=== freq_gate_ctrl_flat ===
==> src/rtl/freq_gate_ctrl_if.sv <==
// freq_gate_ctrl_if -- signal bundle between the gate controller and the
// counter / timebase datapath of the frequency meter.
//   master : the controller (freq_gate_ctrl). Samples tick, auto_en,
//            range_sw, cnt_ovf, th_digit; drives w_enable, clear, save,
//            range, out_range, busy.
//   slave  : the datapath side, mirror image of master.
interface freq_gate_ctrl_if;
  logic       tick;       // one-cycle timebase pulse
  logic       auto_en;    // 1 = auto-ranging
  logic       range_sw;   // manual range (0 = x1, 1 = /10)
  logic       cnt_ovf;    // counter passed 9999 this gate
  logic [3:0] th_digit;   // live thousands digit
  logic       w_enable;   // counter count-enable
  logic       clear;      // one-cycle counter clear
  logic       save;       // one-cycle display latch strobe
  logic       range;      // active prescale select
  logic       out_range;  // over-range indicator
  logic       busy;       // controller not idle

  modport master (
    input  tick, auto_en, range_sw, cnt_ovf, th_digit,
    output w_enable, clear, save, range, out_range, busy
  );

  modport slave (
    output tick, auto_en, range_sw, cnt_ovf, th_digit,
    input  w_enable, clear, save, range, out_range, busy
  );
endinterface

==> src/rtl/freq_gate_ctrl.sv <==
// freq_gate_ctrl -- gate / range controller for a 4-digit BCD frequency meter.
// Opens a counting gate of GATE_TICKS timebase ticks, then evaluates the
// result: auto-ranges between x1 and /10 prescale (re-measuring after a
// discarded settle window when the range moves) or latches the count into
// the display with save.
// Ports:
//   sys_clk  : clock, rising edge
//   reset    : synchronous, active-high
//   bus      : freq_gate_ctrl_if.master (tick/auto_en/range_sw/cnt_ovf/
//              th_digit in; w_enable/clear/save/range/out_range/busy out)
// All outputs are registered. Strobes are produced from the current state,
// so clear appears the cycle after CLR and w_enable the cycle after the
// GATE cycle that requested it; this staggering keeps save, clear and
// w_enable mutually exclusive.
module freq_gate_ctrl #(
  parameter int GATE_TICKS = 1  // ticks per gate window, 1..15
) (
  input  logic             sys_clk,
  input  logic             reset,
  freq_gate_ctrl_if.master bus
);

  typedef enum logic [2:0] {
    S_IDLE,
    S_CLR,
    S_GATE,
    S_EVAL,
    S_SETTLE
  } state_t;

  localparam logic [3:0] LAST_IDX = 4'(GATE_TICKS - 1);

  state_t     state, state_nx;
  logic [3:0] tcnt, tcnt_nx;
  logic       range_q, range_nx;
  logic       ovr_q, ovr_nx;
  logic       wen_q, wen_nx;
  logic       clr_q, clr_nx;
  logic       save_q, save_nx;
  logic       busy_q;

  always_ff @(posedge sys_clk) begin
    if (reset) begin
      state   <= S_IDLE;
      tcnt    <= '0;
      range_q <= 1'b0;
      ovr_q   <= 1'b0;
      wen_q   <= 1'b0;
      clr_q   <= 1'b0;
      save_q  <= 1'b0;
      busy_q  <= 1'b0;
    end else begin
      state   <= state_nx;
      tcnt    <= tcnt_nx;
      range_q <= range_nx;
      ovr_q   <= ovr_nx;
      wen_q   <= wen_nx;
      clr_q   <= clr_nx;
      save_q  <= save_nx;
      busy_q  <= (state_nx != S_IDLE);
    end
  end

  always_comb begin
    state_nx = state;
    tcnt_nx  = tcnt;
    range_nx = range_q;
    ovr_nx   = ovr_q;
    wen_nx   = 1'b0;
    clr_nx   = 1'b0;
    save_nx  = 1'b0;
    case (state)
      S_IDLE: begin
        if (bus.tick) state_nx = S_CLR;
      end
      S_CLR: begin
        // A tick landing here is deliberately dropped.
        clr_nx   = 1'b1;
        tcnt_nx  = '0;
        state_nx = S_GATE;
      end
      S_GATE: begin
        wen_nx = 1'b1;
        if (bus.tick) begin
          if (tcnt == LAST_IDX) begin
            wen_nx   = 1'b0;  // close the gate right after the last tick
            state_nx = S_EVAL;
          end else begin
            tcnt_nx = tcnt + 4'd1;
          end
        end
      end
      S_EVAL: begin
        state_nx = S_CLR;
        if (!bus.auto_en) begin
          range_nx = bus.range_sw;
          ovr_nx   = bus.cnt_ovf;
          save_nx  = 1'b1;
        end else if (bus.cnt_ovf && !range_q) begin
          range_nx = 1'b1;        // up-range, re-measure after settling
          state_nx = S_SETTLE;
        end else if (bus.cnt_ovf) begin
          ovr_nx  = 1'b1;         // already on the top range
          save_nx = 1'b1;
        end else if (range_q && bus.th_digit == 4'd0) begin
          range_nx = 1'b0;        // count < 1000 on /10: go back to x1
          state_nx = S_SETTLE;
        end else begin
          ovr_nx  = 1'b0;
          save_nx = 1'b1;
        end
      end
      S_SETTLE: begin
        if (bus.tick) state_nx = S_CLR;
      end
      default: state_nx = S_IDLE;
    endcase
  end

  assign bus.w_enable  = wen_q;
  assign bus.clear     = clr_q;
  assign bus.save      = save_q;
  assign bus.range     = range_q;
  assign bus.out_range = ovr_q;
  assign bus.busy      = busy_q;

endmodule

==> src/flat_wrapper.sv <==
// flat-port wrapper written by rule: the top's interface ports become plain ports
module freq_gate_ctrl_flat 
#(
  parameter int GATE_TICKS = 1                                 
)
  (sys_clk, reset, bus_tick, bus_auto_en, bus_range_sw, bus_cnt_ovf, bus_th_digit, bus_w_enable, bus_clear, bus_save, bus_range, bus_out_range, bus_busy);
  freq_gate_ctrl_if bus_i ();
  input  logic sys_clk;
  input  logic reset;
  input wire logic [$bits(bus_i.tick)-1:0] bus_tick;
  input wire logic [$bits(bus_i.auto_en)-1:0] bus_auto_en;
  input wire logic [$bits(bus_i.range_sw)-1:0] bus_range_sw;
  input wire logic [$bits(bus_i.cnt_ovf)-1:0] bus_cnt_ovf;
  input wire logic [$bits(bus_i.th_digit)-1:0] bus_th_digit;
  output wire logic [$bits(bus_i.w_enable)-1:0] bus_w_enable;
  output wire logic [$bits(bus_i.clear)-1:0] bus_clear;
  output wire logic [$bits(bus_i.save)-1:0] bus_save;
  output wire logic [$bits(bus_i.range)-1:0] bus_range;
  output wire logic [$bits(bus_i.out_range)-1:0] bus_out_range;
  output wire logic [$bits(bus_i.busy)-1:0] bus_busy;
  assign bus_i.tick = bus_tick;
  assign bus_i.auto_en = bus_auto_en;
  assign bus_i.range_sw = bus_range_sw;
  assign bus_i.cnt_ovf = bus_cnt_ovf;
  assign bus_i.th_digit = bus_th_digit;
  assign bus_w_enable = bus_i.w_enable;
  assign bus_clear = bus_i.clear;
  assign bus_save = bus_i.save;
  assign bus_range = bus_i.range;
  assign bus_out_range = bus_i.out_range;
  assign bus_busy = bus_i.busy;
  freq_gate_ctrl #(.GATE_TICKS(GATE_TICKS)) u_core (.sys_clk(sys_clk), .reset(reset), .bus(bus_i));
endmodule
==> config.mk <==
export PLATFORM = sky130hd
export DESIGN_NAME = freq_gate_ctrl_flat
export DESIGN_NICKNAME = d
export VERILOG_FILES = /design/src/rtl/freq_gate_ctrl_if.sv /design/src/rtl/freq_gate_ctrl.sv /design/src/flat_wrapper.sv
export SDC_FILE = /design/constraint.sdc
export NUM_CORES = 1
export LEC_CHECK = 0
export CORE_UTILIZATION = 44
export CTS_BUF_LIST = sky130_fd_sc_hd__clkbuf_4
export CTS_CLUSTER_SIZE = 10
export DETAILED_ROUTE_END_ITERATION = 7
export MAX_ROUTING_LAYER = met4
export PLACE_DENSITY = 0.7
export SYNTH_ARGS = -nofsm -noshare
export SYNTH_HDL_FRONTEND = slang
export SYNTH_SLANG_ARGS = --single-unit
==> constraint.sdc <==
create_clock -name sys_clk -period 2.1 [get_ports sys_clk]
set_input_delay 0.315 -clock sys_clk [delete_from_list [all_inputs] [get_ports sys_clk]]
set_output_delay 0.315 -clock sys_clk [all_outputs]
set_load 0.1 [all_outputs]
=== sign_truncation ===
File: config.mk
export PLATFORM = sky130hd
export DESIGN_NAME = sign_truncation
export DESIGN_NICKNAME = d
export VERILOG_FILES = /design/src/rtl/sign_ext_pkg.sv /design/src/rtl/sign_trunc_fifo2.sv /design/src/rtl/sign_truncation.sv
export SDC_FILE = /design/constraint.sdc
export NUM_CORES = 1
export LEC_CHECK = 0
export ABC_CLOCK_PERIOD_IN_PS = 1900
export CAP_MARGIN = 20
export CORE_MARGIN = 4
export CORE_UTILIZATION = 42
export DETAILED_ROUTE_END_ITERATION = 16
export PLACE_DENSITY_LB_ADDON = 0.15
export REMOVE_ABC_BUFFERS = 1
export SLEW_MARGIN = 5
export SYNTH_ARGS = -nofsm -noshare
export SYNTH_HDL_FRONTEND = slang
export SYNTH_SLANG_ARGS = --single-unit
export TNS_END_PERCENT = 20
File: constraint.sdc
create_clock -name clk -period 1.9 [get_ports clk]
set_clock_uncertainty 0.05 [all_clocks]
set_input_delay 0.38 -clock clk [delete_from_list [all_inputs] [get_ports clk]]
set_output_delay 0.38 -clock clk [all_outputs]
set_load 0.05 [all_outputs]
File: src/rtl/sign_ext_pkg.sv
// Shared definitions for narrowing/extension blocks: overflow counter sizing,
// result-buffer occupancy encoding and the range-fit check.
package sign_ext_pkg;

    localparam int unsigned OVF_CNT_W   = 8;
    localparam int unsigned OVF_CNT_MAX = 255;

    // Widest source the fit check can handle; callers zero-extend into it.
    localparam int unsigned FIT_MAX_W = 64;
    localparam int unsigned FIT_IDX_W = 6;

    typedef enum logic [1:0] {
        FIFO_EMPTY = 2'd0,
        FIFO_ONE   = 2'd1,
        FIFO_FULL  = 2'd2
    } fifo_occ_e;

    // Does an n-bit value fit in m bits? Signed: bits [n-1:m-1] all equal.
    // Unsigned: bits [n-1:m] all zero.
    function automatic logic fits_narrow(
        input logic [FIT_MAX_W-1:0] data,
        input int unsigned          n,
        input int unsigned          m,
        input logic                 is_signed
    );
        logic ok;
        logic msb;
        ok  = 1'b1;
        msb = data[FIT_IDX_W'(n - 1)];
        for (int unsigned i = 0; i < FIT_MAX_W; i++) begin
            if (i < n) begin
                if (is_signed && (i >= m - 1) && (data[FIT_IDX_W'(i)] != msb)) begin
                    ok = 1'b0;
                end
                if (!is_signed && (i >= m) && data[FIT_IDX_W'(i)]) begin
                    ok = 1'b0;
                end
            end
        end
        return ok;
    endfunction

    // Saturating increment for overflow event counters.
    function automatic logic [OVF_CNT_W-1:0] ovf_cnt_inc(input logic [OVF_CNT_W-1:0] cnt);
        return (cnt == OVF_CNT_W'(OVF_CNT_MAX)) ? cnt : cnt + OVF_CNT_W'(1);
    endfunction

endpackage

File: src/rtl/sign_trunc_fifo2.sv
// Two-entry valid/ready result buffer. Head is a register so the output holds
// while stalled; in_ready depends only on registered occupancy.
module sign_trunc_fifo2
    import sign_ext_pkg::*;
#(
    parameter int unsigned W = 5
) (
    input  logic         clk,
    input  logic         rst,
    input  logic         in_valid,
    output logic         in_ready,
    input  logic [W-1:0] in_data,
    output logic         out_valid,
    input  logic         out_ready,
    output logic [W-1:0] out_data
);

    fifo_occ_e    r_occ;
    fifo_occ_e    w_occ_next;
    logic [W-1:0] r_head;
    logic [W-1:0] r_tail;
    logic         r_out_valid;
    logic         r_in_ready;
    logic         w_push;
    logic         w_pop;

    assign w_push = in_valid && r_in_ready;
    assign w_pop  = r_out_valid && out_ready;

    // Occupancy state register
    always_ff @(posedge clk) begin
        if (rst) begin
            r_occ <= FIFO_EMPTY;
        end else begin
            r_occ <= w_occ_next;
        end
    end

    // Next occupancy
    always_comb begin
        w_occ_next = r_occ;
        case (r_occ)
            FIFO_EMPTY: if (w_push)            w_occ_next = FIFO_ONE;
            FIFO_ONE: begin
                if (w_push && !w_pop)          w_occ_next = FIFO_FULL;
                else if (!w_push && w_pop)     w_occ_next = FIFO_EMPTY;
            end
            FIFO_FULL:  if (w_pop)             w_occ_next = FIFO_ONE;
            default:                           w_occ_next = FIFO_EMPTY;
        endcase
    end

    // Storage and handshake flags, all derived from the next occupancy
    always_ff @(posedge clk) begin
        if (rst) begin
            r_head      <= '0;
            r_tail      <= '0;
            r_out_valid <= 1'b0;
            r_in_ready  <= 1'b1;
        end else begin
            r_out_valid <= (w_occ_next != FIFO_EMPTY);
            r_in_ready  <= (w_occ_next != FIFO_FULL);
            case (r_occ)
                FIFO_EMPTY: begin
                    if (w_push) r_head <= in_data;
                end
                FIFO_ONE: begin
                    if (w_push && w_pop) r_head <= in_data;
                    else if (w_push)     r_tail <= in_data;
                end
                FIFO_FULL: begin
                    if (w_pop) r_head <= r_tail;
                end
                default: ;
            endcase
        end
    end

    assign in_ready  = r_in_ready;
    assign out_valid = r_out_valid;
    assign out_data  = r_head;

endmodule

File: src/rtl/sign_truncation.sv
// Narrows an N-bit word to M bits with signed/unsigned range check, optional
// saturation, a two-entry output buffer and overflow statistics.
module sign_truncation
    import sign_ext_pkg::*;
#(
    parameter int unsigned M = 4,
    parameter int unsigned N = 16
) (
    input  logic                 clk,
    input  logic                 rst,
    input  logic                 in_valid,
    output logic                 in_ready,
    input  logic [N-1:0]         in_data,
    input  logic                 in_signed,
    input  logic                 sat_en,
    output logic                 out_valid,
    input  logic                 out_ready,
    output logic [M-1:0]         out_data,
    output logic                 out_ovf,
    output logic                 ovf_sticky,
    output logic [OVF_CNT_W-1:0] ovf_count,
    input  logic                 clr_ovf
);

    logic                 w_fit;
    logic [M-1:0]         w_sat_val;
    logic [M-1:0]         w_narrow;
    logic [M:0]           w_result;
    logic                 w_fifo_in_ready;
    logic [M:0]           w_fifo_out;
    logic                 w_in_fire;
    logic                 w_ovf_event;
    logic                 r_ovf_sticky;
    logic [OVF_CNT_W-1:0] r_ovf_count;

    // Range check and saturation/wrap selection
    always_comb begin
        w_fit     = fits_narrow(FIT_MAX_W'(in_data), N, M, in_signed);
        w_sat_val = '1;
        if (in_signed) begin
            w_sat_val = in_data[N-1] ? {1'b1, {(M-1){1'b0}}} : {1'b0, {(M-1){1'b1}}};
        end
        w_narrow = in_data[M-1:0];
        if (!w_fit && sat_en) begin
            w_narrow = w_sat_val;
        end
        w_result = {!w_fit, w_narrow};
    end

    // Nothing is accepted while reset is asserted
    assign in_ready    = !rst && w_fifo_in_ready;
    assign w_in_fire   = in_valid && in_ready;
    assign w_ovf_event = w_in_fire && !w_fit;

    sign_trunc_fifo2 #(
        .W (M + 1)
    ) u_fifo (
        .clk       (clk),
        .rst       (rst),
        .in_valid  (w_in_fire),
        .in_ready  (w_fifo_in_ready),
        .in_data   (w_result),
        .out_valid (out_valid),
        .out_ready (out_ready),
        .out_data  (w_fifo_out)
    );

    // A clear coinciding with an overflow leaves that overflow recorded
    always_ff @(posedge clk) begin
        if (rst) begin
            r_ovf_sticky <= 1'b0;
            r_ovf_count  <= '0;
        end else if (clr_ovf) begin
            r_ovf_sticky <= w_ovf_event;
            r_ovf_count  <= OVF_CNT_W'(w_ovf_event);
        end else if (w_ovf_event) begin
            r_ovf_sticky <= 1'b1;
            r_ovf_count  <= ovf_cnt_inc(r_ovf_count);
        end
    end

    assign out_data   = w_fifo_out[M-1:0];
    assign out_ovf    = w_fifo_out[M];
    assign ovf_sticky = r_ovf_sticky;
    assign ovf_count  = r_ovf_count;

endmodule

=== mux_stream_rr_flat ===
--- config.mk ---
export PLATFORM = sky130hd
export DESIGN_NAME = mux_stream_rr_flat
export DESIGN_NICKNAME = d
export VERILOG_FILES = /design/src/rtl/mux_stream_rr_if.sv /design/src/rtl/mux_stream_rr.sv /design/src/flat_wrapper.sv
export SDC_FILE = /design/constraint.sdc
export NUM_CORES = 1
export LEC_CHECK = 0
export CELL_PAD_IN_SITES_DETAIL_PLACEMENT = 0
export CELL_PAD_IN_SITES_GLOBAL_PLACEMENT = 1
export CORE_MARGIN = 2
export CORE_UTILIZATION = 30
export DETAILED_ROUTE_END_ITERATION = 8
export PLACE_DENSITY_LB_ADDON = 0.1
export SLEW_MARGIN = 10
export SYNTH_ARGS = -nofsm -noshare
export SYNTH_HDL_FRONTEND = slang
export SYNTH_SLANG_ARGS = --single-unit
--- constraint.sdc ---
create_clock -name clk -period 10.9 [get_ports clk]
set_input_delay 1.09 -clock clk [delete_from_list [all_inputs] [get_ports clk]]
set_output_delay 1.09 -clock clk [all_outputs]
set_load 0.02 [all_outputs]
--- src/rtl/mux_stream_rr_if.sv ---
// ---------------------------------------------------------------------------
// mux_stream_rr_if
//
// Purpose:
//   Bundles the stream-side signals of mux_stream_rr: the CHANNELS upstream
//   valid/ready/data lanes and the single downstream valid/ready/data/chan
//   lane. Control inputs (mode, sel) and clk/rst_n stay as plain ports on
//   the multiplexer itself.
//
// Signals:
//   in_data   CHANNELS*WIDTH  channel k occupies bits [k*WIDTH +: WIDTH]
//   in_valid  CHANNELS        per-channel valid (producers -> mux)
//   in_ready  CHANNELS        per-channel ready (mux -> producers)
//   out_data  WIDTH           registered selected word (mux -> consumer)
//   out_chan  SEL_W           index of the channel that supplied out_data
//   out_valid 1               registered output valid (mux -> consumer)
//   out_ready 1               downstream ready (consumer -> mux)
//
// Modports:
//   master  environment side (drives producer lanes and consumer ready)
//   slave   multiplexer side
// ---------------------------------------------------------------------------
interface mux_stream_rr_if #(
    parameter int WIDTH    = 8,
    parameter int CHANNELS = 8,
    parameter int SEL_W    = $clog2(CHANNELS)
);

    logic [CHANNELS*WIDTH-1:0] in_data;
    logic [CHANNELS-1:0]       in_valid;
    logic [CHANNELS-1:0]       in_ready;
    logic [WIDTH-1:0]          out_data;
    logic [SEL_W-1:0]          out_chan;
    logic                      out_valid;
    logic                      out_ready;

    modport master (
        output in_data,
        output in_valid,
        output out_ready,
        input  in_ready,
        input  out_data,
        input  out_chan,
        input  out_valid
    );

    modport slave (
        input  in_data,
        input  in_valid,
        input  out_ready,
        output in_ready,
        output out_data,
        output out_chan,
        output out_valid
    );

endinterface

--- src/rtl/mux_stream_rr.sv ---
// ---------------------------------------------------------------------------
// mux_stream_rr
//
// Purpose:
//   N-channel, W-bit stream multiplexer with a single registered output
//   stage. In fixed mode the channel named by sel is forwarded; in
//   round-robin mode the channel after the last granted one (wrapping) with
//   valid set wins. One cycle latency, one word per cycle with out_ready
//   held high, full backpressure via per-channel in_ready.
//
// Ports:
//   clk    sole clock, rising edge
//   rst_n  asynchronous active-low reset
//   mode   0 = fixed select, 1 = round-robin
//   sel    channel index for fixed mode; values >= CHANNELS select nothing
//   bus    mux_stream_rr_if.slave carrying in_data/in_valid/in_ready and
//          out_data/out_chan/out_valid/out_ready
// ---------------------------------------------------------------------------
module mux_stream_rr #(
    parameter int WIDTH    = 8,
    parameter int CHANNELS = 8,
    parameter int SEL_W    = $clog2(CHANNELS)
) (
    input  logic             clk,
    input  logic             rst_n,
    input  logic             mode,
    input  logic [SEL_W-1:0] sel,
    mux_stream_rr_if.slave   bus
);

    // Output stage registers and the round-robin pointer
    logic [WIDTH-1:0]    out_data_q;
    logic [SEL_W-1:0]    out_chan_q;
    logic                out_valid_q;
    logic [SEL_W-1:0]    last_q;

    // Combinational arbitration results
    logic                advance;
    logic                grant_valid;
    logic [SEL_W-1:0]    grant;
    logic [WIDTH-1:0]    grant_data;
    logic [CHANNELS-1:0] in_ready_c;
    logic                transfer;

    // The output register can take a new word when it is empty or when the
    // word it holds is being consumed in this same cycle.
    assign advance = !out_valid_q || bus.out_ready;

    // Grant selection. Fixed mode compares sel against every legal index so
    // an out-of-range sel simply matches nothing. Round-robin walks the
    // channels from farthest to nearest after the pointer, so the nearest
    // valid channel is the last one written and therefore wins; the pointer
    // itself is at distance CHANNELS, i.e. it is considered last.
    always_comb begin
        int idx;
        grant_valid = 1'b0;
        grant       = '0;
        idx         = 0;
        if (!mode) begin
            for (int k = 0; k < CHANNELS; k++) begin
                if (sel == SEL_W'(k) && bus.in_valid[k]) begin
                    grant_valid = 1'b1;
                    grant       = SEL_W'(k);
                end
            end
        end else begin
            for (int i = CHANNELS; i >= 1; i--) begin
                idx = int'(last_q) + i;
                if (idx >= CHANNELS) begin
                    idx = idx - CHANNELS;
                end
                if (bus.in_valid[idx]) begin
                    grant_valid = 1'b1;
                    grant       = SEL_W'(idx);
                end
            end
        end
    end

    // Data steering for the granted channel and the one-hot ready vector.
    // in_ready only depends on other channels' valids through the grant.
    always_comb begin
        grant_data = '0;
        in_ready_c = '0;
        for (int k = 0; k < CHANNELS; k++) begin
            if (grant == SEL_W'(k)) begin
                grant_data    = bus.in_data[k*WIDTH +: WIDTH];
                in_ready_c[k] = advance && grant_valid;
            end
        end
    end

    // A grant always refers to a valid channel, so a granted channel with
    // the output stage advancing is exactly a handshake.
    assign transfer = advance && grant_valid;

    // Output stage and pointer. On a transfer the word, its source index and
    // the pointer all update; the pointer moves in fixed mode too. When the
    // stage advances with nothing granted it just empties, leaving the stale
    // payload in place. Reset points at the highest channel so channel 0 is
    // first in line.
    always_ff @(posedge clk or negedge rst_n) begin
        if (!rst_n) begin
            out_valid_q <= 1'b0;
            out_data_q  <= '0;
            out_chan_q  <= '0;
            last_q      <= SEL_W'(CHANNELS - 1);
        end else if (transfer) begin
            out_valid_q <= 1'b1;
            out_data_q  <= grant_data;
            out_chan_q  <= grant;
            last_q      <= grant;
        end else if (advance) begin
            out_valid_q <= 1'b0;
        end
    end

    assign bus.in_ready  = in_ready_c;
    assign bus.out_data  = out_data_q;
    assign bus.out_chan  = out_chan_q;
    assign bus.out_valid = out_valid_q;

endmodule
--- src/flat_wrapper.sv ---
// flat-port wrapper written by rule: the top's interface ports become plain ports
module mux_stream_rr_flat 
#(
    parameter int WIDTH    = 8,
    parameter int CHANNELS = 8,
    parameter int SEL_W    = $clog2(CHANNELS)
)
  (clk, rst_n, mode, sel, bus_in_data, bus_in_valid, bus_out_ready, bus_in_ready, bus_out_data, bus_out_chan, bus_out_valid);
  mux_stream_rr_if #(.WIDTH(WIDTH), .CHANNELS(CHANNELS), .SEL_W(SEL_W)) bus_i ();
  input  logic clk;
  input  logic rst_n;
  input  logic mode;
  input  logic [SEL_W-1:0] sel;
  input wire logic [$bits(bus_i.in_data)-1:0] bus_in_data;
  input wire logic [$bits(bus_i.in_valid)-1:0] bus_in_valid;
  input wire logic [$bits(bus_i.out_ready)-1:0] bus_out_ready;
  output wire logic [$bits(bus_i.in_ready)-1:0] bus_in_ready;
  output wire logic [$bits(bus_i.out_data)-1:0] bus_out_data;
  output wire logic [$bits(bus_i.out_chan)-1:0] bus_out_chan;
  output wire logic [$bits(bus_i.out_valid)-1:0] bus_out_valid;
  assign bus_i.in_data = bus_in_data;
  assign bus_i.in_valid = bus_in_valid;
  assign bus_i.out_ready = bus_out_ready;
  assign bus_in_ready = bus_i.in_ready;
  assign bus_out_data = bus_i.out_data;
  assign bus_out_chan = bus_i.out_chan;
  assign bus_out_valid = bus_i.out_valid;
  mux_stream_rr #(.WIDTH(WIDTH), .CHANNELS(CHANNELS), .SEL_W(SEL_W)) u_core (.clk(clk), .rst_n(rst_n), .mode(mode), .sel(sel), .bus(bus_i));
endmodule
Figure 1. Sequential cells grouped by signal name (mux_stream_rr_flat).
Scale: 4 px per um. Other sequential cells in the stronger gray, the rest of the logic in the fainter gray.
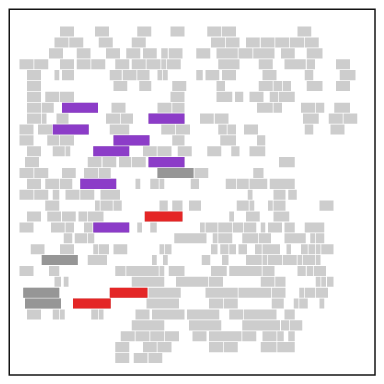
color	netlist name	flops
purple	`u_core.bus.out_data`	8
red	`u_core.last_q`	3
Final Core Density: 45.8%
sequential share of cell area: 11.4%
seq pwr: 132 uW
Register Area: 379 um2

==> flow_metrics.tcl, mux_stream_rr_flat <==
# collected from the flow reports
set metrics [dict create \
    outcome "finished, final reports clean" \
    slowest_delay_ns 0.80 \
    drive_gt1_share_pct 14.4 \
    m1WireLength_mm 3.40 \
    cp_num_buf_inv 4 \
    max-cap-violations 0 \
    ys_top_logic_family "multiplexers" \
    comb.multi_input.count 192 \
    rows 31 \
    met1_usage_pct 24.4 \
    warning_count 27 \
    switching_share_pct 50.1 \
    fp_util_pct 31.2 \
    lay_top_count "clkdlybuf4s50_1" \
    crit_fanout 22 \
    io_buffers 98 \
    p_int_uw 536 \
    fin_skew_ns 0.00598 \
    syn_to_final_growth_pct 46.8 \
    hpwlAfterDp_mm 5.91 \
    fp.dieH_um 91.1 \
    ys_warn_count 0 \
    met3_usage_pct 2.16 \
    routed_wl_mm 7.61 \
    pwr-share-comb_pct 83.4 \
    worstMarginPinSlew_ns 0.842 \
    crit_path_start_kind "flip-flop" \
    clock_buffers 3 \
]
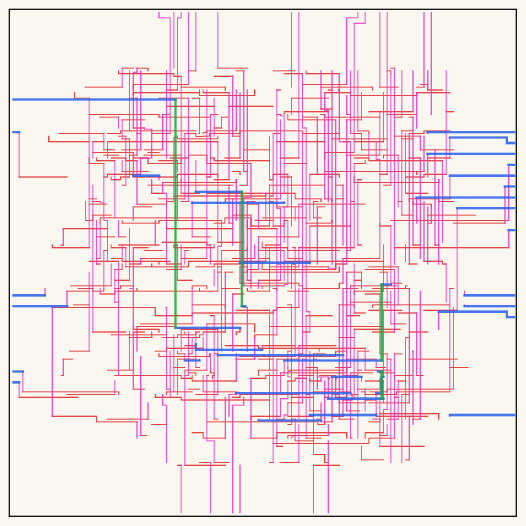
Figure 2: sign_truncation, wiring by layer.
Scale: 8 px per um.
color	layer	wire length
red	M1	1610 um
magenta	M2	2070 um
green	M4	55.8 um
blue	M3	245 um

Figure 3. Clock nets (sign_truncation).
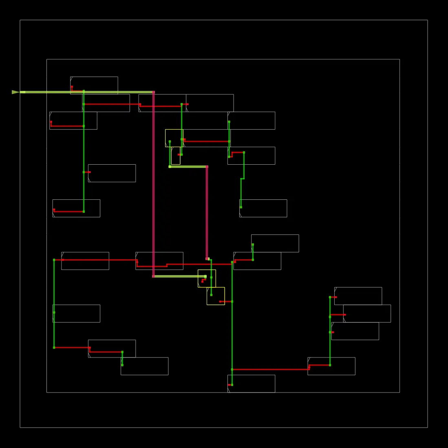
cts bufs inserted: 3
clkbuf count: 4

==> flow_metrics.tcl, sign_truncation <==
# collected from the flow reports
set metrics [dict create \
    synthMuxAreaShare_pct 1.66 \
    switching_share_pct 32.3 \
    crit_type "primary input to flip-flop" \
    antenna_found_initial 0 \
    pwr-share-seq_pct 48.6 \
    synthTopCellsByArea "dfxtp_1, a21oi_1, a2111oi_4" \
    setup_ws_ns -0.0677 \
    num_tap_cells 31 \
    violations "setup timing" \
    ys.flops 23 \
    grt_max_degree 19 \
    rows 19 \
    whs_ns 0.428 \
    top_layer_used "met4" \
    logic_area_um2 921 \
    clk_pin_slew_ns 0.13 \
    utilization_pct 71.1 \
    outcome "finished, violations left" \
    met3_usage_pct 4.62 \
    crit_fanout 7 \
    comb.multi_input.count 111 \
    cp-endpoint "ovf_count[4]$_SDFFE_PP0P_" \
    antenna_cells 0 \
    synth-edff-count 0 \
    endpoint_kind "flip-flop" \
    n_all_inverters 2 \
    clock-sinks 23 \
    top_usage_layer "met2" \
    syn_area_per_cell_um2 9.01 \
    num_vias 1399 \
    pwr_density_cell_mw_per_mm2 545 \
    drive_gt1_share_pct 42.6 \
    slowest_stage "or4_4" \
    setup_viol 5 \
    clock.fmax_mhz 508 \
    p_total_uw 1100 \
    final-clk-cell-share_pct 1.31 \
    buffer_area_share_pct 27.7 \
    routed_wl_mm 3.98 \
    dp_slack_ns -0.648 \
    seqCellArea_um2 460 \
    finalSetupTns_ns -0.312 \
    dr.pass1.iters 4 \
]
Figure 4. Clock nets (freq_gate_ctrl_flat).
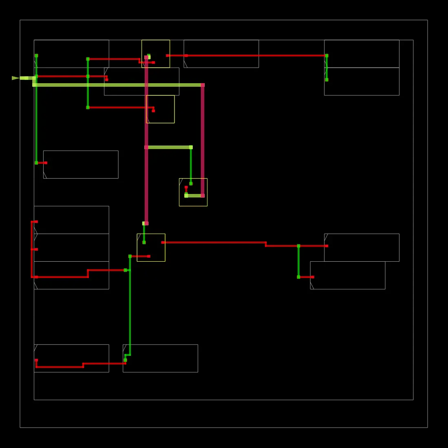
Clock group: 167 uW
clock sinks: 13

Figure 5. Sequential cells grouped by signal name (freq_gate_ctrl_flat).
Scale: 12 px per um. Other sequential cells in the stronger gray, the rest of the logic in the fainter gray.
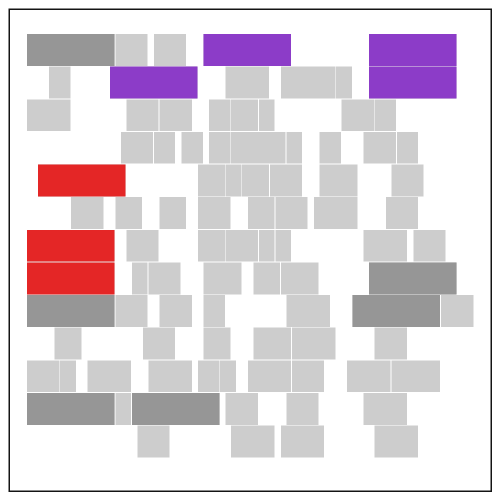
color	netlist name	flops
red	`u_core.state`	3
purple	`u_core.tcnt`	4
not colored	6

==> flow_metrics.tcl, freq_gate_ctrl_flat <==
# collected from the flow reports
set metrics [dict create \
    outcome "finished, final reports clean" \
    most_common_cell "dfxtp_1" \
    ys_sh_aoi_pct 20.6 \
    finalSetupTns_ns 0 \
    utilization_pct 64.0 \
    p_clk_share_pct 31.3 \
    hold_path_class "flip-flop to flip-flop" \
    timing.rr.end "u_core.bus.busy$_SDFF_PP0_" \
    hpwlAfterDp_um 965 \
    grt_max_degree 11 \
    slew_headroom_pct 80.0 \
    simple_gate_area_share_pct 27.9 \
    power.leakage_uw 0.000338 \
    dpl_cell_area_um2 813 \
    numCtsBuffers 3 \
    seqCellArea_um2 260 \
    yosys_area_um2 637 \
    cp.depth 5 \
    finalWeightedCongestion 0.798 \
    fin_crit_ns 1.87 \
    rows 13 \
    ys_sh_adder_pct 3.93 \
]

=== grant_xfer_ctrl ===
Figure 6. Supply network (grant_xfer_ctrl).
Scale: 4 px per um. Pins as bars on the die edge. Tap cells in gray.
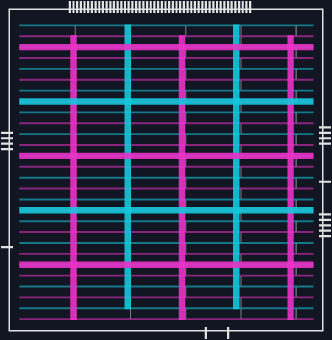

**src/rtl/grant_xfer_ctrl.sv**
```systemverilog
// Locks a shared valid/ready sink to the arbiter's granted requester for one burst.
// Optional `GRANT_ONEHOT_CHECK_EN: reject multi-hot grants in IDLE and pulse err_grant.
module grant_xfer_ctrl #(
   parameter int DW           = 8,
   parameter int MAX_BEATS    = 16,
   parameter int IDLE_TIMEOUT = 8
) (
   input  logic            clk,
   input  logic            rst,
   input  logic [3:0]      grant,
   input  logic [3:0]      src_valid,
   input  logic [4*DW-1:0] src_data,
   input  logic [3:0]      src_last,
   output logic [3:0]      src_ready,
   output logic            m_valid,
   output logic [DW-1:0]   m_data,
   output logic            m_last,
   input  logic            m_ready,
   output logic [1:0]      m_src,
   output logic            busy,
   output logic            xfer_done,
   output logic            xfer_abort,
   output logic            err_grant
);

   localparam int BW = $clog2(MAX_BEATS);
   localparam int SW = $clog2(IDLE_TIMEOUT + 1);

   typedef enum logic [1:0] {IDLE, XFER, DONE} state_t;

   state_t         r_state;
   logic [1:0]     r_owner;
   logic [BW-1:0]  r_beat_cnt;
   logic [SW-1:0]  r_stall_cnt;
   logic           r_busy;
   logic           r_done;
   logic           r_abort;

   logic           w_xfer;
   logic           w_own_valid;
   logic           w_own_last;
   logic           w_limit;
   logic           w_stall_to;
   logic           w_accept;
   logic           w_grant_ok;
   logic [1:0]     w_enc;

   assign w_xfer      = (r_state == XFER);
   assign w_own_valid = src_valid[r_owner];
   assign w_own_last  = src_last[r_owner];
   assign w_limit     = (r_beat_cnt == BW'(MAX_BEATS - 1));
   assign w_stall_to  = (r_stall_cnt == SW'(IDLE_TIMEOUT - 1));

   // Lowest set bit wins; for a clean one-hot grant this is a plain encode.
   always_comb begin
      w_enc = 2'd0;
      if (grant[0])      w_enc = 2'd0;
      else if (grant[1]) w_enc = 2'd1;
      else if (grant[2]) w_enc = 2'd2;
      else if (grant[3]) w_enc = 2'd3;
   end

`ifdef GRANT_ONEHOT_CHECK_EN
   logic w_multi;
   logic r_err;
   assign w_multi    = |(grant & (grant - 4'd1));
   assign w_grant_ok = (grant != 4'd0) && !w_multi;
   assign err_grant  = r_err;
`else
   assign w_grant_ok = (grant != 4'd0);
   assign err_grant  = 1'b0;
`endif

   always_comb begin
      src_ready = 4'd0;
      m_valid   = w_xfer & w_own_valid;
      m_data    = w_xfer ? src_data[r_owner*DW +: DW] : '0;
      m_last    = m_valid & (w_own_last | w_limit);
      if (w_xfer) src_ready[r_owner] = m_ready;
   end

   assign w_accept   = m_valid & m_ready;
   assign m_src      = r_owner;
   assign busy       = r_busy;
   assign xfer_done  = r_done;
   assign xfer_abort = r_abort;

   always_ff @(posedge clk or posedge rst) begin
      if (rst) begin
         r_state     <= IDLE;
         r_owner     <= 2'd0;
         r_beat_cnt  <= '0;
         r_stall_cnt <= '0;
         r_busy      <= 1'b0;
         r_done      <= 1'b0;
         r_abort     <= 1'b0;
`ifdef GRANT_ONEHOT_CHECK_EN
         r_err       <= 1'b0;
`endif
      end else begin
         r_done  <= 1'b0;
         r_abort <= 1'b0;
`ifdef GRANT_ONEHOT_CHECK_EN
         r_err   <= 1'b0;
`endif
         unique case (r_state)
            IDLE: begin
`ifdef GRANT_ONEHOT_CHECK_EN
               r_err <= w_multi;
`endif
               if (w_grant_ok) begin
                  r_owner     <= w_enc;
                  r_beat_cnt  <= '0;
                  r_stall_cnt <= '0;
                  r_busy      <= 1'b1;
                  r_state     <= XFER;
               end
            end
            XFER: begin
               if (w_accept) r_beat_cnt <= r_beat_cnt + BW'(1);
               // Backpressure with valid high is not a stall.
               if (w_own_valid) r_stall_cnt <= '0;
               else             r_stall_cnt <= r_stall_cnt + SW'(1);
               if (w_accept && m_last) begin
                  r_state <= DONE;
                  r_busy  <= 1'b0;
                  r_done  <= 1'b1;
               end else if (!w_own_valid && w_stall_to) begin
                  r_state <= DONE;
                  r_busy  <= 1'b0;
                  r_abort <= 1'b1;
               end
            end
            DONE: r_state <= IDLE;
            default: r_state <= IDLE;
         endcase
      end
   end

endmodule
```
**config.mk**
```make
export PLATFORM = sky130hd
export DESIGN_NAME = grant_xfer_ctrl
export DESIGN_NICKNAME = d
export VERILOG_FILES = /design/src/rtl/grant_xfer_ctrl.sv
export SDC_FILE = /design/constraint.sdc
export NUM_CORES = 1
export LEC_CHECK = 0
export CELL_PAD_IN_SITES_DETAIL_PLACEMENT = 0
export CELL_PAD_IN_SITES_GLOBAL_PLACEMENT = 2
export CORE_AREA = 2 2 76 78
export CTS_CLUSTER_SIZE = 28
export DETAILED_ROUTE_END_ITERATION = 10
export DIE_AREA = 0 0 78 80
export HOLD_SLACK_MARGIN = 0.02
export PLACE_DENSITY = 0.77
export SETUP_SLACK_MARGIN = 0.5
export SLEW_MARGIN = 10
export SYNTH_ARGS = -nofsm -noshare
export SYNTH_HDL_FRONTEND = slang
export SYNTH_SLANG_ARGS = --single-unit
```
**constraint.sdc**
```tcl
create_clock -name clk -period 1.8 [get_ports clk]
set_input_delay 0.36 -clock clk [delete_from_list [all_inputs] [get_ports clk]]
set_output_delay 0.36 -clock clk [all_outputs]
set_load 0.005 [all_outputs]
```
=== irq_dispatch_ctrl_flat ===
[src/rtl/irq_dispatch_pkg.sv]
// Shared types and default sizing for the interrupt dispatch controller.
package irq_dispatch_pkg;

    localparam int DEF_NUM_LINES   = 32;
    localparam int DEF_ACK_TIMEOUT = 256;
    localparam int DEF_CLR_SETTLE  = 2;

    typedef enum logic [2:0] {
        IDLE,
        WAKE,
        REQ,
        CLEAR,
        SETTLE
    } state_t;

endpackage

[src/rtl/irq_dispatch_ctrl_if.sv]
// Signal bundle between the service unit/core side (master) and the dispatcher (slave).
interface irq_dispatch_ctrl_if
    import irq_dispatch_pkg::*;
#(
    parameter int NUM_LINES = DEF_NUM_LINES
);
    localparam int ID_W = (NUM_LINES > 1) ? $clog2(NUM_LINES) : 1;

    logic [NUM_LINES-1:0] pending_i;
    logic                 core_sleeping_i;
    logic                 irq_ack_i;
    logic                 timeout_clr_i;
    logic                 irq_req_o;
    logic [ID_W-1:0]      irq_id_o;
    logic [NUM_LINES-1:0] clear_o;
    logic                 wake_o;
    logic                 timeout_o;

    modport master (
        output pending_i, core_sleeping_i, irq_ack_i, timeout_clr_i,
        input  irq_req_o, irq_id_o, clear_o, wake_o, timeout_o
    );

    modport slave (
        input  pending_i, core_sleeping_i, irq_ack_i, timeout_clr_i,
        output irq_req_o, irq_id_o, clear_o, wake_o, timeout_o
    );

endinterface

[src/rtl/irq_dispatch_ctrl_prio_enc.sv]
// Fixed-priority encoder: the lowest set bit of vec wins.
module prio_enc #(
    parameter int N     = 32,
    parameter int IDX_W = (N > 1) ? $clog2(N) : 1
) (
    input  logic [N-1:0]     vec,
    output logic             valid,
    output logic [IDX_W-1:0] index
);

    assign valid = |vec;

    // NOTE: blocking assignments in combinational logic; scanning downward lets the lowest index overwrite last.
    always_comb begin
        index = '0;
        for (int i = N - 1; i >= 0; i--) begin
            if (vec[i]) index = IDX_W'(i);
        end
    end

endmodule

[src/rtl/irq_dispatch_ctrl.sv]
// Dispatches the highest-priority pending line to the core, handles wake, ack timeout and clear.
module irq_dispatch_ctrl
    import irq_dispatch_pkg::*;
#(
    parameter int NUM_LINES   = DEF_NUM_LINES,
    parameter int ACK_TIMEOUT = DEF_ACK_TIMEOUT,
    parameter int CLR_SETTLE  = DEF_CLR_SETTLE
) (
    input  logic                HCLK,
    input  logic                HRESET,
    irq_dispatch_ctrl_if.slave  bus
);

    localparam int ID_W    = (NUM_LINES > 1) ? $clog2(NUM_LINES) : 1;
    localparam int CNT_MAX = (ACK_TIMEOUT > CLR_SETTLE) ? ACK_TIMEOUT : CLR_SETTLE;
    localparam int CNT_W   = $clog2(CNT_MAX + 1);

    localparam logic [CNT_W-1:0] ACK_LAST    = CNT_W'(ACK_TIMEOUT - 1);
    localparam logic [CNT_W-1:0] SETTLE_LAST = CNT_W'((CLR_SETTLE > 0) ? CLR_SETTLE - 1 : 0);

    state_t               state_q;
    logic [CNT_W-1:0]     cnt_q;
    logic [ID_W-1:0]      id_q;
    logic                 irq_req_q;
    logic [NUM_LINES-1:0] clear_q;
    logic                 wake_q;
    logic                 timeout_q;

    logic                 win_valid;
    logic [ID_W-1:0]      win_idx;

    prio_enc #(
        .N     (NUM_LINES),
        .IDX_W (ID_W)
    ) u_prio_enc (
        .vec   (bus.pending_i),
        .valid (win_valid),
        .index (win_idx)
    );

    logic [CNT_W-1:0] cnt_inc;
    assign cnt_inc = (cnt_q == '1) ? cnt_q : cnt_q + 1'b1;

    // NOTE: reset is synchronous, so it lives inside the clocked block and all state uses <=.
    always_ff @(posedge HCLK) begin
        if (HRESET) begin
            state_q   <= IDLE;
            cnt_q     <= '0;
            id_q      <= '0;
            irq_req_q <= 1'b0;
            clear_q   <= '0;
            wake_q    <= 1'b0;
            timeout_q <= 1'b0;
        end else begin
            clear_q <= '0;
            if (bus.timeout_clr_i) timeout_q <= 1'b0;

            case (state_q)
                IDLE: begin
                    if (win_valid) begin
                        if (bus.core_sleeping_i) begin
                            state_q <= WAKE;
                            wake_q  <= 1'b1;
                        end else begin
                            state_q   <= REQ;
                            id_q      <= win_idx;
                            cnt_q     <= '0;
                            irq_req_q <= 1'b1;
                        end
                    end
                end

                WAKE: begin
                    if (!bus.core_sleeping_i || !win_valid) begin
                        state_q <= IDLE;
                        wake_q  <= 1'b0;
                    end
                end

                REQ: begin
                    // Ack outranks both withdrawal and timeout in the same cycle.
                    if (bus.irq_ack_i) begin
                        state_q   <= CLEAR;
                        irq_req_q <= 1'b0;
                        clear_q   <= NUM_LINES'(1) << id_q;
                    end else if (!bus.pending_i[id_q]) begin
                        state_q   <= IDLE;
                        irq_req_q <= 1'b0;
                    end else if (cnt_q == ACK_LAST) begin
                        state_q   <= IDLE;
                        irq_req_q <= 1'b0;
                        timeout_q <= 1'b1;
                    end else begin
                        cnt_q <= cnt_inc;
                    end
                end

                CLEAR: begin
                    state_q <= SETTLE;
                    cnt_q   <= '0;
                end

                SETTLE: begin
                    if (cnt_q >= SETTLE_LAST) begin
                        state_q <= IDLE;
                    end else begin
                        cnt_q <= cnt_inc;
                    end
                end

                default: begin
                    state_q   <= IDLE;
                    irq_req_q <= 1'b0;
                    wake_q    <= 1'b0;
                end
            endcase
        end
    end

    assign bus.irq_req_o = irq_req_q;
    assign bus.irq_id_o  = id_q;
    assign bus.clear_o   = clear_q;
    assign bus.wake_o    = wake_q;
    assign bus.timeout_o = timeout_q;

endmodule

[src/flat_wrapper.sv]
// flat-port wrapper written by rule: the top's interface ports become plain ports
module irq_dispatch_ctrl_flat import irq_dispatch_pkg::*;
#(
    parameter int NUM_LINES   = DEF_NUM_LINES,
    parameter int ACK_TIMEOUT = DEF_ACK_TIMEOUT,
    parameter int CLR_SETTLE  = DEF_CLR_SETTLE
)
  (HCLK, HRESET, bus_pending_i, bus_core_sleeping_i, bus_irq_ack_i, bus_timeout_clr_i, bus_irq_req_o, bus_irq_id_o, bus_clear_o, bus_wake_o, bus_timeout_o);
  irq_dispatch_ctrl_if #(.NUM_LINES(NUM_LINES)) bus_i ();
  input  logic HCLK;
  input  logic HRESET;
  input wire logic [$bits(bus_i.pending_i)-1:0] bus_pending_i;
  input wire logic [$bits(bus_i.core_sleeping_i)-1:0] bus_core_sleeping_i;
  input wire logic [$bits(bus_i.irq_ack_i)-1:0] bus_irq_ack_i;
  input wire logic [$bits(bus_i.timeout_clr_i)-1:0] bus_timeout_clr_i;
  output wire logic [$bits(bus_i.irq_req_o)-1:0] bus_irq_req_o;
  output wire logic [$bits(bus_i.irq_id_o)-1:0] bus_irq_id_o;
  output wire logic [$bits(bus_i.clear_o)-1:0] bus_clear_o;
  output wire logic [$bits(bus_i.wake_o)-1:0] bus_wake_o;
  output wire logic [$bits(bus_i.timeout_o)-1:0] bus_timeout_o;
  assign bus_i.pending_i = bus_pending_i;
  assign bus_i.core_sleeping_i = bus_core_sleeping_i;
  assign bus_i.irq_ack_i = bus_irq_ack_i;
  assign bus_i.timeout_clr_i = bus_timeout_clr_i;
  assign bus_irq_req_o = bus_i.irq_req_o;
  assign bus_irq_id_o = bus_i.irq_id_o;
  assign bus_clear_o = bus_i.clear_o;
  assign bus_wake_o = bus_i.wake_o;
  assign bus_timeout_o = bus_i.timeout_o;
  irq_dispatch_ctrl #(.NUM_LINES(NUM_LINES), .ACK_TIMEOUT(ACK_TIMEOUT), .CLR_SETTLE(CLR_SETTLE)) u_core (.HCLK(HCLK), .HRESET(HRESET), .bus(bus_i));
endmodule
[config.mk]
export PLATFORM = sky130hd
export DESIGN_NAME = irq_dispatch_ctrl_flat
export DESIGN_NICKNAME = d
export VERILOG_FILES = /design/src/rtl/irq_dispatch_pkg.sv /design/src/rtl/irq_dispatch_ctrl_if.sv /design/src/rtl/irq_dispatch_ctrl_prio_enc.sv /design/src/rtl/irq_dispatch_ctrl.sv /design/src/flat_wrapper.sv
export SDC_FILE = /design/constraint.sdc
export NUM_CORES = 1
export LEC_CHECK = 0
export ABC_CLOCK_PERIOD_IN_PS = 4120
export CAP_MARGIN = 15
export CORE_ASPECT_RATIO = 2
export CORE_MARGIN = 1
export CORE_UTILIZATION = 52
export CTS_CLUSTER_SIZE = 14
export DETAILED_ROUTE_END_ITERATION = 8
export HOLD_SLACK_MARGIN = 0.03
export PLACE_DENSITY = 0.86
export SKIP_CTS_REPAIR_TIMING = 1
export SLEW_MARGIN = 20
export SYNTH_ARGS = -nofsm -noshare
export SYNTH_HDL_FRONTEND = slang
export SYNTH_SLANG_ARGS = --single-unit
[constraint.sdc]
create_clock -name HCLK -period 4.12 [get_ports HCLK]
set_input_delay 0.412 -clock HCLK [delete_from_list [all_inputs] [get_ports HCLK]]
set_output_delay 0.412 -clock HCLK [all_outputs]
set_load 0.05 [all_outputs]
=== crossing_detector ===
<file path="config.mk">
export PLATFORM = sky130hd
export DESIGN_NAME = crossing_detector
export DESIGN_NICKNAME = d
export VERILOG_FILES = /design/src/rtl/crossing_detector.sv
export SDC_FILE = /design/constraint.sdc
export NUM_CORES = 1
export LEC_CHECK = 0
export CAP_MARGIN = 30
export CORE_MARGIN = 2
export CORE_UTILIZATION = 38
export DETAILED_ROUTE_END_ITERATION = 6
export SLEW_MARGIN = 20
export SYNTH_ARGS = -nofsm -noshare
export SYNTH_HDL_FRONTEND = slang
export SYNTH_SLANG_ARGS = --single-unit
</file>
<file path="constraint.sdc">
create_clock -name clk -period 1.4 [get_ports clk]
set_clock_uncertainty 0.05 [all_clocks]
set_input_delay 0.28 -clock clk [delete_from_list [all_inputs] [get_ports clk]]
set_output_delay 0.28 -clock clk [all_outputs]
set_load 0.01 [all_outputs]
</file>
<file path="src/rtl/crossing_detector.sv">
`default_nettype none
// ============================================================================
// Module  : crossing_detector
// Brief   : Beam-sensor direction FSM emitting inc/dec pulses, plus the
//           seconds-timer enable/clear pair derived from the qsec tick.
// Rev     : 1.0  initial release
// ============================================================================
module crossing_detector #(
  parameter int TICKS_PER_SEC = 4
) (
  input  logic       clk,
  input  logic       R,
  input  logic       sL,
  input  logic       sR,
  input  logic       qsec,
  output logic       inc,
  output logic       dec,
  output logic       time_ce,
  output logic       time_r,
  output logic       busy,
  output logic [2:0] state
);

  typedef enum logic [2:0] {
    S_IDLE = 3'd0,
    S_L1   = 3'd1,
    S_LB   = 3'd2,
    S_L2   = 3'd3,
    S_R1   = 3'd4,
    S_RB   = 3'd5,
    S_R2   = 3'd6
  } state_t;

  localparam logic [3:0] c_LAST_TICK = 4'(TICKS_PER_SEC - 1);

  logic [1:0] r_sync_l;
  logic [1:0] r_sync_r;
  logic [1:0] w_s;
  logic       w_done;
  state_t     r_state;
  logic       r_inc;
  logic       r_dec;
  logic       r_time_ce;
  logic       r_time_r;
  logic [3:0] r_qcnt;

  always_ff @(posedge clk or negedge R) begin
    if (!R) begin
      r_sync_l <= 2'b00;
      r_sync_r <= 2'b00;
    end else begin
      r_sync_l <= {r_sync_l[0], sL};
      r_sync_r <= {r_sync_r[0], sR};
    end
  end

  assign w_s    = {r_sync_l[1], r_sync_r[1]};
  // A crossing completes when the exit-side beam clears from L2/R2.
  assign w_done = ((r_state == S_L2) || (r_state == S_R2)) && (w_s == 2'b00);

  always_ff @(posedge clk or negedge R) begin
    if (!R) begin
      r_state  <= S_IDLE;
      r_inc    <= 1'b0;
      r_dec    <= 1'b0;
      r_time_r <= 1'b0;
    end else begin
      r_inc    <= 1'b0;
      r_dec    <= 1'b0;
      r_time_r <= w_done;
      case (r_state)
        S_IDLE: begin
          case (w_s)
            2'b10:   r_state <= S_L1;
            2'b01:   r_state <= S_R1;
            default: r_state <= S_IDLE;
          endcase
        end
        S_L1: begin
          case (w_s)
            2'b10:   r_state <= S_L1;
            2'b11:   r_state <= S_LB;
            default: r_state <= S_IDLE;
          endcase
        end
        S_LB: begin
          case (w_s)
            2'b11:   r_state <= S_LB;
            2'b10:   r_state <= S_L1;
            2'b01:   r_state <= S_L2;
            default: r_state <= S_IDLE;
          endcase
        end
        S_L2: begin
          case (w_s)
            2'b01:   r_state <= S_L2;
            2'b11:   r_state <= S_LB;
            2'b00: begin
              r_state <= S_IDLE;
              r_inc   <= 1'b1;
            end
            default: r_state <= S_IDLE;
          endcase
        end
        S_R1: begin
          case (w_s)
            2'b01:   r_state <= S_R1;
            2'b11:   r_state <= S_RB;
            default: r_state <= S_IDLE;
          endcase
        end
        S_RB: begin
          case (w_s)
            2'b11:   r_state <= S_RB;
            2'b01:   r_state <= S_R1;
            2'b10:   r_state <= S_R2;
            default: r_state <= S_IDLE;
          endcase
        end
        S_R2: begin
          case (w_s)
            2'b10:   r_state <= S_R2;
            2'b11:   r_state <= S_RB;
            2'b00: begin
              r_state <= S_IDLE;
              r_dec   <= 1'b1;
            end
            default: r_state <= S_IDLE;
          endcase
        end
        default: r_state <= S_IDLE;
      endcase
    end
  end

  // Restarting the prescaler on a crossing makes the first second a full one.
  always_ff @(posedge clk or negedge R) begin
    if (!R) begin
      r_qcnt    <= 4'd0;
      r_time_ce <= 1'b0;
    end else if (w_done) begin
      r_qcnt    <= 4'd0;
      r_time_ce <= 1'b0;
    end else if (qsec) begin
      if (r_qcnt == c_LAST_TICK) begin
        r_qcnt    <= 4'd0;
        r_time_ce <= 1'b1;
      end else begin
        r_qcnt    <= r_qcnt + 4'd1;
        r_time_ce <= 1'b0;
      end
    end else begin
      r_time_ce <= 1'b0;
    end
  end

  assign inc     = r_inc;
  assign dec     = r_dec;
  assign time_ce = r_time_ce;
  assign time_r  = r_time_r;
  assign busy    = (r_state != S_IDLE);
  assign state   = r_state;

endmodule
`default_nettype wire

</file>

==> layout pictures side by side <==
Sequential cells grouped by signal name.
picture 1
Scale: 6 px per um. Other sequential cells in the stronger gray, the rest of the logic in the fainter gray.
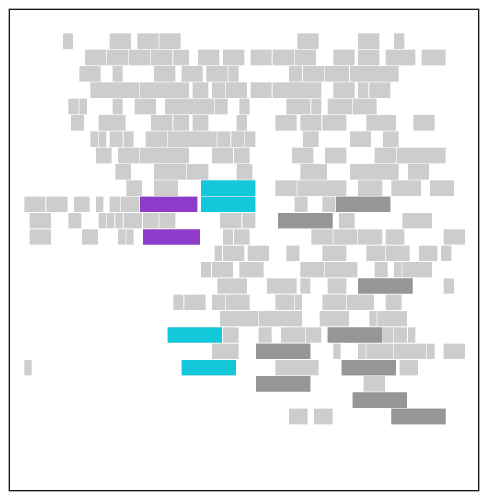
picture 2
Scale: 10 px per um. Other sequential cells in the stronger gray, the rest of the logic in the fainter gray.
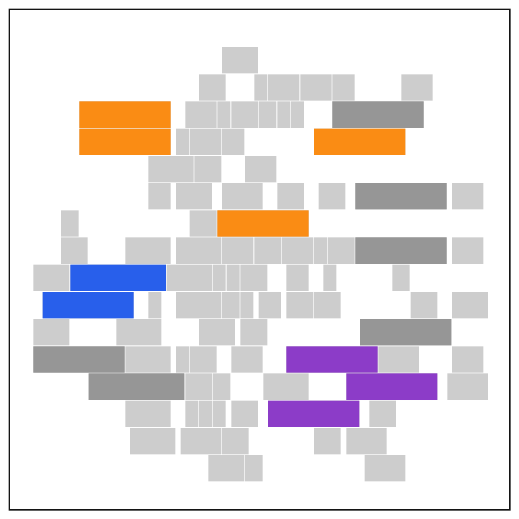
picture 3
Scale: 6 px per um. Other sequential cells in the stronger gray, the rest of the logic in the fainter gray.
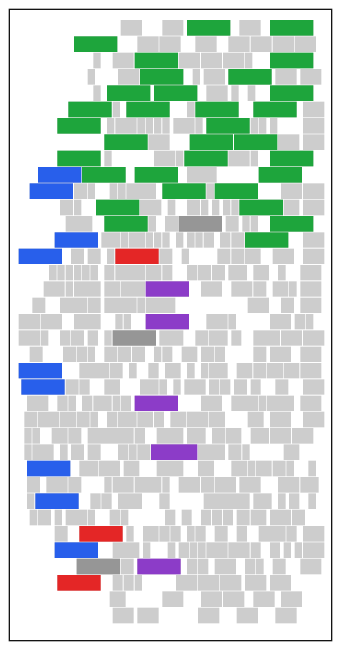
- smallest die: picture 2
picture 3 -> irq_dispatch_ctrl_flat
picture 1 -> grant_xfer_ctrl
picture 2 -> crossing_detector

Key to picture 1:
color	netlist name	flops
cyan	`r_beat_cnt`	4
purple	`m_src`	2
not colored	9

Figure 7. Wiring by layer (grant_xfer_ctrl).
Scale: 6 px per um.
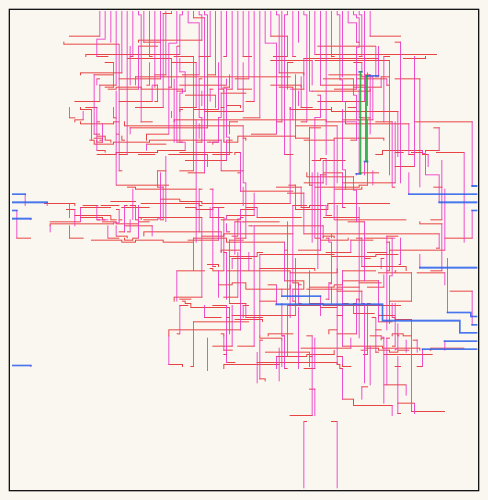
color	layer	wire length
magenta	M2	2180 um
red	M1	1580 um
blue	M3	111 um
green	M4	31.3 um
total track usage: 12.1%
via count: 1169

About Figure 6:
color	net
cyan	VDD
magenta	VSS
signal pins	67
met4 straps	5
rows	27
met5 straps	5
met1 rails	28
Die X: 78 um
Core ar.: 0.00541 mm2
Die H: 80 um
Peak VDD IR: 0.000390 V

==> flow_metrics.tcl, grant_xfer_ctrl <==
# collected from the flow reports
set metrics [dict create \
    outcome "finished, violations left" \
    violations "setup timing" \
    drtIter0Drc 36 \
    fin_crit_ns 2.07 \
    stdcell_area_mm2 0.00222 \
    clock_tree.root_cell "clkbuf_8" \
    pin_count 67 \
    dominantRegCellSynth "dfrtp_1" \
    setup_viol 15 \
    slew_headroom_pct 57.3 \
    p_total_uw 3080 \
    p_int_uw 1980 \
    drive_gt1_share_pct 45.5 \
    pwr_density_cell_mw_per_mm2 1390 \
    finalSetupTns_ns -2.50 \
    ys_seq_share_pct 33.6 \
    synthArstFlopShare_pct 100 \
    drv_slew 0 \
    slowest_delay_ns 0.50 \
    tritoncts "built" \
    ys.flops 15 \
    fillers 534 \
    cts_hold_buf 0 \
    wl_met2_mm 2.18 \
    most_common_cell "dfrtp_1" \
    switching_share_pct 35.8 \
    simple_gate_area_share_pct 21.6 \
    fin_skew_ns 0.00385 \
    power.group.top "combinational logic" \
    comb.multi_input.count 76 \
    setup_ws_ns -0.267 \
    ctsHtreeMaxLevel 1 \
    grt_pass1_wl_mm 6.06 \
    io_buffers 65 \
    ant_nets 0 \
    dr.pass1.iters 4 \
]
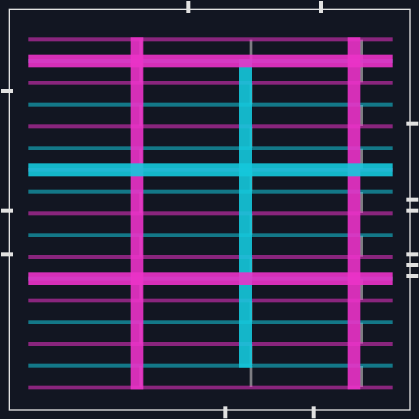
Figure 8: crossing_detector, supply network.
Scale: 8 px per um. Pins as bars on the die edge. Tap cells in gray.
color	net
magenta	VSS
cyan	VDD
met4 straps	3
signal pins	13
rows	16
Core ar.: 0.00198 mm2
Die X: 49.9 um
Peak VDD IR: 0.000727 V
Die H: 49.9 um

==> flow_metrics.tcl, crossing_detector <==
# collected from the flow reports
set metrics [dict create \
    dr.pass1.iters 4 \
    fp_nets 85 \
    largest-register "r_qcnt" \
    die-area_mm2 0.00249 \
    wire_per_inst_um 10.0 \
    ys_warn_count 0 \
    powerComb_uw 658 \
    dp_slack_ns -0.228 \
    power.leakage_uw 0.000520 \
    synth-xor-area-share_pct 2.19 \
    final-hold-violation-count 0 \
    crit_type "flip-flop to output port" \
    ys_seq_share_pct 46.9 \
    comb.multi_input.count 46 \
    syn_area_per_cell_um2 11.3 \
    logic_area_um2 380 \
    final_cells 123 \
    outcome "finished, violations left" \
    met1_usage_pct 15.0 \
    io_buffers 12 \
    clk_pin_slew_ns 0.09 \
    p_int_uw 976 \
    power.group.top "combinational logic" \
    clock_tree.root_cell "clkbuf_4" \
    wl_met2_um 578 \
    comb-cell-share_pct 36.3 \
    num_vias 570 \
    routed_wl_mm 1.23 \
    grt_use_total_pct 11.9 \
    violations "setup timing" \
    setup_ws_ns -0.0984 \
    warning_count 35 \
    syn_to_final_growth_pct 30.8 \
    setup_viol 1 \
    cp-startpoint "state[0]$_DFF_PN0_" \
    lay_top_count "dfrtp_1" \
    cp_top_family "flip-flops" \
    ys_sh_adder_pct 14.1 \
    wl_met3_um 45 \
    pwr-share-seq_pct 39.0 \
    ys.flops 15 \
    top_cell_area_share_pct 46.9 \
    stdcell_area_mm2 0.00105 \
    r2r_start "r_sync_r[1]$_DFF_PN0_" \
    cp.arrival_ns 1.17 \
    cp.depth 2 \
    crit_path_start_kind "flip-flop" \
    yosys_cells 71 \
    drv_slew 0 \
    dominant_cells "logic gates" \
    utilization_pct 52.8 \
    dpl_cell_area_um2 988 \
    cp-endpoint "busy" \
    met3_usage_pct 5.45 \
    ctsHtreeMaxLevel 1 \
    clockBufferDepth 2 \
    synth.distinct_cells 30 \
    clock_latency_ns 0.28 \
    tritoncts "built" \
    slowest_delay_ns 0.38 \
    seq_cells 15 \
    largest_reg_flops 4 \
    top_usage_layer "met2" \
    dominantRegCellSynth "dfrtp_1" \
    timing.rr.end "state[2]$_DFF_PN0_" \
]
Figure 9. Met4 routing (irq_dispatch_ctrl_flat).
Scale: 8 px per um. Supply wires on this layer in gray. Cells faint in the background.
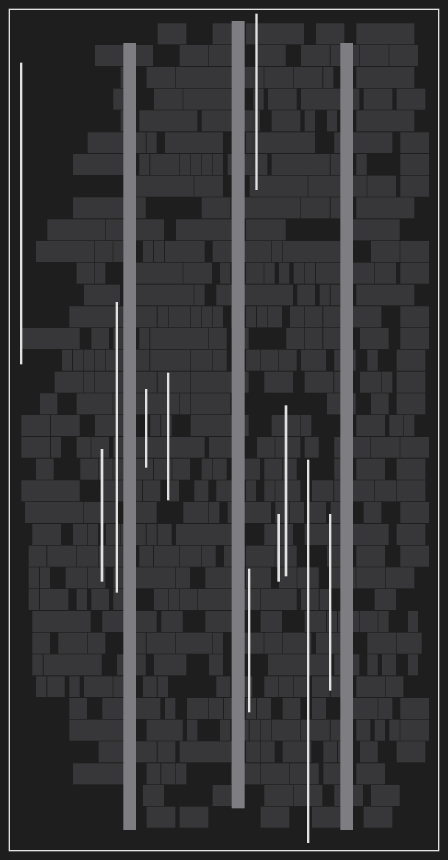
wire length on this layer	253 um
nets with wire on the layer	11
share of all routed wire	3.4%
longest straight run	47.6 um

==> flow_metrics.tcl, irq_dispatch_ctrl_flat <==
# collected from the flow reports
set metrics [dict create \
    num_tap_cells 58 \
    clockBufferDepth 2 \
    whs_ns 0.487 \
    clock-sinks 52 \
    clock_buffers 5 \
    worstMarginPinSlew_ns 0.775 \
    reg2reg_depth 7 \
    fin_skew_ns 0.00983 \
    core-area_mm2 0.00514 \
    most_common_cell "nor2_1" \
    outcome "finished, final reports clean" \
    drive_gt1_share_pct 6.91 \
    hold_path_class "flip-flop to flip-flop" \
    pin_count 77 \
    wl_met3_um 267 \
    r2r_start "u_core.bus.irq_id_o[1]$_SDFFE_PP0P_" \
    overflow 0 \
    warning_count 28 \
    final_cells 463 \
    rows 37 \
    setup_ws_ns 1.60 \
    synth.distinct_cells 53 \
    hpwlAfterDp_mm 5.83 \
    top_cell_area_share_pct 37.7 \
    final-hold-violation-count 0 \
    fillers 435 \
    dr.pass1.iters 4 \
    lay_top_count "clkdlybuf4s50_1" \
    comb-cell-share_pct 44.3 \
    fp_util_pct 53.7 \
    fin_crit_ns 2.52 \
    hold_path.startpoint "u_core.bus.timeout_o$_SDFF_PP0_" \
    clock_tree.root_cell "clkbuf_8" \
    p_clk_share_pct 28.7 \
    dominant_cells "logic gates" \
    seq_share_pct 28.9 \
    yosys_cells 335 \
    ys_top_logic_family "simple AND/OR/NAND/NOR gates" \
    wl_met2_mm 4.23 \
    synthTopCellsByArea "dfxtp_1, nor2_1, mux2i_1" \
    seq_cells 52 \
    clock.fmax_mhz 397 \
    final_nets 445 \
    ys.flops 52 \
    top_layer_used "met4" \
    slew_headroom_pct 48.2 \
    antenna_cells 0 \
    utilization_pct 70.2 \
]

=== mem_access_stage ===
Figure 10. Cell area per tile (mem_access_stage).
Scale: 2 px per um. 17 x 17 tiles, from white (low) to dark blue (high), 0 to 100% covered.
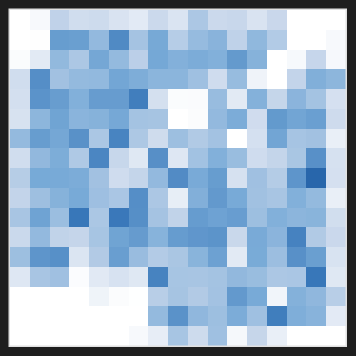

**src/rtl/mem_access_stage_pkg.sv**
```systemverilog
// Shared encodings, widths and store/alignment helpers for the memory-access stage.
package mem_access_stage_pkg;

   localparam int unsigned DATA_W = 32;
   localparam int unsigned ADDR_W = 32;

   localparam logic WRITE_ENABLE  = 1'b1;
   localparam logic WRITE_DISABLE = 1'b0;
   localparam logic [DATA_W-1:0] ZERO = '0;

   typedef enum logic [3:0] {
      OP_NONE = 4'd0,
      OP_LB   = 4'd1,
      OP_LH   = 4'd2,
      OP_LW   = 4'd3,
      OP_LBU  = 4'd4,
      OP_LHU  = 4'd5,
      OP_SB   = 4'd6,
      OP_SH   = 4'd7,
      OP_SW   = 4'd8
   } mem_op_e;

   typedef enum logic {
      ST_IDLE = 1'b0,
      ST_BUSY = 1'b1
   } state_e;

   function automatic logic is_valid_op(input logic [3:0] code);
      return (code >= 4'd1) && (code <= 4'd8);
   endfunction

   function automatic logic is_store(input mem_op_e op);
      return (op == OP_SB) || (op == OP_SH) || (op == OP_SW);
   endfunction

   function automatic logic is_misaligned(input mem_op_e op, input logic [1:0] off);
      case (op)
         OP_LH, OP_LHU, OP_SH: return off[0];
         OP_LW, OP_SW:         return off != 2'b00;
         default:              return 1'b0;
      endcase
   endfunction

   function automatic logic [3:0] byte_enables(input mem_op_e op, input logic [1:0] off);
      case (op)
         OP_SB:   return 4'b0001 << off;
         OP_SH:   return 4'b0011 << off;
         default: return 4'b1111;
      endcase
   endfunction

   // Sub-word stores replicate across lanes; byte enables pick the live lane.
   function automatic logic [DATA_W-1:0] store_lanes(input mem_op_e op, input logic [DATA_W-1:0] d);
      case (op)
         OP_SB:   return {4{d[7:0]}};
         OP_SH:   return {2{d[15:0]}};
         default: return d;
      endcase
   endfunction

endpackage

```
**src/rtl/mem_access_stage_load_align.sv**
```systemverilog
// Extracts the addressed byte/half from a bus read word and sign/zero extends it.
module mem_load_align
   import mem_access_stage_pkg::*;
(
   input  logic [DATA_W-1:0] rdata,
   input  logic [1:0]        off,
   input  logic [3:0]        op,
   output logic [DATA_W-1:0] value
);

   logic [7:0]  byte_v;
   logic [15:0] half_v;

   always_comb begin
      byte_v = rdata[{off, 3'b000} +: 8];
      half_v = rdata[{off[1], 4'b0000} +: 16];
      value  = rdata;
      case (mem_op_e'(op))
         OP_LB:   value = {{(DATA_W-8){byte_v[7]}}, byte_v};
         OP_LBU:  value = {{(DATA_W-8){1'b0}}, byte_v};
         OP_LH:   value = {{(DATA_W-16){half_v[15]}}, half_v};
         OP_LHU:  value = {{(DATA_W-16){1'b0}}, half_v};
         default: value = rdata;
      endcase
   end

endmodule

```
**src/rtl/mem_access_stage.sv**
```systemverilog
// Memory-access pipeline stage: runs one req/ack bus transaction per load/store and feeds writeback.
module mem_access_stage
   import mem_access_stage_pkg::*;
#(
   parameter int unsigned TIMEOUT_CYCLES = 255,
   parameter int unsigned DATA_WIDTH     = DATA_W,
   parameter int unsigned ADDR_WIDTH     = ADDR_W
) (
   input  logic                  clk_i,
   input  logic                  rst_i,
   input  logic [ADDR_WIDTH-1:0] mem_addr_i,
   input  logic [DATA_WIDTH-1:0] mem_data_i,
   input  logic                  mem_we_i,
   input  logic [3:0]            mem_op_i,
   input  logic                  reg_we_i,
   input  logic [4:0]            reg_waddr_i,
   input  logic [DATA_WIDTH-1:0] reg_wdata_i,
   output logic                  stall_o,
   output logic                  dbus_req_o,
   output logic                  dbus_we_o,
   output logic [ADDR_WIDTH-1:0] dbus_addr_o,
   output logic [3:0]            dbus_be_o,
   output logic [DATA_WIDTH-1:0] dbus_wdata_o,
   input  logic                  dbus_ack_i,
   input  logic [DATA_WIDTH-1:0] dbus_rdata_i,
   output logic                  wb_reg_we_o,
   output logic [4:0]            wb_reg_waddr_o,
   output logic [DATA_WIDTH-1:0] wb_reg_wdata_o,
   output logic                  err_o
);

   localparam int unsigned CNT_W = $clog2(TIMEOUT_CYCLES + 1);

   state_e                 state_q, state_d;
   logic [CNT_W-1:0]       cnt_q, cnt_d;
   mem_op_e                op_q, op_d;
   logic [1:0]             off_q, off_d;
   logic [4:0]             waddr_q, waddr_d;
   logic                   rwe_q, rwe_d;
   logic                   req_d, we_d, wb_we_d, err_d;
   logic [ADDR_WIDTH-1:0]  addr_d;
   logic [3:0]             be_d;
   logic [DATA_WIDTH-1:0]  wdata_d, wb_wdata_d, load_val;
   logic [4:0]             wb_waddr_d;
   mem_op_e                in_op;

   assign in_op = mem_op_e'(mem_op_i);

   mem_load_align u_load_align (
      .rdata (dbus_rdata_i),
      .off   (off_q),
      .op    (op_q),
      .value (load_val)
   );

   // Next-state, registered-output next values and the combinational stall.
   always_comb begin
      state_d    = state_q;
      cnt_d      = cnt_q;
      op_d       = op_q;
      off_d      = off_q;
      waddr_d    = waddr_q;
      rwe_d      = rwe_q;
      req_d      = dbus_req_o;
      we_d       = dbus_we_o;
      addr_d     = dbus_addr_o;
      be_d       = dbus_be_o;
      wdata_d    = dbus_wdata_o;
      wb_we_d    = WRITE_DISABLE;
      wb_waddr_d = wb_reg_waddr_o;
      wb_wdata_d = wb_reg_wdata_o;
      err_d      = 1'b0;
      stall_o    = 1'b0;
      case (state_q)
         ST_IDLE: begin
            if (!is_valid_op(mem_op_i)) begin
               wb_we_d    = reg_we_i;
               wb_waddr_d = reg_waddr_i;
               wb_wdata_d = reg_wdata_i;
            end else if (is_misaligned(in_op, mem_addr_i[1:0])) begin
               err_d = 1'b1;
            end else begin
               stall_o = 1'b1;
               state_d = ST_BUSY;
               cnt_d   = '0;
               op_d    = in_op;
               off_d   = mem_addr_i[1:0];
               waddr_d = reg_waddr_i;
               rwe_d   = reg_we_i;
               req_d   = 1'b1;
               we_d    = mem_we_i & is_store(in_op);
               addr_d  = {mem_addr_i[ADDR_WIDTH-1:2], 2'b00};
               be_d    = byte_enables(in_op, mem_addr_i[1:0]);
               wdata_d = store_lanes(in_op, mem_data_i);
            end
         end
         ST_BUSY: begin
            stall_o = !dbus_ack_i;
            if (dbus_ack_i) begin
               state_d = ST_IDLE;
               cnt_d   = '0;
               req_d   = 1'b0;
               if (!is_store(op_q)) begin
                  wb_we_d    = rwe_q;
                  wb_waddr_d = waddr_q;
                  wb_wdata_d = load_val;
               end
            end else if (cnt_q == CNT_W'(TIMEOUT_CYCLES - 1)) begin
               // Final wait cycle: release upstream so the aborted op is dropped.
               stall_o = 1'b0;
               state_d = ST_IDLE;
               cnt_d   = '0;
               req_d   = 1'b0;
               err_d   = 1'b1;
            end else begin
               cnt_d = cnt_q + CNT_W'(1);
            end
         end
         default: state_d = ST_IDLE;
      endcase
   end

   // State and output registers with synchronous reset.
   always_ff @(posedge clk_i) begin
      if (rst_i) begin
         state_q        <= ST_IDLE;
         cnt_q          <= '0;
         op_q           <= OP_NONE;
         off_q          <= 2'b00;
         waddr_q        <= 5'd0;
         rwe_q          <= 1'b0;
         dbus_req_o     <= 1'b0;
         dbus_we_o      <= WRITE_DISABLE;
         dbus_addr_o    <= '0;
         dbus_be_o      <= 4'b0000;
         dbus_wdata_o   <= '0;
         wb_reg_we_o    <= WRITE_DISABLE;
         wb_reg_waddr_o <= 5'd0;
         wb_reg_wdata_o <= '0;
         err_o          <= 1'b0;
      end else begin
         state_q        <= state_d;
         cnt_q          <= cnt_d;
         op_q           <= op_d;
         off_q          <= off_d;
         waddr_q        <= waddr_d;
         rwe_q          <= rwe_d;
         dbus_req_o     <= req_d;
         dbus_we_o      <= we_d;
         dbus_addr_o    <= addr_d;
         dbus_be_o      <= be_d;
         dbus_wdata_o   <= wdata_d;
         wb_reg_we_o    <= wb_we_d;
         wb_reg_waddr_o <= wb_waddr_d;
         wb_reg_wdata_o <= wb_wdata_d;
         err_o          <= err_d;
      end
   end

endmodule

```
**config.mk**
```make
export PLATFORM = sky130hd
export DESIGN_NAME = mem_access_stage
export DESIGN_NICKNAME = d
export VERILOG_FILES = /design/src/rtl/mem_access_stage_pkg.sv /design/src/rtl/mem_access_stage_load_align.sv /design/src/rtl/mem_access_stage.sv
export SDC_FILE = /design/constraint.sdc
export NUM_CORES = 1
export LEC_CHECK = 0
export CAP_MARGIN = 20
export CORE_MARGIN = 4
export CORE_UTILIZATION = 25
export CTS_BUF_LIST = sky130_fd_sc_hd__clkbuf_16
export DETAILED_ROUTE_END_ITERATION = 12
export GPL_ROUTABILITY_DRIVEN = 0
export PLACE_DENSITY_LB_ADDON = 0.1
export SLEW_MARGIN = 20
export SYNTH_ARGS = -nofsm -noshare
export SYNTH_HDL_FRONTEND = slang
export SYNTH_SLANG_ARGS = --single-unit
```
**constraint.sdc**
```tcl
create_clock -name clk_i -period 4.8 [get_ports clk_i]
set_input_delay 1.44 -clock clk_i [delete_from_list [all_inputs] [get_ports clk_i]]
set_output_delay 1.44 -clock clk_i [all_outputs]
set_load 0.005 [all_outputs]
```
=== vpifo_pop_scheduler ===
File: src/rtl/vpifo_pop_scheduler.sv
// Weighted round-robin pop scheduler for several logical PIFO trees sharing one datapath.
// Tracks per-tree occupancy, issues one pop at a time and waits (bounded) for its response.
module vpifo_pop_scheduler #(
  parameter int TREE_NUM  = 3,
  parameter int FIFO_SIZE = 2048,
  parameter int WEIGHT_W  = 4,
  parameter int TIMEOUT   = 64,
  localparam int CNT_W    = $clog2(FIFO_SIZE) + 1,
  localparam int TB       = (TREE_NUM > 1) ? $clog2(TREE_NUM) : 1
) (
  input  logic                  i_clk,
  input  logic                  i_rst,
  input  logic                  i_en,
  input  logic                  i_push,
  input  logic [TB-1:0]         i_push_tree_id,
  input  logic                  i_task_fifo_full,
  output logic                  o_push_ready,
  input  logic                  i_cfg_we,
  input  logic [TB-1:0]         i_cfg_tree_id,
  input  logic [WEIGHT_W-1:0]   i_cfg_weight,
  output logic                  o_pop,
  output logic [TB-1:0]         o_pop_tree_id,
  input  logic                  i_pop_out,
  output logic                  o_busy,
  output logic                  o_timeout_err,
  output logic [CNT_W+TB-1:0]   o_occ_total
);

  localparam int TO_W = $clog2(TIMEOUT + 1);
  localparam logic [CNT_W-1:0] OCC_MAX = CNT_W'(FIFO_SIZE);

  typedef enum logic [1:0] {IDLE, SELECT, ISSUE, WAIT} state_t;

  state_t                state, state_nxt;
  logic [CNT_W-1:0]      occ    [TREE_NUM];
  logic [WEIGHT_W-1:0]   weight [TREE_NUM];
  logic [TB-1:0]         ptr, ptr_nxt;
  logic [WEIGHT_W-1:0]   credit, credit_nxt;
  logic [TO_W-1:0]       to_cnt, to_cnt_nxt;
  logic                  err, err_nxt;
  logic [TB-1:0]         pop_id, pop_id_nxt;
  logic [CNT_W+TB-1:0]   total;

  logic                  push_acc, issue, any_occ, keep, found;
  logic [CNT_W-1:0]      occ_push, occ_ptr;
  logic [TB-1:0]         hit;
  logic [WEIGHT_W-1:0]   hit_w;
  logic [TREE_NUM-1:0]   inc_v, dec_v;
  int unsigned           idx;

  always_comb begin
    occ_push = '0;
    occ_ptr  = '0;
    any_occ  = 1'b0;
    for (int unsigned i = 0; i < TREE_NUM; i++) begin
      if (i_push_tree_id == TB'(i)) occ_push = occ[i];
      if (ptr == TB'(i))            occ_ptr  = occ[i];
      if (occ[i] != '0)             any_occ  = 1'b1;
    end
  end

  assign o_push_ready = !i_rst && !i_task_fifo_full &&
                        ({1'b0, i_push_tree_id} < (TB+1)'(TREE_NUM)) &&
                        (occ_push < OCC_MAX);
  assign push_acc = i_push && o_push_ready;
  assign issue    = (state == ISSUE);

  always_comb begin
    for (int unsigned t = 0; t < TREE_NUM; t++) begin
      inc_v[t] = push_acc && (i_push_tree_id == TB'(t));
      dec_v[t] = issue && (ptr == TB'(t));
    end
  end

  // Search ptr+1 .. ptr+TREE_NUM, so the last step revisits ptr itself.
  always_comb begin
    keep  = (occ_ptr != '0) && (credit != '0);
    found = 1'b0;
    hit   = '0;
    hit_w = '0;
    idx   = 0;
    for (int unsigned k = 1; k <= TREE_NUM; k++) begin
      idx = (32'(ptr) + k) % TREE_NUM;
      if (!found && occ[idx] != '0) begin
        found = 1'b1;
        hit   = TB'(idx);
        hit_w = weight[idx];
      end
    end
  end

  always_comb begin
    state_nxt  = state;
    ptr_nxt    = ptr;
    credit_nxt = credit;
    to_cnt_nxt = to_cnt;
    err_nxt    = err;
    pop_id_nxt = pop_id;
    case (state)
      IDLE: if (i_en && any_occ) state_nxt = SELECT;
      SELECT: begin
        if (keep) begin
          pop_id_nxt = ptr;
          state_nxt  = ISSUE;
        end else if (found) begin
          ptr_nxt    = hit;
          credit_nxt = (hit_w == '0) ? WEIGHT_W'(1) : hit_w;
          pop_id_nxt = hit;
          state_nxt  = ISSUE;
        end else begin
          state_nxt  = IDLE;
        end
      end
      ISSUE: begin
        credit_nxt = credit - WEIGHT_W'(1);
        to_cnt_nxt = '0;
        state_nxt  = WAIT;
      end
      WAIT: begin
        if (i_pop_out) begin
          state_nxt = IDLE;
        end else if (to_cnt == TO_W'(TIMEOUT - 1)) begin
          err_nxt   = 1'b1;
          state_nxt = IDLE;
        end else begin
          to_cnt_nxt = to_cnt + TO_W'(1);
        end
      end
      default: state_nxt = IDLE;
    endcase
  end

  // ptr starts on the last tree so the first search after reset lands on tree 0.
  always_ff @(posedge i_clk) begin
    if (i_rst) begin
      state  <= IDLE;
      ptr    <= TB'(TREE_NUM - 1);
      credit <= '0;
      to_cnt <= '0;
      err    <= 1'b0;
      pop_id <= '0;
      total  <= '0;
      for (int unsigned t = 0; t < TREE_NUM; t++) begin
        occ[t]    <= '0;
        weight[t] <= WEIGHT_W'(1);
      end
    end else begin
      state  <= state_nxt;
      ptr    <= ptr_nxt;
      credit <= credit_nxt;
      to_cnt <= to_cnt_nxt;
      err    <= err_nxt;
      pop_id <= pop_id_nxt;
      if (push_acc && !issue)      total <= total + (CNT_W+TB)'(1);
      else if (issue && !push_acc) total <= total - (CNT_W+TB)'(1);
      for (int unsigned t = 0; t < TREE_NUM; t++) begin
        case ({inc_v[t], dec_v[t]})
          2'b10:   occ[t] <= occ[t] + CNT_W'(1);
          2'b01:   occ[t] <= occ[t] - CNT_W'(1);
          default: occ[t] <= occ[t];
        endcase
        if (i_cfg_we && i_cfg_tree_id == TB'(t)) weight[t] <= i_cfg_weight;
      end
    end
  end

  assign o_pop         = issue;
  assign o_pop_tree_id = pop_id;
  assign o_busy        = (state == ISSUE) || (state == WAIT);
  assign o_timeout_err = err;
  assign o_occ_total   = total;

endmodule
File: config.mk
export PLATFORM = sky130hd
export DESIGN_NAME = vpifo_pop_scheduler
export DESIGN_NICKNAME = d
export VERILOG_FILES = /design/src/rtl/vpifo_pop_scheduler.sv
export SDC_FILE = /design/constraint.sdc
export NUM_CORES = 1
export LEC_CHECK = 0
export ABC_AREA = 1
export CAP_MARGIN = 20
export CORE_UTILIZATION = 50
export DETAILED_ROUTE_END_ITERATION = 7
export PLACE_DENSITY = 0.69
export RECOVER_POWER = 25
export REMOVE_ABC_BUFFERS = 1
export SLEW_MARGIN = 20
export SYNTH_ARGS = -nofsm -noshare
export SYNTH_HDL_FRONTEND = slang
export SYNTH_SLANG_ARGS = --single-unit
File: constraint.sdc
create_clock -name i_clk -period 6.6 [get_ports i_clk]
set_input_delay 1.65 -clock i_clk [delete_from_list [all_inputs] [get_ports i_clk]]
set_output_delay 1.65 -clock i_clk [all_outputs]
set_load 0.02 [all_outputs]
=== keypad_scanner ===
### src/rtl/keypad_scanner.sv
// 4x4 active-low matrix keypad scanner: row scan, column synchroniser, press/release
// debounce and key-code mapping with a delayed strobe.
module keypad_scanner #(
  parameter int SCAN_DIV     = 1000,
  parameter int DEBOUNCE_CNT = 50000,
  parameter int EN_PULSE_LEN = 4
) (
  input  logic       clk,
  input  logic       reset,
  input  logic [3:0] col_n,
  output logic [3:0] row_n,
  output logic       kbEN,
  output logic [3:0] pressedkey,
  output logic       key_held
);

  localparam int MAXV0 = (SCAN_DIV > DEBOUNCE_CNT) ? SCAN_DIV : DEBOUNCE_CNT;
  localparam int MAXV  = (MAXV0 > EN_PULSE_LEN) ? MAXV0 : EN_PULSE_LEN;
  localparam int CW    = $clog2(MAXV) + 1;

  localparam logic [CW-1:0] SCAN_LAST = CW'(SCAN_DIV - 1);
  localparam logic [CW-1:0] DEB_LAST  = CW'(DEBOUNCE_CNT - 1);
  localparam logic [CW-1:0] EN_LEN    = CW'(EN_PULSE_LEN);

  typedef enum logic [2:0] {
    SCAN,
    DEBOUNCE,
    LOAD,
    STROBE,
    WAIT_RELEASE
  } state_t;

  state_t      state;
  logic [3:0]  sync1;
  logic [3:0]  col_s;
  logic [1:0]  row_idx;
  logic [1:0]  key_col;
  logic [3:0]  entry_pat;
  logic [CW-1:0] cnt;

  function automatic logic [3:0] row_drive(input logic [1:0] r);
    row_drive = ~(4'b0001 << r);
  endfunction

  function automatic logic [1:0] low_col(input logic [3:0] c);
    if (!c[0])      low_col = 2'd0;
    else if (!c[1]) low_col = 2'd1;
    else if (!c[2]) low_col = 2'd2;
    else            low_col = 2'd3;
  endfunction

  function automatic logic [3:0] key_code(input logic [1:0] r, input logic [1:0] c);
    logic [3:0] code;
    code = 4'd0;
    case ({r, c})
      4'h0: code = 4'd1;
      4'h1: code = 4'd2;
      4'h2: code = 4'd3;
      4'h3: code = 4'd12;
      4'h4: code = 4'd4;
      4'h5: code = 4'd5;
      4'h6: code = 4'd6;
      4'h7: code = 4'd13;
      4'h8: code = 4'd7;
      4'h9: code = 4'd8;
      4'hA: code = 4'd9;
      4'hB: code = 4'd14;
      4'hC: code = 4'd11;
      4'hD: code = 4'd0;
      4'hE: code = 4'd10;
      4'hF: code = 4'd15;
      default: code = 4'd0;
    endcase
    return code;
  endfunction

  always_ff @(posedge clk or posedge reset) begin
    if (reset) begin
      sync1 <= '1;
      col_s <= '1;
    end else begin
      sync1 <= col_n;
      col_s <= sync1;
    end
  end

  always_ff @(posedge clk or posedge reset) begin
    if (reset) begin
      state      <= SCAN;
      row_idx    <= '0;
      row_n      <= 4'b1110;
      key_col    <= '0;
      entry_pat  <= '1;
      cnt        <= '0;
      kbEN       <= 1'b0;
      pressedkey <= '0;
      key_held   <= 1'b0;
    end else begin
      case (state)
        SCAN: begin
          if (cnt == SCAN_LAST) begin
            cnt <= '0;
            if (col_s != 4'b1111) begin
              key_col   <= low_col(col_s);
              entry_pat <= col_s;
              state     <= DEBOUNCE;
            end else begin
              row_idx <= row_idx + 2'd1;
              row_n   <= row_drive(row_idx + 2'd1);
            end
          end else begin
            cnt <= cnt + 1'b1;
          end
        end

        // A pattern change restarts the dwell on the same row rather than moving on.
        DEBOUNCE: begin
          if (col_s != entry_pat) begin
            cnt   <= '0;
            state <= SCAN;
          end else begin
            cnt <= cnt + 1'b1;
            if (cnt == DEB_LAST) state <= LOAD;
          end
        end

        // Code lands one clock ahead of the strobe so the consumer latches a settled value.
        LOAD: begin
          pressedkey <= key_code(row_idx, key_col);
          key_held   <= 1'b1;
          cnt        <= '0;
          state      <= STROBE;
        end

        STROBE: begin
          if (cnt == EN_LEN) begin
            kbEN  <= 1'b0;
            cnt   <= '0;
            state <= WAIT_RELEASE;
          end else begin
            kbEN <= 1'b1;
            cnt  <= cnt + 1'b1;
          end
        end

        WAIT_RELEASE: begin
          if (col_s != 4'b1111) begin
            cnt <= '0;
          end else if (cnt == DEB_LAST) begin
            key_held <= 1'b0;
            cnt      <= '0;
            row_idx  <= row_idx + 2'd1;
            row_n    <= row_drive(row_idx + 2'd1);
            state    <= SCAN;
          end else begin
            cnt <= cnt + 1'b1;
          end
        end

        default: begin
          cnt   <= '0;
          kbEN  <= 1'b0;
          state <= SCAN;
        end
      endcase
    end
  end

endmodule
### config.mk
export PLATFORM = sky130hd
export DESIGN_NAME = keypad_scanner
export DESIGN_NICKNAME = d
export VERILOG_FILES = /design/src/rtl/keypad_scanner.sv
export SDC_FILE = /design/constraint.sdc
export NUM_CORES = 1
export LEC_CHECK = 0
export ABC_CLOCK_PERIOD_IN_PS = 3500
export CORE_MARGIN = 8
export CORE_UTILIZATION = 58
export CTS_CLUSTER_SIZE = 24
export DETAILED_ROUTE_END_ITERATION = 6
export GPL_ROUTABILITY_DRIVEN = 0
export PLACE_DENSITY_LB_ADDON = 0.25
export SETUP_SLACK_MARGIN = 0.5
export SYNTH_ARGS = -nofsm -noshare
export SYNTH_HDL_FRONTEND = slang
export SYNTH_SLANG_ARGS = --single-unit
export TNS_END_PERCENT = 50
### constraint.sdc
create_clock -name clk -period 3.5 [get_ports clk]
set_input_delay 0.35 -clock clk [delete_from_list [all_inputs] [get_ports clk]]
set_output_delay 0.35 -clock clk [all_outputs]
set_load 0.01 [all_outputs]
Figure 11. Cell area per tile (keypad_scanner).
Scale: 4 px per um. 8 x 8 tiles, from white (low) to dark blue (high), 0 to 100% covered.
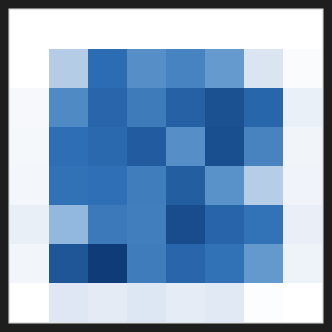
mean over tiles	41%
nearly empty tiles	19%
tiles over 75% full	22%
densest ninth of the die	center
fullest tile	95%

==> flow_metrics.tcl, keypad_scanner <==
# collected from the flow reports
set metrics [dict create \
    fin_skew_ns 0.00469 \
    finalSetupTns_ns 0 \
    worstMarginPinSlew_ns 0.753 \
    drc 0 \
    pwr_density_cell_mw_per_mm2 374 \
    crit_fanout 7 \
    clock_buffers 5 \
    drtIter0Drc 51 \
    place_inst 276 \
    antenna_cells 0 \
    fp_util_pct 60.4 \
    outcome "finished, final reports clean" \
    finalCritPeriodShare_pct 75.3 \
    cp-endpoint "state[0]$_DFFE_PP0P_" \
    ys_warn_count 0 \
    reg2reg_depth 6 \
    dominant_cells "sequential cells" \
    hold-path-endpoint "col_s[0]$_DFF_PP1_" \
    grt_pass1_vias 1458 \
    fp.dieW_um 78 \
    power.switching_uw 194 \
    p_total_uw 955 \
    cp.arrival_ns 2.82 \
    lay_top_count "dfrtp_1" \
    hold_path_class "flip-flop to flip-flop" \
    utilization_pct 69.3 \
    n_all_inverters 12 \
    comb-cell-share_pct 39.3 \
    num_vias 1502 \
    top_layer_used "met4" \
    timing.rr.end "state[0]$_DFFE_PP0P_" \
    stdcell_area_mm2 0.00255 \
    antenna_found_initial 0 \
    hpwlAfterDp_mm 2.67 \
]
Figure 12. Met4 routing (vpifo_pop_scheduler).
Scale: 4 px per um. Supply wires on this layer in gray. Cells faint in the background.
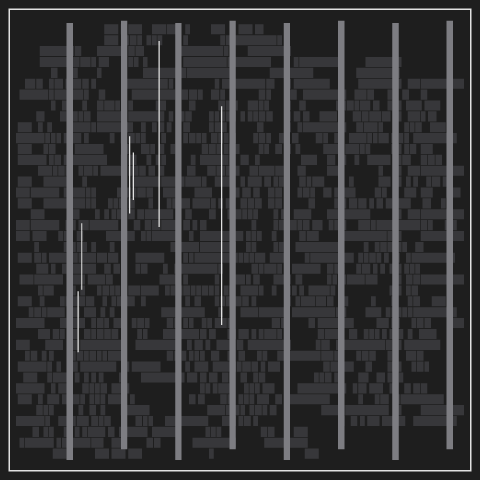
nets with wire on the layer	6
share of all routed wire	1.1%
main direction	vertical
wire length on this layer	163 um
longest straight run	54.4 um
via count: 5717
DRT Wirelength: 14.3 mm

==> flow_metrics.tcl, vpifo_pop_scheduler <==
# collected from the flow reports
set metrics [dict create \
    reg2reg_depth 18 \
    p_total_uw 2440 \
    lay_top_count "nand2_1" \
    simple_gate_area_share_pct 30.5 \
    cp-endpoint "occ[2][0]$_DFFE_PP_" \
    finalSetupTns_ns 0 \
    fp.dieW_um 115 \
    finalCritPeriodShare_pct 84.0 \
    pwr-share-seq_pct 29.9 \
    ys_warn_count 0 \
    final_nets 960 \
    crit_path_start_kind "primary input" \
    hold_path.startpoint "o_timeout_err$_SDFFE_PP0P_" \
    grt_pass1_wl_mm 24.5 \
    setup_ws_ns 1.06 \
    grt_use_met2_pct 38.0 \
    synth_area_mm2 0.00638 \
    outcome "finished, final reports clean" \
    synthMuxAreaShare_pct 0 \
    tritoncts "built" \
    cp_num_buf_inv 7 \
    grt_use_total_pct 23.3 \
    final-clk-cell-share_pct 4.03 \
    synthArstFlopShare_pct 0 \
    powerClk_uw 502 \
]
Figure 13. Met4 routing (mem_access_stage).
Scale: 3 px per um. Supply wires on this layer in gray. Cells faint in the background.
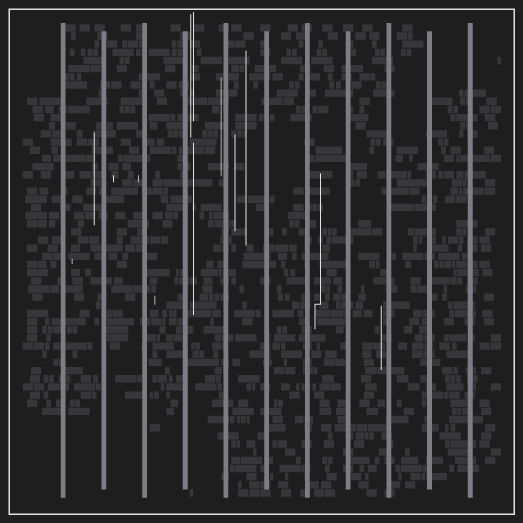
longest straight run	64.6 um
nets with wire on the layer	9
main direction	vertical
share of all routed wire	1.5%

Notes on Figure 10 above:
mean over tiles	33%
tiles over 75% full	0.30%
nearly empty tiles	13%
fullest tile	78%
emptiest ninth of the die	lower left

==> flow_metrics.tcl, mem_access_stage <==
# collected from the flow reports
set metrics [dict create \
    outcome "finished, final reports clean" \
    synthMuxAreaShare_pct 9.29 \
    p_int_uw 2330 \
    drv_slew 0 \
    wire_per_inst_um 19.3 \
    max-cap-violations 0 \
    fillers 2591 \
    simple_gate_area_share_pct 16.2 \
    ys_seq_share_pct 40.1 \
    reg2reg_depth 5 \
    ir_drop_v 0.000175 \
    antenna_cells 0 \
    dominantRegCellSynth "dfxtp_1" \
    common_cells "dfxtp_1, a21oi_1, nand3_1, o21ai_0, nor2_1" \
    viasPerCell 4.99 \
    core-area_mm2 0.0252 \
    pwr-share-seq_pct 37.3 \
    power.leakage_uw 0.00339 \
    grt_use_met2_pct 26.5 \
    cp-startpoint "mem_addr_i[1]" \
    yosys_area_mm2 0.00638 \
    antenna_found_initial 3 \
    clock_tree.root_cell "clkbuf_16" \
    clock_latency_ns 0.42 \
    fp_util_pct 25.4 \
    syn_to_final_growth_pct 51.9 \
    syn_area_per_cell_um2 8.79 \
    drc 0 \
    top_cell_area_share_pct 40.1 \
    switching_share_pct 28.0 \
    ys_sh_aoi_pct 26.7 \
    hpwlAfterDp_mm 16.9 \
    drtIter0Drc 479 \
    logic_area_mm2 0.00340 \
    routed_wl_mm 24.8 \
    final_nets 1081 \
    met1_usage_pct 22.3 \
    whs_ns 0.453 \
    clockBufferDepth 2 \
    p_total_uw 3230 \
    finalCritPeriodShare_pct 96.1 \
    final-hold-violation-count 0 \
    power_sequential_uw 1210 \
    cp_top_family "buffers and inverters" \
    fp.dieH_um 168 \
    seq_cells 128 \
    top_regs "dbus_wdata_o (32), wb_reg_wdata_o (32), dbus_addr_o (30)" \
    warning_count 27 \
    p_clk_share_pct 41.3 \
    power.switching_uw 905 \
    n_all_buffers 273 \
    hold_path_class "flip-flop to flip-flop" \
    ys_warn_count 0 \
    n_all_inverters 6 \
    fp.dieW_um 168 \
    pin_count 252 \
    powerComb_uw 693 \
    overflow 0 \
    ys_top_logic_family "AND-OR/OR-AND gates" \
    slowest_stage "clkdlybuf4s50_1" \
    dp_slack_ns 0.00890 \
    wl_met2_mm 11.2 \
]

## Gallery

Sequential cells grouped by signal name.
(a)
Scale: 3 px per um. Other sequential cells in the stronger gray, the rest of the logic in the fainter gray.
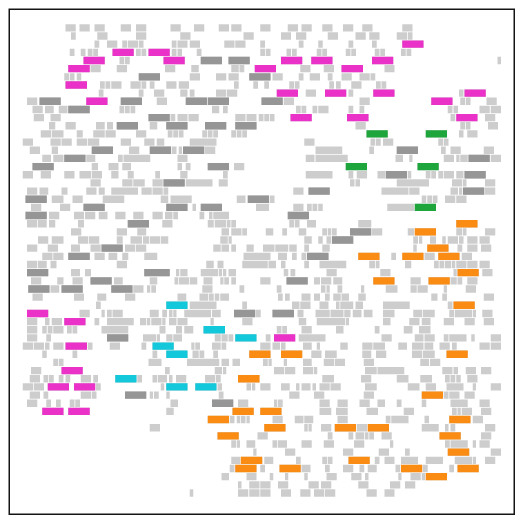
(b)
Scale: 6 px per um. Other sequential cells in the stronger gray, the rest of the logic in the fainter gray.
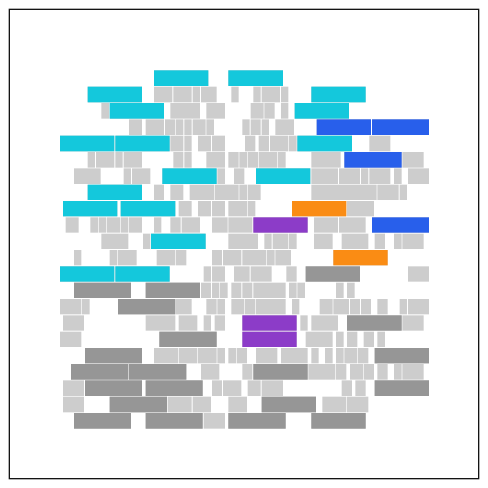
(c)
Scale: 4 px per um. Other sequential cells in the stronger gray, the rest of the logic in the fainter gray.
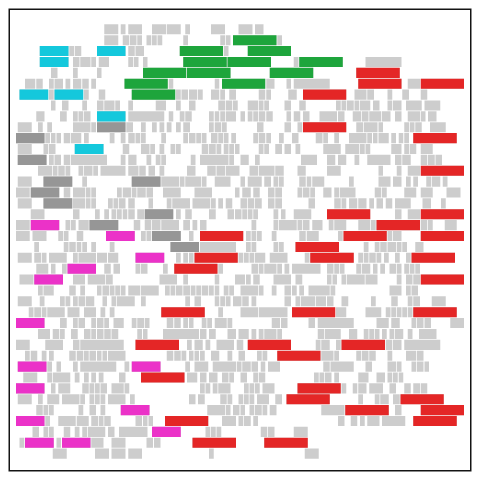
(b) is keypad_scanner.
(c) is vpifo_pop_scheduler.
(a) is mem_access_stage.
The one with the most sequential cells is (a).
The one with the fewest sequential cells is (b).

Key to (c):
color	netlist name	flops
cyan	`to_cnt`	7
magenta	`o_occ_total`	14
red	`occ`	36
green	`weight`	12
not colored	11


=== fifo_rd_stream_flat ===
Figure 14. Cell area per tile (fifo_rd_stream_flat).
Scale: 8 px per um. 11 x 11 tiles, from white (low) to dark blue (high), 0 to 100% covered.
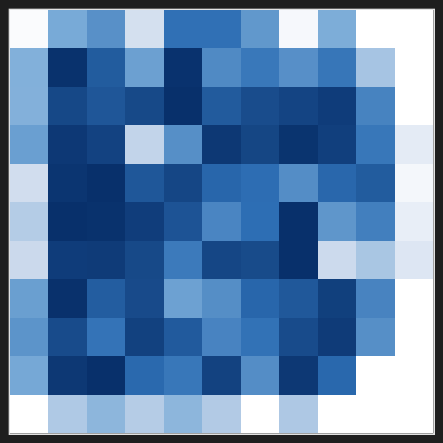

$ cat config.mk
export PLATFORM = sky130hd
export DESIGN_NAME = fifo_rd_stream_flat
export DESIGN_NICKNAME = d
export VERILOG_FILES = /design/src/rtl/fifo_rd_pkg.sv /design/src/rtl/fifo_rd_stream_if.sv /design/src/rtl/fifo_rd_skid_buf.sv /design/src/rtl/fifo_rd_stream.sv /design/src/flat_wrapper.sv
export SDC_FILE = /design/constraint.sdc
export NUM_CORES = 1
export LEC_CHECK = 0
export CORE_UTILIZATION = 55
export DETAILED_ROUTE_END_ITERATION = 8
export PLACE_DENSITY = 0.82
export SYNTH_ARGS = -nofsm -noshare
export SYNTH_HDL_FRONTEND = slang
export SYNTH_SLANG_ARGS = --single-unit
$ cat constraint.sdc
create_clock -name clk -period 4.2 [get_ports clk]
set_input_delay 1.05 -clock clk [delete_from_list [all_inputs] [get_ports clk]]
set_output_delay 1.05 -clock clk [all_outputs]
set_load 0.01 [all_outputs]
$ cat src/rtl/fifo_rd_pkg.sv
// Shared types and sizing helpers for the FIFO read-side stream engine.
package fifo_rd_pkg;

  typedef enum logic [1:0] {
    IDLE = 2'd0,
    RUN  = 2'd1,
    STOP = 2'd2
  } rd_state_e;

  localparam int MIN_BUF_DEPTH = 3;
  localparam int MAX_BUF_DEPTH = 8;

  // Wide enough to hold 0..depth inclusive.
  function automatic int cnt_width(input int depth);
    return $clog2(depth + 1);
  endfunction

  function automatic int ptr_width(input int depth);
    return (depth > 1) ? $clog2(depth) : 1;
  endfunction

endpackage

$ cat src/rtl/fifo_rd_stream_if.sv
// Valid/ready stream carrying words popped from the sync FIFO to a consumer.
interface fifo_rd_stream_if #(
  parameter int DATA_W = 8
);
  logic              m_valid;
  logic              m_ready;
  logic [DATA_W-1:0] m_data;

  modport master (output m_valid, output m_data, input m_ready);
  modport slave  (input m_valid, input m_data, output m_ready);
endinterface

$ cat src/rtl/fifo_rd_skid_buf.sv
// Circular skid buffer between FIFO read data and the stream output.
// Flush beats push and pop; the head reads as zero while the buffer is empty.
module fifo_rd_skid_buf
  import fifo_rd_pkg::*;
#(
  parameter int DATA_W    = 8,
  parameter int BUF_DEPTH = 3,
  localparam int CW       = cnt_width(BUF_DEPTH)
) (
  input  logic              clk,
  input  logic              rst_n,
  input  logic              push,
  input  logic              pop,
  input  logic              flush,
  input  logic [DATA_W-1:0] wdata,
  output logic [CW-1:0]     cnt,
  output logic [DATA_W-1:0] head
);
  localparam int PW = ptr_width(BUF_DEPTH);
  localparam logic [PW-1:0] PTR_LAST = PW'(BUF_DEPTH - 1);
  localparam logic [PW-1:0] PTR_ONE  = PW'(1);
  localparam logic [CW-1:0] CNT_ONE  = CW'(1);

  if ((BUF_DEPTH < MIN_BUF_DEPTH) || (BUF_DEPTH > MAX_BUF_DEPTH)) begin : g_depth_check
    $error("fifo_rd_skid_buf: BUF_DEPTH out of range");
  end

  logic [DATA_W-1:0] mem [BUF_DEPTH];
  logic [PW-1:0]     wr_ptr;
  logic [PW-1:0]     rd_ptr;
  logic              do_push;
  logic              do_pop;

  function automatic logic [PW-1:0] ptr_next(input logic [PW-1:0] p);
    return (p == PTR_LAST) ? '0 : p + PTR_ONE;
  endfunction

  assign do_push = push && !flush;
  assign do_pop  = pop && !flush && (cnt != '0);

  always_ff @(posedge clk or negedge rst_n) begin
    if (!rst_n) begin
      cnt    <= '0;
      wr_ptr <= '0;
      rd_ptr <= '0;
    end else if (flush) begin
      cnt    <= '0;
      wr_ptr <= '0;
      rd_ptr <= '0;
    end else begin
      if (do_push) wr_ptr <= ptr_next(wr_ptr);
      if (do_pop)  rd_ptr <= ptr_next(rd_ptr);
      case ({do_push, do_pop})
        2'b10:   cnt <= cnt + CNT_ONE;
        2'b01:   cnt <= cnt - CNT_ONE;
        default: cnt <= cnt;
      endcase
    end
  end

  // Storage needs no reset: the head is masked whenever cnt is zero.
  always_ff @(posedge clk) begin
    if (do_push) mem[wr_ptr] <= wdata;
  end

  assign head = (cnt != '0) ? mem[rd_ptr] : '0;

endmodule

$ cat src/rtl/fifo_rd_stream.sv
// Read-side engine: pops the sync FIFO and presents words on a valid/ready stream.
// Optional build macro FIFO_RD_STATS_EN adds word_cnt / underrun_cnt outputs.
//
// state | meaning
// IDLE  | not reading; buffered words may still drain
// RUN   | issuing FIFO reads while space and data are available
// STOP  | en dropped; no new reads, waiting for the in-flight word to land
module fifo_rd_stream
  import fifo_rd_pkg::*;
#(
  parameter int DATA_W    = 8,
  parameter int BUF_DEPTH = 3
) (
  input  logic              clk,
  input  logic              rst_n,
  input  logic              en,
  input  logic              flush,
  input  logic              empty,
  input  logic [DATA_W-1:0] rd_data,
  output logic              rd_en,
  output logic              busy,
`ifdef FIFO_RD_STATS_EN
  output logic [31:0]       word_cnt,
  output logic [31:0]       underrun_cnt,
`endif
  fifo_rd_stream_if.master  strm
);
  localparam int CW = cnt_width(BUF_DEPTH);
  localparam logic [CW:0] FILL_MAX = (CW + 1)'(BUF_DEPTH);

  rd_state_e         state;
  rd_state_e         state_nxt;
  logic              inflight_q;
  logic [CW-1:0]     cnt;
  logic [CW:0]       fill;
  logic              handshake;
  logic [DATA_W-1:0] head;

  // Reserving a slot for the in-flight word keeps rd_en independent of m_ready.
  assign fill      = {1'b0, cnt} + {{CW{1'b0}}, inflight_q};
  assign rd_en     = en && !flush && !empty && (state == RUN) && (fill < FILL_MAX);
  assign handshake = strm.m_valid && strm.m_ready;
  assign busy      = (state != IDLE) || (cnt != '0);

  assign strm.m_valid = (cnt != '0);
  assign strm.m_data  = head;

  fifo_rd_skid_buf #(
    .DATA_W   (DATA_W),
    .BUF_DEPTH(BUF_DEPTH)
  ) u_skid_buf (
    .clk  (clk),
    .rst_n(rst_n),
    .push (inflight_q),
    .pop  (handshake),
    .flush(flush),
    .wdata(rd_data),
    .cnt  (cnt),
    .head (head)
  );

  always_ff @(posedge clk or negedge rst_n) begin
    if (!rst_n) begin
      state      <= IDLE;
      inflight_q <= 1'b0;
    end else begin
      state      <= state_nxt;
      inflight_q <= rd_en;
    end
  end

  always_comb begin
    state_nxt = state;
    if (flush) begin
      state_nxt = en ? RUN : IDLE;
    end else begin
      case (state)
        IDLE:    if (en) state_nxt = RUN;
        RUN:     if (!en) state_nxt = STOP;
        STOP: begin
          if (en)               state_nxt = RUN;
          else if (!inflight_q) state_nxt = IDLE;
        end
        default: state_nxt = IDLE;
      endcase
    end
  end

`ifdef FIFO_RD_STATS_EN
  always_ff @(posedge clk or negedge rst_n) begin
    if (!rst_n) begin
      word_cnt     <= '0;
      underrun_cnt <= '0;
    end else begin
      if (handshake && (word_cnt != '1))
        word_cnt <= word_cnt + 32'd1;
      if (en && empty && (cnt == '0) && !inflight_q && (underrun_cnt != '1))
        underrun_cnt <= underrun_cnt + 32'd1;
    end
  end
`endif

endmodule

$ cat src/flat_wrapper.sv
// flat-port wrapper written by rule: the top's interface ports become plain ports
module fifo_rd_stream_flat import fifo_rd_pkg::*;
#(
  parameter int DATA_W    = 8,
  parameter int BUF_DEPTH = 3
)
  (clk, rst_n, en, flush, empty, rd_data, rd_en, busy, strm_m_valid, strm_m_data, strm_m_ready);
  fifo_rd_stream_if #(.DATA_W(DATA_W)) strm_i ();
  input  logic clk;
  input  logic rst_n;
  input  logic en;
  input  logic flush;
  input  logic empty;
  input  logic [DATA_W-1:0] rd_data;
  output logic rd_en;
  output logic busy;
  output wire logic [$bits(strm_i.m_valid)-1:0] strm_m_valid;
  output wire logic [$bits(strm_i.m_data)-1:0] strm_m_data;
  input wire logic [$bits(strm_i.m_ready)-1:0] strm_m_ready;
  assign strm_m_valid = strm_i.m_valid;
  assign strm_m_data = strm_i.m_data;
  assign strm_i.m_ready = strm_m_ready;
  fifo_rd_stream #(.DATA_W(DATA_W), .BUF_DEPTH(BUF_DEPTH)) u_core (.clk(clk), .rst_n(rst_n), .en(en), .flush(flush), .empty(empty), .rd_data(rd_data), .rd_en(rd_en), .busy(busy), .strm(strm_i));
endmodule
=== sync_fifo_pop_stage ===
File: src/rtl/fifo_pkg.sv
// Shared types and sizing for the single-port FIFO pop stage and its skid buffer.
// Pointers are sized for the deepest legal skid buffer and wrap at the actual depth.
package fifo_pkg;

  localparam int SKID_DEPTH_MAX = 4;
  localparam int SKID_PTR_W     = $clog2(SKID_DEPTH_MAX);
  localparam int SKID_SLOTS     = 1 << SKID_PTR_W;
  localparam int SKID_OCC_W     = $clog2(SKID_DEPTH_MAX + 1);

  typedef enum logic [1:0] {
    POP_ERR_NONE,
    POP_ERR_UNEXP,
    POP_ERR_OVF,
    POP_ERR_UNF
  } pop_err_cause_e;

  function automatic logic [SKID_PTR_W-1:0] skid_ptr_inc(input logic [SKID_PTR_W-1:0] ptr,
                                                        input int depth);
    return (int'(ptr) == depth - 1) ? '0 : ptr + 1'b1;
  endfunction

endpackage

File: src/rtl/sync_fifo_skid_buf.sv
// Circular skid buffer: registered storage, wrapping pointers and an occupancy count.
// Read data comes straight from storage so the consumer never sees a path from the FIFO.
module sync_fifo_skid_buf
  import fifo_pkg::*;
#(
  parameter int WIDTH      = 16,
  parameter int SKID_DEPTH = 2
) (
  input  logic                  clk,
  input  logic                  reset_n,
  input  logic                  push,
  input  logic [WIDTH-1:0]      push_data,
  input  logic                  pop,
  output logic                  full,
  output logic                  empty,
  output logic [SKID_OCC_W-1:0] occupancy,
  output logic [WIDTH-1:0]      rd_data
);

  localparam logic [SKID_OCC_W-1:0] DEPTH_L = SKID_OCC_W'(SKID_DEPTH);

  logic [WIDTH-1:0]      mem_reg [SKID_SLOTS];
  logic [SKID_PTR_W-1:0] wr_ptr_reg;
  logic [SKID_PTR_W-1:0] rd_ptr_reg;
  logic [SKID_OCC_W-1:0] occ_reg;
  logic [SKID_SLOTS-1:0] wr_en;
  logic                  push_ok;
  logic                  pop_ok;

  assign full    = (occ_reg == DEPTH_L);
  assign empty   = (occ_reg == '0);
  assign pop_ok  = pop && !empty;
  // A full buffer still accepts a word when one leaves in the same cycle.
  assign push_ok = push && (!full || pop_ok);

  for (genvar gi = 0; gi < SKID_SLOTS; gi++) begin : g_wr_en
    assign wr_en[gi] = push_ok && (wr_ptr_reg == SKID_PTR_W'(gi));
  end

  always_ff @(posedge clk) begin
    if (!reset_n) begin
      wr_ptr_reg <= '0;
      rd_ptr_reg <= '0;
      occ_reg    <= '0;
      for (int i = 0; i < SKID_SLOTS; i++) mem_reg[i] <= '0;
    end else begin
      for (int i = 0; i < SKID_SLOTS; i++) begin
        if (wr_en[i]) mem_reg[i] <= push_data;
      end
      if (push_ok) wr_ptr_reg <= skid_ptr_inc(wr_ptr_reg, SKID_DEPTH);
      if (pop_ok)  rd_ptr_reg <= skid_ptr_inc(rd_ptr_reg, SKID_DEPTH);
      case ({push_ok, pop_ok})
        2'b10:   occ_reg <= occ_reg + 1'b1;
        2'b01:   occ_reg <= occ_reg - 1'b1;
        default: occ_reg <= occ_reg;
      endcase
    end
  end

  assign occupancy = occ_reg;
  assign rd_data   = mem_reg[rd_ptr_reg];

  a_occ_bound: assert property (@(posedge clk) disable iff (!reset_n) occ_reg <= DEPTH_L);

endmodule

File: src/rtl/sync_fifo_pop_stage.sv
// Pops a single-port FIFO on credit and replays the words as a valid/ready stream.
// Pops are withheld while empty, while the writer pushes, or when the skid buffer lacks room.
module sync_fifo_pop_stage
  import fifo_pkg::*;
#(
  parameter int WIDTH      = 16,
  parameter int SKID_DEPTH = 2,
  parameter int RD_LAT     = 1
) (
  input  logic             clk,
  input  logic             reset_n,
  input  logic             fifo_mt,
  input  logic             fifo_wr,
  output logic             fifo_rd,
  input  logic             fifo_rd_vld,
  input  logic [WIDTH-1:0] fifo_dout,
  output logic             out_vld,
  input  logic             out_rdy,
  output logic [WIDTH-1:0] out_data,
  output logic             pop_err
);

  localparam int INF_W = $clog2(RD_LAT + 1);
  localparam logic [SKID_OCC_W:0] DEPTH_L = (SKID_OCC_W + 1)'(SKID_DEPTH);

  logic [INF_W-1:0]      inflight_reg;
  logic [INF_W-1:0]      drop_cnt_reg;
  pop_err_cause_e        err_cause_reg;
  pop_err_cause_e        err_cause_next;
  logic                  rd_acc;
  logic                  deq;
  logic                  inf_inc;
  logic                  inf_dec;
  logic                  buf_full;
  logic                  buf_empty;
  logic [SKID_OCC_W-1:0] occ;
  logic [SKID_OCC_W:0]   credit_used;

  assign out_vld = !buf_empty;
  assign deq     = out_vld && out_rdy;
  // Read data landing inside the post-reset window belongs to a pop issued before reset.
  assign rd_acc  = fifo_rd_vld && (drop_cnt_reg == '0);

  assign credit_used = {1'b0, occ} + (SKID_OCC_W + 1)'(inflight_reg);
  assign fifo_rd     = reset_n && !fifo_mt && !fifo_wr &&
                       (credit_used < DEPTH_L + {{SKID_OCC_W{1'b0}}, deq});

  assign inf_inc = fifo_rd;
  assign inf_dec = rd_acc && (inflight_reg != '0);

  always_ff @(posedge clk) begin
    if (!reset_n) begin
      inflight_reg <= '0;
      drop_cnt_reg <= INF_W'(RD_LAT);
    end else begin
      if (drop_cnt_reg != '0) drop_cnt_reg <= drop_cnt_reg - 1'b1;
      case ({inf_inc, inf_dec})
        2'b10:   inflight_reg <= inflight_reg + 1'b1;
        2'b01:   inflight_reg <= inflight_reg - 1'b1;
        default: inflight_reg <= inflight_reg;
      endcase
    end
  end

  // The first cause seen is latched for debug; the flag itself is sticky until reset.
  always_comb begin
    err_cause_next = err_cause_reg;
    if (err_cause_reg == POP_ERR_NONE) begin
      if (rd_acc && (inflight_reg == '0))  err_cause_next = POP_ERR_UNEXP;
      else if (rd_acc && buf_full && !deq) err_cause_next = POP_ERR_OVF;
      else if (fifo_rd && fifo_mt)         err_cause_next = POP_ERR_UNF;
    end
  end

  always_ff @(posedge clk) begin
    if (!reset_n) err_cause_reg <= POP_ERR_NONE;
    else          err_cause_reg <= err_cause_next;
  end

  assign pop_err = (err_cause_reg != POP_ERR_NONE);

  sync_fifo_skid_buf #(
    .WIDTH      (WIDTH),
    .SKID_DEPTH (SKID_DEPTH)
  ) u_skid (
    .clk       (clk),
    .reset_n   (reset_n),
    .push      (rd_acc),
    .push_data (fifo_dout),
    .pop       (deq),
    .full      (buf_full),
    .empty     (buf_empty),
    .occupancy (occ),
    .rd_data   (out_data)
  );

  a_no_rd_wr:   assert property (@(posedge clk) disable iff (!reset_n) !(fifo_rd && fifo_wr));
  a_out_stable: assert property (@(posedge clk) disable iff (!reset_n)
                                 (out_vld && !out_rdy) |=> $stable(out_data));
  a_no_ovf:     assert property (@(posedge clk) disable iff (!reset_n)
                                 !(rd_acc && buf_full && !deq));
  a_no_unf:     assert property (@(posedge clk) disable iff (!reset_n) !(fifo_rd && fifo_mt));

endmodule

File: config.mk
export PLATFORM = sky130hd
export DESIGN_NAME = sync_fifo_pop_stage
export DESIGN_NICKNAME = d
export VERILOG_FILES = /design/src/rtl/fifo_pkg.sv /design/src/rtl/sync_fifo_skid_buf.sv /design/src/rtl/sync_fifo_pop_stage.sv
export SDC_FILE = /design/constraint.sdc
export NUM_CORES = 1
export LEC_CHECK = 0
export CORE_AREA = 2 2 92 94
export DETAILED_ROUTE_END_ITERATION = 8
export DIE_AREA = 0 0 94 96
export PLACE_DENSITY = 0.65
export REMOVE_ABC_BUFFERS = 1
export SYNTH_ARGS = -nofsm -noshare
export SYNTH_HDL_FRONTEND = slang
export SYNTH_HIERARCHICAL = 1
export SYNTH_SLANG_ARGS = --single-unit
File: constraint.sdc
create_clock -name clk -period 4.3 [get_ports clk]
set_input_delay 1.075 -clock clk [delete_from_list [all_inputs] [get_ports clk]]
set_output_delay 1.075 -clock clk [all_outputs]
set_load 0.02 [all_outputs]
=== ring_decoder_flat ===
--- config.mk ---
export PLATFORM = sky130hd
export DESIGN_NAME = ring_decoder_flat
export DESIGN_NICKNAME = d
export VERILOG_FILES = /design/src/rtl/ring_decoder_if.sv /design/src/rtl/ring_decoder.sv /design/src/flat_wrapper.sv
export SDC_FILE = /design/constraint.sdc
export NUM_CORES = 1
export LEC_CHECK = 0
export ABC_AREA = 1
export CORE_MARGIN = 2
export CORE_UTILIZATION = 50
export DETAILED_ROUTE_END_ITERATION = 10
export PLACE_DENSITY = 0.78
export SYNTH_ARGS = -nofsm -noshare
export SYNTH_HDL_FRONTEND = slang
export SYNTH_SLANG_ARGS = --single-unit
--- constraint.sdc ---
create_clock -name clk -period 1.8 [get_ports clk]
set_input_delay 0.36 -clock clk [delete_from_list [all_inputs] [get_ports clk]]
set_output_delay 0.36 -clock clk [all_outputs]
set_load 0.01 [all_outputs]
--- src/rtl/ring_decoder_if.sv ---
// Bundles the signals between a ring counter (or its driver) and
// ring_decoder. clk and reset stay outside the interface as plain ports.
//   master : drives the sample stream and reads back the decoder results
//   slave  : the decoder itself
interface ring_decoder_if #(
    parameter int N  = 4,
    parameter int IW = 2,
    parameter int CW = 8
);
    logic          clear;        // synchronous resync
    logic          in_valid;     // ring_in sampled on this edge
    logic          ring_load;    // sample follows a parallel load
    logic [N-1:0]  ring_in;      // one-hot counter state
    logic [IW-1:0] index_out;    // binary position of the hot bit
    logic          index_valid;  // pulse: index_out updated
    logic          onehot_err;   // pulse: sample not one-hot
    logic          seq_err;      // pulse: sample not the expected next index
    logic          locked;       // tracking the sequence
    logic [CW-1:0] wrap_count;   // legal 0 -> N-1 transitions, saturating

    modport master (
        output clear, in_valid, ring_load, ring_in,
        input  index_out, index_valid, onehot_err, seq_err, locked, wrap_count
    );
    modport slave (
        input  clear, in_valid, ring_load, ring_in,
        output index_out, index_valid, onehot_err, seq_err, locked, wrap_count
    );
endinterface

--- src/rtl/ring_decoder.sv ---
// Monitor/decoder for a rotate-right one-hot ring counter.
// On each in_valid sample it decodes the hot-bit position, flags non-one-hot
// words, checks the rotation order (i -> i-1 mod N) and counts full
// revolutions (0 -> N-1 transitions). All outputs are registered.
// Ports:
//   clk    : rising-edge clock
//   reset  : asynchronous active-high reset
//   bus    : ring_decoder_if.slave (clear/in_valid/ring_load/ring_in in,
//            index_out/index_valid/onehot_err/seq_err/locked/wrap_count out)
module ring_decoder #(
    parameter int N  = 4,
    parameter int IW = 2,
    parameter int CW = 8
) (
    input  logic                 clk,
    input  logic                 reset,
    ring_decoder_if.slave        bus
);

    typedef enum logic {UNLOCKED = 1'b0, LOCKED = 1'b1} state_t;

    state_t        r_state, w_state_nxt;
    logic [IW-1:0] r_index, w_index_nxt;
    logic [IW-1:0] r_expected, w_expected_nxt;
    logic [CW-1:0] r_wrap, w_wrap_nxt;
    logic          r_ivalid, w_ivalid_nxt;
    logic          r_oh_err, w_oh_err_nxt;
    logic          r_seq_err, w_seq_err_nxt;

    logic [IW-1:0] w_idx;
    logic [IW-1:0] w_idx_dec;
    logic          w_onehot;
    int            w_ones;

    // Decode position and count set bits in one pass.
    always_comb begin
        w_idx  = '0;
        w_ones = 0;
        for (int i = 0; i < N; i++) begin
            if (bus.ring_in[i]) begin
                w_idx  = IW'(i);
                w_ones = w_ones + 1;
            end
        end
        w_onehot = (w_ones == 1);
    end

    // Modulo-N decrement; wraps 0 to N-1 even when N is not a power of two.
    assign w_idx_dec = (w_idx == '0) ? IW'(N - 1) : w_idx - 1'b1;

    always_comb begin
        w_state_nxt    = r_state;
        w_index_nxt    = r_index;
        w_expected_nxt = r_expected;
        w_wrap_nxt     = r_wrap;
        w_ivalid_nxt   = 1'b0;
        w_oh_err_nxt   = 1'b0;
        w_seq_err_nxt  = 1'b0;

        if (bus.clear) begin
            w_state_nxt    = UNLOCKED;
            w_wrap_nxt     = '0;
            w_expected_nxt = '0;
        end else if (bus.in_valid) begin
            if (!w_onehot) begin
                w_oh_err_nxt = 1'b1;
                w_state_nxt  = UNLOCKED;
            end else begin
                w_index_nxt    = w_idx;
                w_ivalid_nxt   = 1'b1;
                w_expected_nxt = w_idx_dec;
                w_state_nxt    = LOCKED;
                // Unlocked and load samples only (re)establish the expectation.
                if (r_state == LOCKED && !bus.ring_load) begin
                    if (w_idx != r_expected) begin
                        w_seq_err_nxt = 1'b1;
                    end else if (r_index == '0 && w_idx == IW'(N - 1) &&
                                 r_wrap != '1) begin
                        w_wrap_nxt = r_wrap + 1'b1;
                    end
                end
            end
        end
    end

    always_ff @(posedge clk or posedge reset) begin
        if (reset) begin
            r_state    <= UNLOCKED;
            r_index    <= '0;
            r_expected <= '0;
            r_wrap     <= '0;
            r_ivalid   <= 1'b0;
            r_oh_err   <= 1'b0;
            r_seq_err  <= 1'b0;
        end else begin
            r_state    <= w_state_nxt;
            r_index    <= w_index_nxt;
            r_expected <= w_expected_nxt;
            r_wrap     <= w_wrap_nxt;
            r_ivalid   <= w_ivalid_nxt;
            r_oh_err   <= w_oh_err_nxt;
            r_seq_err  <= w_seq_err_nxt;
        end
    end

    assign bus.index_out   = r_index;
    assign bus.index_valid = r_ivalid;
    assign bus.onehot_err  = r_oh_err;
    assign bus.seq_err     = r_seq_err;
    assign bus.locked      = (r_state == LOCKED);
    assign bus.wrap_count  = r_wrap;

endmodule
--- src/flat_wrapper.sv ---
// flat-port wrapper written by rule: the top's interface ports become plain ports
module ring_decoder_flat 
#(
    parameter int N  = 4,
    parameter int IW = 2,
    parameter int CW = 8
)
  (clk, reset, bus_clear, bus_in_valid, bus_ring_load, bus_ring_in, bus_index_out, bus_index_valid, bus_onehot_err, bus_seq_err, bus_locked, bus_wrap_count);
  ring_decoder_if #(.N(N), .IW(IW), .CW(CW)) bus_i ();
  input  logic clk;
  input  logic reset;
  input wire logic [$bits(bus_i.clear)-1:0] bus_clear;
  input wire logic [$bits(bus_i.in_valid)-1:0] bus_in_valid;
  input wire logic [$bits(bus_i.ring_load)-1:0] bus_ring_load;
  input wire logic [$bits(bus_i.ring_in)-1:0] bus_ring_in;
  output wire logic [$bits(bus_i.index_out)-1:0] bus_index_out;
  output wire logic [$bits(bus_i.index_valid)-1:0] bus_index_valid;
  output wire logic [$bits(bus_i.onehot_err)-1:0] bus_onehot_err;
  output wire logic [$bits(bus_i.seq_err)-1:0] bus_seq_err;
  output wire logic [$bits(bus_i.locked)-1:0] bus_locked;
  output wire logic [$bits(bus_i.wrap_count)-1:0] bus_wrap_count;
  assign bus_i.clear = bus_clear;
  assign bus_i.in_valid = bus_in_valid;
  assign bus_i.ring_load = bus_ring_load;
  assign bus_i.ring_in = bus_ring_in;
  assign bus_index_out = bus_i.index_out;
  assign bus_index_valid = bus_i.index_valid;
  assign bus_onehot_err = bus_i.onehot_err;
  assign bus_seq_err = bus_i.seq_err;
  assign bus_locked = bus_i.locked;
  assign bus_wrap_count = bus_i.wrap_count;
  ring_decoder #(.N(N), .IW(IW), .CW(CW)) u_core (.clk(clk), .reset(reset), .bus(bus_i));
endmodule
=== md5_pad ===
## config.mk

```make
export PLATFORM = sky130hd
export DESIGN_NAME = md5_pad
export DESIGN_NICKNAME = d
export VERILOG_FILES = /design/src/rtl/md5_pad.sv
export SDC_FILE = /design/constraint.sdc
export NUM_CORES = 1
export LEC_CHECK = 0
export CAP_MARGIN = 30
export CORE_AREA = 2 2 106 108
export DETAILED_ROUTE_END_ITERATION = 10
export DIE_AREA = 0 0 108 110
export PLACE_DENSITY = 0.7
export SLEW_MARGIN = 20
export SYNTH_ARGS = -nofsm -noshare
export SYNTH_HDL_FRONTEND = slang
export SYNTH_SLANG_ARGS = --single-unit
```

## constraint.sdc

```tcl
create_clock -name clk -period 10.45 [get_ports clk]
set_input_delay 2.09 -clock clk [delete_from_list [all_inputs] [get_ports clk]]
set_output_delay 2.09 -clock clk [all_outputs]
set_load 0.02 [all_outputs]
```

## src/rtl/md5_pad.sv

```systemverilog
// md5_pad: MD5 message padder. Passes message words straight through to the
// MD5 core, appends the 0x80 marker and zero fill, and closes the message
// with the 64-bit little-endian bit length in words 14/15 of the final block.
//
// Ports
//   clk          in   clock, rising edge
//   reset        in   asynchronous active-high reset
//   in_valid     in   input word valid
//   in_ready     out  input word accepted this cycle (combinational)
//   in_data      in   [31:0] message word, byte 0 in bits [7:0]
//   in_last      in   final word of the message
//   in_nbytes    in   [2:0] valid bytes in the final word (0..4)
//   out_valid    out  output word valid (combinational)
//   out_ready    in   downstream accepts output word
//   out_data     out  [31:0] padded block word
//   out_idx      out  [3:0] word index within current 512-bit block
//   out_blk_last out  out_idx == 15
//   out_msg_last out  final word of the message (length high word)
module md5_pad (
    input  logic        clk,
    input  logic        reset,
    input  logic        in_valid,
    output logic        in_ready,
    input  logic [31:0] in_data,
    input  logic        in_last,
    input  logic [2:0]  in_nbytes,
    output logic        out_valid,
    input  logic        out_ready,
    output logic [31:0] out_data,
    output logic [3:0]  out_idx,
    output logic        out_blk_last,
    output logic        out_msg_last
);

    localparam int unsigned WORD_W     = 32;
    localparam int unsigned IDX_W      = 4;
    localparam int unsigned BYTE_CNT_W = 61;
    localparam int unsigned LEN_W      = 64;

    typedef enum logic [1:0] {
        S_DATA,
        S_PAD,
        S_LEN_LO,
        S_LEN_HI
    } state_e;

    state_e                  state_q, state_d;
    logic [IDX_W-1:0]        wcnt_q, wcnt_d;
    logic [BYTE_CNT_W-1:0]   bytecnt_q, bytecnt_d;
    logic                    mpend_q, mpend_d;

    logic [2:0]              nb_eff;
    logic [WORD_W-1:0]       last_data;
    logic [LEN_W-1:0]        bitlen;

    // Out-of-range byte counts are treated as a full word so the FSM always
    // terminates the message.
    assign nb_eff = (in_nbytes > 3'd4) ? 3'd4 : in_nbytes;
    assign bitlen = {bytecnt_q, 3'b000};

    // Final word: keep valid bytes, drop the marker right after them, zero the rest.
    always_comb begin
        last_data = '0;
        for (int i = 0; i < 4; i++) begin
            if (3'(i) < nb_eff) begin
                last_data[8*i +: 8] = in_data[8*i +: 8];
            end else if (3'(i) == nb_eff) begin
                last_data[8*i +: 8] = 8'h80;
            end
        end
    end

    // State register.
    always_ff @(posedge clk or posedge reset) begin
        if (reset) begin
            state_q   <= S_DATA;
            wcnt_q    <= '0;
            bytecnt_q <= '0;
            mpend_q   <= 1'b0;
        end else begin
            state_q   <= state_d;
            wcnt_q    <= wcnt_d;
            bytecnt_q <= bytecnt_d;
            mpend_q   <= mpend_d;
        end
    end

    // Next-state and output decode.
    always_comb begin
        state_d      = state_q;
        wcnt_d       = wcnt_q;
        bytecnt_d    = bytecnt_q;
        mpend_d      = mpend_q;
        in_ready     = 1'b0;
        out_valid    = 1'b0;
        out_data     = '0;
        out_msg_last = 1'b0;

        unique case (state_q)
            S_DATA: begin
                in_ready  = out_ready;
                out_valid = in_valid;
                out_data  = in_last ? last_data : in_data;
                if (in_valid && out_ready) begin
                    wcnt_d = wcnt_q + IDX_W'(1);
                    if (in_last) begin
                        bytecnt_d = bytecnt_q + BYTE_CNT_W'(nb_eff);
                        if (nb_eff == 3'd4) begin
                            // No room for the marker: it goes out as the next pad word.
                            mpend_d = 1'b1;
                            state_d = S_PAD;
                        end else if (wcnt_q == IDX_W'(13)) begin
                            state_d = S_LEN_LO;
                        end else begin
                            state_d = S_PAD;
                        end
                    end else begin
                        bytecnt_d = bytecnt_q + BYTE_CNT_W'(4);
                    end
                end
            end

            S_PAD: begin
                out_valid = 1'b1;
                out_data  = mpend_q ? WORD_W'(32'h0000_0080) : '0;
                if (out_ready) begin
                    wcnt_d  = wcnt_q + IDX_W'(1);
                    mpend_d = 1'b0;
                    // After any pad word the marker is out, so idx 13 ends the fill.
                    if (wcnt_q == IDX_W'(13)) begin
                        state_d = S_LEN_LO;
                    end
                end
            end

            S_LEN_LO: begin
                out_valid = 1'b1;
                out_data  = bitlen[31:0];
                if (out_ready) begin
                    wcnt_d  = wcnt_q + IDX_W'(1);
                    state_d = S_LEN_HI;
                end
            end

            S_LEN_HI: begin
                out_valid    = 1'b1;
                out_data     = bitlen[63:32];
                out_msg_last = 1'b1;
                if (out_ready) begin
                    wcnt_d    = '0;
                    bytecnt_d = '0;
                    mpend_d   = 1'b0;
                    state_d   = S_DATA;
                end
            end

            default: begin
                state_d = S_DATA;
            end
        endcase

        // Handshakes and payload are quiet while reset is held.
        if (reset) begin
            in_ready     = 1'b0;
            out_valid    = 1'b0;
            out_data     = '0;
            out_msg_last = 1'b0;
        end
    end

    assign out_idx      = wcnt_q;
    assign out_blk_last = (wcnt_q == IDX_W'(15));

endmodule

```

Figure 15. Sequential cells grouped by signal name (fifo_rd_stream_flat).
Scale: 10 px per um. Other sequential cells in the stronger gray, the rest of the logic in the fainter gray.
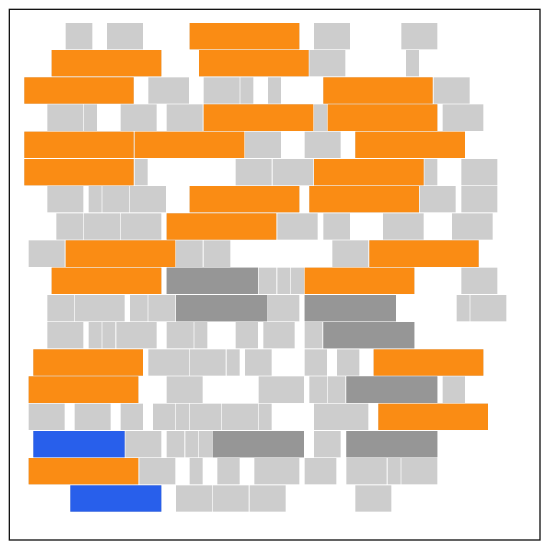
color	netlist name	flops
orange	`u_core.u_skid_buf.mem`	24
blue	`u_core.state`	2
not colored	7
sequential share of cell area: 53.4%
Final Core Density: 72.1%

## Picture notes: Figure 14
mean over tiles	62%
tiles over 75% full	45%
fullest tile	100%

==> flow_metrics.tcl, fifo_rd_stream_flat <==
# collected from the flow reports
set metrics [dict create \
    fin_skew_ns 0.0116 \
    cp_cell_sequence "clkdlybuf4s50_1 -> inv_1 -> nor4_1 -> and4_1 -> clkdlybuf4s50_1" \
    grt_max_degree 12 \
    met3_usage_pct 5.17 \
    power_sequential_uw 356 \
    largest_reg_flops 24 \
    outcome "finished, final reports clean" \
    clock-sinks 33 \
    routed_wl_mm 2.43 \
    ant_nets 0 \
    ys_top_logic_family "multiplexers" \
    ir_drop_v 0.000293 \
    setup_viol 0 \
    final-clk-cell-share_pct 3.32 \
    hold_path_class "flip-flop to flip-flop" \
    syn_to_final_growth_pct 24.1 \
    syn_area_per_cell_um2 14.4 \
    synth_area_mm2 0.00143 \
    m1WireLength_mm 1.06 \
    top_usage_layer "met2" \
    wl_met2_mm 1.25 \
    slew_headroom_pct 62.4 \
    simple_gate_area_share_pct 11.1 \
    synth_top_cell_by_area "edfxtp_1" \
    finalWeightedCongestion 0.734 \
    slowest_delay_ns 0.54 \
    cts_setup_buffers 0 \
    ctsHtreeMaxLevel 2 \
    fillers 175 \
    final-hold-violation-count 0 \
    cts_hold_buf 0 \
    top_cell_area_share_pct 50.5 \
    power.leakage_uw 0.000620 \
    buffer_area_share_pct 14.8 \
    timing.rr.end "u_core.u_skid_buf.mem[2][7]$_DFFE_PP_" \
    dominant_cells "sequential cells" \
    final_nets 146 \
    ys_seq_share_pct 66.3 \
    finalSetupTns_ns 0 \
    dpl_cell_area_mm2 0.00171 \
    place_inst 153 \
    finalCritPeriodShare_pct 87.7 \
    num_tap_cells 30 \
    drtIter0Drc 25 \
    slowest_stage "clkdlybuf4s50_1" \
    num_vias 884 \
    most_common_cell "edfxtp_1" \
    rows 18 \
    cp-endpoint "rd_en" \
    common_cells "edfxtp_1, mux2i_1, nor2_1, dfrtp_1, mux2_2" \
    crit_path_start_kind "primary input" \
    crit_type "primary input to output port" \
    layout_top_cells "clkdlybuf4s50_1, edfxtp_1, mux2i_1, nor2_1" \
    comb.multi_input.count 60 \
    fin_crit_ns 3.68 \
    clock_buffers 8 \
]
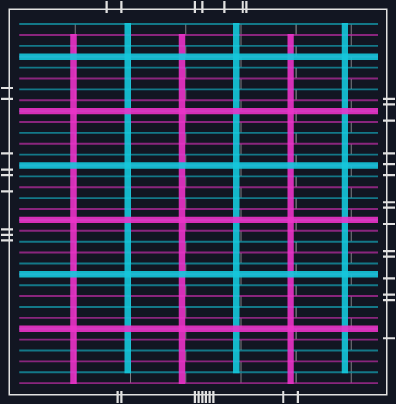
Figure 16: sync_fifo_pop_stage, supply network.
Scale: 4 px per um. Pins as bars on the die edge. Tap cells in gray.
color	net
cyan	VDD
magenta	VSS
met1 rails	34
rows	33

==> flow_metrics.tcl, sync_fifo_pop_stage <==
# collected from the flow reports
set metrics [dict create \
    outcome "finished, final reports clean" \
    dominantRegCellSynth "edfxtp_1" \
    yosys_cells 248 \
    finalWeightedCongestion 0.747 \
    io_buffers 40 \
    ctsHtreeMaxLevel 3 \
    crit_path_start_kind "primary input" \
    ys_sh_aoi_pct 5.41 \
    comb.multi_input.count 148 \
    clk_pin_slew_ns 0.08 \
    dpl_cell_area_mm2 0.00408 \
    final_nets 320 \
    cp_cell_sequence "clkdlybuf4s50_1 -> nor2b_4 -> nand2b_2 -> a2111oi_4 -> and2_1 -> clkdlybuf4s50_1" \
    pwr-share-comb_pct 9.0 \
    seq_cells 77 \
    met1_usage_pct 19.6 \
    top_layer_used "met4" \
    power.switching_uw 337 \
    hold_path_depth 2 \
    crit_type "primary input to output port" \
    stdcell_area_mm2 0.00425 \
    grt_use_met2_pct 28.0 \
    power_sequential_uw 850 \
    tritoncts "built" \
    largest_reg_flops 64 \
    cp.depth 6 \
    timing.rr.end "u_skid/occupancy[1]$_SDFFE_PN0P_" \
    num_tap_cells 105 \
    ys_seq_share_pct 61.3 \
    synthMuxAreaShare_pct 10.7 \
    worstMarginPinSlew_ns 0.835 \
    wl_met2_mm 3.35 \
    setup_ws_ns 0.301 \
    antenna_found_initial 0 \
    grt_pass1_wl_mm 10.5 \
    cp_top_family "buffers and inverters" \
    fin_skew_ns 0.00828 \
    clockBufferDepth 2 \
    whs_ns 0.442 \
    seqCellArea_mm2 0.00218 \
    dominant_cells "sequential cells" \
    viasPerCell 5.04 \
    synthTopCellsByArea "edfxtp_1, and2_1, mux4_2" \
    final_cells 405 \
    ys_top_logic_family "simple AND/OR/NAND/NOR gates" \
    numCtsBuffers 9 \
    buffer_area_share_pct 11.3 \
    wire_per_inst_um 16.2 \
    p_clk_share_pct 32.3 \
]
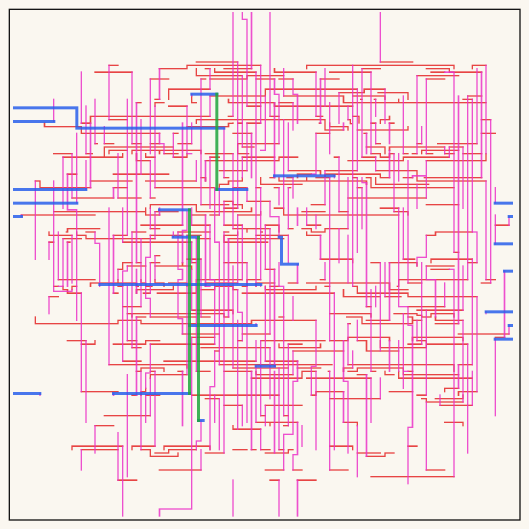
Figure 17: ring_decoder_flat, wiring by layer.
Scale: 10 px per um.
color	layer	wire length
red	M1	1190 um
green	M4	46.2 um
magenta	M2	1600 um
blue	M3	106 um
total track usage: 23.0%
DRT Wirelength: 2.94 mm
via count: 1105

==> flow_metrics.tcl, ring_decoder_flat <==
# collected from the flow reports
set metrics [dict create \
    utilization_pct 84.2 \
    ant_nets 0 \
    viasPerCell 5.24 \
    syn_to_final_growth_pct 54.7 \
    ys_seq_share_pct 36.4 \
    m1WireLength_mm 1.19 \
    crit_type "primary input to flip-flop" \
    cp-startpoint "bus_ring_in[1]" \
    top_cell_area_share_pct 36.4 \
    outcome "finished, final reports clean" \
    fin_skew_ns 0.00725 \
    met3_usage_pct 5.56 \
    dpl_cell_area_mm2 0.00152 \
    lay_top_count "nand2_1" \
    yosys_cells 141 \
    post_cts_resized 18 \
    slowest_delay_ns 0.25 \
    wl_met3_um 105 \
    n_all_buffers 40 \
    finalWeightedCongestion 0.803 \
    comb-cell-share_pct 44.2 \
    powerComb_uw 296 \
    hpwlAfterDp_mm 1.93 \
    fillers 118 \
    max-cap-violations 0 \
    finalSetupTns_ns 0 \
    final-hold-violation-count 0 \
    ys_sh_aoi_pct 2.05 \
]
Figure 18. Sequential cells grouped by signal name (md5_pad).
Scale: 4 px per um. Other sequential cells in the stronger gray, the rest of the logic in the fainter gray.
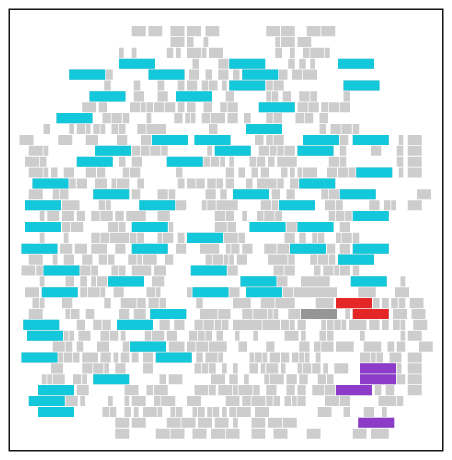
color	netlist name	flops
red	`state_q`	2
cyan	`bytecnt_q`	61
purple	`out_idx`	4
not colored	1

Figure 19. Wiring by layer (md5_pad).
Scale: 4 px per um.
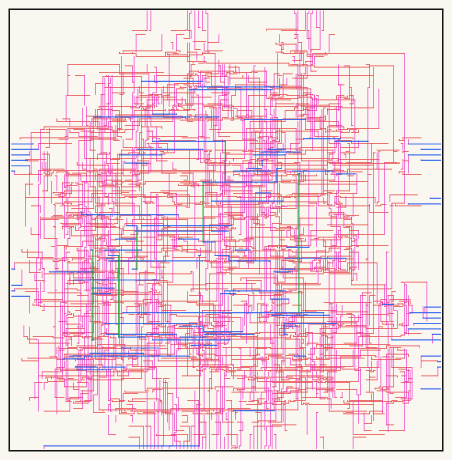
color	layer	wire length
magenta	M2	6700 um
green	M4	160 um
red	M1	6180 um
blue	M3	956 um

==> flow_metrics.tcl, md5_pad <==
# collected from the flow reports
set metrics [dict create \
    grt_use_met2_pct 40.4 \
    cp.arrival_ns 4.48 \
    outcome "finished, final reports clean" \
    rows 38 \
    tritoncts "built" \
    max-cap-violations 0 \
    fillers 1027 \
    most_common_cell "dfrtp_1" \
    whs_ns 0.547 \
    dr.pass1.iters 6 \
    rsz0062_at_grt "no" \
    r2r_start "state_q[0]$_DFFE_PP0P_" \
    pwr_density_cell_mw_per_mm2 175 \
    stdcell_area_mm2 0.00580 \
    lay_top_count "clkdlybuf4s50_1" \
    n_all_inverters 15 \
    dp_slack_ns 3.91 \
    grt_use_total_pct 24.2 \
    ant_nets 0 \
    finalWeightedCongestion 0.880 \
    worstMarginPinSlew_ns 0.870 \
    cp.depth 8 \
    final-hold-violation-count 0 \
    met1_usage_pct 33.0 \
    pin_count 80 \
    met3_usage_pct 3.12 \
    cp-startpoint "in_nbytes[2]" \
    ys_top_logic_family "simple AND/OR/NAND/NOR gates" \
    place_inst 767 \
    hold-path-endpoint "bytecnt_q[0]$_DFFE_PP0P_" \
    m1WireLength_mm 6.18 \
    num_tap_cells 140 \
    largest-register "bytecnt_q" \
    seq_cells 68 \
    pwr-share-comb_pct 46.9 \
    dominantRegCellSynth "dfrtp_1" \
    finalCritPeriodShare_pct 62.8 \
    synth-xor-area-share_pct 2.24 \
    utilization_pct 54.2 \
    rrSetupSlack_ns 7.45 \
]

==> screenshots <==
Clock nets.
shot_01.png
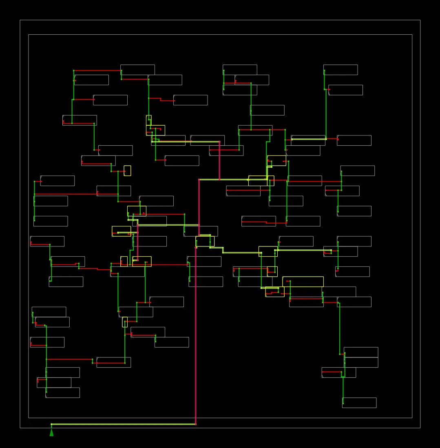
shot_02.png
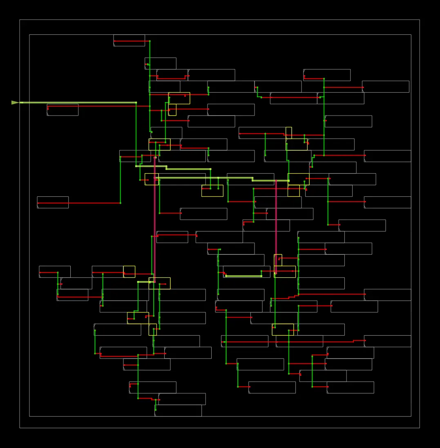
shot_03.png
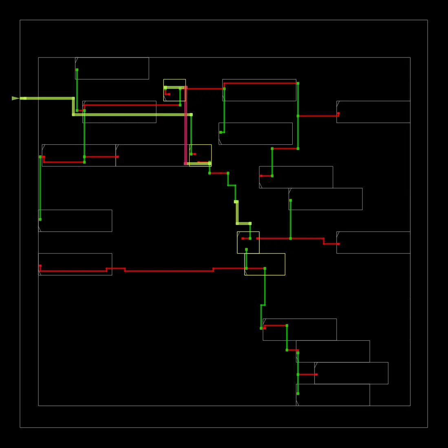
shot_04.png
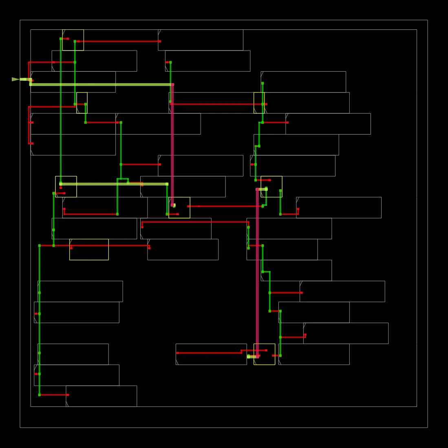
| from | picture |
|---|---|
| sync_fifo_pop_stage | shot_02.png |
| md5_pad | shot_01.png |
| ring_decoder_flat | shot_03.png |
| fifo_rd_stream_flat | shot_04.png |
- fewest clock buffers: shot_03.png
- fewest sequential cells: shot_03.png


=== overlay_compositor ===
Figure 20. Met4 routing (overlay_compositor).
Scale: 6 px per um. Supply wires on this layer in gray. Cells faint in the background.
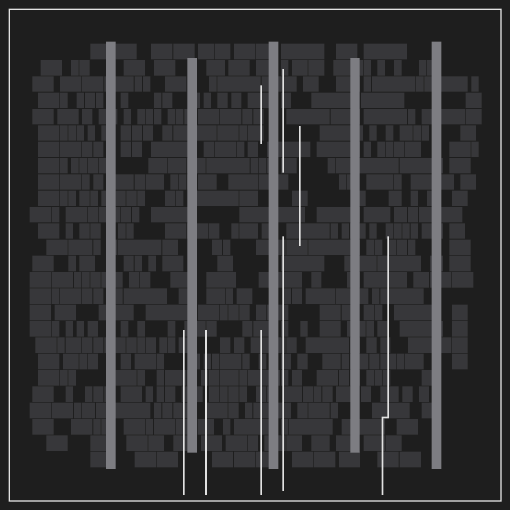

<file path="src/rtl/overlay_compositor.sv">
// Pixel-domain overlay compositor: priority-merges 1-bit layers over a background,
// with a frame-counted blink phase and sync delay matched to the upstream read latency.
module overlay_compositor #(
  parameter int LAYERS       = 3,
  parameter int COLOUR_BITS  = 8,
  parameter int SYNC_DELAY   = 2,
  parameter int BLINK_FRAMES = 30
) (
  input  logic                                   i_clk_pxl,
  input  logic                                   i_rst_n,
  input  logic                                   i_de,
  input  logic                                   i_hsync,
  input  logic                                   i_vsync,
  input  logic [LAYERS-1:0]                      i_layer_dv,
  input  logic [LAYERS-1:0]                      i_layer_data,
  input  logic [LAYERS-1:0][3*COLOUR_BITS-1:0]   i_layer_colour,
  input  logic [LAYERS-1:0]                      i_layer_blink,
  input  logic [3*COLOUR_BITS-1:0]               i_bg_colour,
  output logic [COLOUR_BITS-1:0]                 o_r,
  output logic [COLOUR_BITS-1:0]                 o_g,
  output logic [COLOUR_BITS-1:0]                 o_b,
  output logic                                   o_de,
  output logic                                   o_hsync,
  output logic                                   o_vsync,
  output logic                                   o_blink_phase
);

  localparam int PW = 3 * COLOUR_BITS;
  localparam int CW = $clog2(BLINK_FRAMES + 1);
  localparam logic [CW-1:0] CNT_LAST = CW'(BLINK_FRAMES - 1);

  logic [SYNC_DELAY:0] de_sr, hs_sr, vs_sr;
  logic                de_next;
  logic                vs_q, vs_armed, frame_tick, blink_phase;
  logic [CW-1:0]       frame_cnt;
  logic [PW-1:0]       pix_sel, pix_next, pix_q;

  always_ff @(posedge i_clk_pxl) begin
    if (!i_rst_n) begin
      de_sr <= '0;
      hs_sr <= '0;
      vs_sr <= '0;
    end else begin
      de_sr[0] <= i_de;
      hs_sr[0] <= i_hsync;
      vs_sr[0] <= i_vsync;
      for (int i = 1; i <= SYNC_DELAY; i++) begin
        de_sr[i] <= de_sr[i-1];
        hs_sr[i] <= hs_sr[i-1];
        vs_sr[i] <= vs_sr[i-1];
      end
    end
  end

  // de value that lands in the last stage on the same edge as the pixel register
  generate
    if (SYNC_DELAY == 0) begin : g_de_direct
      assign de_next = i_de;
    end else begin : g_de_tap
      assign de_next = de_sr[SYNC_DELAY-1];
    end
  endgenerate

  assign o_de    = de_sr[SYNC_DELAY];
  assign o_hsync = hs_sr[SYNC_DELAY];
  assign o_vsync = vs_sr[SYNC_DELAY];

  // vs_armed blocks a vsync already high at reset release from counting as a tick
  assign frame_tick = i_vsync & ~vs_q & vs_armed;

  always_ff @(posedge i_clk_pxl) begin
    if (!i_rst_n) begin
      vs_q        <= 1'b0;
      vs_armed    <= 1'b0;
      frame_cnt   <= '0;
      blink_phase <= 1'b1;
    end else begin
      vs_q <= i_vsync;
      if (!i_vsync) vs_armed <= 1'b1;
      if (frame_tick) begin
        if (frame_cnt == CNT_LAST) begin
          frame_cnt   <= '0;
          blink_phase <= ~blink_phase;
        end else begin
          frame_cnt <= frame_cnt + CW'(1);
        end
      end
    end
  end

  assign o_blink_phase = blink_phase;

  // descending scan so the lowest-indexed opaque layer wins
  always_comb begin
    pix_sel = i_bg_colour;
    for (int k = LAYERS - 1; k >= 0; k--) begin
      if (i_layer_dv[k] && i_layer_data[k] && !(i_layer_blink[k] && !blink_phase))
        pix_sel = i_layer_colour[k];
    end
    pix_next = de_next ? pix_sel : '0;
  end

  always_ff @(posedge i_clk_pxl) begin
    if (!i_rst_n) pix_q <= '0;
    else          pix_q <= pix_next;
  end

  assign o_r = pix_q[3*COLOUR_BITS-1:2*COLOUR_BITS];
  assign o_g = pix_q[2*COLOUR_BITS-1:COLOUR_BITS];
  assign o_b = pix_q[COLOUR_BITS-1:0];

endmodule

</file>
<file path="config.mk">
export PLATFORM = sky130hd
export DESIGN_NAME = overlay_compositor
export DESIGN_NICKNAME = d
export VERILOG_FILES = /design/src/rtl/overlay_compositor.sv
export SDC_FILE = /design/constraint.sdc
export NUM_CORES = 1
export LEC_CHECK = 0
export ABC_AREA = 1
export CORE_MARGIN = 3
export CORE_UTILIZATION = 41
export CTS_CLUSTER_SIZE = 40
export DETAILED_ROUTE_END_ITERATION = 6
export HOLD_SLACK_MARGIN = 0.06
export PLACE_DENSITY = 0.88
export SLEW_MARGIN = 20
export SYNTH_ARGS = -nofsm -noshare
export SYNTH_HDL_FRONTEND = slang
export SYNTH_SLANG_ARGS = --single-unit
</file>
<file path="constraint.sdc">
create_clock -name i_clk_pxl -period 2.1 [get_ports i_clk_pxl]
set_input_delay 0.315 -clock i_clk_pxl [delete_from_list [all_inputs] [get_ports i_clk_pxl]]
set_output_delay 0.315 -clock i_clk_pxl [all_outputs]
set_load 0.1 [all_outputs]
</file>
=== parallel_serial_tx_flat ===
File: config.mk
export PLATFORM = sky130hd
export DESIGN_NAME = parallel_serial_tx_flat
export DESIGN_NICKNAME = d
export VERILOG_FILES = /design/src/rtl/parallel_serial_tx_if.sv /design/src/rtl/parallel_serial_tx.sv /design/src/flat_wrapper.sv
export SDC_FILE = /design/constraint.sdc
export NUM_CORES = 1
export LEC_CHECK = 0
export CAP_MARGIN = 10
export CELL_PAD_IN_SITES_DETAIL_PLACEMENT = 1
export CELL_PAD_IN_SITES_GLOBAL_PLACEMENT = 1
export CORE_MARGIN = 2
export CORE_UTILIZATION = 39
export CTS_CLUSTER_DIAMETER = 100
export DETAILED_ROUTE_END_ITERATION = 16
export GPL_TIMING_DRIVEN = 0
export PLACE_DENSITY = 0.72
export REMOVE_ABC_BUFFERS = 1
export SLEW_MARGIN = 10
export SYNTH_ARGS = -nofsm -noshare
export SYNTH_HDL_FRONTEND = slang
export SYNTH_SLANG_ARGS = --single-unit
File: constraint.sdc
create_clock -name CLK -period 1.55 [get_ports CLK]
set_input_delay 0.2325 -clock CLK [delete_from_list [all_inputs] [get_ports CLK]]
set_output_delay 0.2325 -clock CLK [all_outputs]
set_load 0.02 [all_outputs]
File: src/rtl/parallel_serial_tx_if.sv
// Byte-in / bit-out bus of parallel_serial_tx.
// The producer side (master) drives DATA_IN/VALID_IN and observes the handshake
// and the serial line; the transmitter (slave) drives READY_OUT, DATA_OUT, ACTIVE.
interface parallel_serial_tx_if #(
    parameter int WIDTH = 8
);
    logic [WIDTH-1:0] DATA_IN;
    logic             VALID_IN;
    logic             READY_OUT;
    logic             DATA_OUT;
    logic             ACTIVE;

    modport master (
        output DATA_IN,
        output VALID_IN,
        input  READY_OUT,
        input  DATA_OUT,
        input  ACTIVE
    );

    modport slave (
        input  DATA_IN,
        input  VALID_IN,
        output READY_OUT,
        output DATA_OUT,
        output ACTIVE
    );
endinterface

File: src/rtl/parallel_serial_tx.sv
// parallel_serial_tx: turns a valid/ready byte stream into a 1-bit-per-clock
// serial line, MSB first. The idle filler is the COM alignment symbol; after
// reset MIN_COM complete COM symbols are sent before any data is accepted.
// A one-entry holding buffer decouples the producer from the line.
// Optional feature macro: PS_STATS_EN adds TX_COUNT / COM_COUNT outputs that
// count data and COM symbols loaded onto the line (16-bit, wrapping).
// WIDTH must be at least 2.
module parallel_serial_tx #(
    parameter int               WIDTH   = 8,
    parameter logic [WIDTH-1:0] COM_SYM = 8'hBC,
    parameter int               MIN_COM = 4
) (
    input  logic                 CLK,
    input  logic                 RESET,
    parallel_serial_tx_if.slave  bus
`ifdef PS_STATS_EN
    ,
    output logic [15:0]          TX_COUNT,
    output logic [15:0]          COM_COUNT
`endif
);

    localparam int CNT_W = $clog2(WIDTH);
    localparam int COM_W = $clog2(MIN_COM + 1);
    localparam logic [CNT_W-1:0] LAST_BIT = CNT_W'(WIDTH - 1);
    localparam logic [CNT_W-1:0] PRE_LAST = CNT_W'(WIDTH - 2);
    localparam logic [COM_W-1:0] COM_LAST = COM_W'(MIN_COM - 1);

    typedef enum logic [0:0] {
        ST_SYNC    = 1'b0,
        ST_DATA_OK = 1'b1
    } state_t;

    state_t             state_q, state_d;
    logic [CNT_W-1:0]   bit_cnt_q, bit_cnt_d;   // position of the bit on DATA_OUT
    logic               started_q, started_d;   // line has emitted its first bit
    logic [WIDTH-1:0]   sym_q, sym_d;           // remaining bits of current symbol
    logic [WIDTH-1:0]   buf_q, buf_d;
    logic               buf_full_q, buf_full_d;
    logic [COM_W-1:0]   com_cnt_q, com_cnt_d;
    logic               data_out_q, data_out_d;
    logic               active_q, active_d;

    logic               boundary_s;
    logic               load_data_s;
    logic [WIDTH-1:0]   next_sym_s;
    logic               com_done_s;
    logic               ready_s;
    logic               write_s;

    // The very first edge after reset starts a symbol just like a wrap does,
    // so the line begins with the MSB of a COM with no dead bit.
    assign boundary_s  = !started_q || (bit_cnt_q == LAST_BIT);
    assign load_data_s = boundary_s && (state_q == ST_DATA_OK) && buf_full_q;
    assign next_sym_s  = load_data_s ? buf_q : COM_SYM;
    // In SYNC every symbol is a COM; it is complete when its LSB goes out.
    assign com_done_s  = (state_q == ST_SYNC) && !boundary_s && (bit_cnt_q == PRE_LAST);
    assign write_s     = bus.VALID_IN && ready_s;

    // State register: SYNC preamble, then DATA_OK until the next reset
    always_ff @(posedge CLK or negedge RESET) begin
        if (!RESET) begin
            state_q <= ST_SYNC;
        end else begin
            state_q <= state_d;
        end
    end

    // Next state: leave SYNC once the last preamble COM has been fully sent
    always_comb begin
        state_d = state_q;
        case (state_q)
            ST_SYNC: begin
                if (com_done_s && (com_cnt_q == COM_LAST)) begin
                    state_d = ST_DATA_OK;
                end else begin
                    state_d = ST_SYNC;
                end
            end
            ST_DATA_OK: state_d = ST_DATA_OK;
            default:    state_d = ST_SYNC;
        endcase
    end

    // Handshake output: open when the buffer is empty or drains on this edge
    always_comb begin
        ready_s = 1'b0;
        case (state_q)
            ST_SYNC:    ready_s = 1'b0;
            ST_DATA_OK: ready_s = !buf_full_q || (bit_cnt_q == LAST_BIT);
            default:    ready_s = 1'b0;
        endcase
    end

    // Datapath next state: bit sequencing, symbol selection, buffer, preamble count
    always_comb begin
        started_d  = 1'b1;
        bit_cnt_d  = bit_cnt_q;
        sym_d      = sym_q;
        data_out_d = data_out_q;
        active_d   = active_q;
        buf_d      = buf_q;
        buf_full_d = buf_full_q;
        com_cnt_d  = com_cnt_q;

        if (boundary_s) begin
            bit_cnt_d  = {CNT_W{1'b0}};
            data_out_d = next_sym_s[WIDTH-1];
            sym_d      = {next_sym_s[WIDTH-2:0], 1'b0};
            active_d   = load_data_s;
        end else begin
            bit_cnt_d  = bit_cnt_q + CNT_W'(1);
            data_out_d = sym_q[WIDTH-1];
            sym_d      = {sym_q[WIDTH-2:0], 1'b0};
            active_d   = active_q;
        end

        if (com_done_s) begin
            com_cnt_d = com_cnt_q + COM_W'(1);
        end else begin
            com_cnt_d = com_cnt_q;
        end

        // A write on a draining edge refills the buffer: old byte to the line,
        // new byte held for the following symbol.
        if (write_s) begin
            buf_d      = bus.DATA_IN;
            buf_full_d = 1'b1;
        end else if (load_data_s) begin
            buf_d      = buf_q;
            buf_full_d = 1'b0;
        end else begin
            buf_d      = buf_q;
            buf_full_d = buf_full_q;
        end
    end

    // Datapath registers; reset drops any partial symbol and buffered byte
    always_ff @(posedge CLK or negedge RESET) begin
        if (!RESET) begin
            started_q  <= 1'b0;
            bit_cnt_q  <= {CNT_W{1'b0}};
            sym_q      <= COM_SYM;
            data_out_q <= 1'b0;
            active_q   <= 1'b0;
            buf_q      <= {WIDTH{1'b0}};
            buf_full_q <= 1'b0;
            com_cnt_q  <= {COM_W{1'b0}};
        end else begin
            started_q  <= started_d;
            bit_cnt_q  <= bit_cnt_d;
            sym_q      <= sym_d;
            data_out_q <= data_out_d;
            active_q   <= active_d;
            buf_q      <= buf_d;
            buf_full_q <= buf_full_d;
            com_cnt_q  <= com_cnt_d;
        end
    end

    assign bus.READY_OUT = ready_s;
    assign bus.DATA_OUT  = data_out_q;
    assign bus.ACTIVE    = active_q;

`ifdef PS_STATS_EN
    logic [15:0] tx_count_q, tx_count_d;
    logic [15:0] com_count_q, com_count_d;

    // Statistics next state: one count per symbol loaded, by symbol kind
    always_comb begin
        tx_count_d  = tx_count_q;
        com_count_d = com_count_q;
        if (load_data_s) begin
            tx_count_d = tx_count_q + 16'd1;
        end else if (boundary_s) begin
            com_count_d = com_count_q + 16'd1;
        end else begin
            tx_count_d  = tx_count_q;
            com_count_d = com_count_q;
        end
    end

    // Statistics registers, wrapping naturally at 16 bits
    always_ff @(posedge CLK or negedge RESET) begin
        if (!RESET) begin
            tx_count_q  <= 16'd0;
            com_count_q <= 16'd0;
        end else begin
            tx_count_q  <= tx_count_d;
            com_count_q <= com_count_d;
        end
    end

    assign TX_COUNT  = tx_count_q;
    assign COM_COUNT = com_count_q;
`endif

endmodule
File: src/flat_wrapper.sv
// flat-port wrapper written by rule: the top's interface ports become plain ports
module parallel_serial_tx_flat 
#(
    parameter int               WIDTH   = 8,
    parameter logic [WIDTH-1:0] COM_SYM = 8'hBC,
    parameter int               MIN_COM = 4
)
  (CLK, RESET, bus_DATA_IN, bus_VALID_IN, bus_READY_OUT, bus_DATA_OUT, bus_ACTIVE);
  parallel_serial_tx_if #(.WIDTH(WIDTH)) bus_i ();
  input  logic CLK;
  input  logic RESET;
  input wire logic [$bits(bus_i.DATA_IN)-1:0] bus_DATA_IN;
  input wire logic [$bits(bus_i.VALID_IN)-1:0] bus_VALID_IN;
  output wire logic [$bits(bus_i.READY_OUT)-1:0] bus_READY_OUT;
  output wire logic [$bits(bus_i.DATA_OUT)-1:0] bus_DATA_OUT;
  output wire logic [$bits(bus_i.ACTIVE)-1:0] bus_ACTIVE;
  assign bus_i.DATA_IN = bus_DATA_IN;
  assign bus_i.VALID_IN = bus_VALID_IN;
  assign bus_READY_OUT = bus_i.READY_OUT;
  assign bus_DATA_OUT = bus_i.DATA_OUT;
  assign bus_ACTIVE = bus_i.ACTIVE;
  parallel_serial_tx #(.WIDTH(WIDTH), .COM_SYM(COM_SYM), .MIN_COM(MIN_COM)) u_core (.CLK(CLK), .RESET(RESET), .bus(bus_i));
endmodule
=== switch_mode_ctrl ===
===== config.mk =====
export PLATFORM = sky130hd
export DESIGN_NAME = switch_mode_ctrl
export DESIGN_NICKNAME = d
export VERILOG_FILES = /design/src/rtl/switch_mode_ctrl_pkg.sv /design/src/rtl/switch_mode_ctrl_debounce_filter.sv /design/src/rtl/switch_mode_ctrl.sv
export SDC_FILE = /design/constraint.sdc
export NUM_CORES = 1
export LEC_CHECK = 0
export ABC_CLOCK_PERIOD_IN_PS = 1850
export CAP_MARGIN = 20
export CORE_ASPECT_RATIO = 0.7
export CORE_MARGIN = 1
export CORE_UTILIZATION = 56
export DETAILED_ROUTE_END_ITERATION = 16
export PLACE_DENSITY = 0.76
export SLEW_MARGIN = 20
export SYNTH_ARGS = -nofsm -noshare
export SYNTH_HDL_FRONTEND = slang
export SYNTH_SLANG_ARGS = --single-unit

===== constraint.sdc =====
create_clock -name i_Clk -period 1.85 [get_ports i_Clk]
set_input_delay 0.2775 -clock i_Clk [delete_from_list [all_inputs] [get_ports i_Clk]]
set_output_delay 0.2775 -clock i_Clk [all_outputs]
set_load 0.02 [all_outputs]

===== src/rtl/switch_mode_ctrl_pkg.sv =====
// Shared types and constants for the switch-to-mode control stage.
package switch_mode_ctrl_pkg;

    typedef enum logic [1:0] {
        S_RELEASED  = 2'd0,
        S_PRESSED   = 2'd1,
        S_LONG_HELD = 2'd2
    } press_state_e;

    localparam int c_MODE_W  = 3;
    localparam int c_LED_NUM = 4;

    // Thermometer decode: mode m lights the lower m LEDs; out-of-range modes light all.
    function automatic logic [c_LED_NUM-1:0] mode_to_led(input logic [c_MODE_W-1:0] mode);
        logic [c_LED_NUM-1:0] led;
        led = '0;
        for (int i = 0; i < c_LED_NUM; i++) begin
            led[i] = (mode > c_MODE_W'(i));
        end
        return led;
    endfunction

endpackage


===== src/rtl/switch_mode_ctrl_debounce_filter.sv =====
// Two-flop synchroniser followed by a counter that accepts a new level only after
// it has been stable for g_DEBOUNCE_LIMIT consecutive cycles.
module debounce_filter #(
    parameter int unsigned g_DEBOUNCE_LIMIT = 250000
) (
    input  logic i_Clk,
    input  logic i_Rst_L,
    input  logic i_Raw,
    output logic o_Db
);

    logic        sync1_q;
    logic        sync2_q;
    logic        db_q;
    logic        db_d;
    logic [31:0] cnt_q;
    logic [31:0] cnt_d;

    always_comb begin
        cnt_d = cnt_q;
        db_d  = db_q;
        if (sync2_q == db_q) begin
            cnt_d = '0;
        end else if (cnt_q == 32'(g_DEBOUNCE_LIMIT - 1)) begin
            db_d  = sync2_q;
            cnt_d = '0;
        end else begin
            cnt_d = cnt_q + 32'd1;
        end
    end

    always_ff @(posedge i_Clk or negedge i_Rst_L) begin
        if (!i_Rst_L) begin
            sync1_q <= 1'b0;
            sync2_q <= 1'b0;
            db_q    <= 1'b0;
            cnt_q   <= '0;
        end else begin
            sync1_q <= i_Raw;
            sync2_q <= sync1_q;
            db_q    <= db_d;
            cnt_q   <= cnt_d;
        end
    end

    assign o_Db = db_q;

endmodule


===== src/rtl/switch_mode_ctrl.sv =====
// Debounced push switch classified into short presses (step mode) and long presses
// (return to mode 0); the mode drives a registered thermometer LED-enable vector.
module switch_mode_ctrl
    import switch_mode_ctrl_pkg::*;
#(
    parameter int unsigned g_DEBOUNCE_LIMIT = 250000,
    parameter int unsigned g_LONG_PRESS     = 25000000,
    parameter int unsigned g_NUM_MODES      = 5
) (
    input  logic                  i_Clk,
    input  logic                  i_Rst_L,
    input  logic                  i_Switch,
    output logic                  o_Switch_Db,
    output logic [c_MODE_W-1:0]   o_Mode,
    output logic                  o_Mode_Change,
    output logic                  o_Long_Press,
    output logic [c_LED_NUM-1:0]  o_LED_En
);

    press_state_e         state_q, state_d;
    logic [31:0]          hold_q, hold_d;
    logic [c_MODE_W-1:0]  mode_q, mode_d;
    logic                 change_q, change_d;
    logic                 long_q, long_d;
    logic [c_LED_NUM-1:0] led_q;
    logic                 db;
    logic                 db_prev_q;
    logic                 rise;
    logic                 fall;

    debounce_filter #(
        .g_DEBOUNCE_LIMIT(g_DEBOUNCE_LIMIT)
    ) u_debounce (
        .i_Clk  (i_Clk),
        .i_Rst_L(i_Rst_L),
        .i_Raw  (i_Switch),
        .o_Db   (db)
    );

    assign rise = db & ~db_prev_q;
    assign fall = ~db & db_prev_q;

    always_comb begin
        state_d  = state_q;
        hold_d   = hold_q;
        mode_d   = mode_q;
        change_d = 1'b0;
        long_d   = 1'b0;
        case (state_q)
            S_RELEASED: begin
                if (rise) begin
                    hold_d  = '0;
                    state_d = S_PRESSED;
                end
            end
            S_PRESSED: begin
                // A release on the threshold cycle still counts as a short press.
                if (fall) begin
                    mode_d   = (mode_q == c_MODE_W'(g_NUM_MODES - 1)) ? '0 : mode_q + 1'b1;
                    change_d = 1'b1;
                    state_d  = S_RELEASED;
                end else if (hold_q == 32'(g_LONG_PRESS - 1)) begin
                    mode_d   = '0;
                    change_d = 1'b1;
                    long_d   = 1'b1;
                    state_d  = S_LONG_HELD;
                end else begin
                    hold_d = hold_q + 32'd1;
                end
            end
            S_LONG_HELD: begin
                if (fall) begin
                    state_d = S_RELEASED;
                end
            end
            default: begin
                state_d = S_RELEASED;
            end
        endcase
    end

    always_ff @(posedge i_Clk or negedge i_Rst_L) begin
        if (!i_Rst_L) begin
            state_q   <= S_RELEASED;
            hold_q    <= '0;
            mode_q    <= '0;
            change_q  <= 1'b0;
            long_q    <= 1'b0;
            led_q     <= '0;
            db_prev_q <= 1'b0;
        end else begin
            state_q   <= state_d;
            hold_q    <= hold_d;
            mode_q    <= mode_d;
            change_q  <= change_d;
            long_q    <= long_d;
            led_q     <= mode_to_led(mode_q);
            db_prev_q <= db;
        end
    end

    assign o_Switch_Db   = db;
    assign o_Mode        = mode_q;
    assign o_Mode_Change = change_q;
    assign o_Long_Press  = long_q;
    assign o_LED_En      = led_q;

endmodule


## Gallery

Clock nets.
image #1
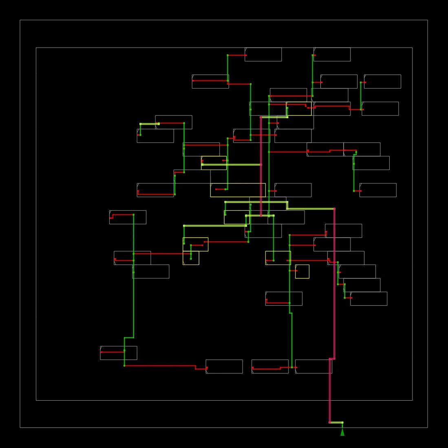
image #2
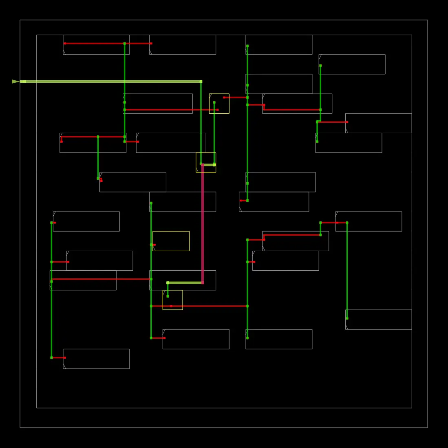
image #3
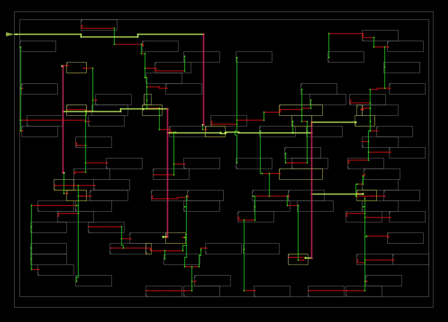
| from | picture |
|---|---|
| overlay_compositor | image #1 |
| parallel_serial_tx_flat | image #2 |
| switch_mode_ctrl | image #3 |
The one with the most clock buffers is image #3.
The one with the most sequential cells is image #3.

Figure 21. Cell area per tile (overlay_compositor).
Scale: 4 px per um. 8 x 8 tiles, from white (low) to dark blue (high), 0 to 100% covered.
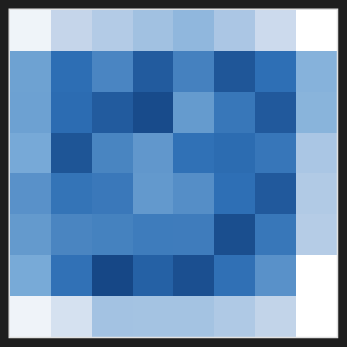
nearly empty tiles	4.7%
fullest tile	91%
emptiest ninth of the die	lower right

Figure 22. Wiring by layer (overlay_compositor).
Scale: 6 px per um.
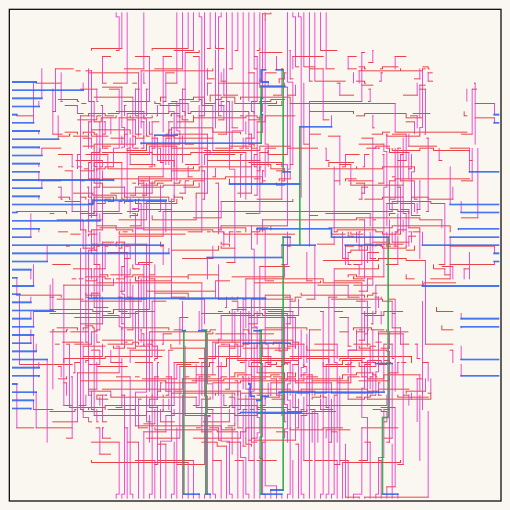
color	layer	wire length
magenta	M2	3830 um
red	M1	2950 um
green	M4	214 um
blue	M3	527 um
via count: 2685
total track usage: 22.7%
DRT Wirelength: 7.52 mm
routed length per placed instance: 13.3 um

## Picture notes: Figure 20
longest straight run	42.2 um
nets with wire on the layer	8
share of all routed wire	2.8%
main direction	vertical
wire length on this layer	214 um

==> flow_metrics.tcl, overlay_compositor <==
# collected from the flow reports
set metrics [dict create \
    outcome "finished, final reports clean" \
    hold_path_depth 2 \
    slew_headroom_pct 71.2 \
    power.leakage_uw 0.00195 \
    clock.fmax_mhz 645 \
    power_sequential_uw 787 \
    clock_tree.root_cell "clkbuf_8" \
    dpl_cell_area_mm2 0.00369 \
    n_all_inverters 88 \
    wl_met3_um 526 \
    syn_area_per_cell_um2 6.46 \
    synthMuxAreaShare_pct 0 \
    top_usage_layer "met2" \
    hold_path_class "flip-flop to flip-flop" \
    ctsHtreeMaxLevel 2 \
    powerClk_uw 651 \
    p_total_uw 1960 \
    met3_usage_pct 4.71 \
    synth-edff-count 0 \
    crit_fanout 28 \
    hold-path-endpoint "hs_sr[2]$_SDFF_PN0_" \
    dominant_cells "buffers" \
    drv_slew 0 \
    n_all_buffers 144 \
    endpoint_kind "flip-flop" \
    synth.distinct_cells 23 \
    io_buffers 137 \
    comb-cell-share_pct 29.0 \
    ys_seq_share_pct 34.1 \
    top_layer_used "met4" \
    setup_viol 0 \
    slowest_delay_ns 0.37 \
    fp.dieW_um 81.7 \
    whs_ns 0.419 \
    wl_met2_mm 3.83 \
    powerComb_uw 523 \
    fp_util_pct 44.0 \
    pwr-share-seq_pct 40.1 \
    logic_area_mm2 0.00110 \
]
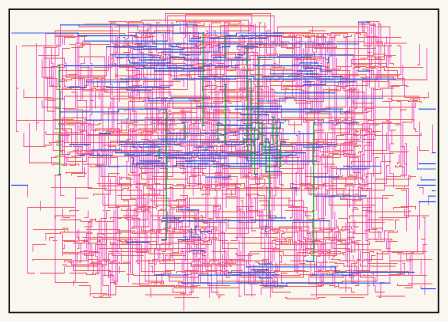
Figure 23: switch_mode_ctrl, wiring by layer.
Scale: 4 px per um.
color	layer	wire length
green	M4	289 um
blue	M3	1610 um
magenta	M2	6130 um
red	M1	5840 um
DRT Wirelength: 13.9 mm
via count: 4395
routed length per placed instance: 20.7 um
total track usage: 33.6%

==> flow_metrics.tcl, switch_mode_ctrl <==
# collected from the flow reports
set metrics [dict create \
    clockBufferDepth 2 \
    fp_util_pct 58.4 \
    dominant_cells "logic gates" \
    ctsHtreeMaxLevel 3 \
    setup_ws_ns -0.245 \
    cp.depth 8 \
    rows 26 \
    final-clk-cell-share_pct 3.83 \
    grt_max_degree 38 \
    crit_required_ns 2.10 \
    max-cap-violations 0 \
    dr.pass1.iters 6 \
    pwr-share-seq_pct 53.0 \
    fillers 420 \
    cp.arrival_ns 2.35 \
    seq_share_pct 33.8 \
    syn_area_per_cell_um2 9.34 \
    outcome "finished, violations left" \
    hold_path_depth 0 \
    crit_top_cell "buf_4" \
    slowest_delay_ns 0.44 \
    final-hold-violation-count 0 \
    violations "setup timing" \
    power_sequential_uw 1740 \
    layout_top_cells "buf_4, dfrtp_1, nor2_1, nand4_1, nand2_1" \
    final_nets 576 \
    worstMarginPinSlew_ns 0.490 \
    overflow 0 \
    n_all_inverters 13 \
    fin_skew_ns 0.00942 \
    antenna_found_initial 0 \
    finalSetupTns_ns -5.92 \
    setup_viol 38 \
    crit_path_start_kind "flip-flop" \
    yosys_cells 462 \
]
Figure 24. Wiring by layer (parallel_serial_tx_flat).
Scale: 8 px per um.
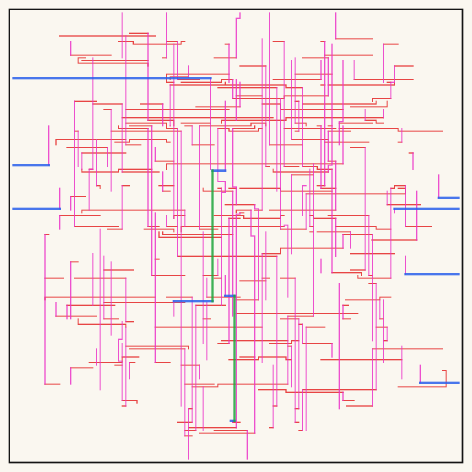
color	layer	wire length
magenta	M2	1190 um
blue	M3	64.4 um
red	M1	957 um
green	M4	32.0 um

Figure 25. Cell area per tile (parallel_serial_tx_flat).
Scale: 6 px per um. 11 x 11 tiles, from white (low) to dark blue (high), 0 to 100% covered.
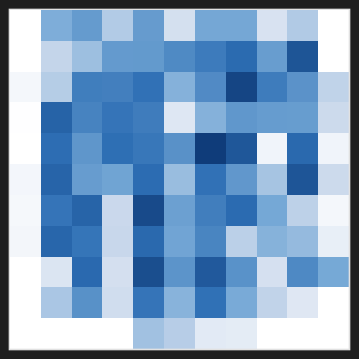
mean over tiles	44%
tiles over 75% full	16%
densest ninth of the die	center
nearly empty tiles	13%
Core ar.: 0.00269 mm2
Initial Utilization: 40.0%
Final Core Density: 53.6%

==> flow_metrics.tcl, parallel_serial_tx_flat <==
# collected from the flow reports
set metrics [dict create \
    grt_pass1_vias 716 \
    clockBufferDepth 2 \
    io_buffers 13 \
    ctsHtreeMaxLevel 1 \
    antenna_found_initial 0 \
    slew_headroom_pct 57.8 \
    layout_top_cells "dfrtp_1, clkdlybuf4s50_1, mux2_4, buf_6" \
    place_inst 114 \
    clock.fmax_mhz 584 \
    synthTopCellsByArea "dfrtp_1, dfstp_2, mux2_2" \
    hold_path_class "primary input to asynchronous set/reset pin" \
    seqCellArea_um2 657 \
    synth_cells 72 \
    top_usage_layer "met2" \
    clock-sinks 26 \
    comb.multi_input.count 41 \
    max-cap-violations 0 \
    fp.dieW_um 56.5 \
    final-hold-violation-count 0 \
    rrSetupSlack_ns -0.16 \
    synthMuxAreaShare_pct 10.4 \
    die-area_mm2 0.00319 \
    synth.distinct_cells 25 \
    synthArstFlopShare_pct 100 \
    setup_viol 17 \
    powerClk_uw 341 \
    clock_latency_ns 0.32 \
    ys_sh_aoi_pct 10.0 \
    m1WireLength_um 957 \
    cts_hold_buf 0 \
    simple_gate_area_share_pct 8.86 \
    dr.pass1.iters 2 \
    ys_sh_adder_pct 5.83 \
    crit_fanout 4 \
    num_vias 661 \
    lay_top_count "dfrtp_1" \
    synth-xor-area-share_pct 0.816 \
    cp.arrival_ns 1.93 \
    violations "setup timing" \
    stdcell_area_mm2 0.00144 \
    rsz0062_at_grt "yes" \
    top_regs "u_core.buf_q (8), u_core.sym_q (7)" \
    outcome "finished, violations left" \
    drv_slew 0 \
    yosys_area_mm2 0.00107 \
    pin_count 14 \
    ys.flops 26 \
    cts_setup_buffers 9 \
    finalCritPeriodShare_pct 111 \
    timing.rr.end "u_core.com_cnt_q[1]$_DFFE_PN0P_" \
    fp.dieH_um 56.5 \
    pwr_density_cell_mw_per_mm2 820 \
    syn_to_final_growth_pct 34.0 \
    cp-endpoint "u_core.com_cnt_q[1]$_DFFE_PN0P_" \
    cp_top_family "flip-flops" \
    wire_per_inst_um 17.2 \
    numCtsBuffers 3 \
    ant_nets 0 \
    wl_met2_mm 1.19 \
    setup_ws_ns -0.163 \
    power.switching_uw 264 \
    fillers 268 \
    final_nets 116 \
    tritoncts "built" \
    worstMarginPinSlew_ns 0.633 \
    ir_drop_v 0.000470 \
    n_all_inverters 3 \
]

=== mips_bus_master ===
Figure 26. Met4 routing (mips_bus_master).
Scale: 4 px per um. Supply wires on this layer in gray. Cells faint in the background.
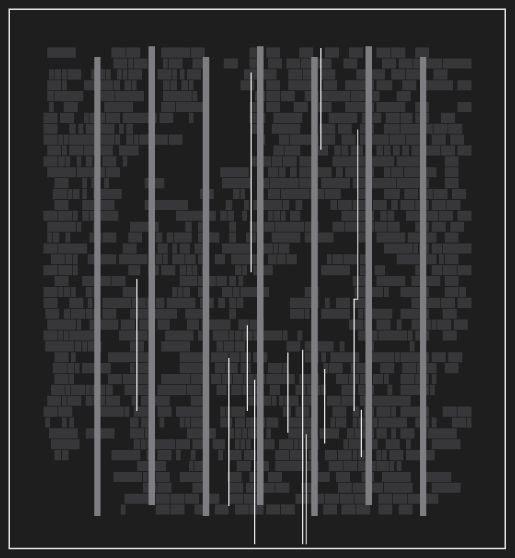

$ cat src/rtl/mips_bus_pkg.sv
// rtl/mips_bus_pkg.sv - shared types and helpers for the MIPS bus master
package mips_bus_pkg;

    typedef enum logic [1:0] {
        SZ_BYTE  = 2'd0,
        SZ_HALF  = 2'd1,
        SZ_WORD  = 2'd2,
        SZ_DWORD = 2'd3
    } access_size_t;

    typedef enum logic [1:0] {
        ERR_NONE     = 2'd0,
        ERR_MISALIGN = 2'd1,
        ERR_TIMEOUT  = 2'd2
    } bus_err_t;

    typedef enum logic [1:0] {
        ST_IDLE = 2'd0,
        ST_BUS  = 2'd1,
        ST_ERR  = 2'd2
    } bus_state_t;

    // Unshifted byte-enable pattern for an access of the given size.
    function automatic logic [7:0] size_mask(input access_size_t sz);
        case (sz)
            SZ_BYTE: return 8'h01;
            SZ_HALF: return 8'h03;
            SZ_WORD: return 8'h0F;
            default: return 8'hFF;
        endcase
    endfunction

    // Natural alignment check; a dword on a 32-bit bus is always rejected.
    function automatic logic is_misaligned(input access_size_t sz,
                                           input logic [2:0] a,
                                           input logic dword_ok);
        case (sz)
            SZ_BYTE: return 1'b0;
            SZ_HALF: return a[0];
            SZ_WORD: return |a[1:0];
            default: return !dword_ok || (|a);
        endcase
    endfunction

endpackage

$ cat src/rtl/mips_bus_lane_steer.sv
// rtl/mips_bus_lane_steer.sv - byte-lane steering for stores and load extraction/extension
// Ports:
//   st_size/st_lane/st_wdata -> st_be/st_data : store byteenable and lane-shifted data
//   ld_size/ld_lane/ld_signed/ld_data -> ld_result : right-justified, extended load data
module mips_bus_lane_steer
    import mips_bus_pkg::*;
#(
    parameter int DATA_W = 32,
    localparam int BE_W = DATA_W / 8,
    localparam int LANE_W = $clog2(BE_W)
) (
    input  access_size_t      st_size,
    input  logic [LANE_W-1:0] st_lane,
    input  logic [DATA_W-1:0] st_wdata,
    output logic [BE_W-1:0]   st_be,
    output logic [DATA_W-1:0] st_data,
    input  access_size_t      ld_size,
    input  logic [LANE_W-1:0] ld_lane,
    input  logic              ld_signed,
    input  logic [DATA_W-1:0] ld_data,
    output logic [DATA_W-1:0] ld_result
);

    logic [BE_W-1:0]   base_be;
    logic [DATA_W-1:0] base_bits;
    logic [DATA_W-1:0] shifted;
    logic [DATA_W-1:0] ld_mask;
    logic              sign_bit;

    // Store side: bits above the access size are cleared before shifting so
    // unused lanes always carry zero.
    always_comb begin
        base_be = BE_W'(size_mask(st_size));
        base_bits = '0;
        for (int i = 0; i < BE_W; i++) begin
            base_bits[i*8 +: 8] = {8{base_be[i]}};
        end
        st_be   = base_be << st_lane;
        st_data = (st_wdata & base_bits) << {st_lane, 3'b000};
    end

    // Load side: bring the addressed lane down to bit 0, then mask and extend.
    always_comb begin
        shifted  = ld_data >> {ld_lane, 3'b000};
        ld_mask  = '1;
        sign_bit = 1'b0;
        case (ld_size)
            SZ_BYTE: begin
                ld_mask  = DATA_W'(8'hFF);
                sign_bit = shifted[7];
            end
            SZ_HALF: begin
                ld_mask  = DATA_W'(16'hFFFF);
                sign_bit = shifted[15];
            end
            SZ_WORD: begin
                ld_mask  = DATA_W'(32'hFFFF_FFFF);
                sign_bit = shifted[31];
            end
            default: begin
                ld_mask  = '1;
                sign_bit = 1'b0;
            end
        endcase
        ld_result = shifted & ld_mask;
        if (ld_signed && sign_bit) begin
            ld_result = ld_result | ~ld_mask;
        end
    end

endmodule

$ cat src/rtl/mips_bus_master.sv
// rtl/mips_bus_master.sv - single-outstanding load/store engine from MIPS core to Avalon-style bus
// Ports:
//   clk, reset                      : clock, synchronous active-high reset
//   req_* / req_ready               : core request handshake (accepted in IDLE only)
//   resp_valid/resp_rdata/resp_err  : one-cycle completion with extended load data and status
//   address/read/write/waitrequest/
//   writedata/byteenable/readdata   : memory bus
module mips_bus_master
    import mips_bus_pkg::*;
#(
    parameter int DATA_W  = 32,
    parameter int ADDR_W  = 32,
    parameter int TIMEOUT = 0,
    localparam int BE_W = DATA_W / 8
) (
    input  logic              clk,
    input  logic              reset,
    input  logic              req_valid,
    output logic              req_ready,
    input  logic              req_write,
    input  logic [1:0]        req_size,
    input  logic              req_signed,
    input  logic [ADDR_W-1:0] req_addr,
    input  logic [DATA_W-1:0] req_wdata,
    output logic              resp_valid,
    output logic [DATA_W-1:0] resp_rdata,
    output logic [1:0]        resp_err,
    output logic [ADDR_W-1:0] address,
    output logic              read,
    output logic              write,
    input  logic              waitrequest,
    output logic [DATA_W-1:0] writedata,
    output logic [BE_W-1:0]   byteenable,
    input  logic [DATA_W-1:0] readdata
);

    localparam int LANE_W = $clog2(BE_W);
    localparam int CNT_W  = (TIMEOUT > 1) ? $clog2(TIMEOUT + 1) : 1;
    localparam logic [CNT_W-1:0] CNT_LAST = CNT_W'((TIMEOUT > 0) ? TIMEOUT - 1 : 0);

    bus_state_t state, state_d;

    logic              lat_write, lat_write_d;
    access_size_t      lat_size, lat_size_d;
    logic              lat_signed, lat_signed_d;
    logic [LANE_W-1:0] lat_lane, lat_lane_d;
    logic [CNT_W-1:0]  cnt, cnt_d;

    logic              read_d, write_d, resp_valid_d;
    logic [ADDR_W-1:0] address_d;
    logic [DATA_W-1:0] writedata_d, resp_rdata_d;
    logic [BE_W-1:0]   byteenable_d;
    logic [1:0]        resp_err_d;

    access_size_t      req_sz;
    logic [BE_W-1:0]   st_be;
    logic [DATA_W-1:0] st_data;
    logic [DATA_W-1:0] ld_result;

    assign req_sz    = access_size_t'(req_size);
    assign req_ready = (state == ST_IDLE);

    // Store lanes come from the live request (used only on the accept edge);
    // load extraction uses the request latched at accept time.
    mips_bus_lane_steer #(.DATA_W(DATA_W)) u_steer (
        .st_size   (req_sz),
        .st_lane   (req_addr[LANE_W-1:0]),
        .st_wdata  (req_wdata),
        .st_be     (st_be),
        .st_data   (st_data),
        .ld_size   (lat_size),
        .ld_lane   (lat_lane),
        .ld_signed (lat_signed),
        .ld_data   (readdata),
        .ld_result (ld_result)
    );

    always_comb begin
        state_d      = state;
        lat_write_d  = lat_write;
        lat_size_d   = lat_size;
        lat_signed_d = lat_signed;
        lat_lane_d   = lat_lane;
        cnt_d        = cnt;
        read_d       = read;
        write_d      = write;
        address_d    = address;
        writedata_d  = writedata;
        byteenable_d = byteenable;
        resp_valid_d = 1'b0;
        resp_rdata_d = resp_rdata;
        resp_err_d   = resp_err;

        case (state)
            ST_IDLE: begin
                if (req_valid) begin
                    lat_write_d  = req_write;
                    lat_size_d   = req_sz;
                    lat_signed_d = req_signed;
                    lat_lane_d   = req_addr[LANE_W-1:0];
                    if (is_misaligned(req_sz, req_addr[2:0], DATA_W == 64)) begin
                        state_d = ST_ERR;
                    end else begin
                        state_d      = ST_BUS;
                        cnt_d        = '0;
                        read_d       = !req_write;
                        write_d      = req_write;
                        address_d    = {req_addr[ADDR_W-1:LANE_W], LANE_W'(0)};
                        byteenable_d = st_be;
                        writedata_d  = st_data;
                    end
                end
            end
            ST_BUS: begin
                // Completion is checked first so a zero waitrequest beats a
                // timeout landing on the same edge.
                if (!waitrequest) begin
                    state_d      = ST_IDLE;
                    read_d       = 1'b0;
                    write_d      = 1'b0;
                    byteenable_d = '0;
                    writedata_d  = '0;
                    resp_valid_d = 1'b1;
                    resp_err_d   = ERR_NONE;
                    resp_rdata_d = lat_write ? '0 : ld_result;
                end else if (TIMEOUT > 0 && cnt == CNT_LAST) begin
                    state_d      = ST_IDLE;
                    read_d       = 1'b0;
                    write_d      = 1'b0;
                    byteenable_d = '0;
                    writedata_d  = '0;
                    resp_valid_d = 1'b1;
                    resp_err_d   = ERR_TIMEOUT;
                    resp_rdata_d = '0;
                end else begin
                    cnt_d = cnt + CNT_W'(1);
                end
            end
            ST_ERR: begin
                state_d      = ST_IDLE;
                resp_valid_d = 1'b1;
                resp_err_d   = ERR_MISALIGN;
                resp_rdata_d = '0;
            end
            default: begin
                state_d = ST_IDLE;
            end
        endcase
    end

    always_ff @(posedge clk) begin
        if (reset) begin
            state      <= ST_IDLE;
            lat_write  <= 1'b0;
            lat_size   <= SZ_BYTE;
            lat_signed <= 1'b0;
            lat_lane   <= '0;
            cnt        <= '0;
            read       <= 1'b0;
            write      <= 1'b0;
            address    <= '0;
            writedata  <= '0;
            byteenable <= '0;
            resp_valid <= 1'b0;
            resp_rdata <= '0;
            resp_err   <= ERR_NONE;
        end else begin
            state      <= state_d;
            lat_write  <= lat_write_d;
            lat_size   <= lat_size_d;
            lat_signed <= lat_signed_d;
            lat_lane   <= lat_lane_d;
            cnt        <= cnt_d;
            read       <= read_d;
            write      <= write_d;
            address    <= address_d;
            writedata  <= writedata_d;
            byteenable <= byteenable_d;
            resp_valid <= resp_valid_d;
            resp_rdata <= resp_rdata_d;
            resp_err   <= resp_err_d;
        end
    end

endmodule
$ cat config.mk
export PLATFORM = sky130hd
export DESIGN_NAME = mips_bus_master
export DESIGN_NICKNAME = d
export VERILOG_FILES = /design/src/rtl/mips_bus_pkg.sv /design/src/rtl/mips_bus_lane_steer.sv /design/src/rtl/mips_bus_master.sv
export SDC_FILE = /design/constraint.sdc
export NUM_CORES = 1
export LEC_CHECK = 0
export CAP_MARGIN = 20
export CORE_ASPECT_RATIO = 1.1
export CORE_MARGIN = 8
export CORE_UTILIZATION = 40
export CTS_BUF_LIST = sky130_fd_sc_hd__clkbuf_8
export CTS_CLUSTER_DIAMETER = 60
export DETAILED_ROUTE_END_ITERATION = 8
export PLACE_DENSITY_LB_ADDON = 0.2
export SLEW_MARGIN = 10
export SYNTH_ARGS = -nofsm -noshare
export SYNTH_HDL_FRONTEND = slang
export SYNTH_SLANG_ARGS = --single-unit
$ cat constraint.sdc
create_clock -name clk -period 2.1 [get_ports clk]
set_input_delay 0.42 -clock clk [delete_from_list [all_inputs] [get_ports clk]]
set_output_delay 0.42 -clock clk [all_outputs]
set_load 0.01 [all_outputs]
=== asap_ctrl ===
`src/rtl/asap_ctrl.sv`:
```
// Sequencer for the ASAP two-bus datapath: one job per accepted start.
// It loads the operands, iterates F1/F2 a programmed number of times, then presents R1.
module asap_ctrl #(
  parameter int CNT_WIDTH = 8
) (
  input  logic                 clk,
  input  logic                 rst,
  input  logic                 start,
  input  logic [CNT_WIDTH-1:0] iters,
  input  logic [3:0]           f1_sel,
  input  logic [1:0]           f2_sel,
  input  logic                 out_ready,
  output logic                 busy,
  output logic                 out_valid,
  output logic                 in0_oe,
  output logic                 in1_oe,
  output logic                 f1_oe,
  output logic                 f2_oe,
  output logic                 out_oe,
  output logic                 r2_sel,
  output logic                 r1_en,
  output logic                 r2_en,
  output logic                 r3_en,
  output logic [3:0]           f1_f,
  output logic [1:0]           f2_f
);

  typedef enum logic [3:0] {
    IDLE    = 4'b0001,
    LOAD    = 4'b0010,
    COMPUTE = 4'b0100,
    OUT     = 4'b1000
  } state_t;

  state_t               state;
  state_t               nxt;
  logic [CNT_WIDTH-1:0] count;
  logic [10:0]          ctl;

  // Control vector order:
  // {busy, out_valid, in0_oe, in1_oe, f1_oe, f2_oe, out_oe, r2_sel, r1_en, r2_en, r3_en}
  function automatic logic [10:0] decode(input state_t s);
    logic [10:0] c;
    c = '0;
    case (s)
      LOAD:    c = 11'b101_1000_0111;
      COMPUTE: c = 11'b100_0110_0110;
      OUT:     c = 11'b110_0001_0000;
      default: c = '0;
    endcase
    return c;
  endfunction

  assign {busy, out_valid, in0_oe, in1_oe, f1_oe, f2_oe,
          out_oe, r2_sel, r1_en, r2_en, r3_en} = ctl;

  always_comb begin
    nxt = state;
    case (state)
      IDLE:    if (start) nxt = LOAD;
      LOAD:    nxt = (count != '0) ? COMPUTE : OUT;
      // A count of 0 cannot reach COMPUTE; treating it like 1 keeps the FSM from sticking.
      COMPUTE: if (count <= CNT_WIDTH'(1)) nxt = OUT;
      OUT:     if (out_ready) nxt = IDLE;
      default: nxt = IDLE;
    endcase
  end

  // Outputs are decoded from the next state so they line up with the state register.
  always_ff @(posedge clk or posedge rst) begin
    if (rst) begin
      state <= IDLE;
      count <= '0;
      f1_f  <= '0;
      f2_f  <= '0;
      ctl   <= '0;
    end else begin
      state <= nxt;
      ctl   <= decode(nxt);
      if (state == IDLE && start) begin
        count <= iters;
        f1_f  <= f1_sel;
        f2_f  <= f2_sel;
      end else if (state == COMPUTE && count != '0) begin
        count <= count - CNT_WIDTH'(1);
      end
    end
  end

endmodule

```
`config.mk`:
```
export PLATFORM = sky130hd
export DESIGN_NAME = asap_ctrl
export DESIGN_NICKNAME = d
export VERILOG_FILES = /design/src/rtl/asap_ctrl.sv
export SDC_FILE = /design/constraint.sdc
export NUM_CORES = 1
export LEC_CHECK = 0
export CAP_MARGIN = 5
export CORE_MARGIN = 4
export CORE_UTILIZATION = 50
export CTS_CLUSTER_DIAMETER = 50
export CTS_CLUSTER_SIZE = 30
export DETAILED_ROUTE_END_ITERATION = 6
export PLACE_DENSITY_LB_ADDON = 0.2
export SYNTH_ARGS = -nofsm -noshare
export SYNTH_HDL_FRONTEND = slang
export SYNTH_SLANG_ARGS = --single-unit
```
`constraint.sdc`:
```
create_clock -name clk -period 4.7 [get_ports clk]
set_input_delay 0.94 -clock clk [delete_from_list [all_inputs] [get_ports clk]]
set_output_delay 0.94 -clock clk [all_outputs]
set_load 0.005 [all_outputs]
```
=== if_id_fifo ===
--- src/rtl/if_id_fifo.sv ---
// IF/ID decoupling buffer: holds fetched {pc, inst} pairs until decode takes them.
// A flush drops everything held, plus the word arriving that cycle.
module if_id_fifo #(
  parameter int              XLEN     = 32,
  parameter int              DEPTH    = 2,
  parameter logic [XLEN-1:0] NOP_INST = 32'h00000013
) (
  input  logic            clk_i,
  input  logic            rst_n_i,
  input  logic [XLEN-1:0] pc_i,
  input  logic [XLEN-1:0] inst_i,
  input  logic            valid_i,
  output logic            ready_o,
  input  logic            flush_i,
  output logic [XLEN-1:0] pc_o,
  output logic [XLEN-1:0] inst_o,
  output logic            valid_o,
  input  logic            ready_i
);

  localparam int AW = (DEPTH > 1) ? $clog2(DEPTH) : 1;
  localparam int CW = $clog2(DEPTH + 1);

  logic [DEPTH-1:0][XLEN-1:0] mem_pc;
  logic [DEPTH-1:0][XLEN-1:0] mem_inst;
  logic [AW-1:0]              wr_ptr;
  logic [AW-1:0]              rd_ptr;
  logic [CW-1:0]              count;
  logic                       push;
  logic                       pop;

  // Handshake outputs come only from count, so there is no ready_i -> ready_o path.
  assign ready_o = (count != CW'(DEPTH));
  assign valid_o = (count != '0);
  assign push    = valid_i & ready_o & ~flush_i;
  assign pop     = valid_o & ready_i & ~flush_i;

  assign pc_o    = valid_o ? mem_pc[rd_ptr]   : '0;
  assign inst_o  = valid_o ? mem_inst[rd_ptr] : NOP_INST;

  always_ff @(posedge clk_i) begin
    if (!rst_n_i || flush_i) begin
      wr_ptr <= '0;
      rd_ptr <= '0;
      count  <= '0;
    end else begin
      if (push) wr_ptr <= wr_ptr + AW'(1);
      if (pop)  rd_ptr <= rd_ptr + AW'(1);
      if (push && !pop)      count <= count + CW'(1);
      else if (pop && !push) count <= count - CW'(1);
    end
  end

  // Storage needs no reset: an entry is only read once count says it is valid.
  always_ff @(posedge clk_i) begin
    if (push) begin
      mem_pc[wr_ptr]   <= pc_i;
      mem_inst[wr_ptr] <= inst_i;
    end
  end

endmodule

--- config.mk ---
export PLATFORM = sky130hd
export DESIGN_NAME = if_id_fifo
export DESIGN_NICKNAME = d
export VERILOG_FILES = /design/src/rtl/if_id_fifo.sv
export SDC_FILE = /design/constraint.sdc
export NUM_CORES = 1
export LEC_CHECK = 0
export CORE_UTILIZATION = 25
export CTS_CLUSTER_SIZE = 20
export DETAILED_ROUTE_END_ITERATION = 10
export GPL_ROUTABILITY_DRIVEN = 0
export RECOVER_POWER = 100
export SLEW_MARGIN = 20
export SYNTH_ARGS = -nofsm -noshare
export SYNTH_HDL_FRONTEND = slang
export SYNTH_SLANG_ARGS = --single-unit
--- constraint.sdc ---
create_clock -name clk_i -period 7.7 [get_ports clk_i]
set_clock_uncertainty 0.1 [all_clocks]
set_input_delay 0.77 -clock clk_i [delete_from_list [all_inputs] [get_ports clk_i]]
set_output_delay 0.77 -clock clk_i [all_outputs]
set_load 0.01 [all_outputs]
=== mem_arbiter_32kx12 ===
<file path="src/rtl/pdp8_mem_pkg.sv">
// Shared types and constants for the 32Kx12 main-memory sequencer/arbiter.
// Holds the default bus widths, the sequencer state encoding and the owner ids.
package pdp8_mem_pkg;

    localparam int ADDR_W_DEF = 15;
    localparam int DATA_W_DEF = 12;

    typedef enum logic [2:0] {
        ST_IDLE,
        ST_RD,
        ST_WR_SETUP,
        ST_WR_PULSE,
        ST_WR_HOLD
    } state_e;

    localparam logic OWN_CPU = 1'b0;
    localparam logic OWN_DMA = 1'b1;

endpackage

</file>
<file path="src/rtl/mem_arb_pick.sv">
// Combinational CPU/DMA winner select. Fixed DMA priority by default;
// MEM_ARB_ROUND_ROBIN_EN favours the requester not served last on a tie.
module mem_arb_pick
    import pdp8_mem_pkg::*;
(
    input  logic cpu_elig_i,
    input  logic dma_elig_i,
    input  logic last_i,
    output logic grant_vld_o,
    output logic grant_own_o
);

`ifdef MEM_ARB_ROUND_ROBIN_EN
    always_comb begin
        grant_vld_o = cpu_elig_i | dma_elig_i;
        if (cpu_elig_i && dma_elig_i) begin
            grant_own_o = (last_i == OWN_DMA) ? OWN_CPU : OWN_DMA;
        end else begin
            grant_own_o = dma_elig_i ? OWN_DMA : OWN_CPU;
        end
    end
`else
    logic unused_last;
    assign unused_last = last_i;

    always_comb begin
        grant_vld_o = cpu_elig_i | dma_elig_i;
        grant_own_o = dma_elig_i ? OWN_DMA : OWN_CPU;
    end
`endif

endmodule

</file>
<file path="src/rtl/mem_arbiter_32kx12.sv">
// CPU/DMA arbiter and CE_N/WE_N sequencer for the 32Kx12 async RAM; all outputs registered.
// Read ack RD_CYCLES+1 edges after grant, write ack WR_PULSE+3; MEM_ARB_ROUND_ROBIN_EN selects round-robin.
module mem_arbiter_32kx12
    import pdp8_mem_pkg::*;
#(
    parameter int ADDR_W    = ADDR_W_DEF,
    parameter int DATA_W    = DATA_W_DEF,
    parameter int RD_CYCLES = 2,
    parameter int WR_PULSE  = 1
)(
    input  logic              clk,
    input  logic              reset,
    input  logic              cpu_req,
    input  logic              cpu_we,
    input  logic [ADDR_W-1:0] cpu_addr,
    input  logic [DATA_W-1:0] cpu_wdata,
    output logic              cpu_ack,
    input  logic              dma_req,
    input  logic              dma_we,
    input  logic [ADDR_W-1:0] dma_addr,
    input  logic [DATA_W-1:0] dma_wdata,
    output logic              dma_ack,
    output logic [DATA_W-1:0] mem_rdata,
    output logic              busy,
    output logic [ADDR_W-1:0] ram_a,
    output logic [DATA_W-1:0] ram_di,
    input  logic [DATA_W-1:0] ram_do,
    output logic              ram_ce_n,
    output logic              ram_we_n
);

    localparam int CNT_MAX = (RD_CYCLES > WR_PULSE) ? RD_CYCLES : WR_PULSE;
    localparam int CNT_W   = $clog2(CNT_MAX + 1);

    state_e            state_q, state_d;
    logic [CNT_W-1:0]  cnt_q, cnt_d;
    logic              owner_q, owner_d;
    logic              last_q, last_d;
    logic [ADDR_W-1:0] a_q, a_d;
    logic [DATA_W-1:0] di_q, di_d;
    logic [DATA_W-1:0] rdata_q, rdata_d;
    logic              ce_n_q, ce_n_d;
    logic              we_n_q, we_n_d;
    logic              cpu_ack_q, cpu_ack_d;
    logic              dma_ack_q, dma_ack_d;
    logic              busy_q, busy_d;

    logic cpu_elig, dma_elig, grant_vld, grant_own, grant_we, complete;

    // No grant at all during an ack cycle: a req still high from the finishing
    // transaction cannot re-grant, and every completion leaves one idle bubble.
    assign cpu_elig = cpu_req & ~cpu_ack_q & ~dma_ack_q;
    assign dma_elig = dma_req & ~dma_ack_q & ~cpu_ack_q;

    mem_arb_pick u_pick (
        .cpu_elig_i  (cpu_elig),
        .dma_elig_i  (dma_elig),
        .last_i      (last_q),
        .grant_vld_o (grant_vld),
        .grant_own_o (grant_own)
    );

    always_comb begin
        state_d   = state_q;
        cnt_d     = cnt_q;
        owner_d   = owner_q;
        last_d    = last_q;
        a_d       = a_q;
        di_d      = di_q;
        rdata_d   = rdata_q;
        ce_n_d    = ce_n_q;
        we_n_d    = we_n_q;
        cpu_ack_d = 1'b0;
        dma_ack_d = 1'b0;
        grant_we  = 1'b0;
        complete  = 1'b0;

        case (state_q)
            ST_IDLE: begin
                if (grant_vld) begin
                    owner_d  = grant_own;
                    last_d   = grant_own;
                    ce_n_d   = 1'b0;
                    a_d      = (grant_own == OWN_DMA) ? dma_addr  : cpu_addr;
                    di_d     = (grant_own == OWN_DMA) ? dma_wdata : cpu_wdata;
                    grant_we = (grant_own == OWN_DMA) ? dma_we    : cpu_we;
                    state_d  = grant_we ? ST_WR_SETUP : ST_RD;
                    cnt_d    = CNT_W'(RD_CYCLES - 1);
                end
            end
            ST_RD: begin
                if (cnt_q == '0) begin
                    rdata_d  = ram_do;
                    complete = 1'b1;
                end else begin
                    cnt_d = cnt_q - CNT_W'(1);
                end
            end
            ST_WR_SETUP: begin
                state_d = ST_WR_PULSE;
                we_n_d  = 1'b0;
                cnt_d   = CNT_W'(WR_PULSE - 1);
            end
            ST_WR_PULSE: begin
                if (cnt_q == '0) begin
                    we_n_d  = 1'b1;
                    state_d = ST_WR_HOLD;
                end else begin
                    cnt_d = cnt_q - CNT_W'(1);
                end
            end
            ST_WR_HOLD: complete = 1'b1;
            default:    state_d = ST_IDLE;
        endcase

        if (complete) begin
            ce_n_d  = 1'b1;
            state_d = ST_IDLE;
            if (owner_q == OWN_DMA) begin
                dma_ack_d = 1'b1;
            end else begin
                cpu_ack_d = 1'b1;
            end
        end

        busy_d = (state_d != ST_IDLE);
    end

    always_ff @(posedge clk) begin
        if (reset) begin
            state_q   <= ST_IDLE;
            cnt_q     <= '0;
            owner_q   <= OWN_CPU;
            last_q    <= OWN_CPU;
            a_q       <= '0;
            di_q      <= '0;
            rdata_q   <= '0;
            ce_n_q    <= 1'b1;
            we_n_q    <= 1'b1;
            cpu_ack_q <= 1'b0;
            dma_ack_q <= 1'b0;
            busy_q    <= 1'b0;
        end else begin
            state_q   <= state_d;
            cnt_q     <= cnt_d;
            owner_q   <= owner_d;
            last_q    <= last_d;
            a_q       <= a_d;
            di_q      <= di_d;
            rdata_q   <= rdata_d;
            ce_n_q    <= ce_n_d;
            we_n_q    <= we_n_d;
            cpu_ack_q <= cpu_ack_d;
            dma_ack_q <= dma_ack_d;
            busy_q    <= busy_d;
        end
    end

    assign cpu_ack   = cpu_ack_q;
    assign dma_ack   = dma_ack_q;
    assign mem_rdata = rdata_q;
    assign busy      = busy_q;
    assign ram_a     = a_q;
    assign ram_di    = di_q;
    assign ram_ce_n  = ce_n_q;
    assign ram_we_n  = we_n_q;

endmodule

</file>
<file path="config.mk">
export PLATFORM = sky130hd
export DESIGN_NAME = mem_arbiter_32kx12
export DESIGN_NICKNAME = d
export VERILOG_FILES = /design/src/rtl/pdp8_mem_pkg.sv /design/src/rtl/mem_arb_pick.sv /design/src/rtl/mem_arbiter_32kx12.sv
export SDC_FILE = /design/constraint.sdc
export NUM_CORES = 1
export LEC_CHECK = 0
export CAP_MARGIN = 15
export CELL_PAD_IN_SITES_DETAIL_PLACEMENT = 1
export CELL_PAD_IN_SITES_GLOBAL_PLACEMENT = 2
export CORE_ASPECT_RATIO = 0.7
export CORE_MARGIN = 8
export CORE_UTILIZATION = 21
export CTS_BUF_LIST = sky130_fd_sc_hd__clkbuf_16
export DETAILED_ROUTE_END_ITERATION = 7
export HOLD_SLACK_MARGIN = 0.15
export PLACE_DENSITY = 0.81
export SETUP_SLACK_MARGIN = 0.15
export SYNTH_ARGS = -nofsm -noshare
export SYNTH_HDL_FRONTEND = slang
export SYNTH_SLANG_ARGS = --single-unit
</file>
<file path="constraint.sdc">
create_clock -name clk -period 2.2 [get_ports clk]
set_input_delay 0.55 -clock clk [delete_from_list [all_inputs] [get_ports clk]]
set_output_delay 0.55 -clock clk [all_outputs]
set_load 0.05 [all_outputs]
</file>
Figure 27. Sequential cells grouped by signal name (if_id_fifo).
Scale: 3 px per um. Other sequential cells in the stronger gray, the rest of the logic in the fainter gray.
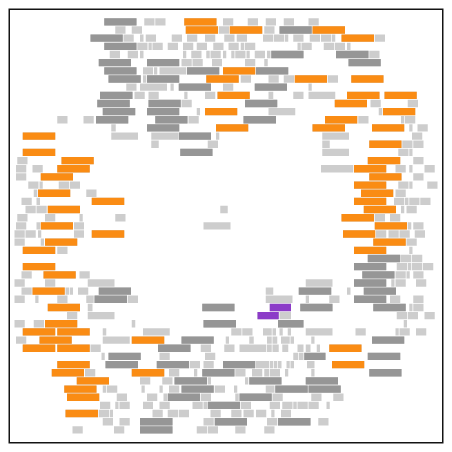
color	netlist name	flops
orange	`mem_pc`	64
purple	`count`	2
not colored	66

==> flow_metrics.tcl, if_id_fifo <==
# collected from the flow reports
set metrics [dict create \
    fp.dieH_um 144 \
    fp.dieW_um 144 \
    grt_pass1_vias 3058 \
    yosys_cells 298 \
    cp_top_family "buffers and inverters" \
    rrSetupSlack_ns 3.45 \
    drv_slew 194 \
    outcome "finished, violations left" \
    clock_buffers 19 \
    dominantRegCellSynth "edfxtp_1" \
    stdcell_area_mm2 0.00717 \
    max-cap-violations 4 \
    clockBufferDepth 2 \
    timing.rr.end "mem_inst[58]$_DFFE_PP_" \
    cp.arrival_ns 4.17 \
    grt_use_total_pct 10.5 \
    fp_nets 368 \
    layout_top_cells "dlygate4sd3_1, edfxtp_1, nor2_1, mux2i_1, clkbuf_16" \
    pwr_density_cell_mw_per_mm2 231 \
    violations "capacitance limit, slew limit" \
]
Figure 28. Wiring by layer (mips_bus_master).
Scale: 4 px per um.
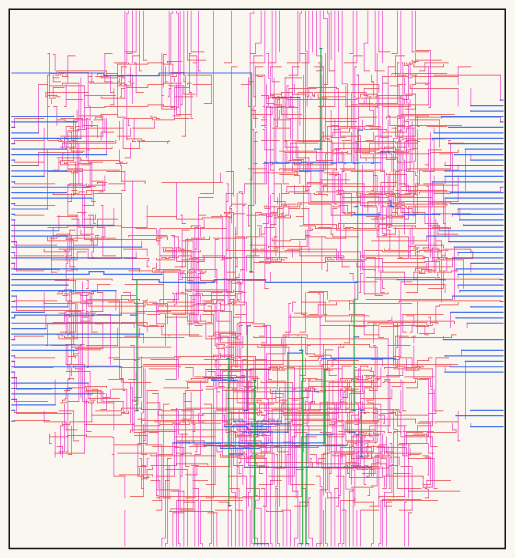
color	layer	wire length
magenta	M2	7900 um
red	M1	6650 um
green	M4	402 um
blue	M3	1700 um
DRT Wirelength: 16.6 mm
routed length per placed instance: 17.7 um
via count: 4961
total track usage: 20.3%

About Figure 26:
longest straight run	49.6 um
wire length on this layer	402 um
nets with wire on the layer	11
main direction	vertical
share of all routed wire	2.4%

==> flow_metrics.tcl, mips_bus_master <==
# collected from the flow reports
set metrics [dict create \
    grt_pass1_wl_mm 26.9 \
    outcome "finished, final reports clean" \
    max-cap-violations 0 \
    slew_headroom_pct 54.9 \
    numCtsBuffers 9 \
    die-area_mm2 0.0166 \
    overflow 0 \
    cp.depth 6 \
    synthArstFlopShare_pct 0 \
    wl_met3_mm 1.70 \
    top_regs "resp_rdata (32), writedata (32), address (30)" \
    layout_top_cells "clkdlybuf4s50_1, nand2_1, dfxtp_1, mux2i_1, a21oi_1" \
    power.switching_uw 1240 \
    drive_gt1_share_pct 10.3 \
    wl_met2_mm 7.90 \
    final-clk-cell-share_pct 2.97 \
    power.group.top "registers" \
    fp_util_pct 40.7 \
    ant_nets 0 \
    dpl_cell_area_mm2 0.00749 \
    final-hold-violation-count 0 \
    pwr-share-comb_pct 22.2 \
    n_all_inverters 14 \
    top_layer_used "met4" \
    buffer_area_share_pct 31.7 \
    synth_top_cell_by_area "dfxtp_1" \
    fillers 1068 \
    p_int_uw 3510 \
    top_usage_layer "met2" \
    fp.dieW_um 124 \
    dp_slack_ns -0.152 \
    dominant_cells "logic gates" \
    m1WireLength_mm 6.65 \
    endpoint_kind "flip-flop" \
    ctsHtreeMaxLevel 3 \
    powerClk_uw 1470 \
]
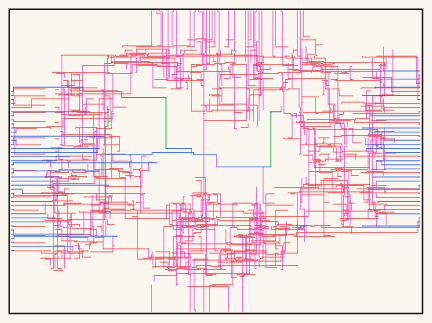
Figure 29: mem_arbiter_32kx12, wiring by layer.
Scale: 3 px per um.
color	layer	wire length
blue	M3	1070 um
magenta	M2	3130 um
red	M1	3660 um
green	M4	70.3 um
via count: 2200
DRT Wirelength: 7.93 mm
total track usage: 11.0%
routed length per placed instance: 16.4 um

==> flow_metrics.tcl, mem_arbiter_32kx12 <==
# collected from the flow reports
set metrics [dict create \
    outcome "finished, final reports clean" \
    cp_top_family "buffers and inverters" \
    pin_count 116 \
    top_layer_used "met4" \
    syn_area_per_cell_um2 9.05 \
    ys_sh_adder_pct 0.579 \
    comb-cell-share_pct 28.0 \
    setup_ws_ns 0.194 \
    crit_type "flip-flop to output port" \
    final_cells 484 \
    grt_pass1_wl_mm 12.0 \
    clock.fmax_mhz 499 \
    post_cts_resized 1 \
    fp_util_pct 21.2 \
    r2r_start "state_q[0]$_SDFF_PP0_" \
    wl_met2_mm 3.13 \
]
Figure 30. Sequential cells grouped by signal name (asap_ctrl).
Scale: 8 px per um. Other sequential cells in the stronger gray, the rest of the logic in the fainter gray.
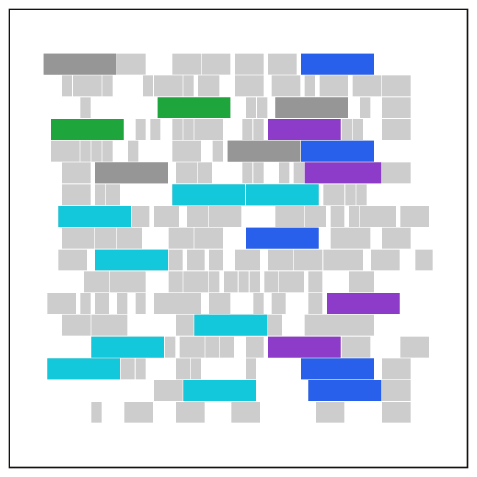
color	netlist name	flops
purple	`state`	4
cyan	`count`	8
green	`f2_f`	2
blue	`ctl`	5
not colored	4

==> flow_metrics.tcl, asap_ctrl <==
# collected from the flow reports
set metrics [dict create \
    drc 0 \
    clock_tree.root_cell "clkbuf_4" \
    max-cap-violations 0 \
    grt_use_total_pct 16.4 \
    utilization_pct 68.5 \
    reg2reg_depth 4 \
    most_common_cell "nand2_1" \
    slowest_stage "clkinv_1" \
    hpwlAfterDp_mm 1.87 \
    final_cells 180 \
    met3_usage_pct 2.26 \
    layout_top_cells "clkdlybuf4s50_1, nand2_1, dfrtp_1, inv_1" \
    cp-endpoint "ctl[2]$_DFF_PP0_" \
    grt_max_degree 24 \
    ant_nets 0 \
    clock_buffers 3 \
    n_all_buffers 33 \
    fp.dieW_um 57.1 \
    setup_viol 0 \
    top_layer_used "met4" \
    yosys_cells 123 \
    wl_met2_mm 1.33 \
    wl_met3_um 179 \
    routed_wl_mm 2.54 \
    p_total_uw 866 \
    ys_warn_count 0 \
    grt_use_met2_pct 30.2 \
    ys_top_logic_family "simple AND/OR/NAND/NOR gates" \
    seq_share_pct 37.4 \
    hold_path_depth 2 \
    pwr_density_cell_mw_per_mm2 561 \
    outcome "finished, final reports clean" \
    ys_seq_share_pct 47.9 \
    top_usage_layer "met2" \
]


==> layout pictures side by side <==
Supply network.
Plate I
Scale: 8 px per um. Pins as bars on the die edge. Tap cells in gray.
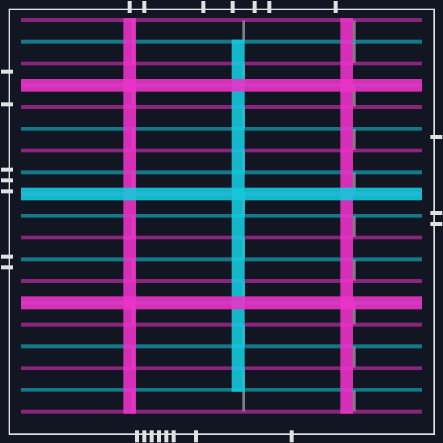
Plate II
Scale: 2 px per um. Pins as bars on the die edge. Tap cells in gray.
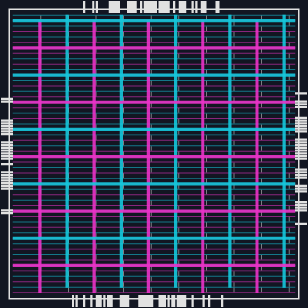
Plate III
Scale: 4 px per um. Pins as bars on the die edge. Tap cells in gray.
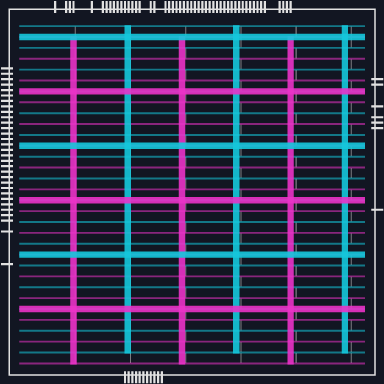
Plate IV
Scale: 10 px per um. Pins as bars on the die edge. Tap cells in gray.
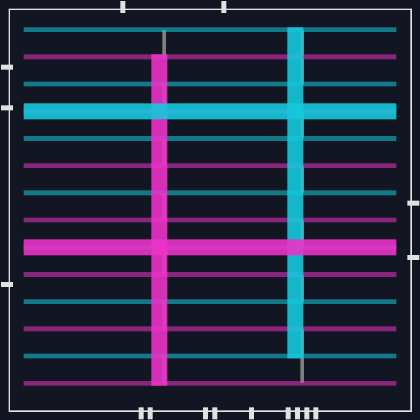
Plate V
Scale: 3 px per um. Pins as bars on the die edge. Tap cells in gray.
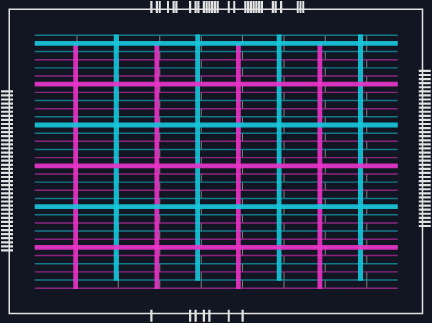
Plate VI
Scale: 6 px per um. Pins as bars on the die edge. Tap cells in gray.
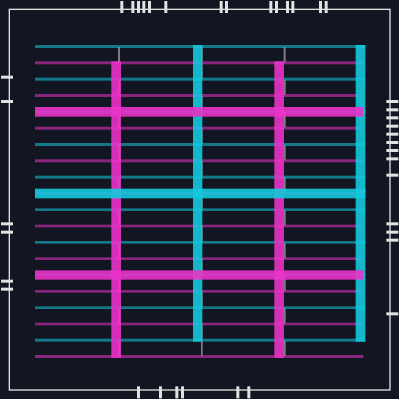
For mem_arbiter_32kx12, see Plate V.
For if_id_fifo, see Plate II.
For mux_stream_rr_flat, see Plate III.
For sign_truncation, see Plate VI.
For fifo_rd_stream_flat, see Plate I.
For freq_gate_ctrl_flat, see Plate IV.
Of these, smallest die: Plate IV
Of these, fewest pins: Plate IV


==> notes/layouts.md <==
Pictures saved along the way, in no particular order.

Supply network.
panel A
Scale: 6 px per um. Pins as bars on the die edge. Tap cells in gray.
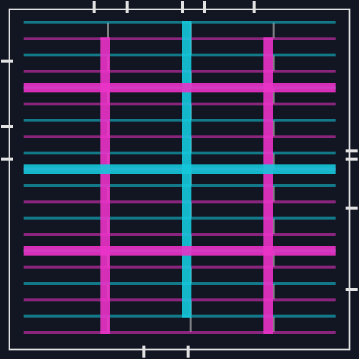
panel B
Scale: 4 px per um. Pins as bars on the die edge. Tap cells in gray.
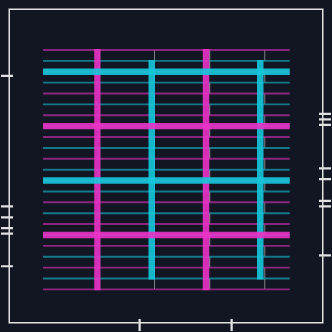
panel C
Scale: 6 px per um. Pins as bars on the die edge. Tap cells in gray.
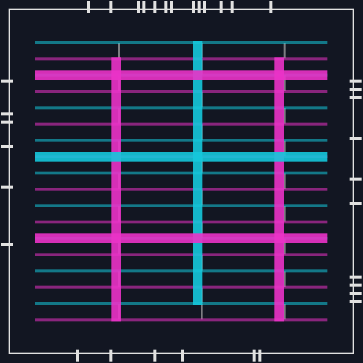
panel D
Scale: 8 px per um. Pins as bars on the die edge. Tap cells in gray.
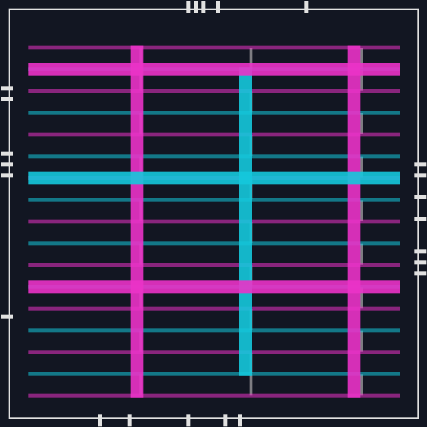
| from | picture |
|---|---|
| parallel_serial_tx_flat | panel A |
| asap_ctrl | panel C |
| keypad_scanner | panel B |
| ring_decoder_flat | panel D |
Of these, largest die: panel B
Of these, most pins: panel C

Key to panel A:
color	net
magenta	VSS
cyan	VDD
met5 straps	3
rows	19
met1 rails	20

Power figures rest on the tool's default switching activity, not on a simulated workload.
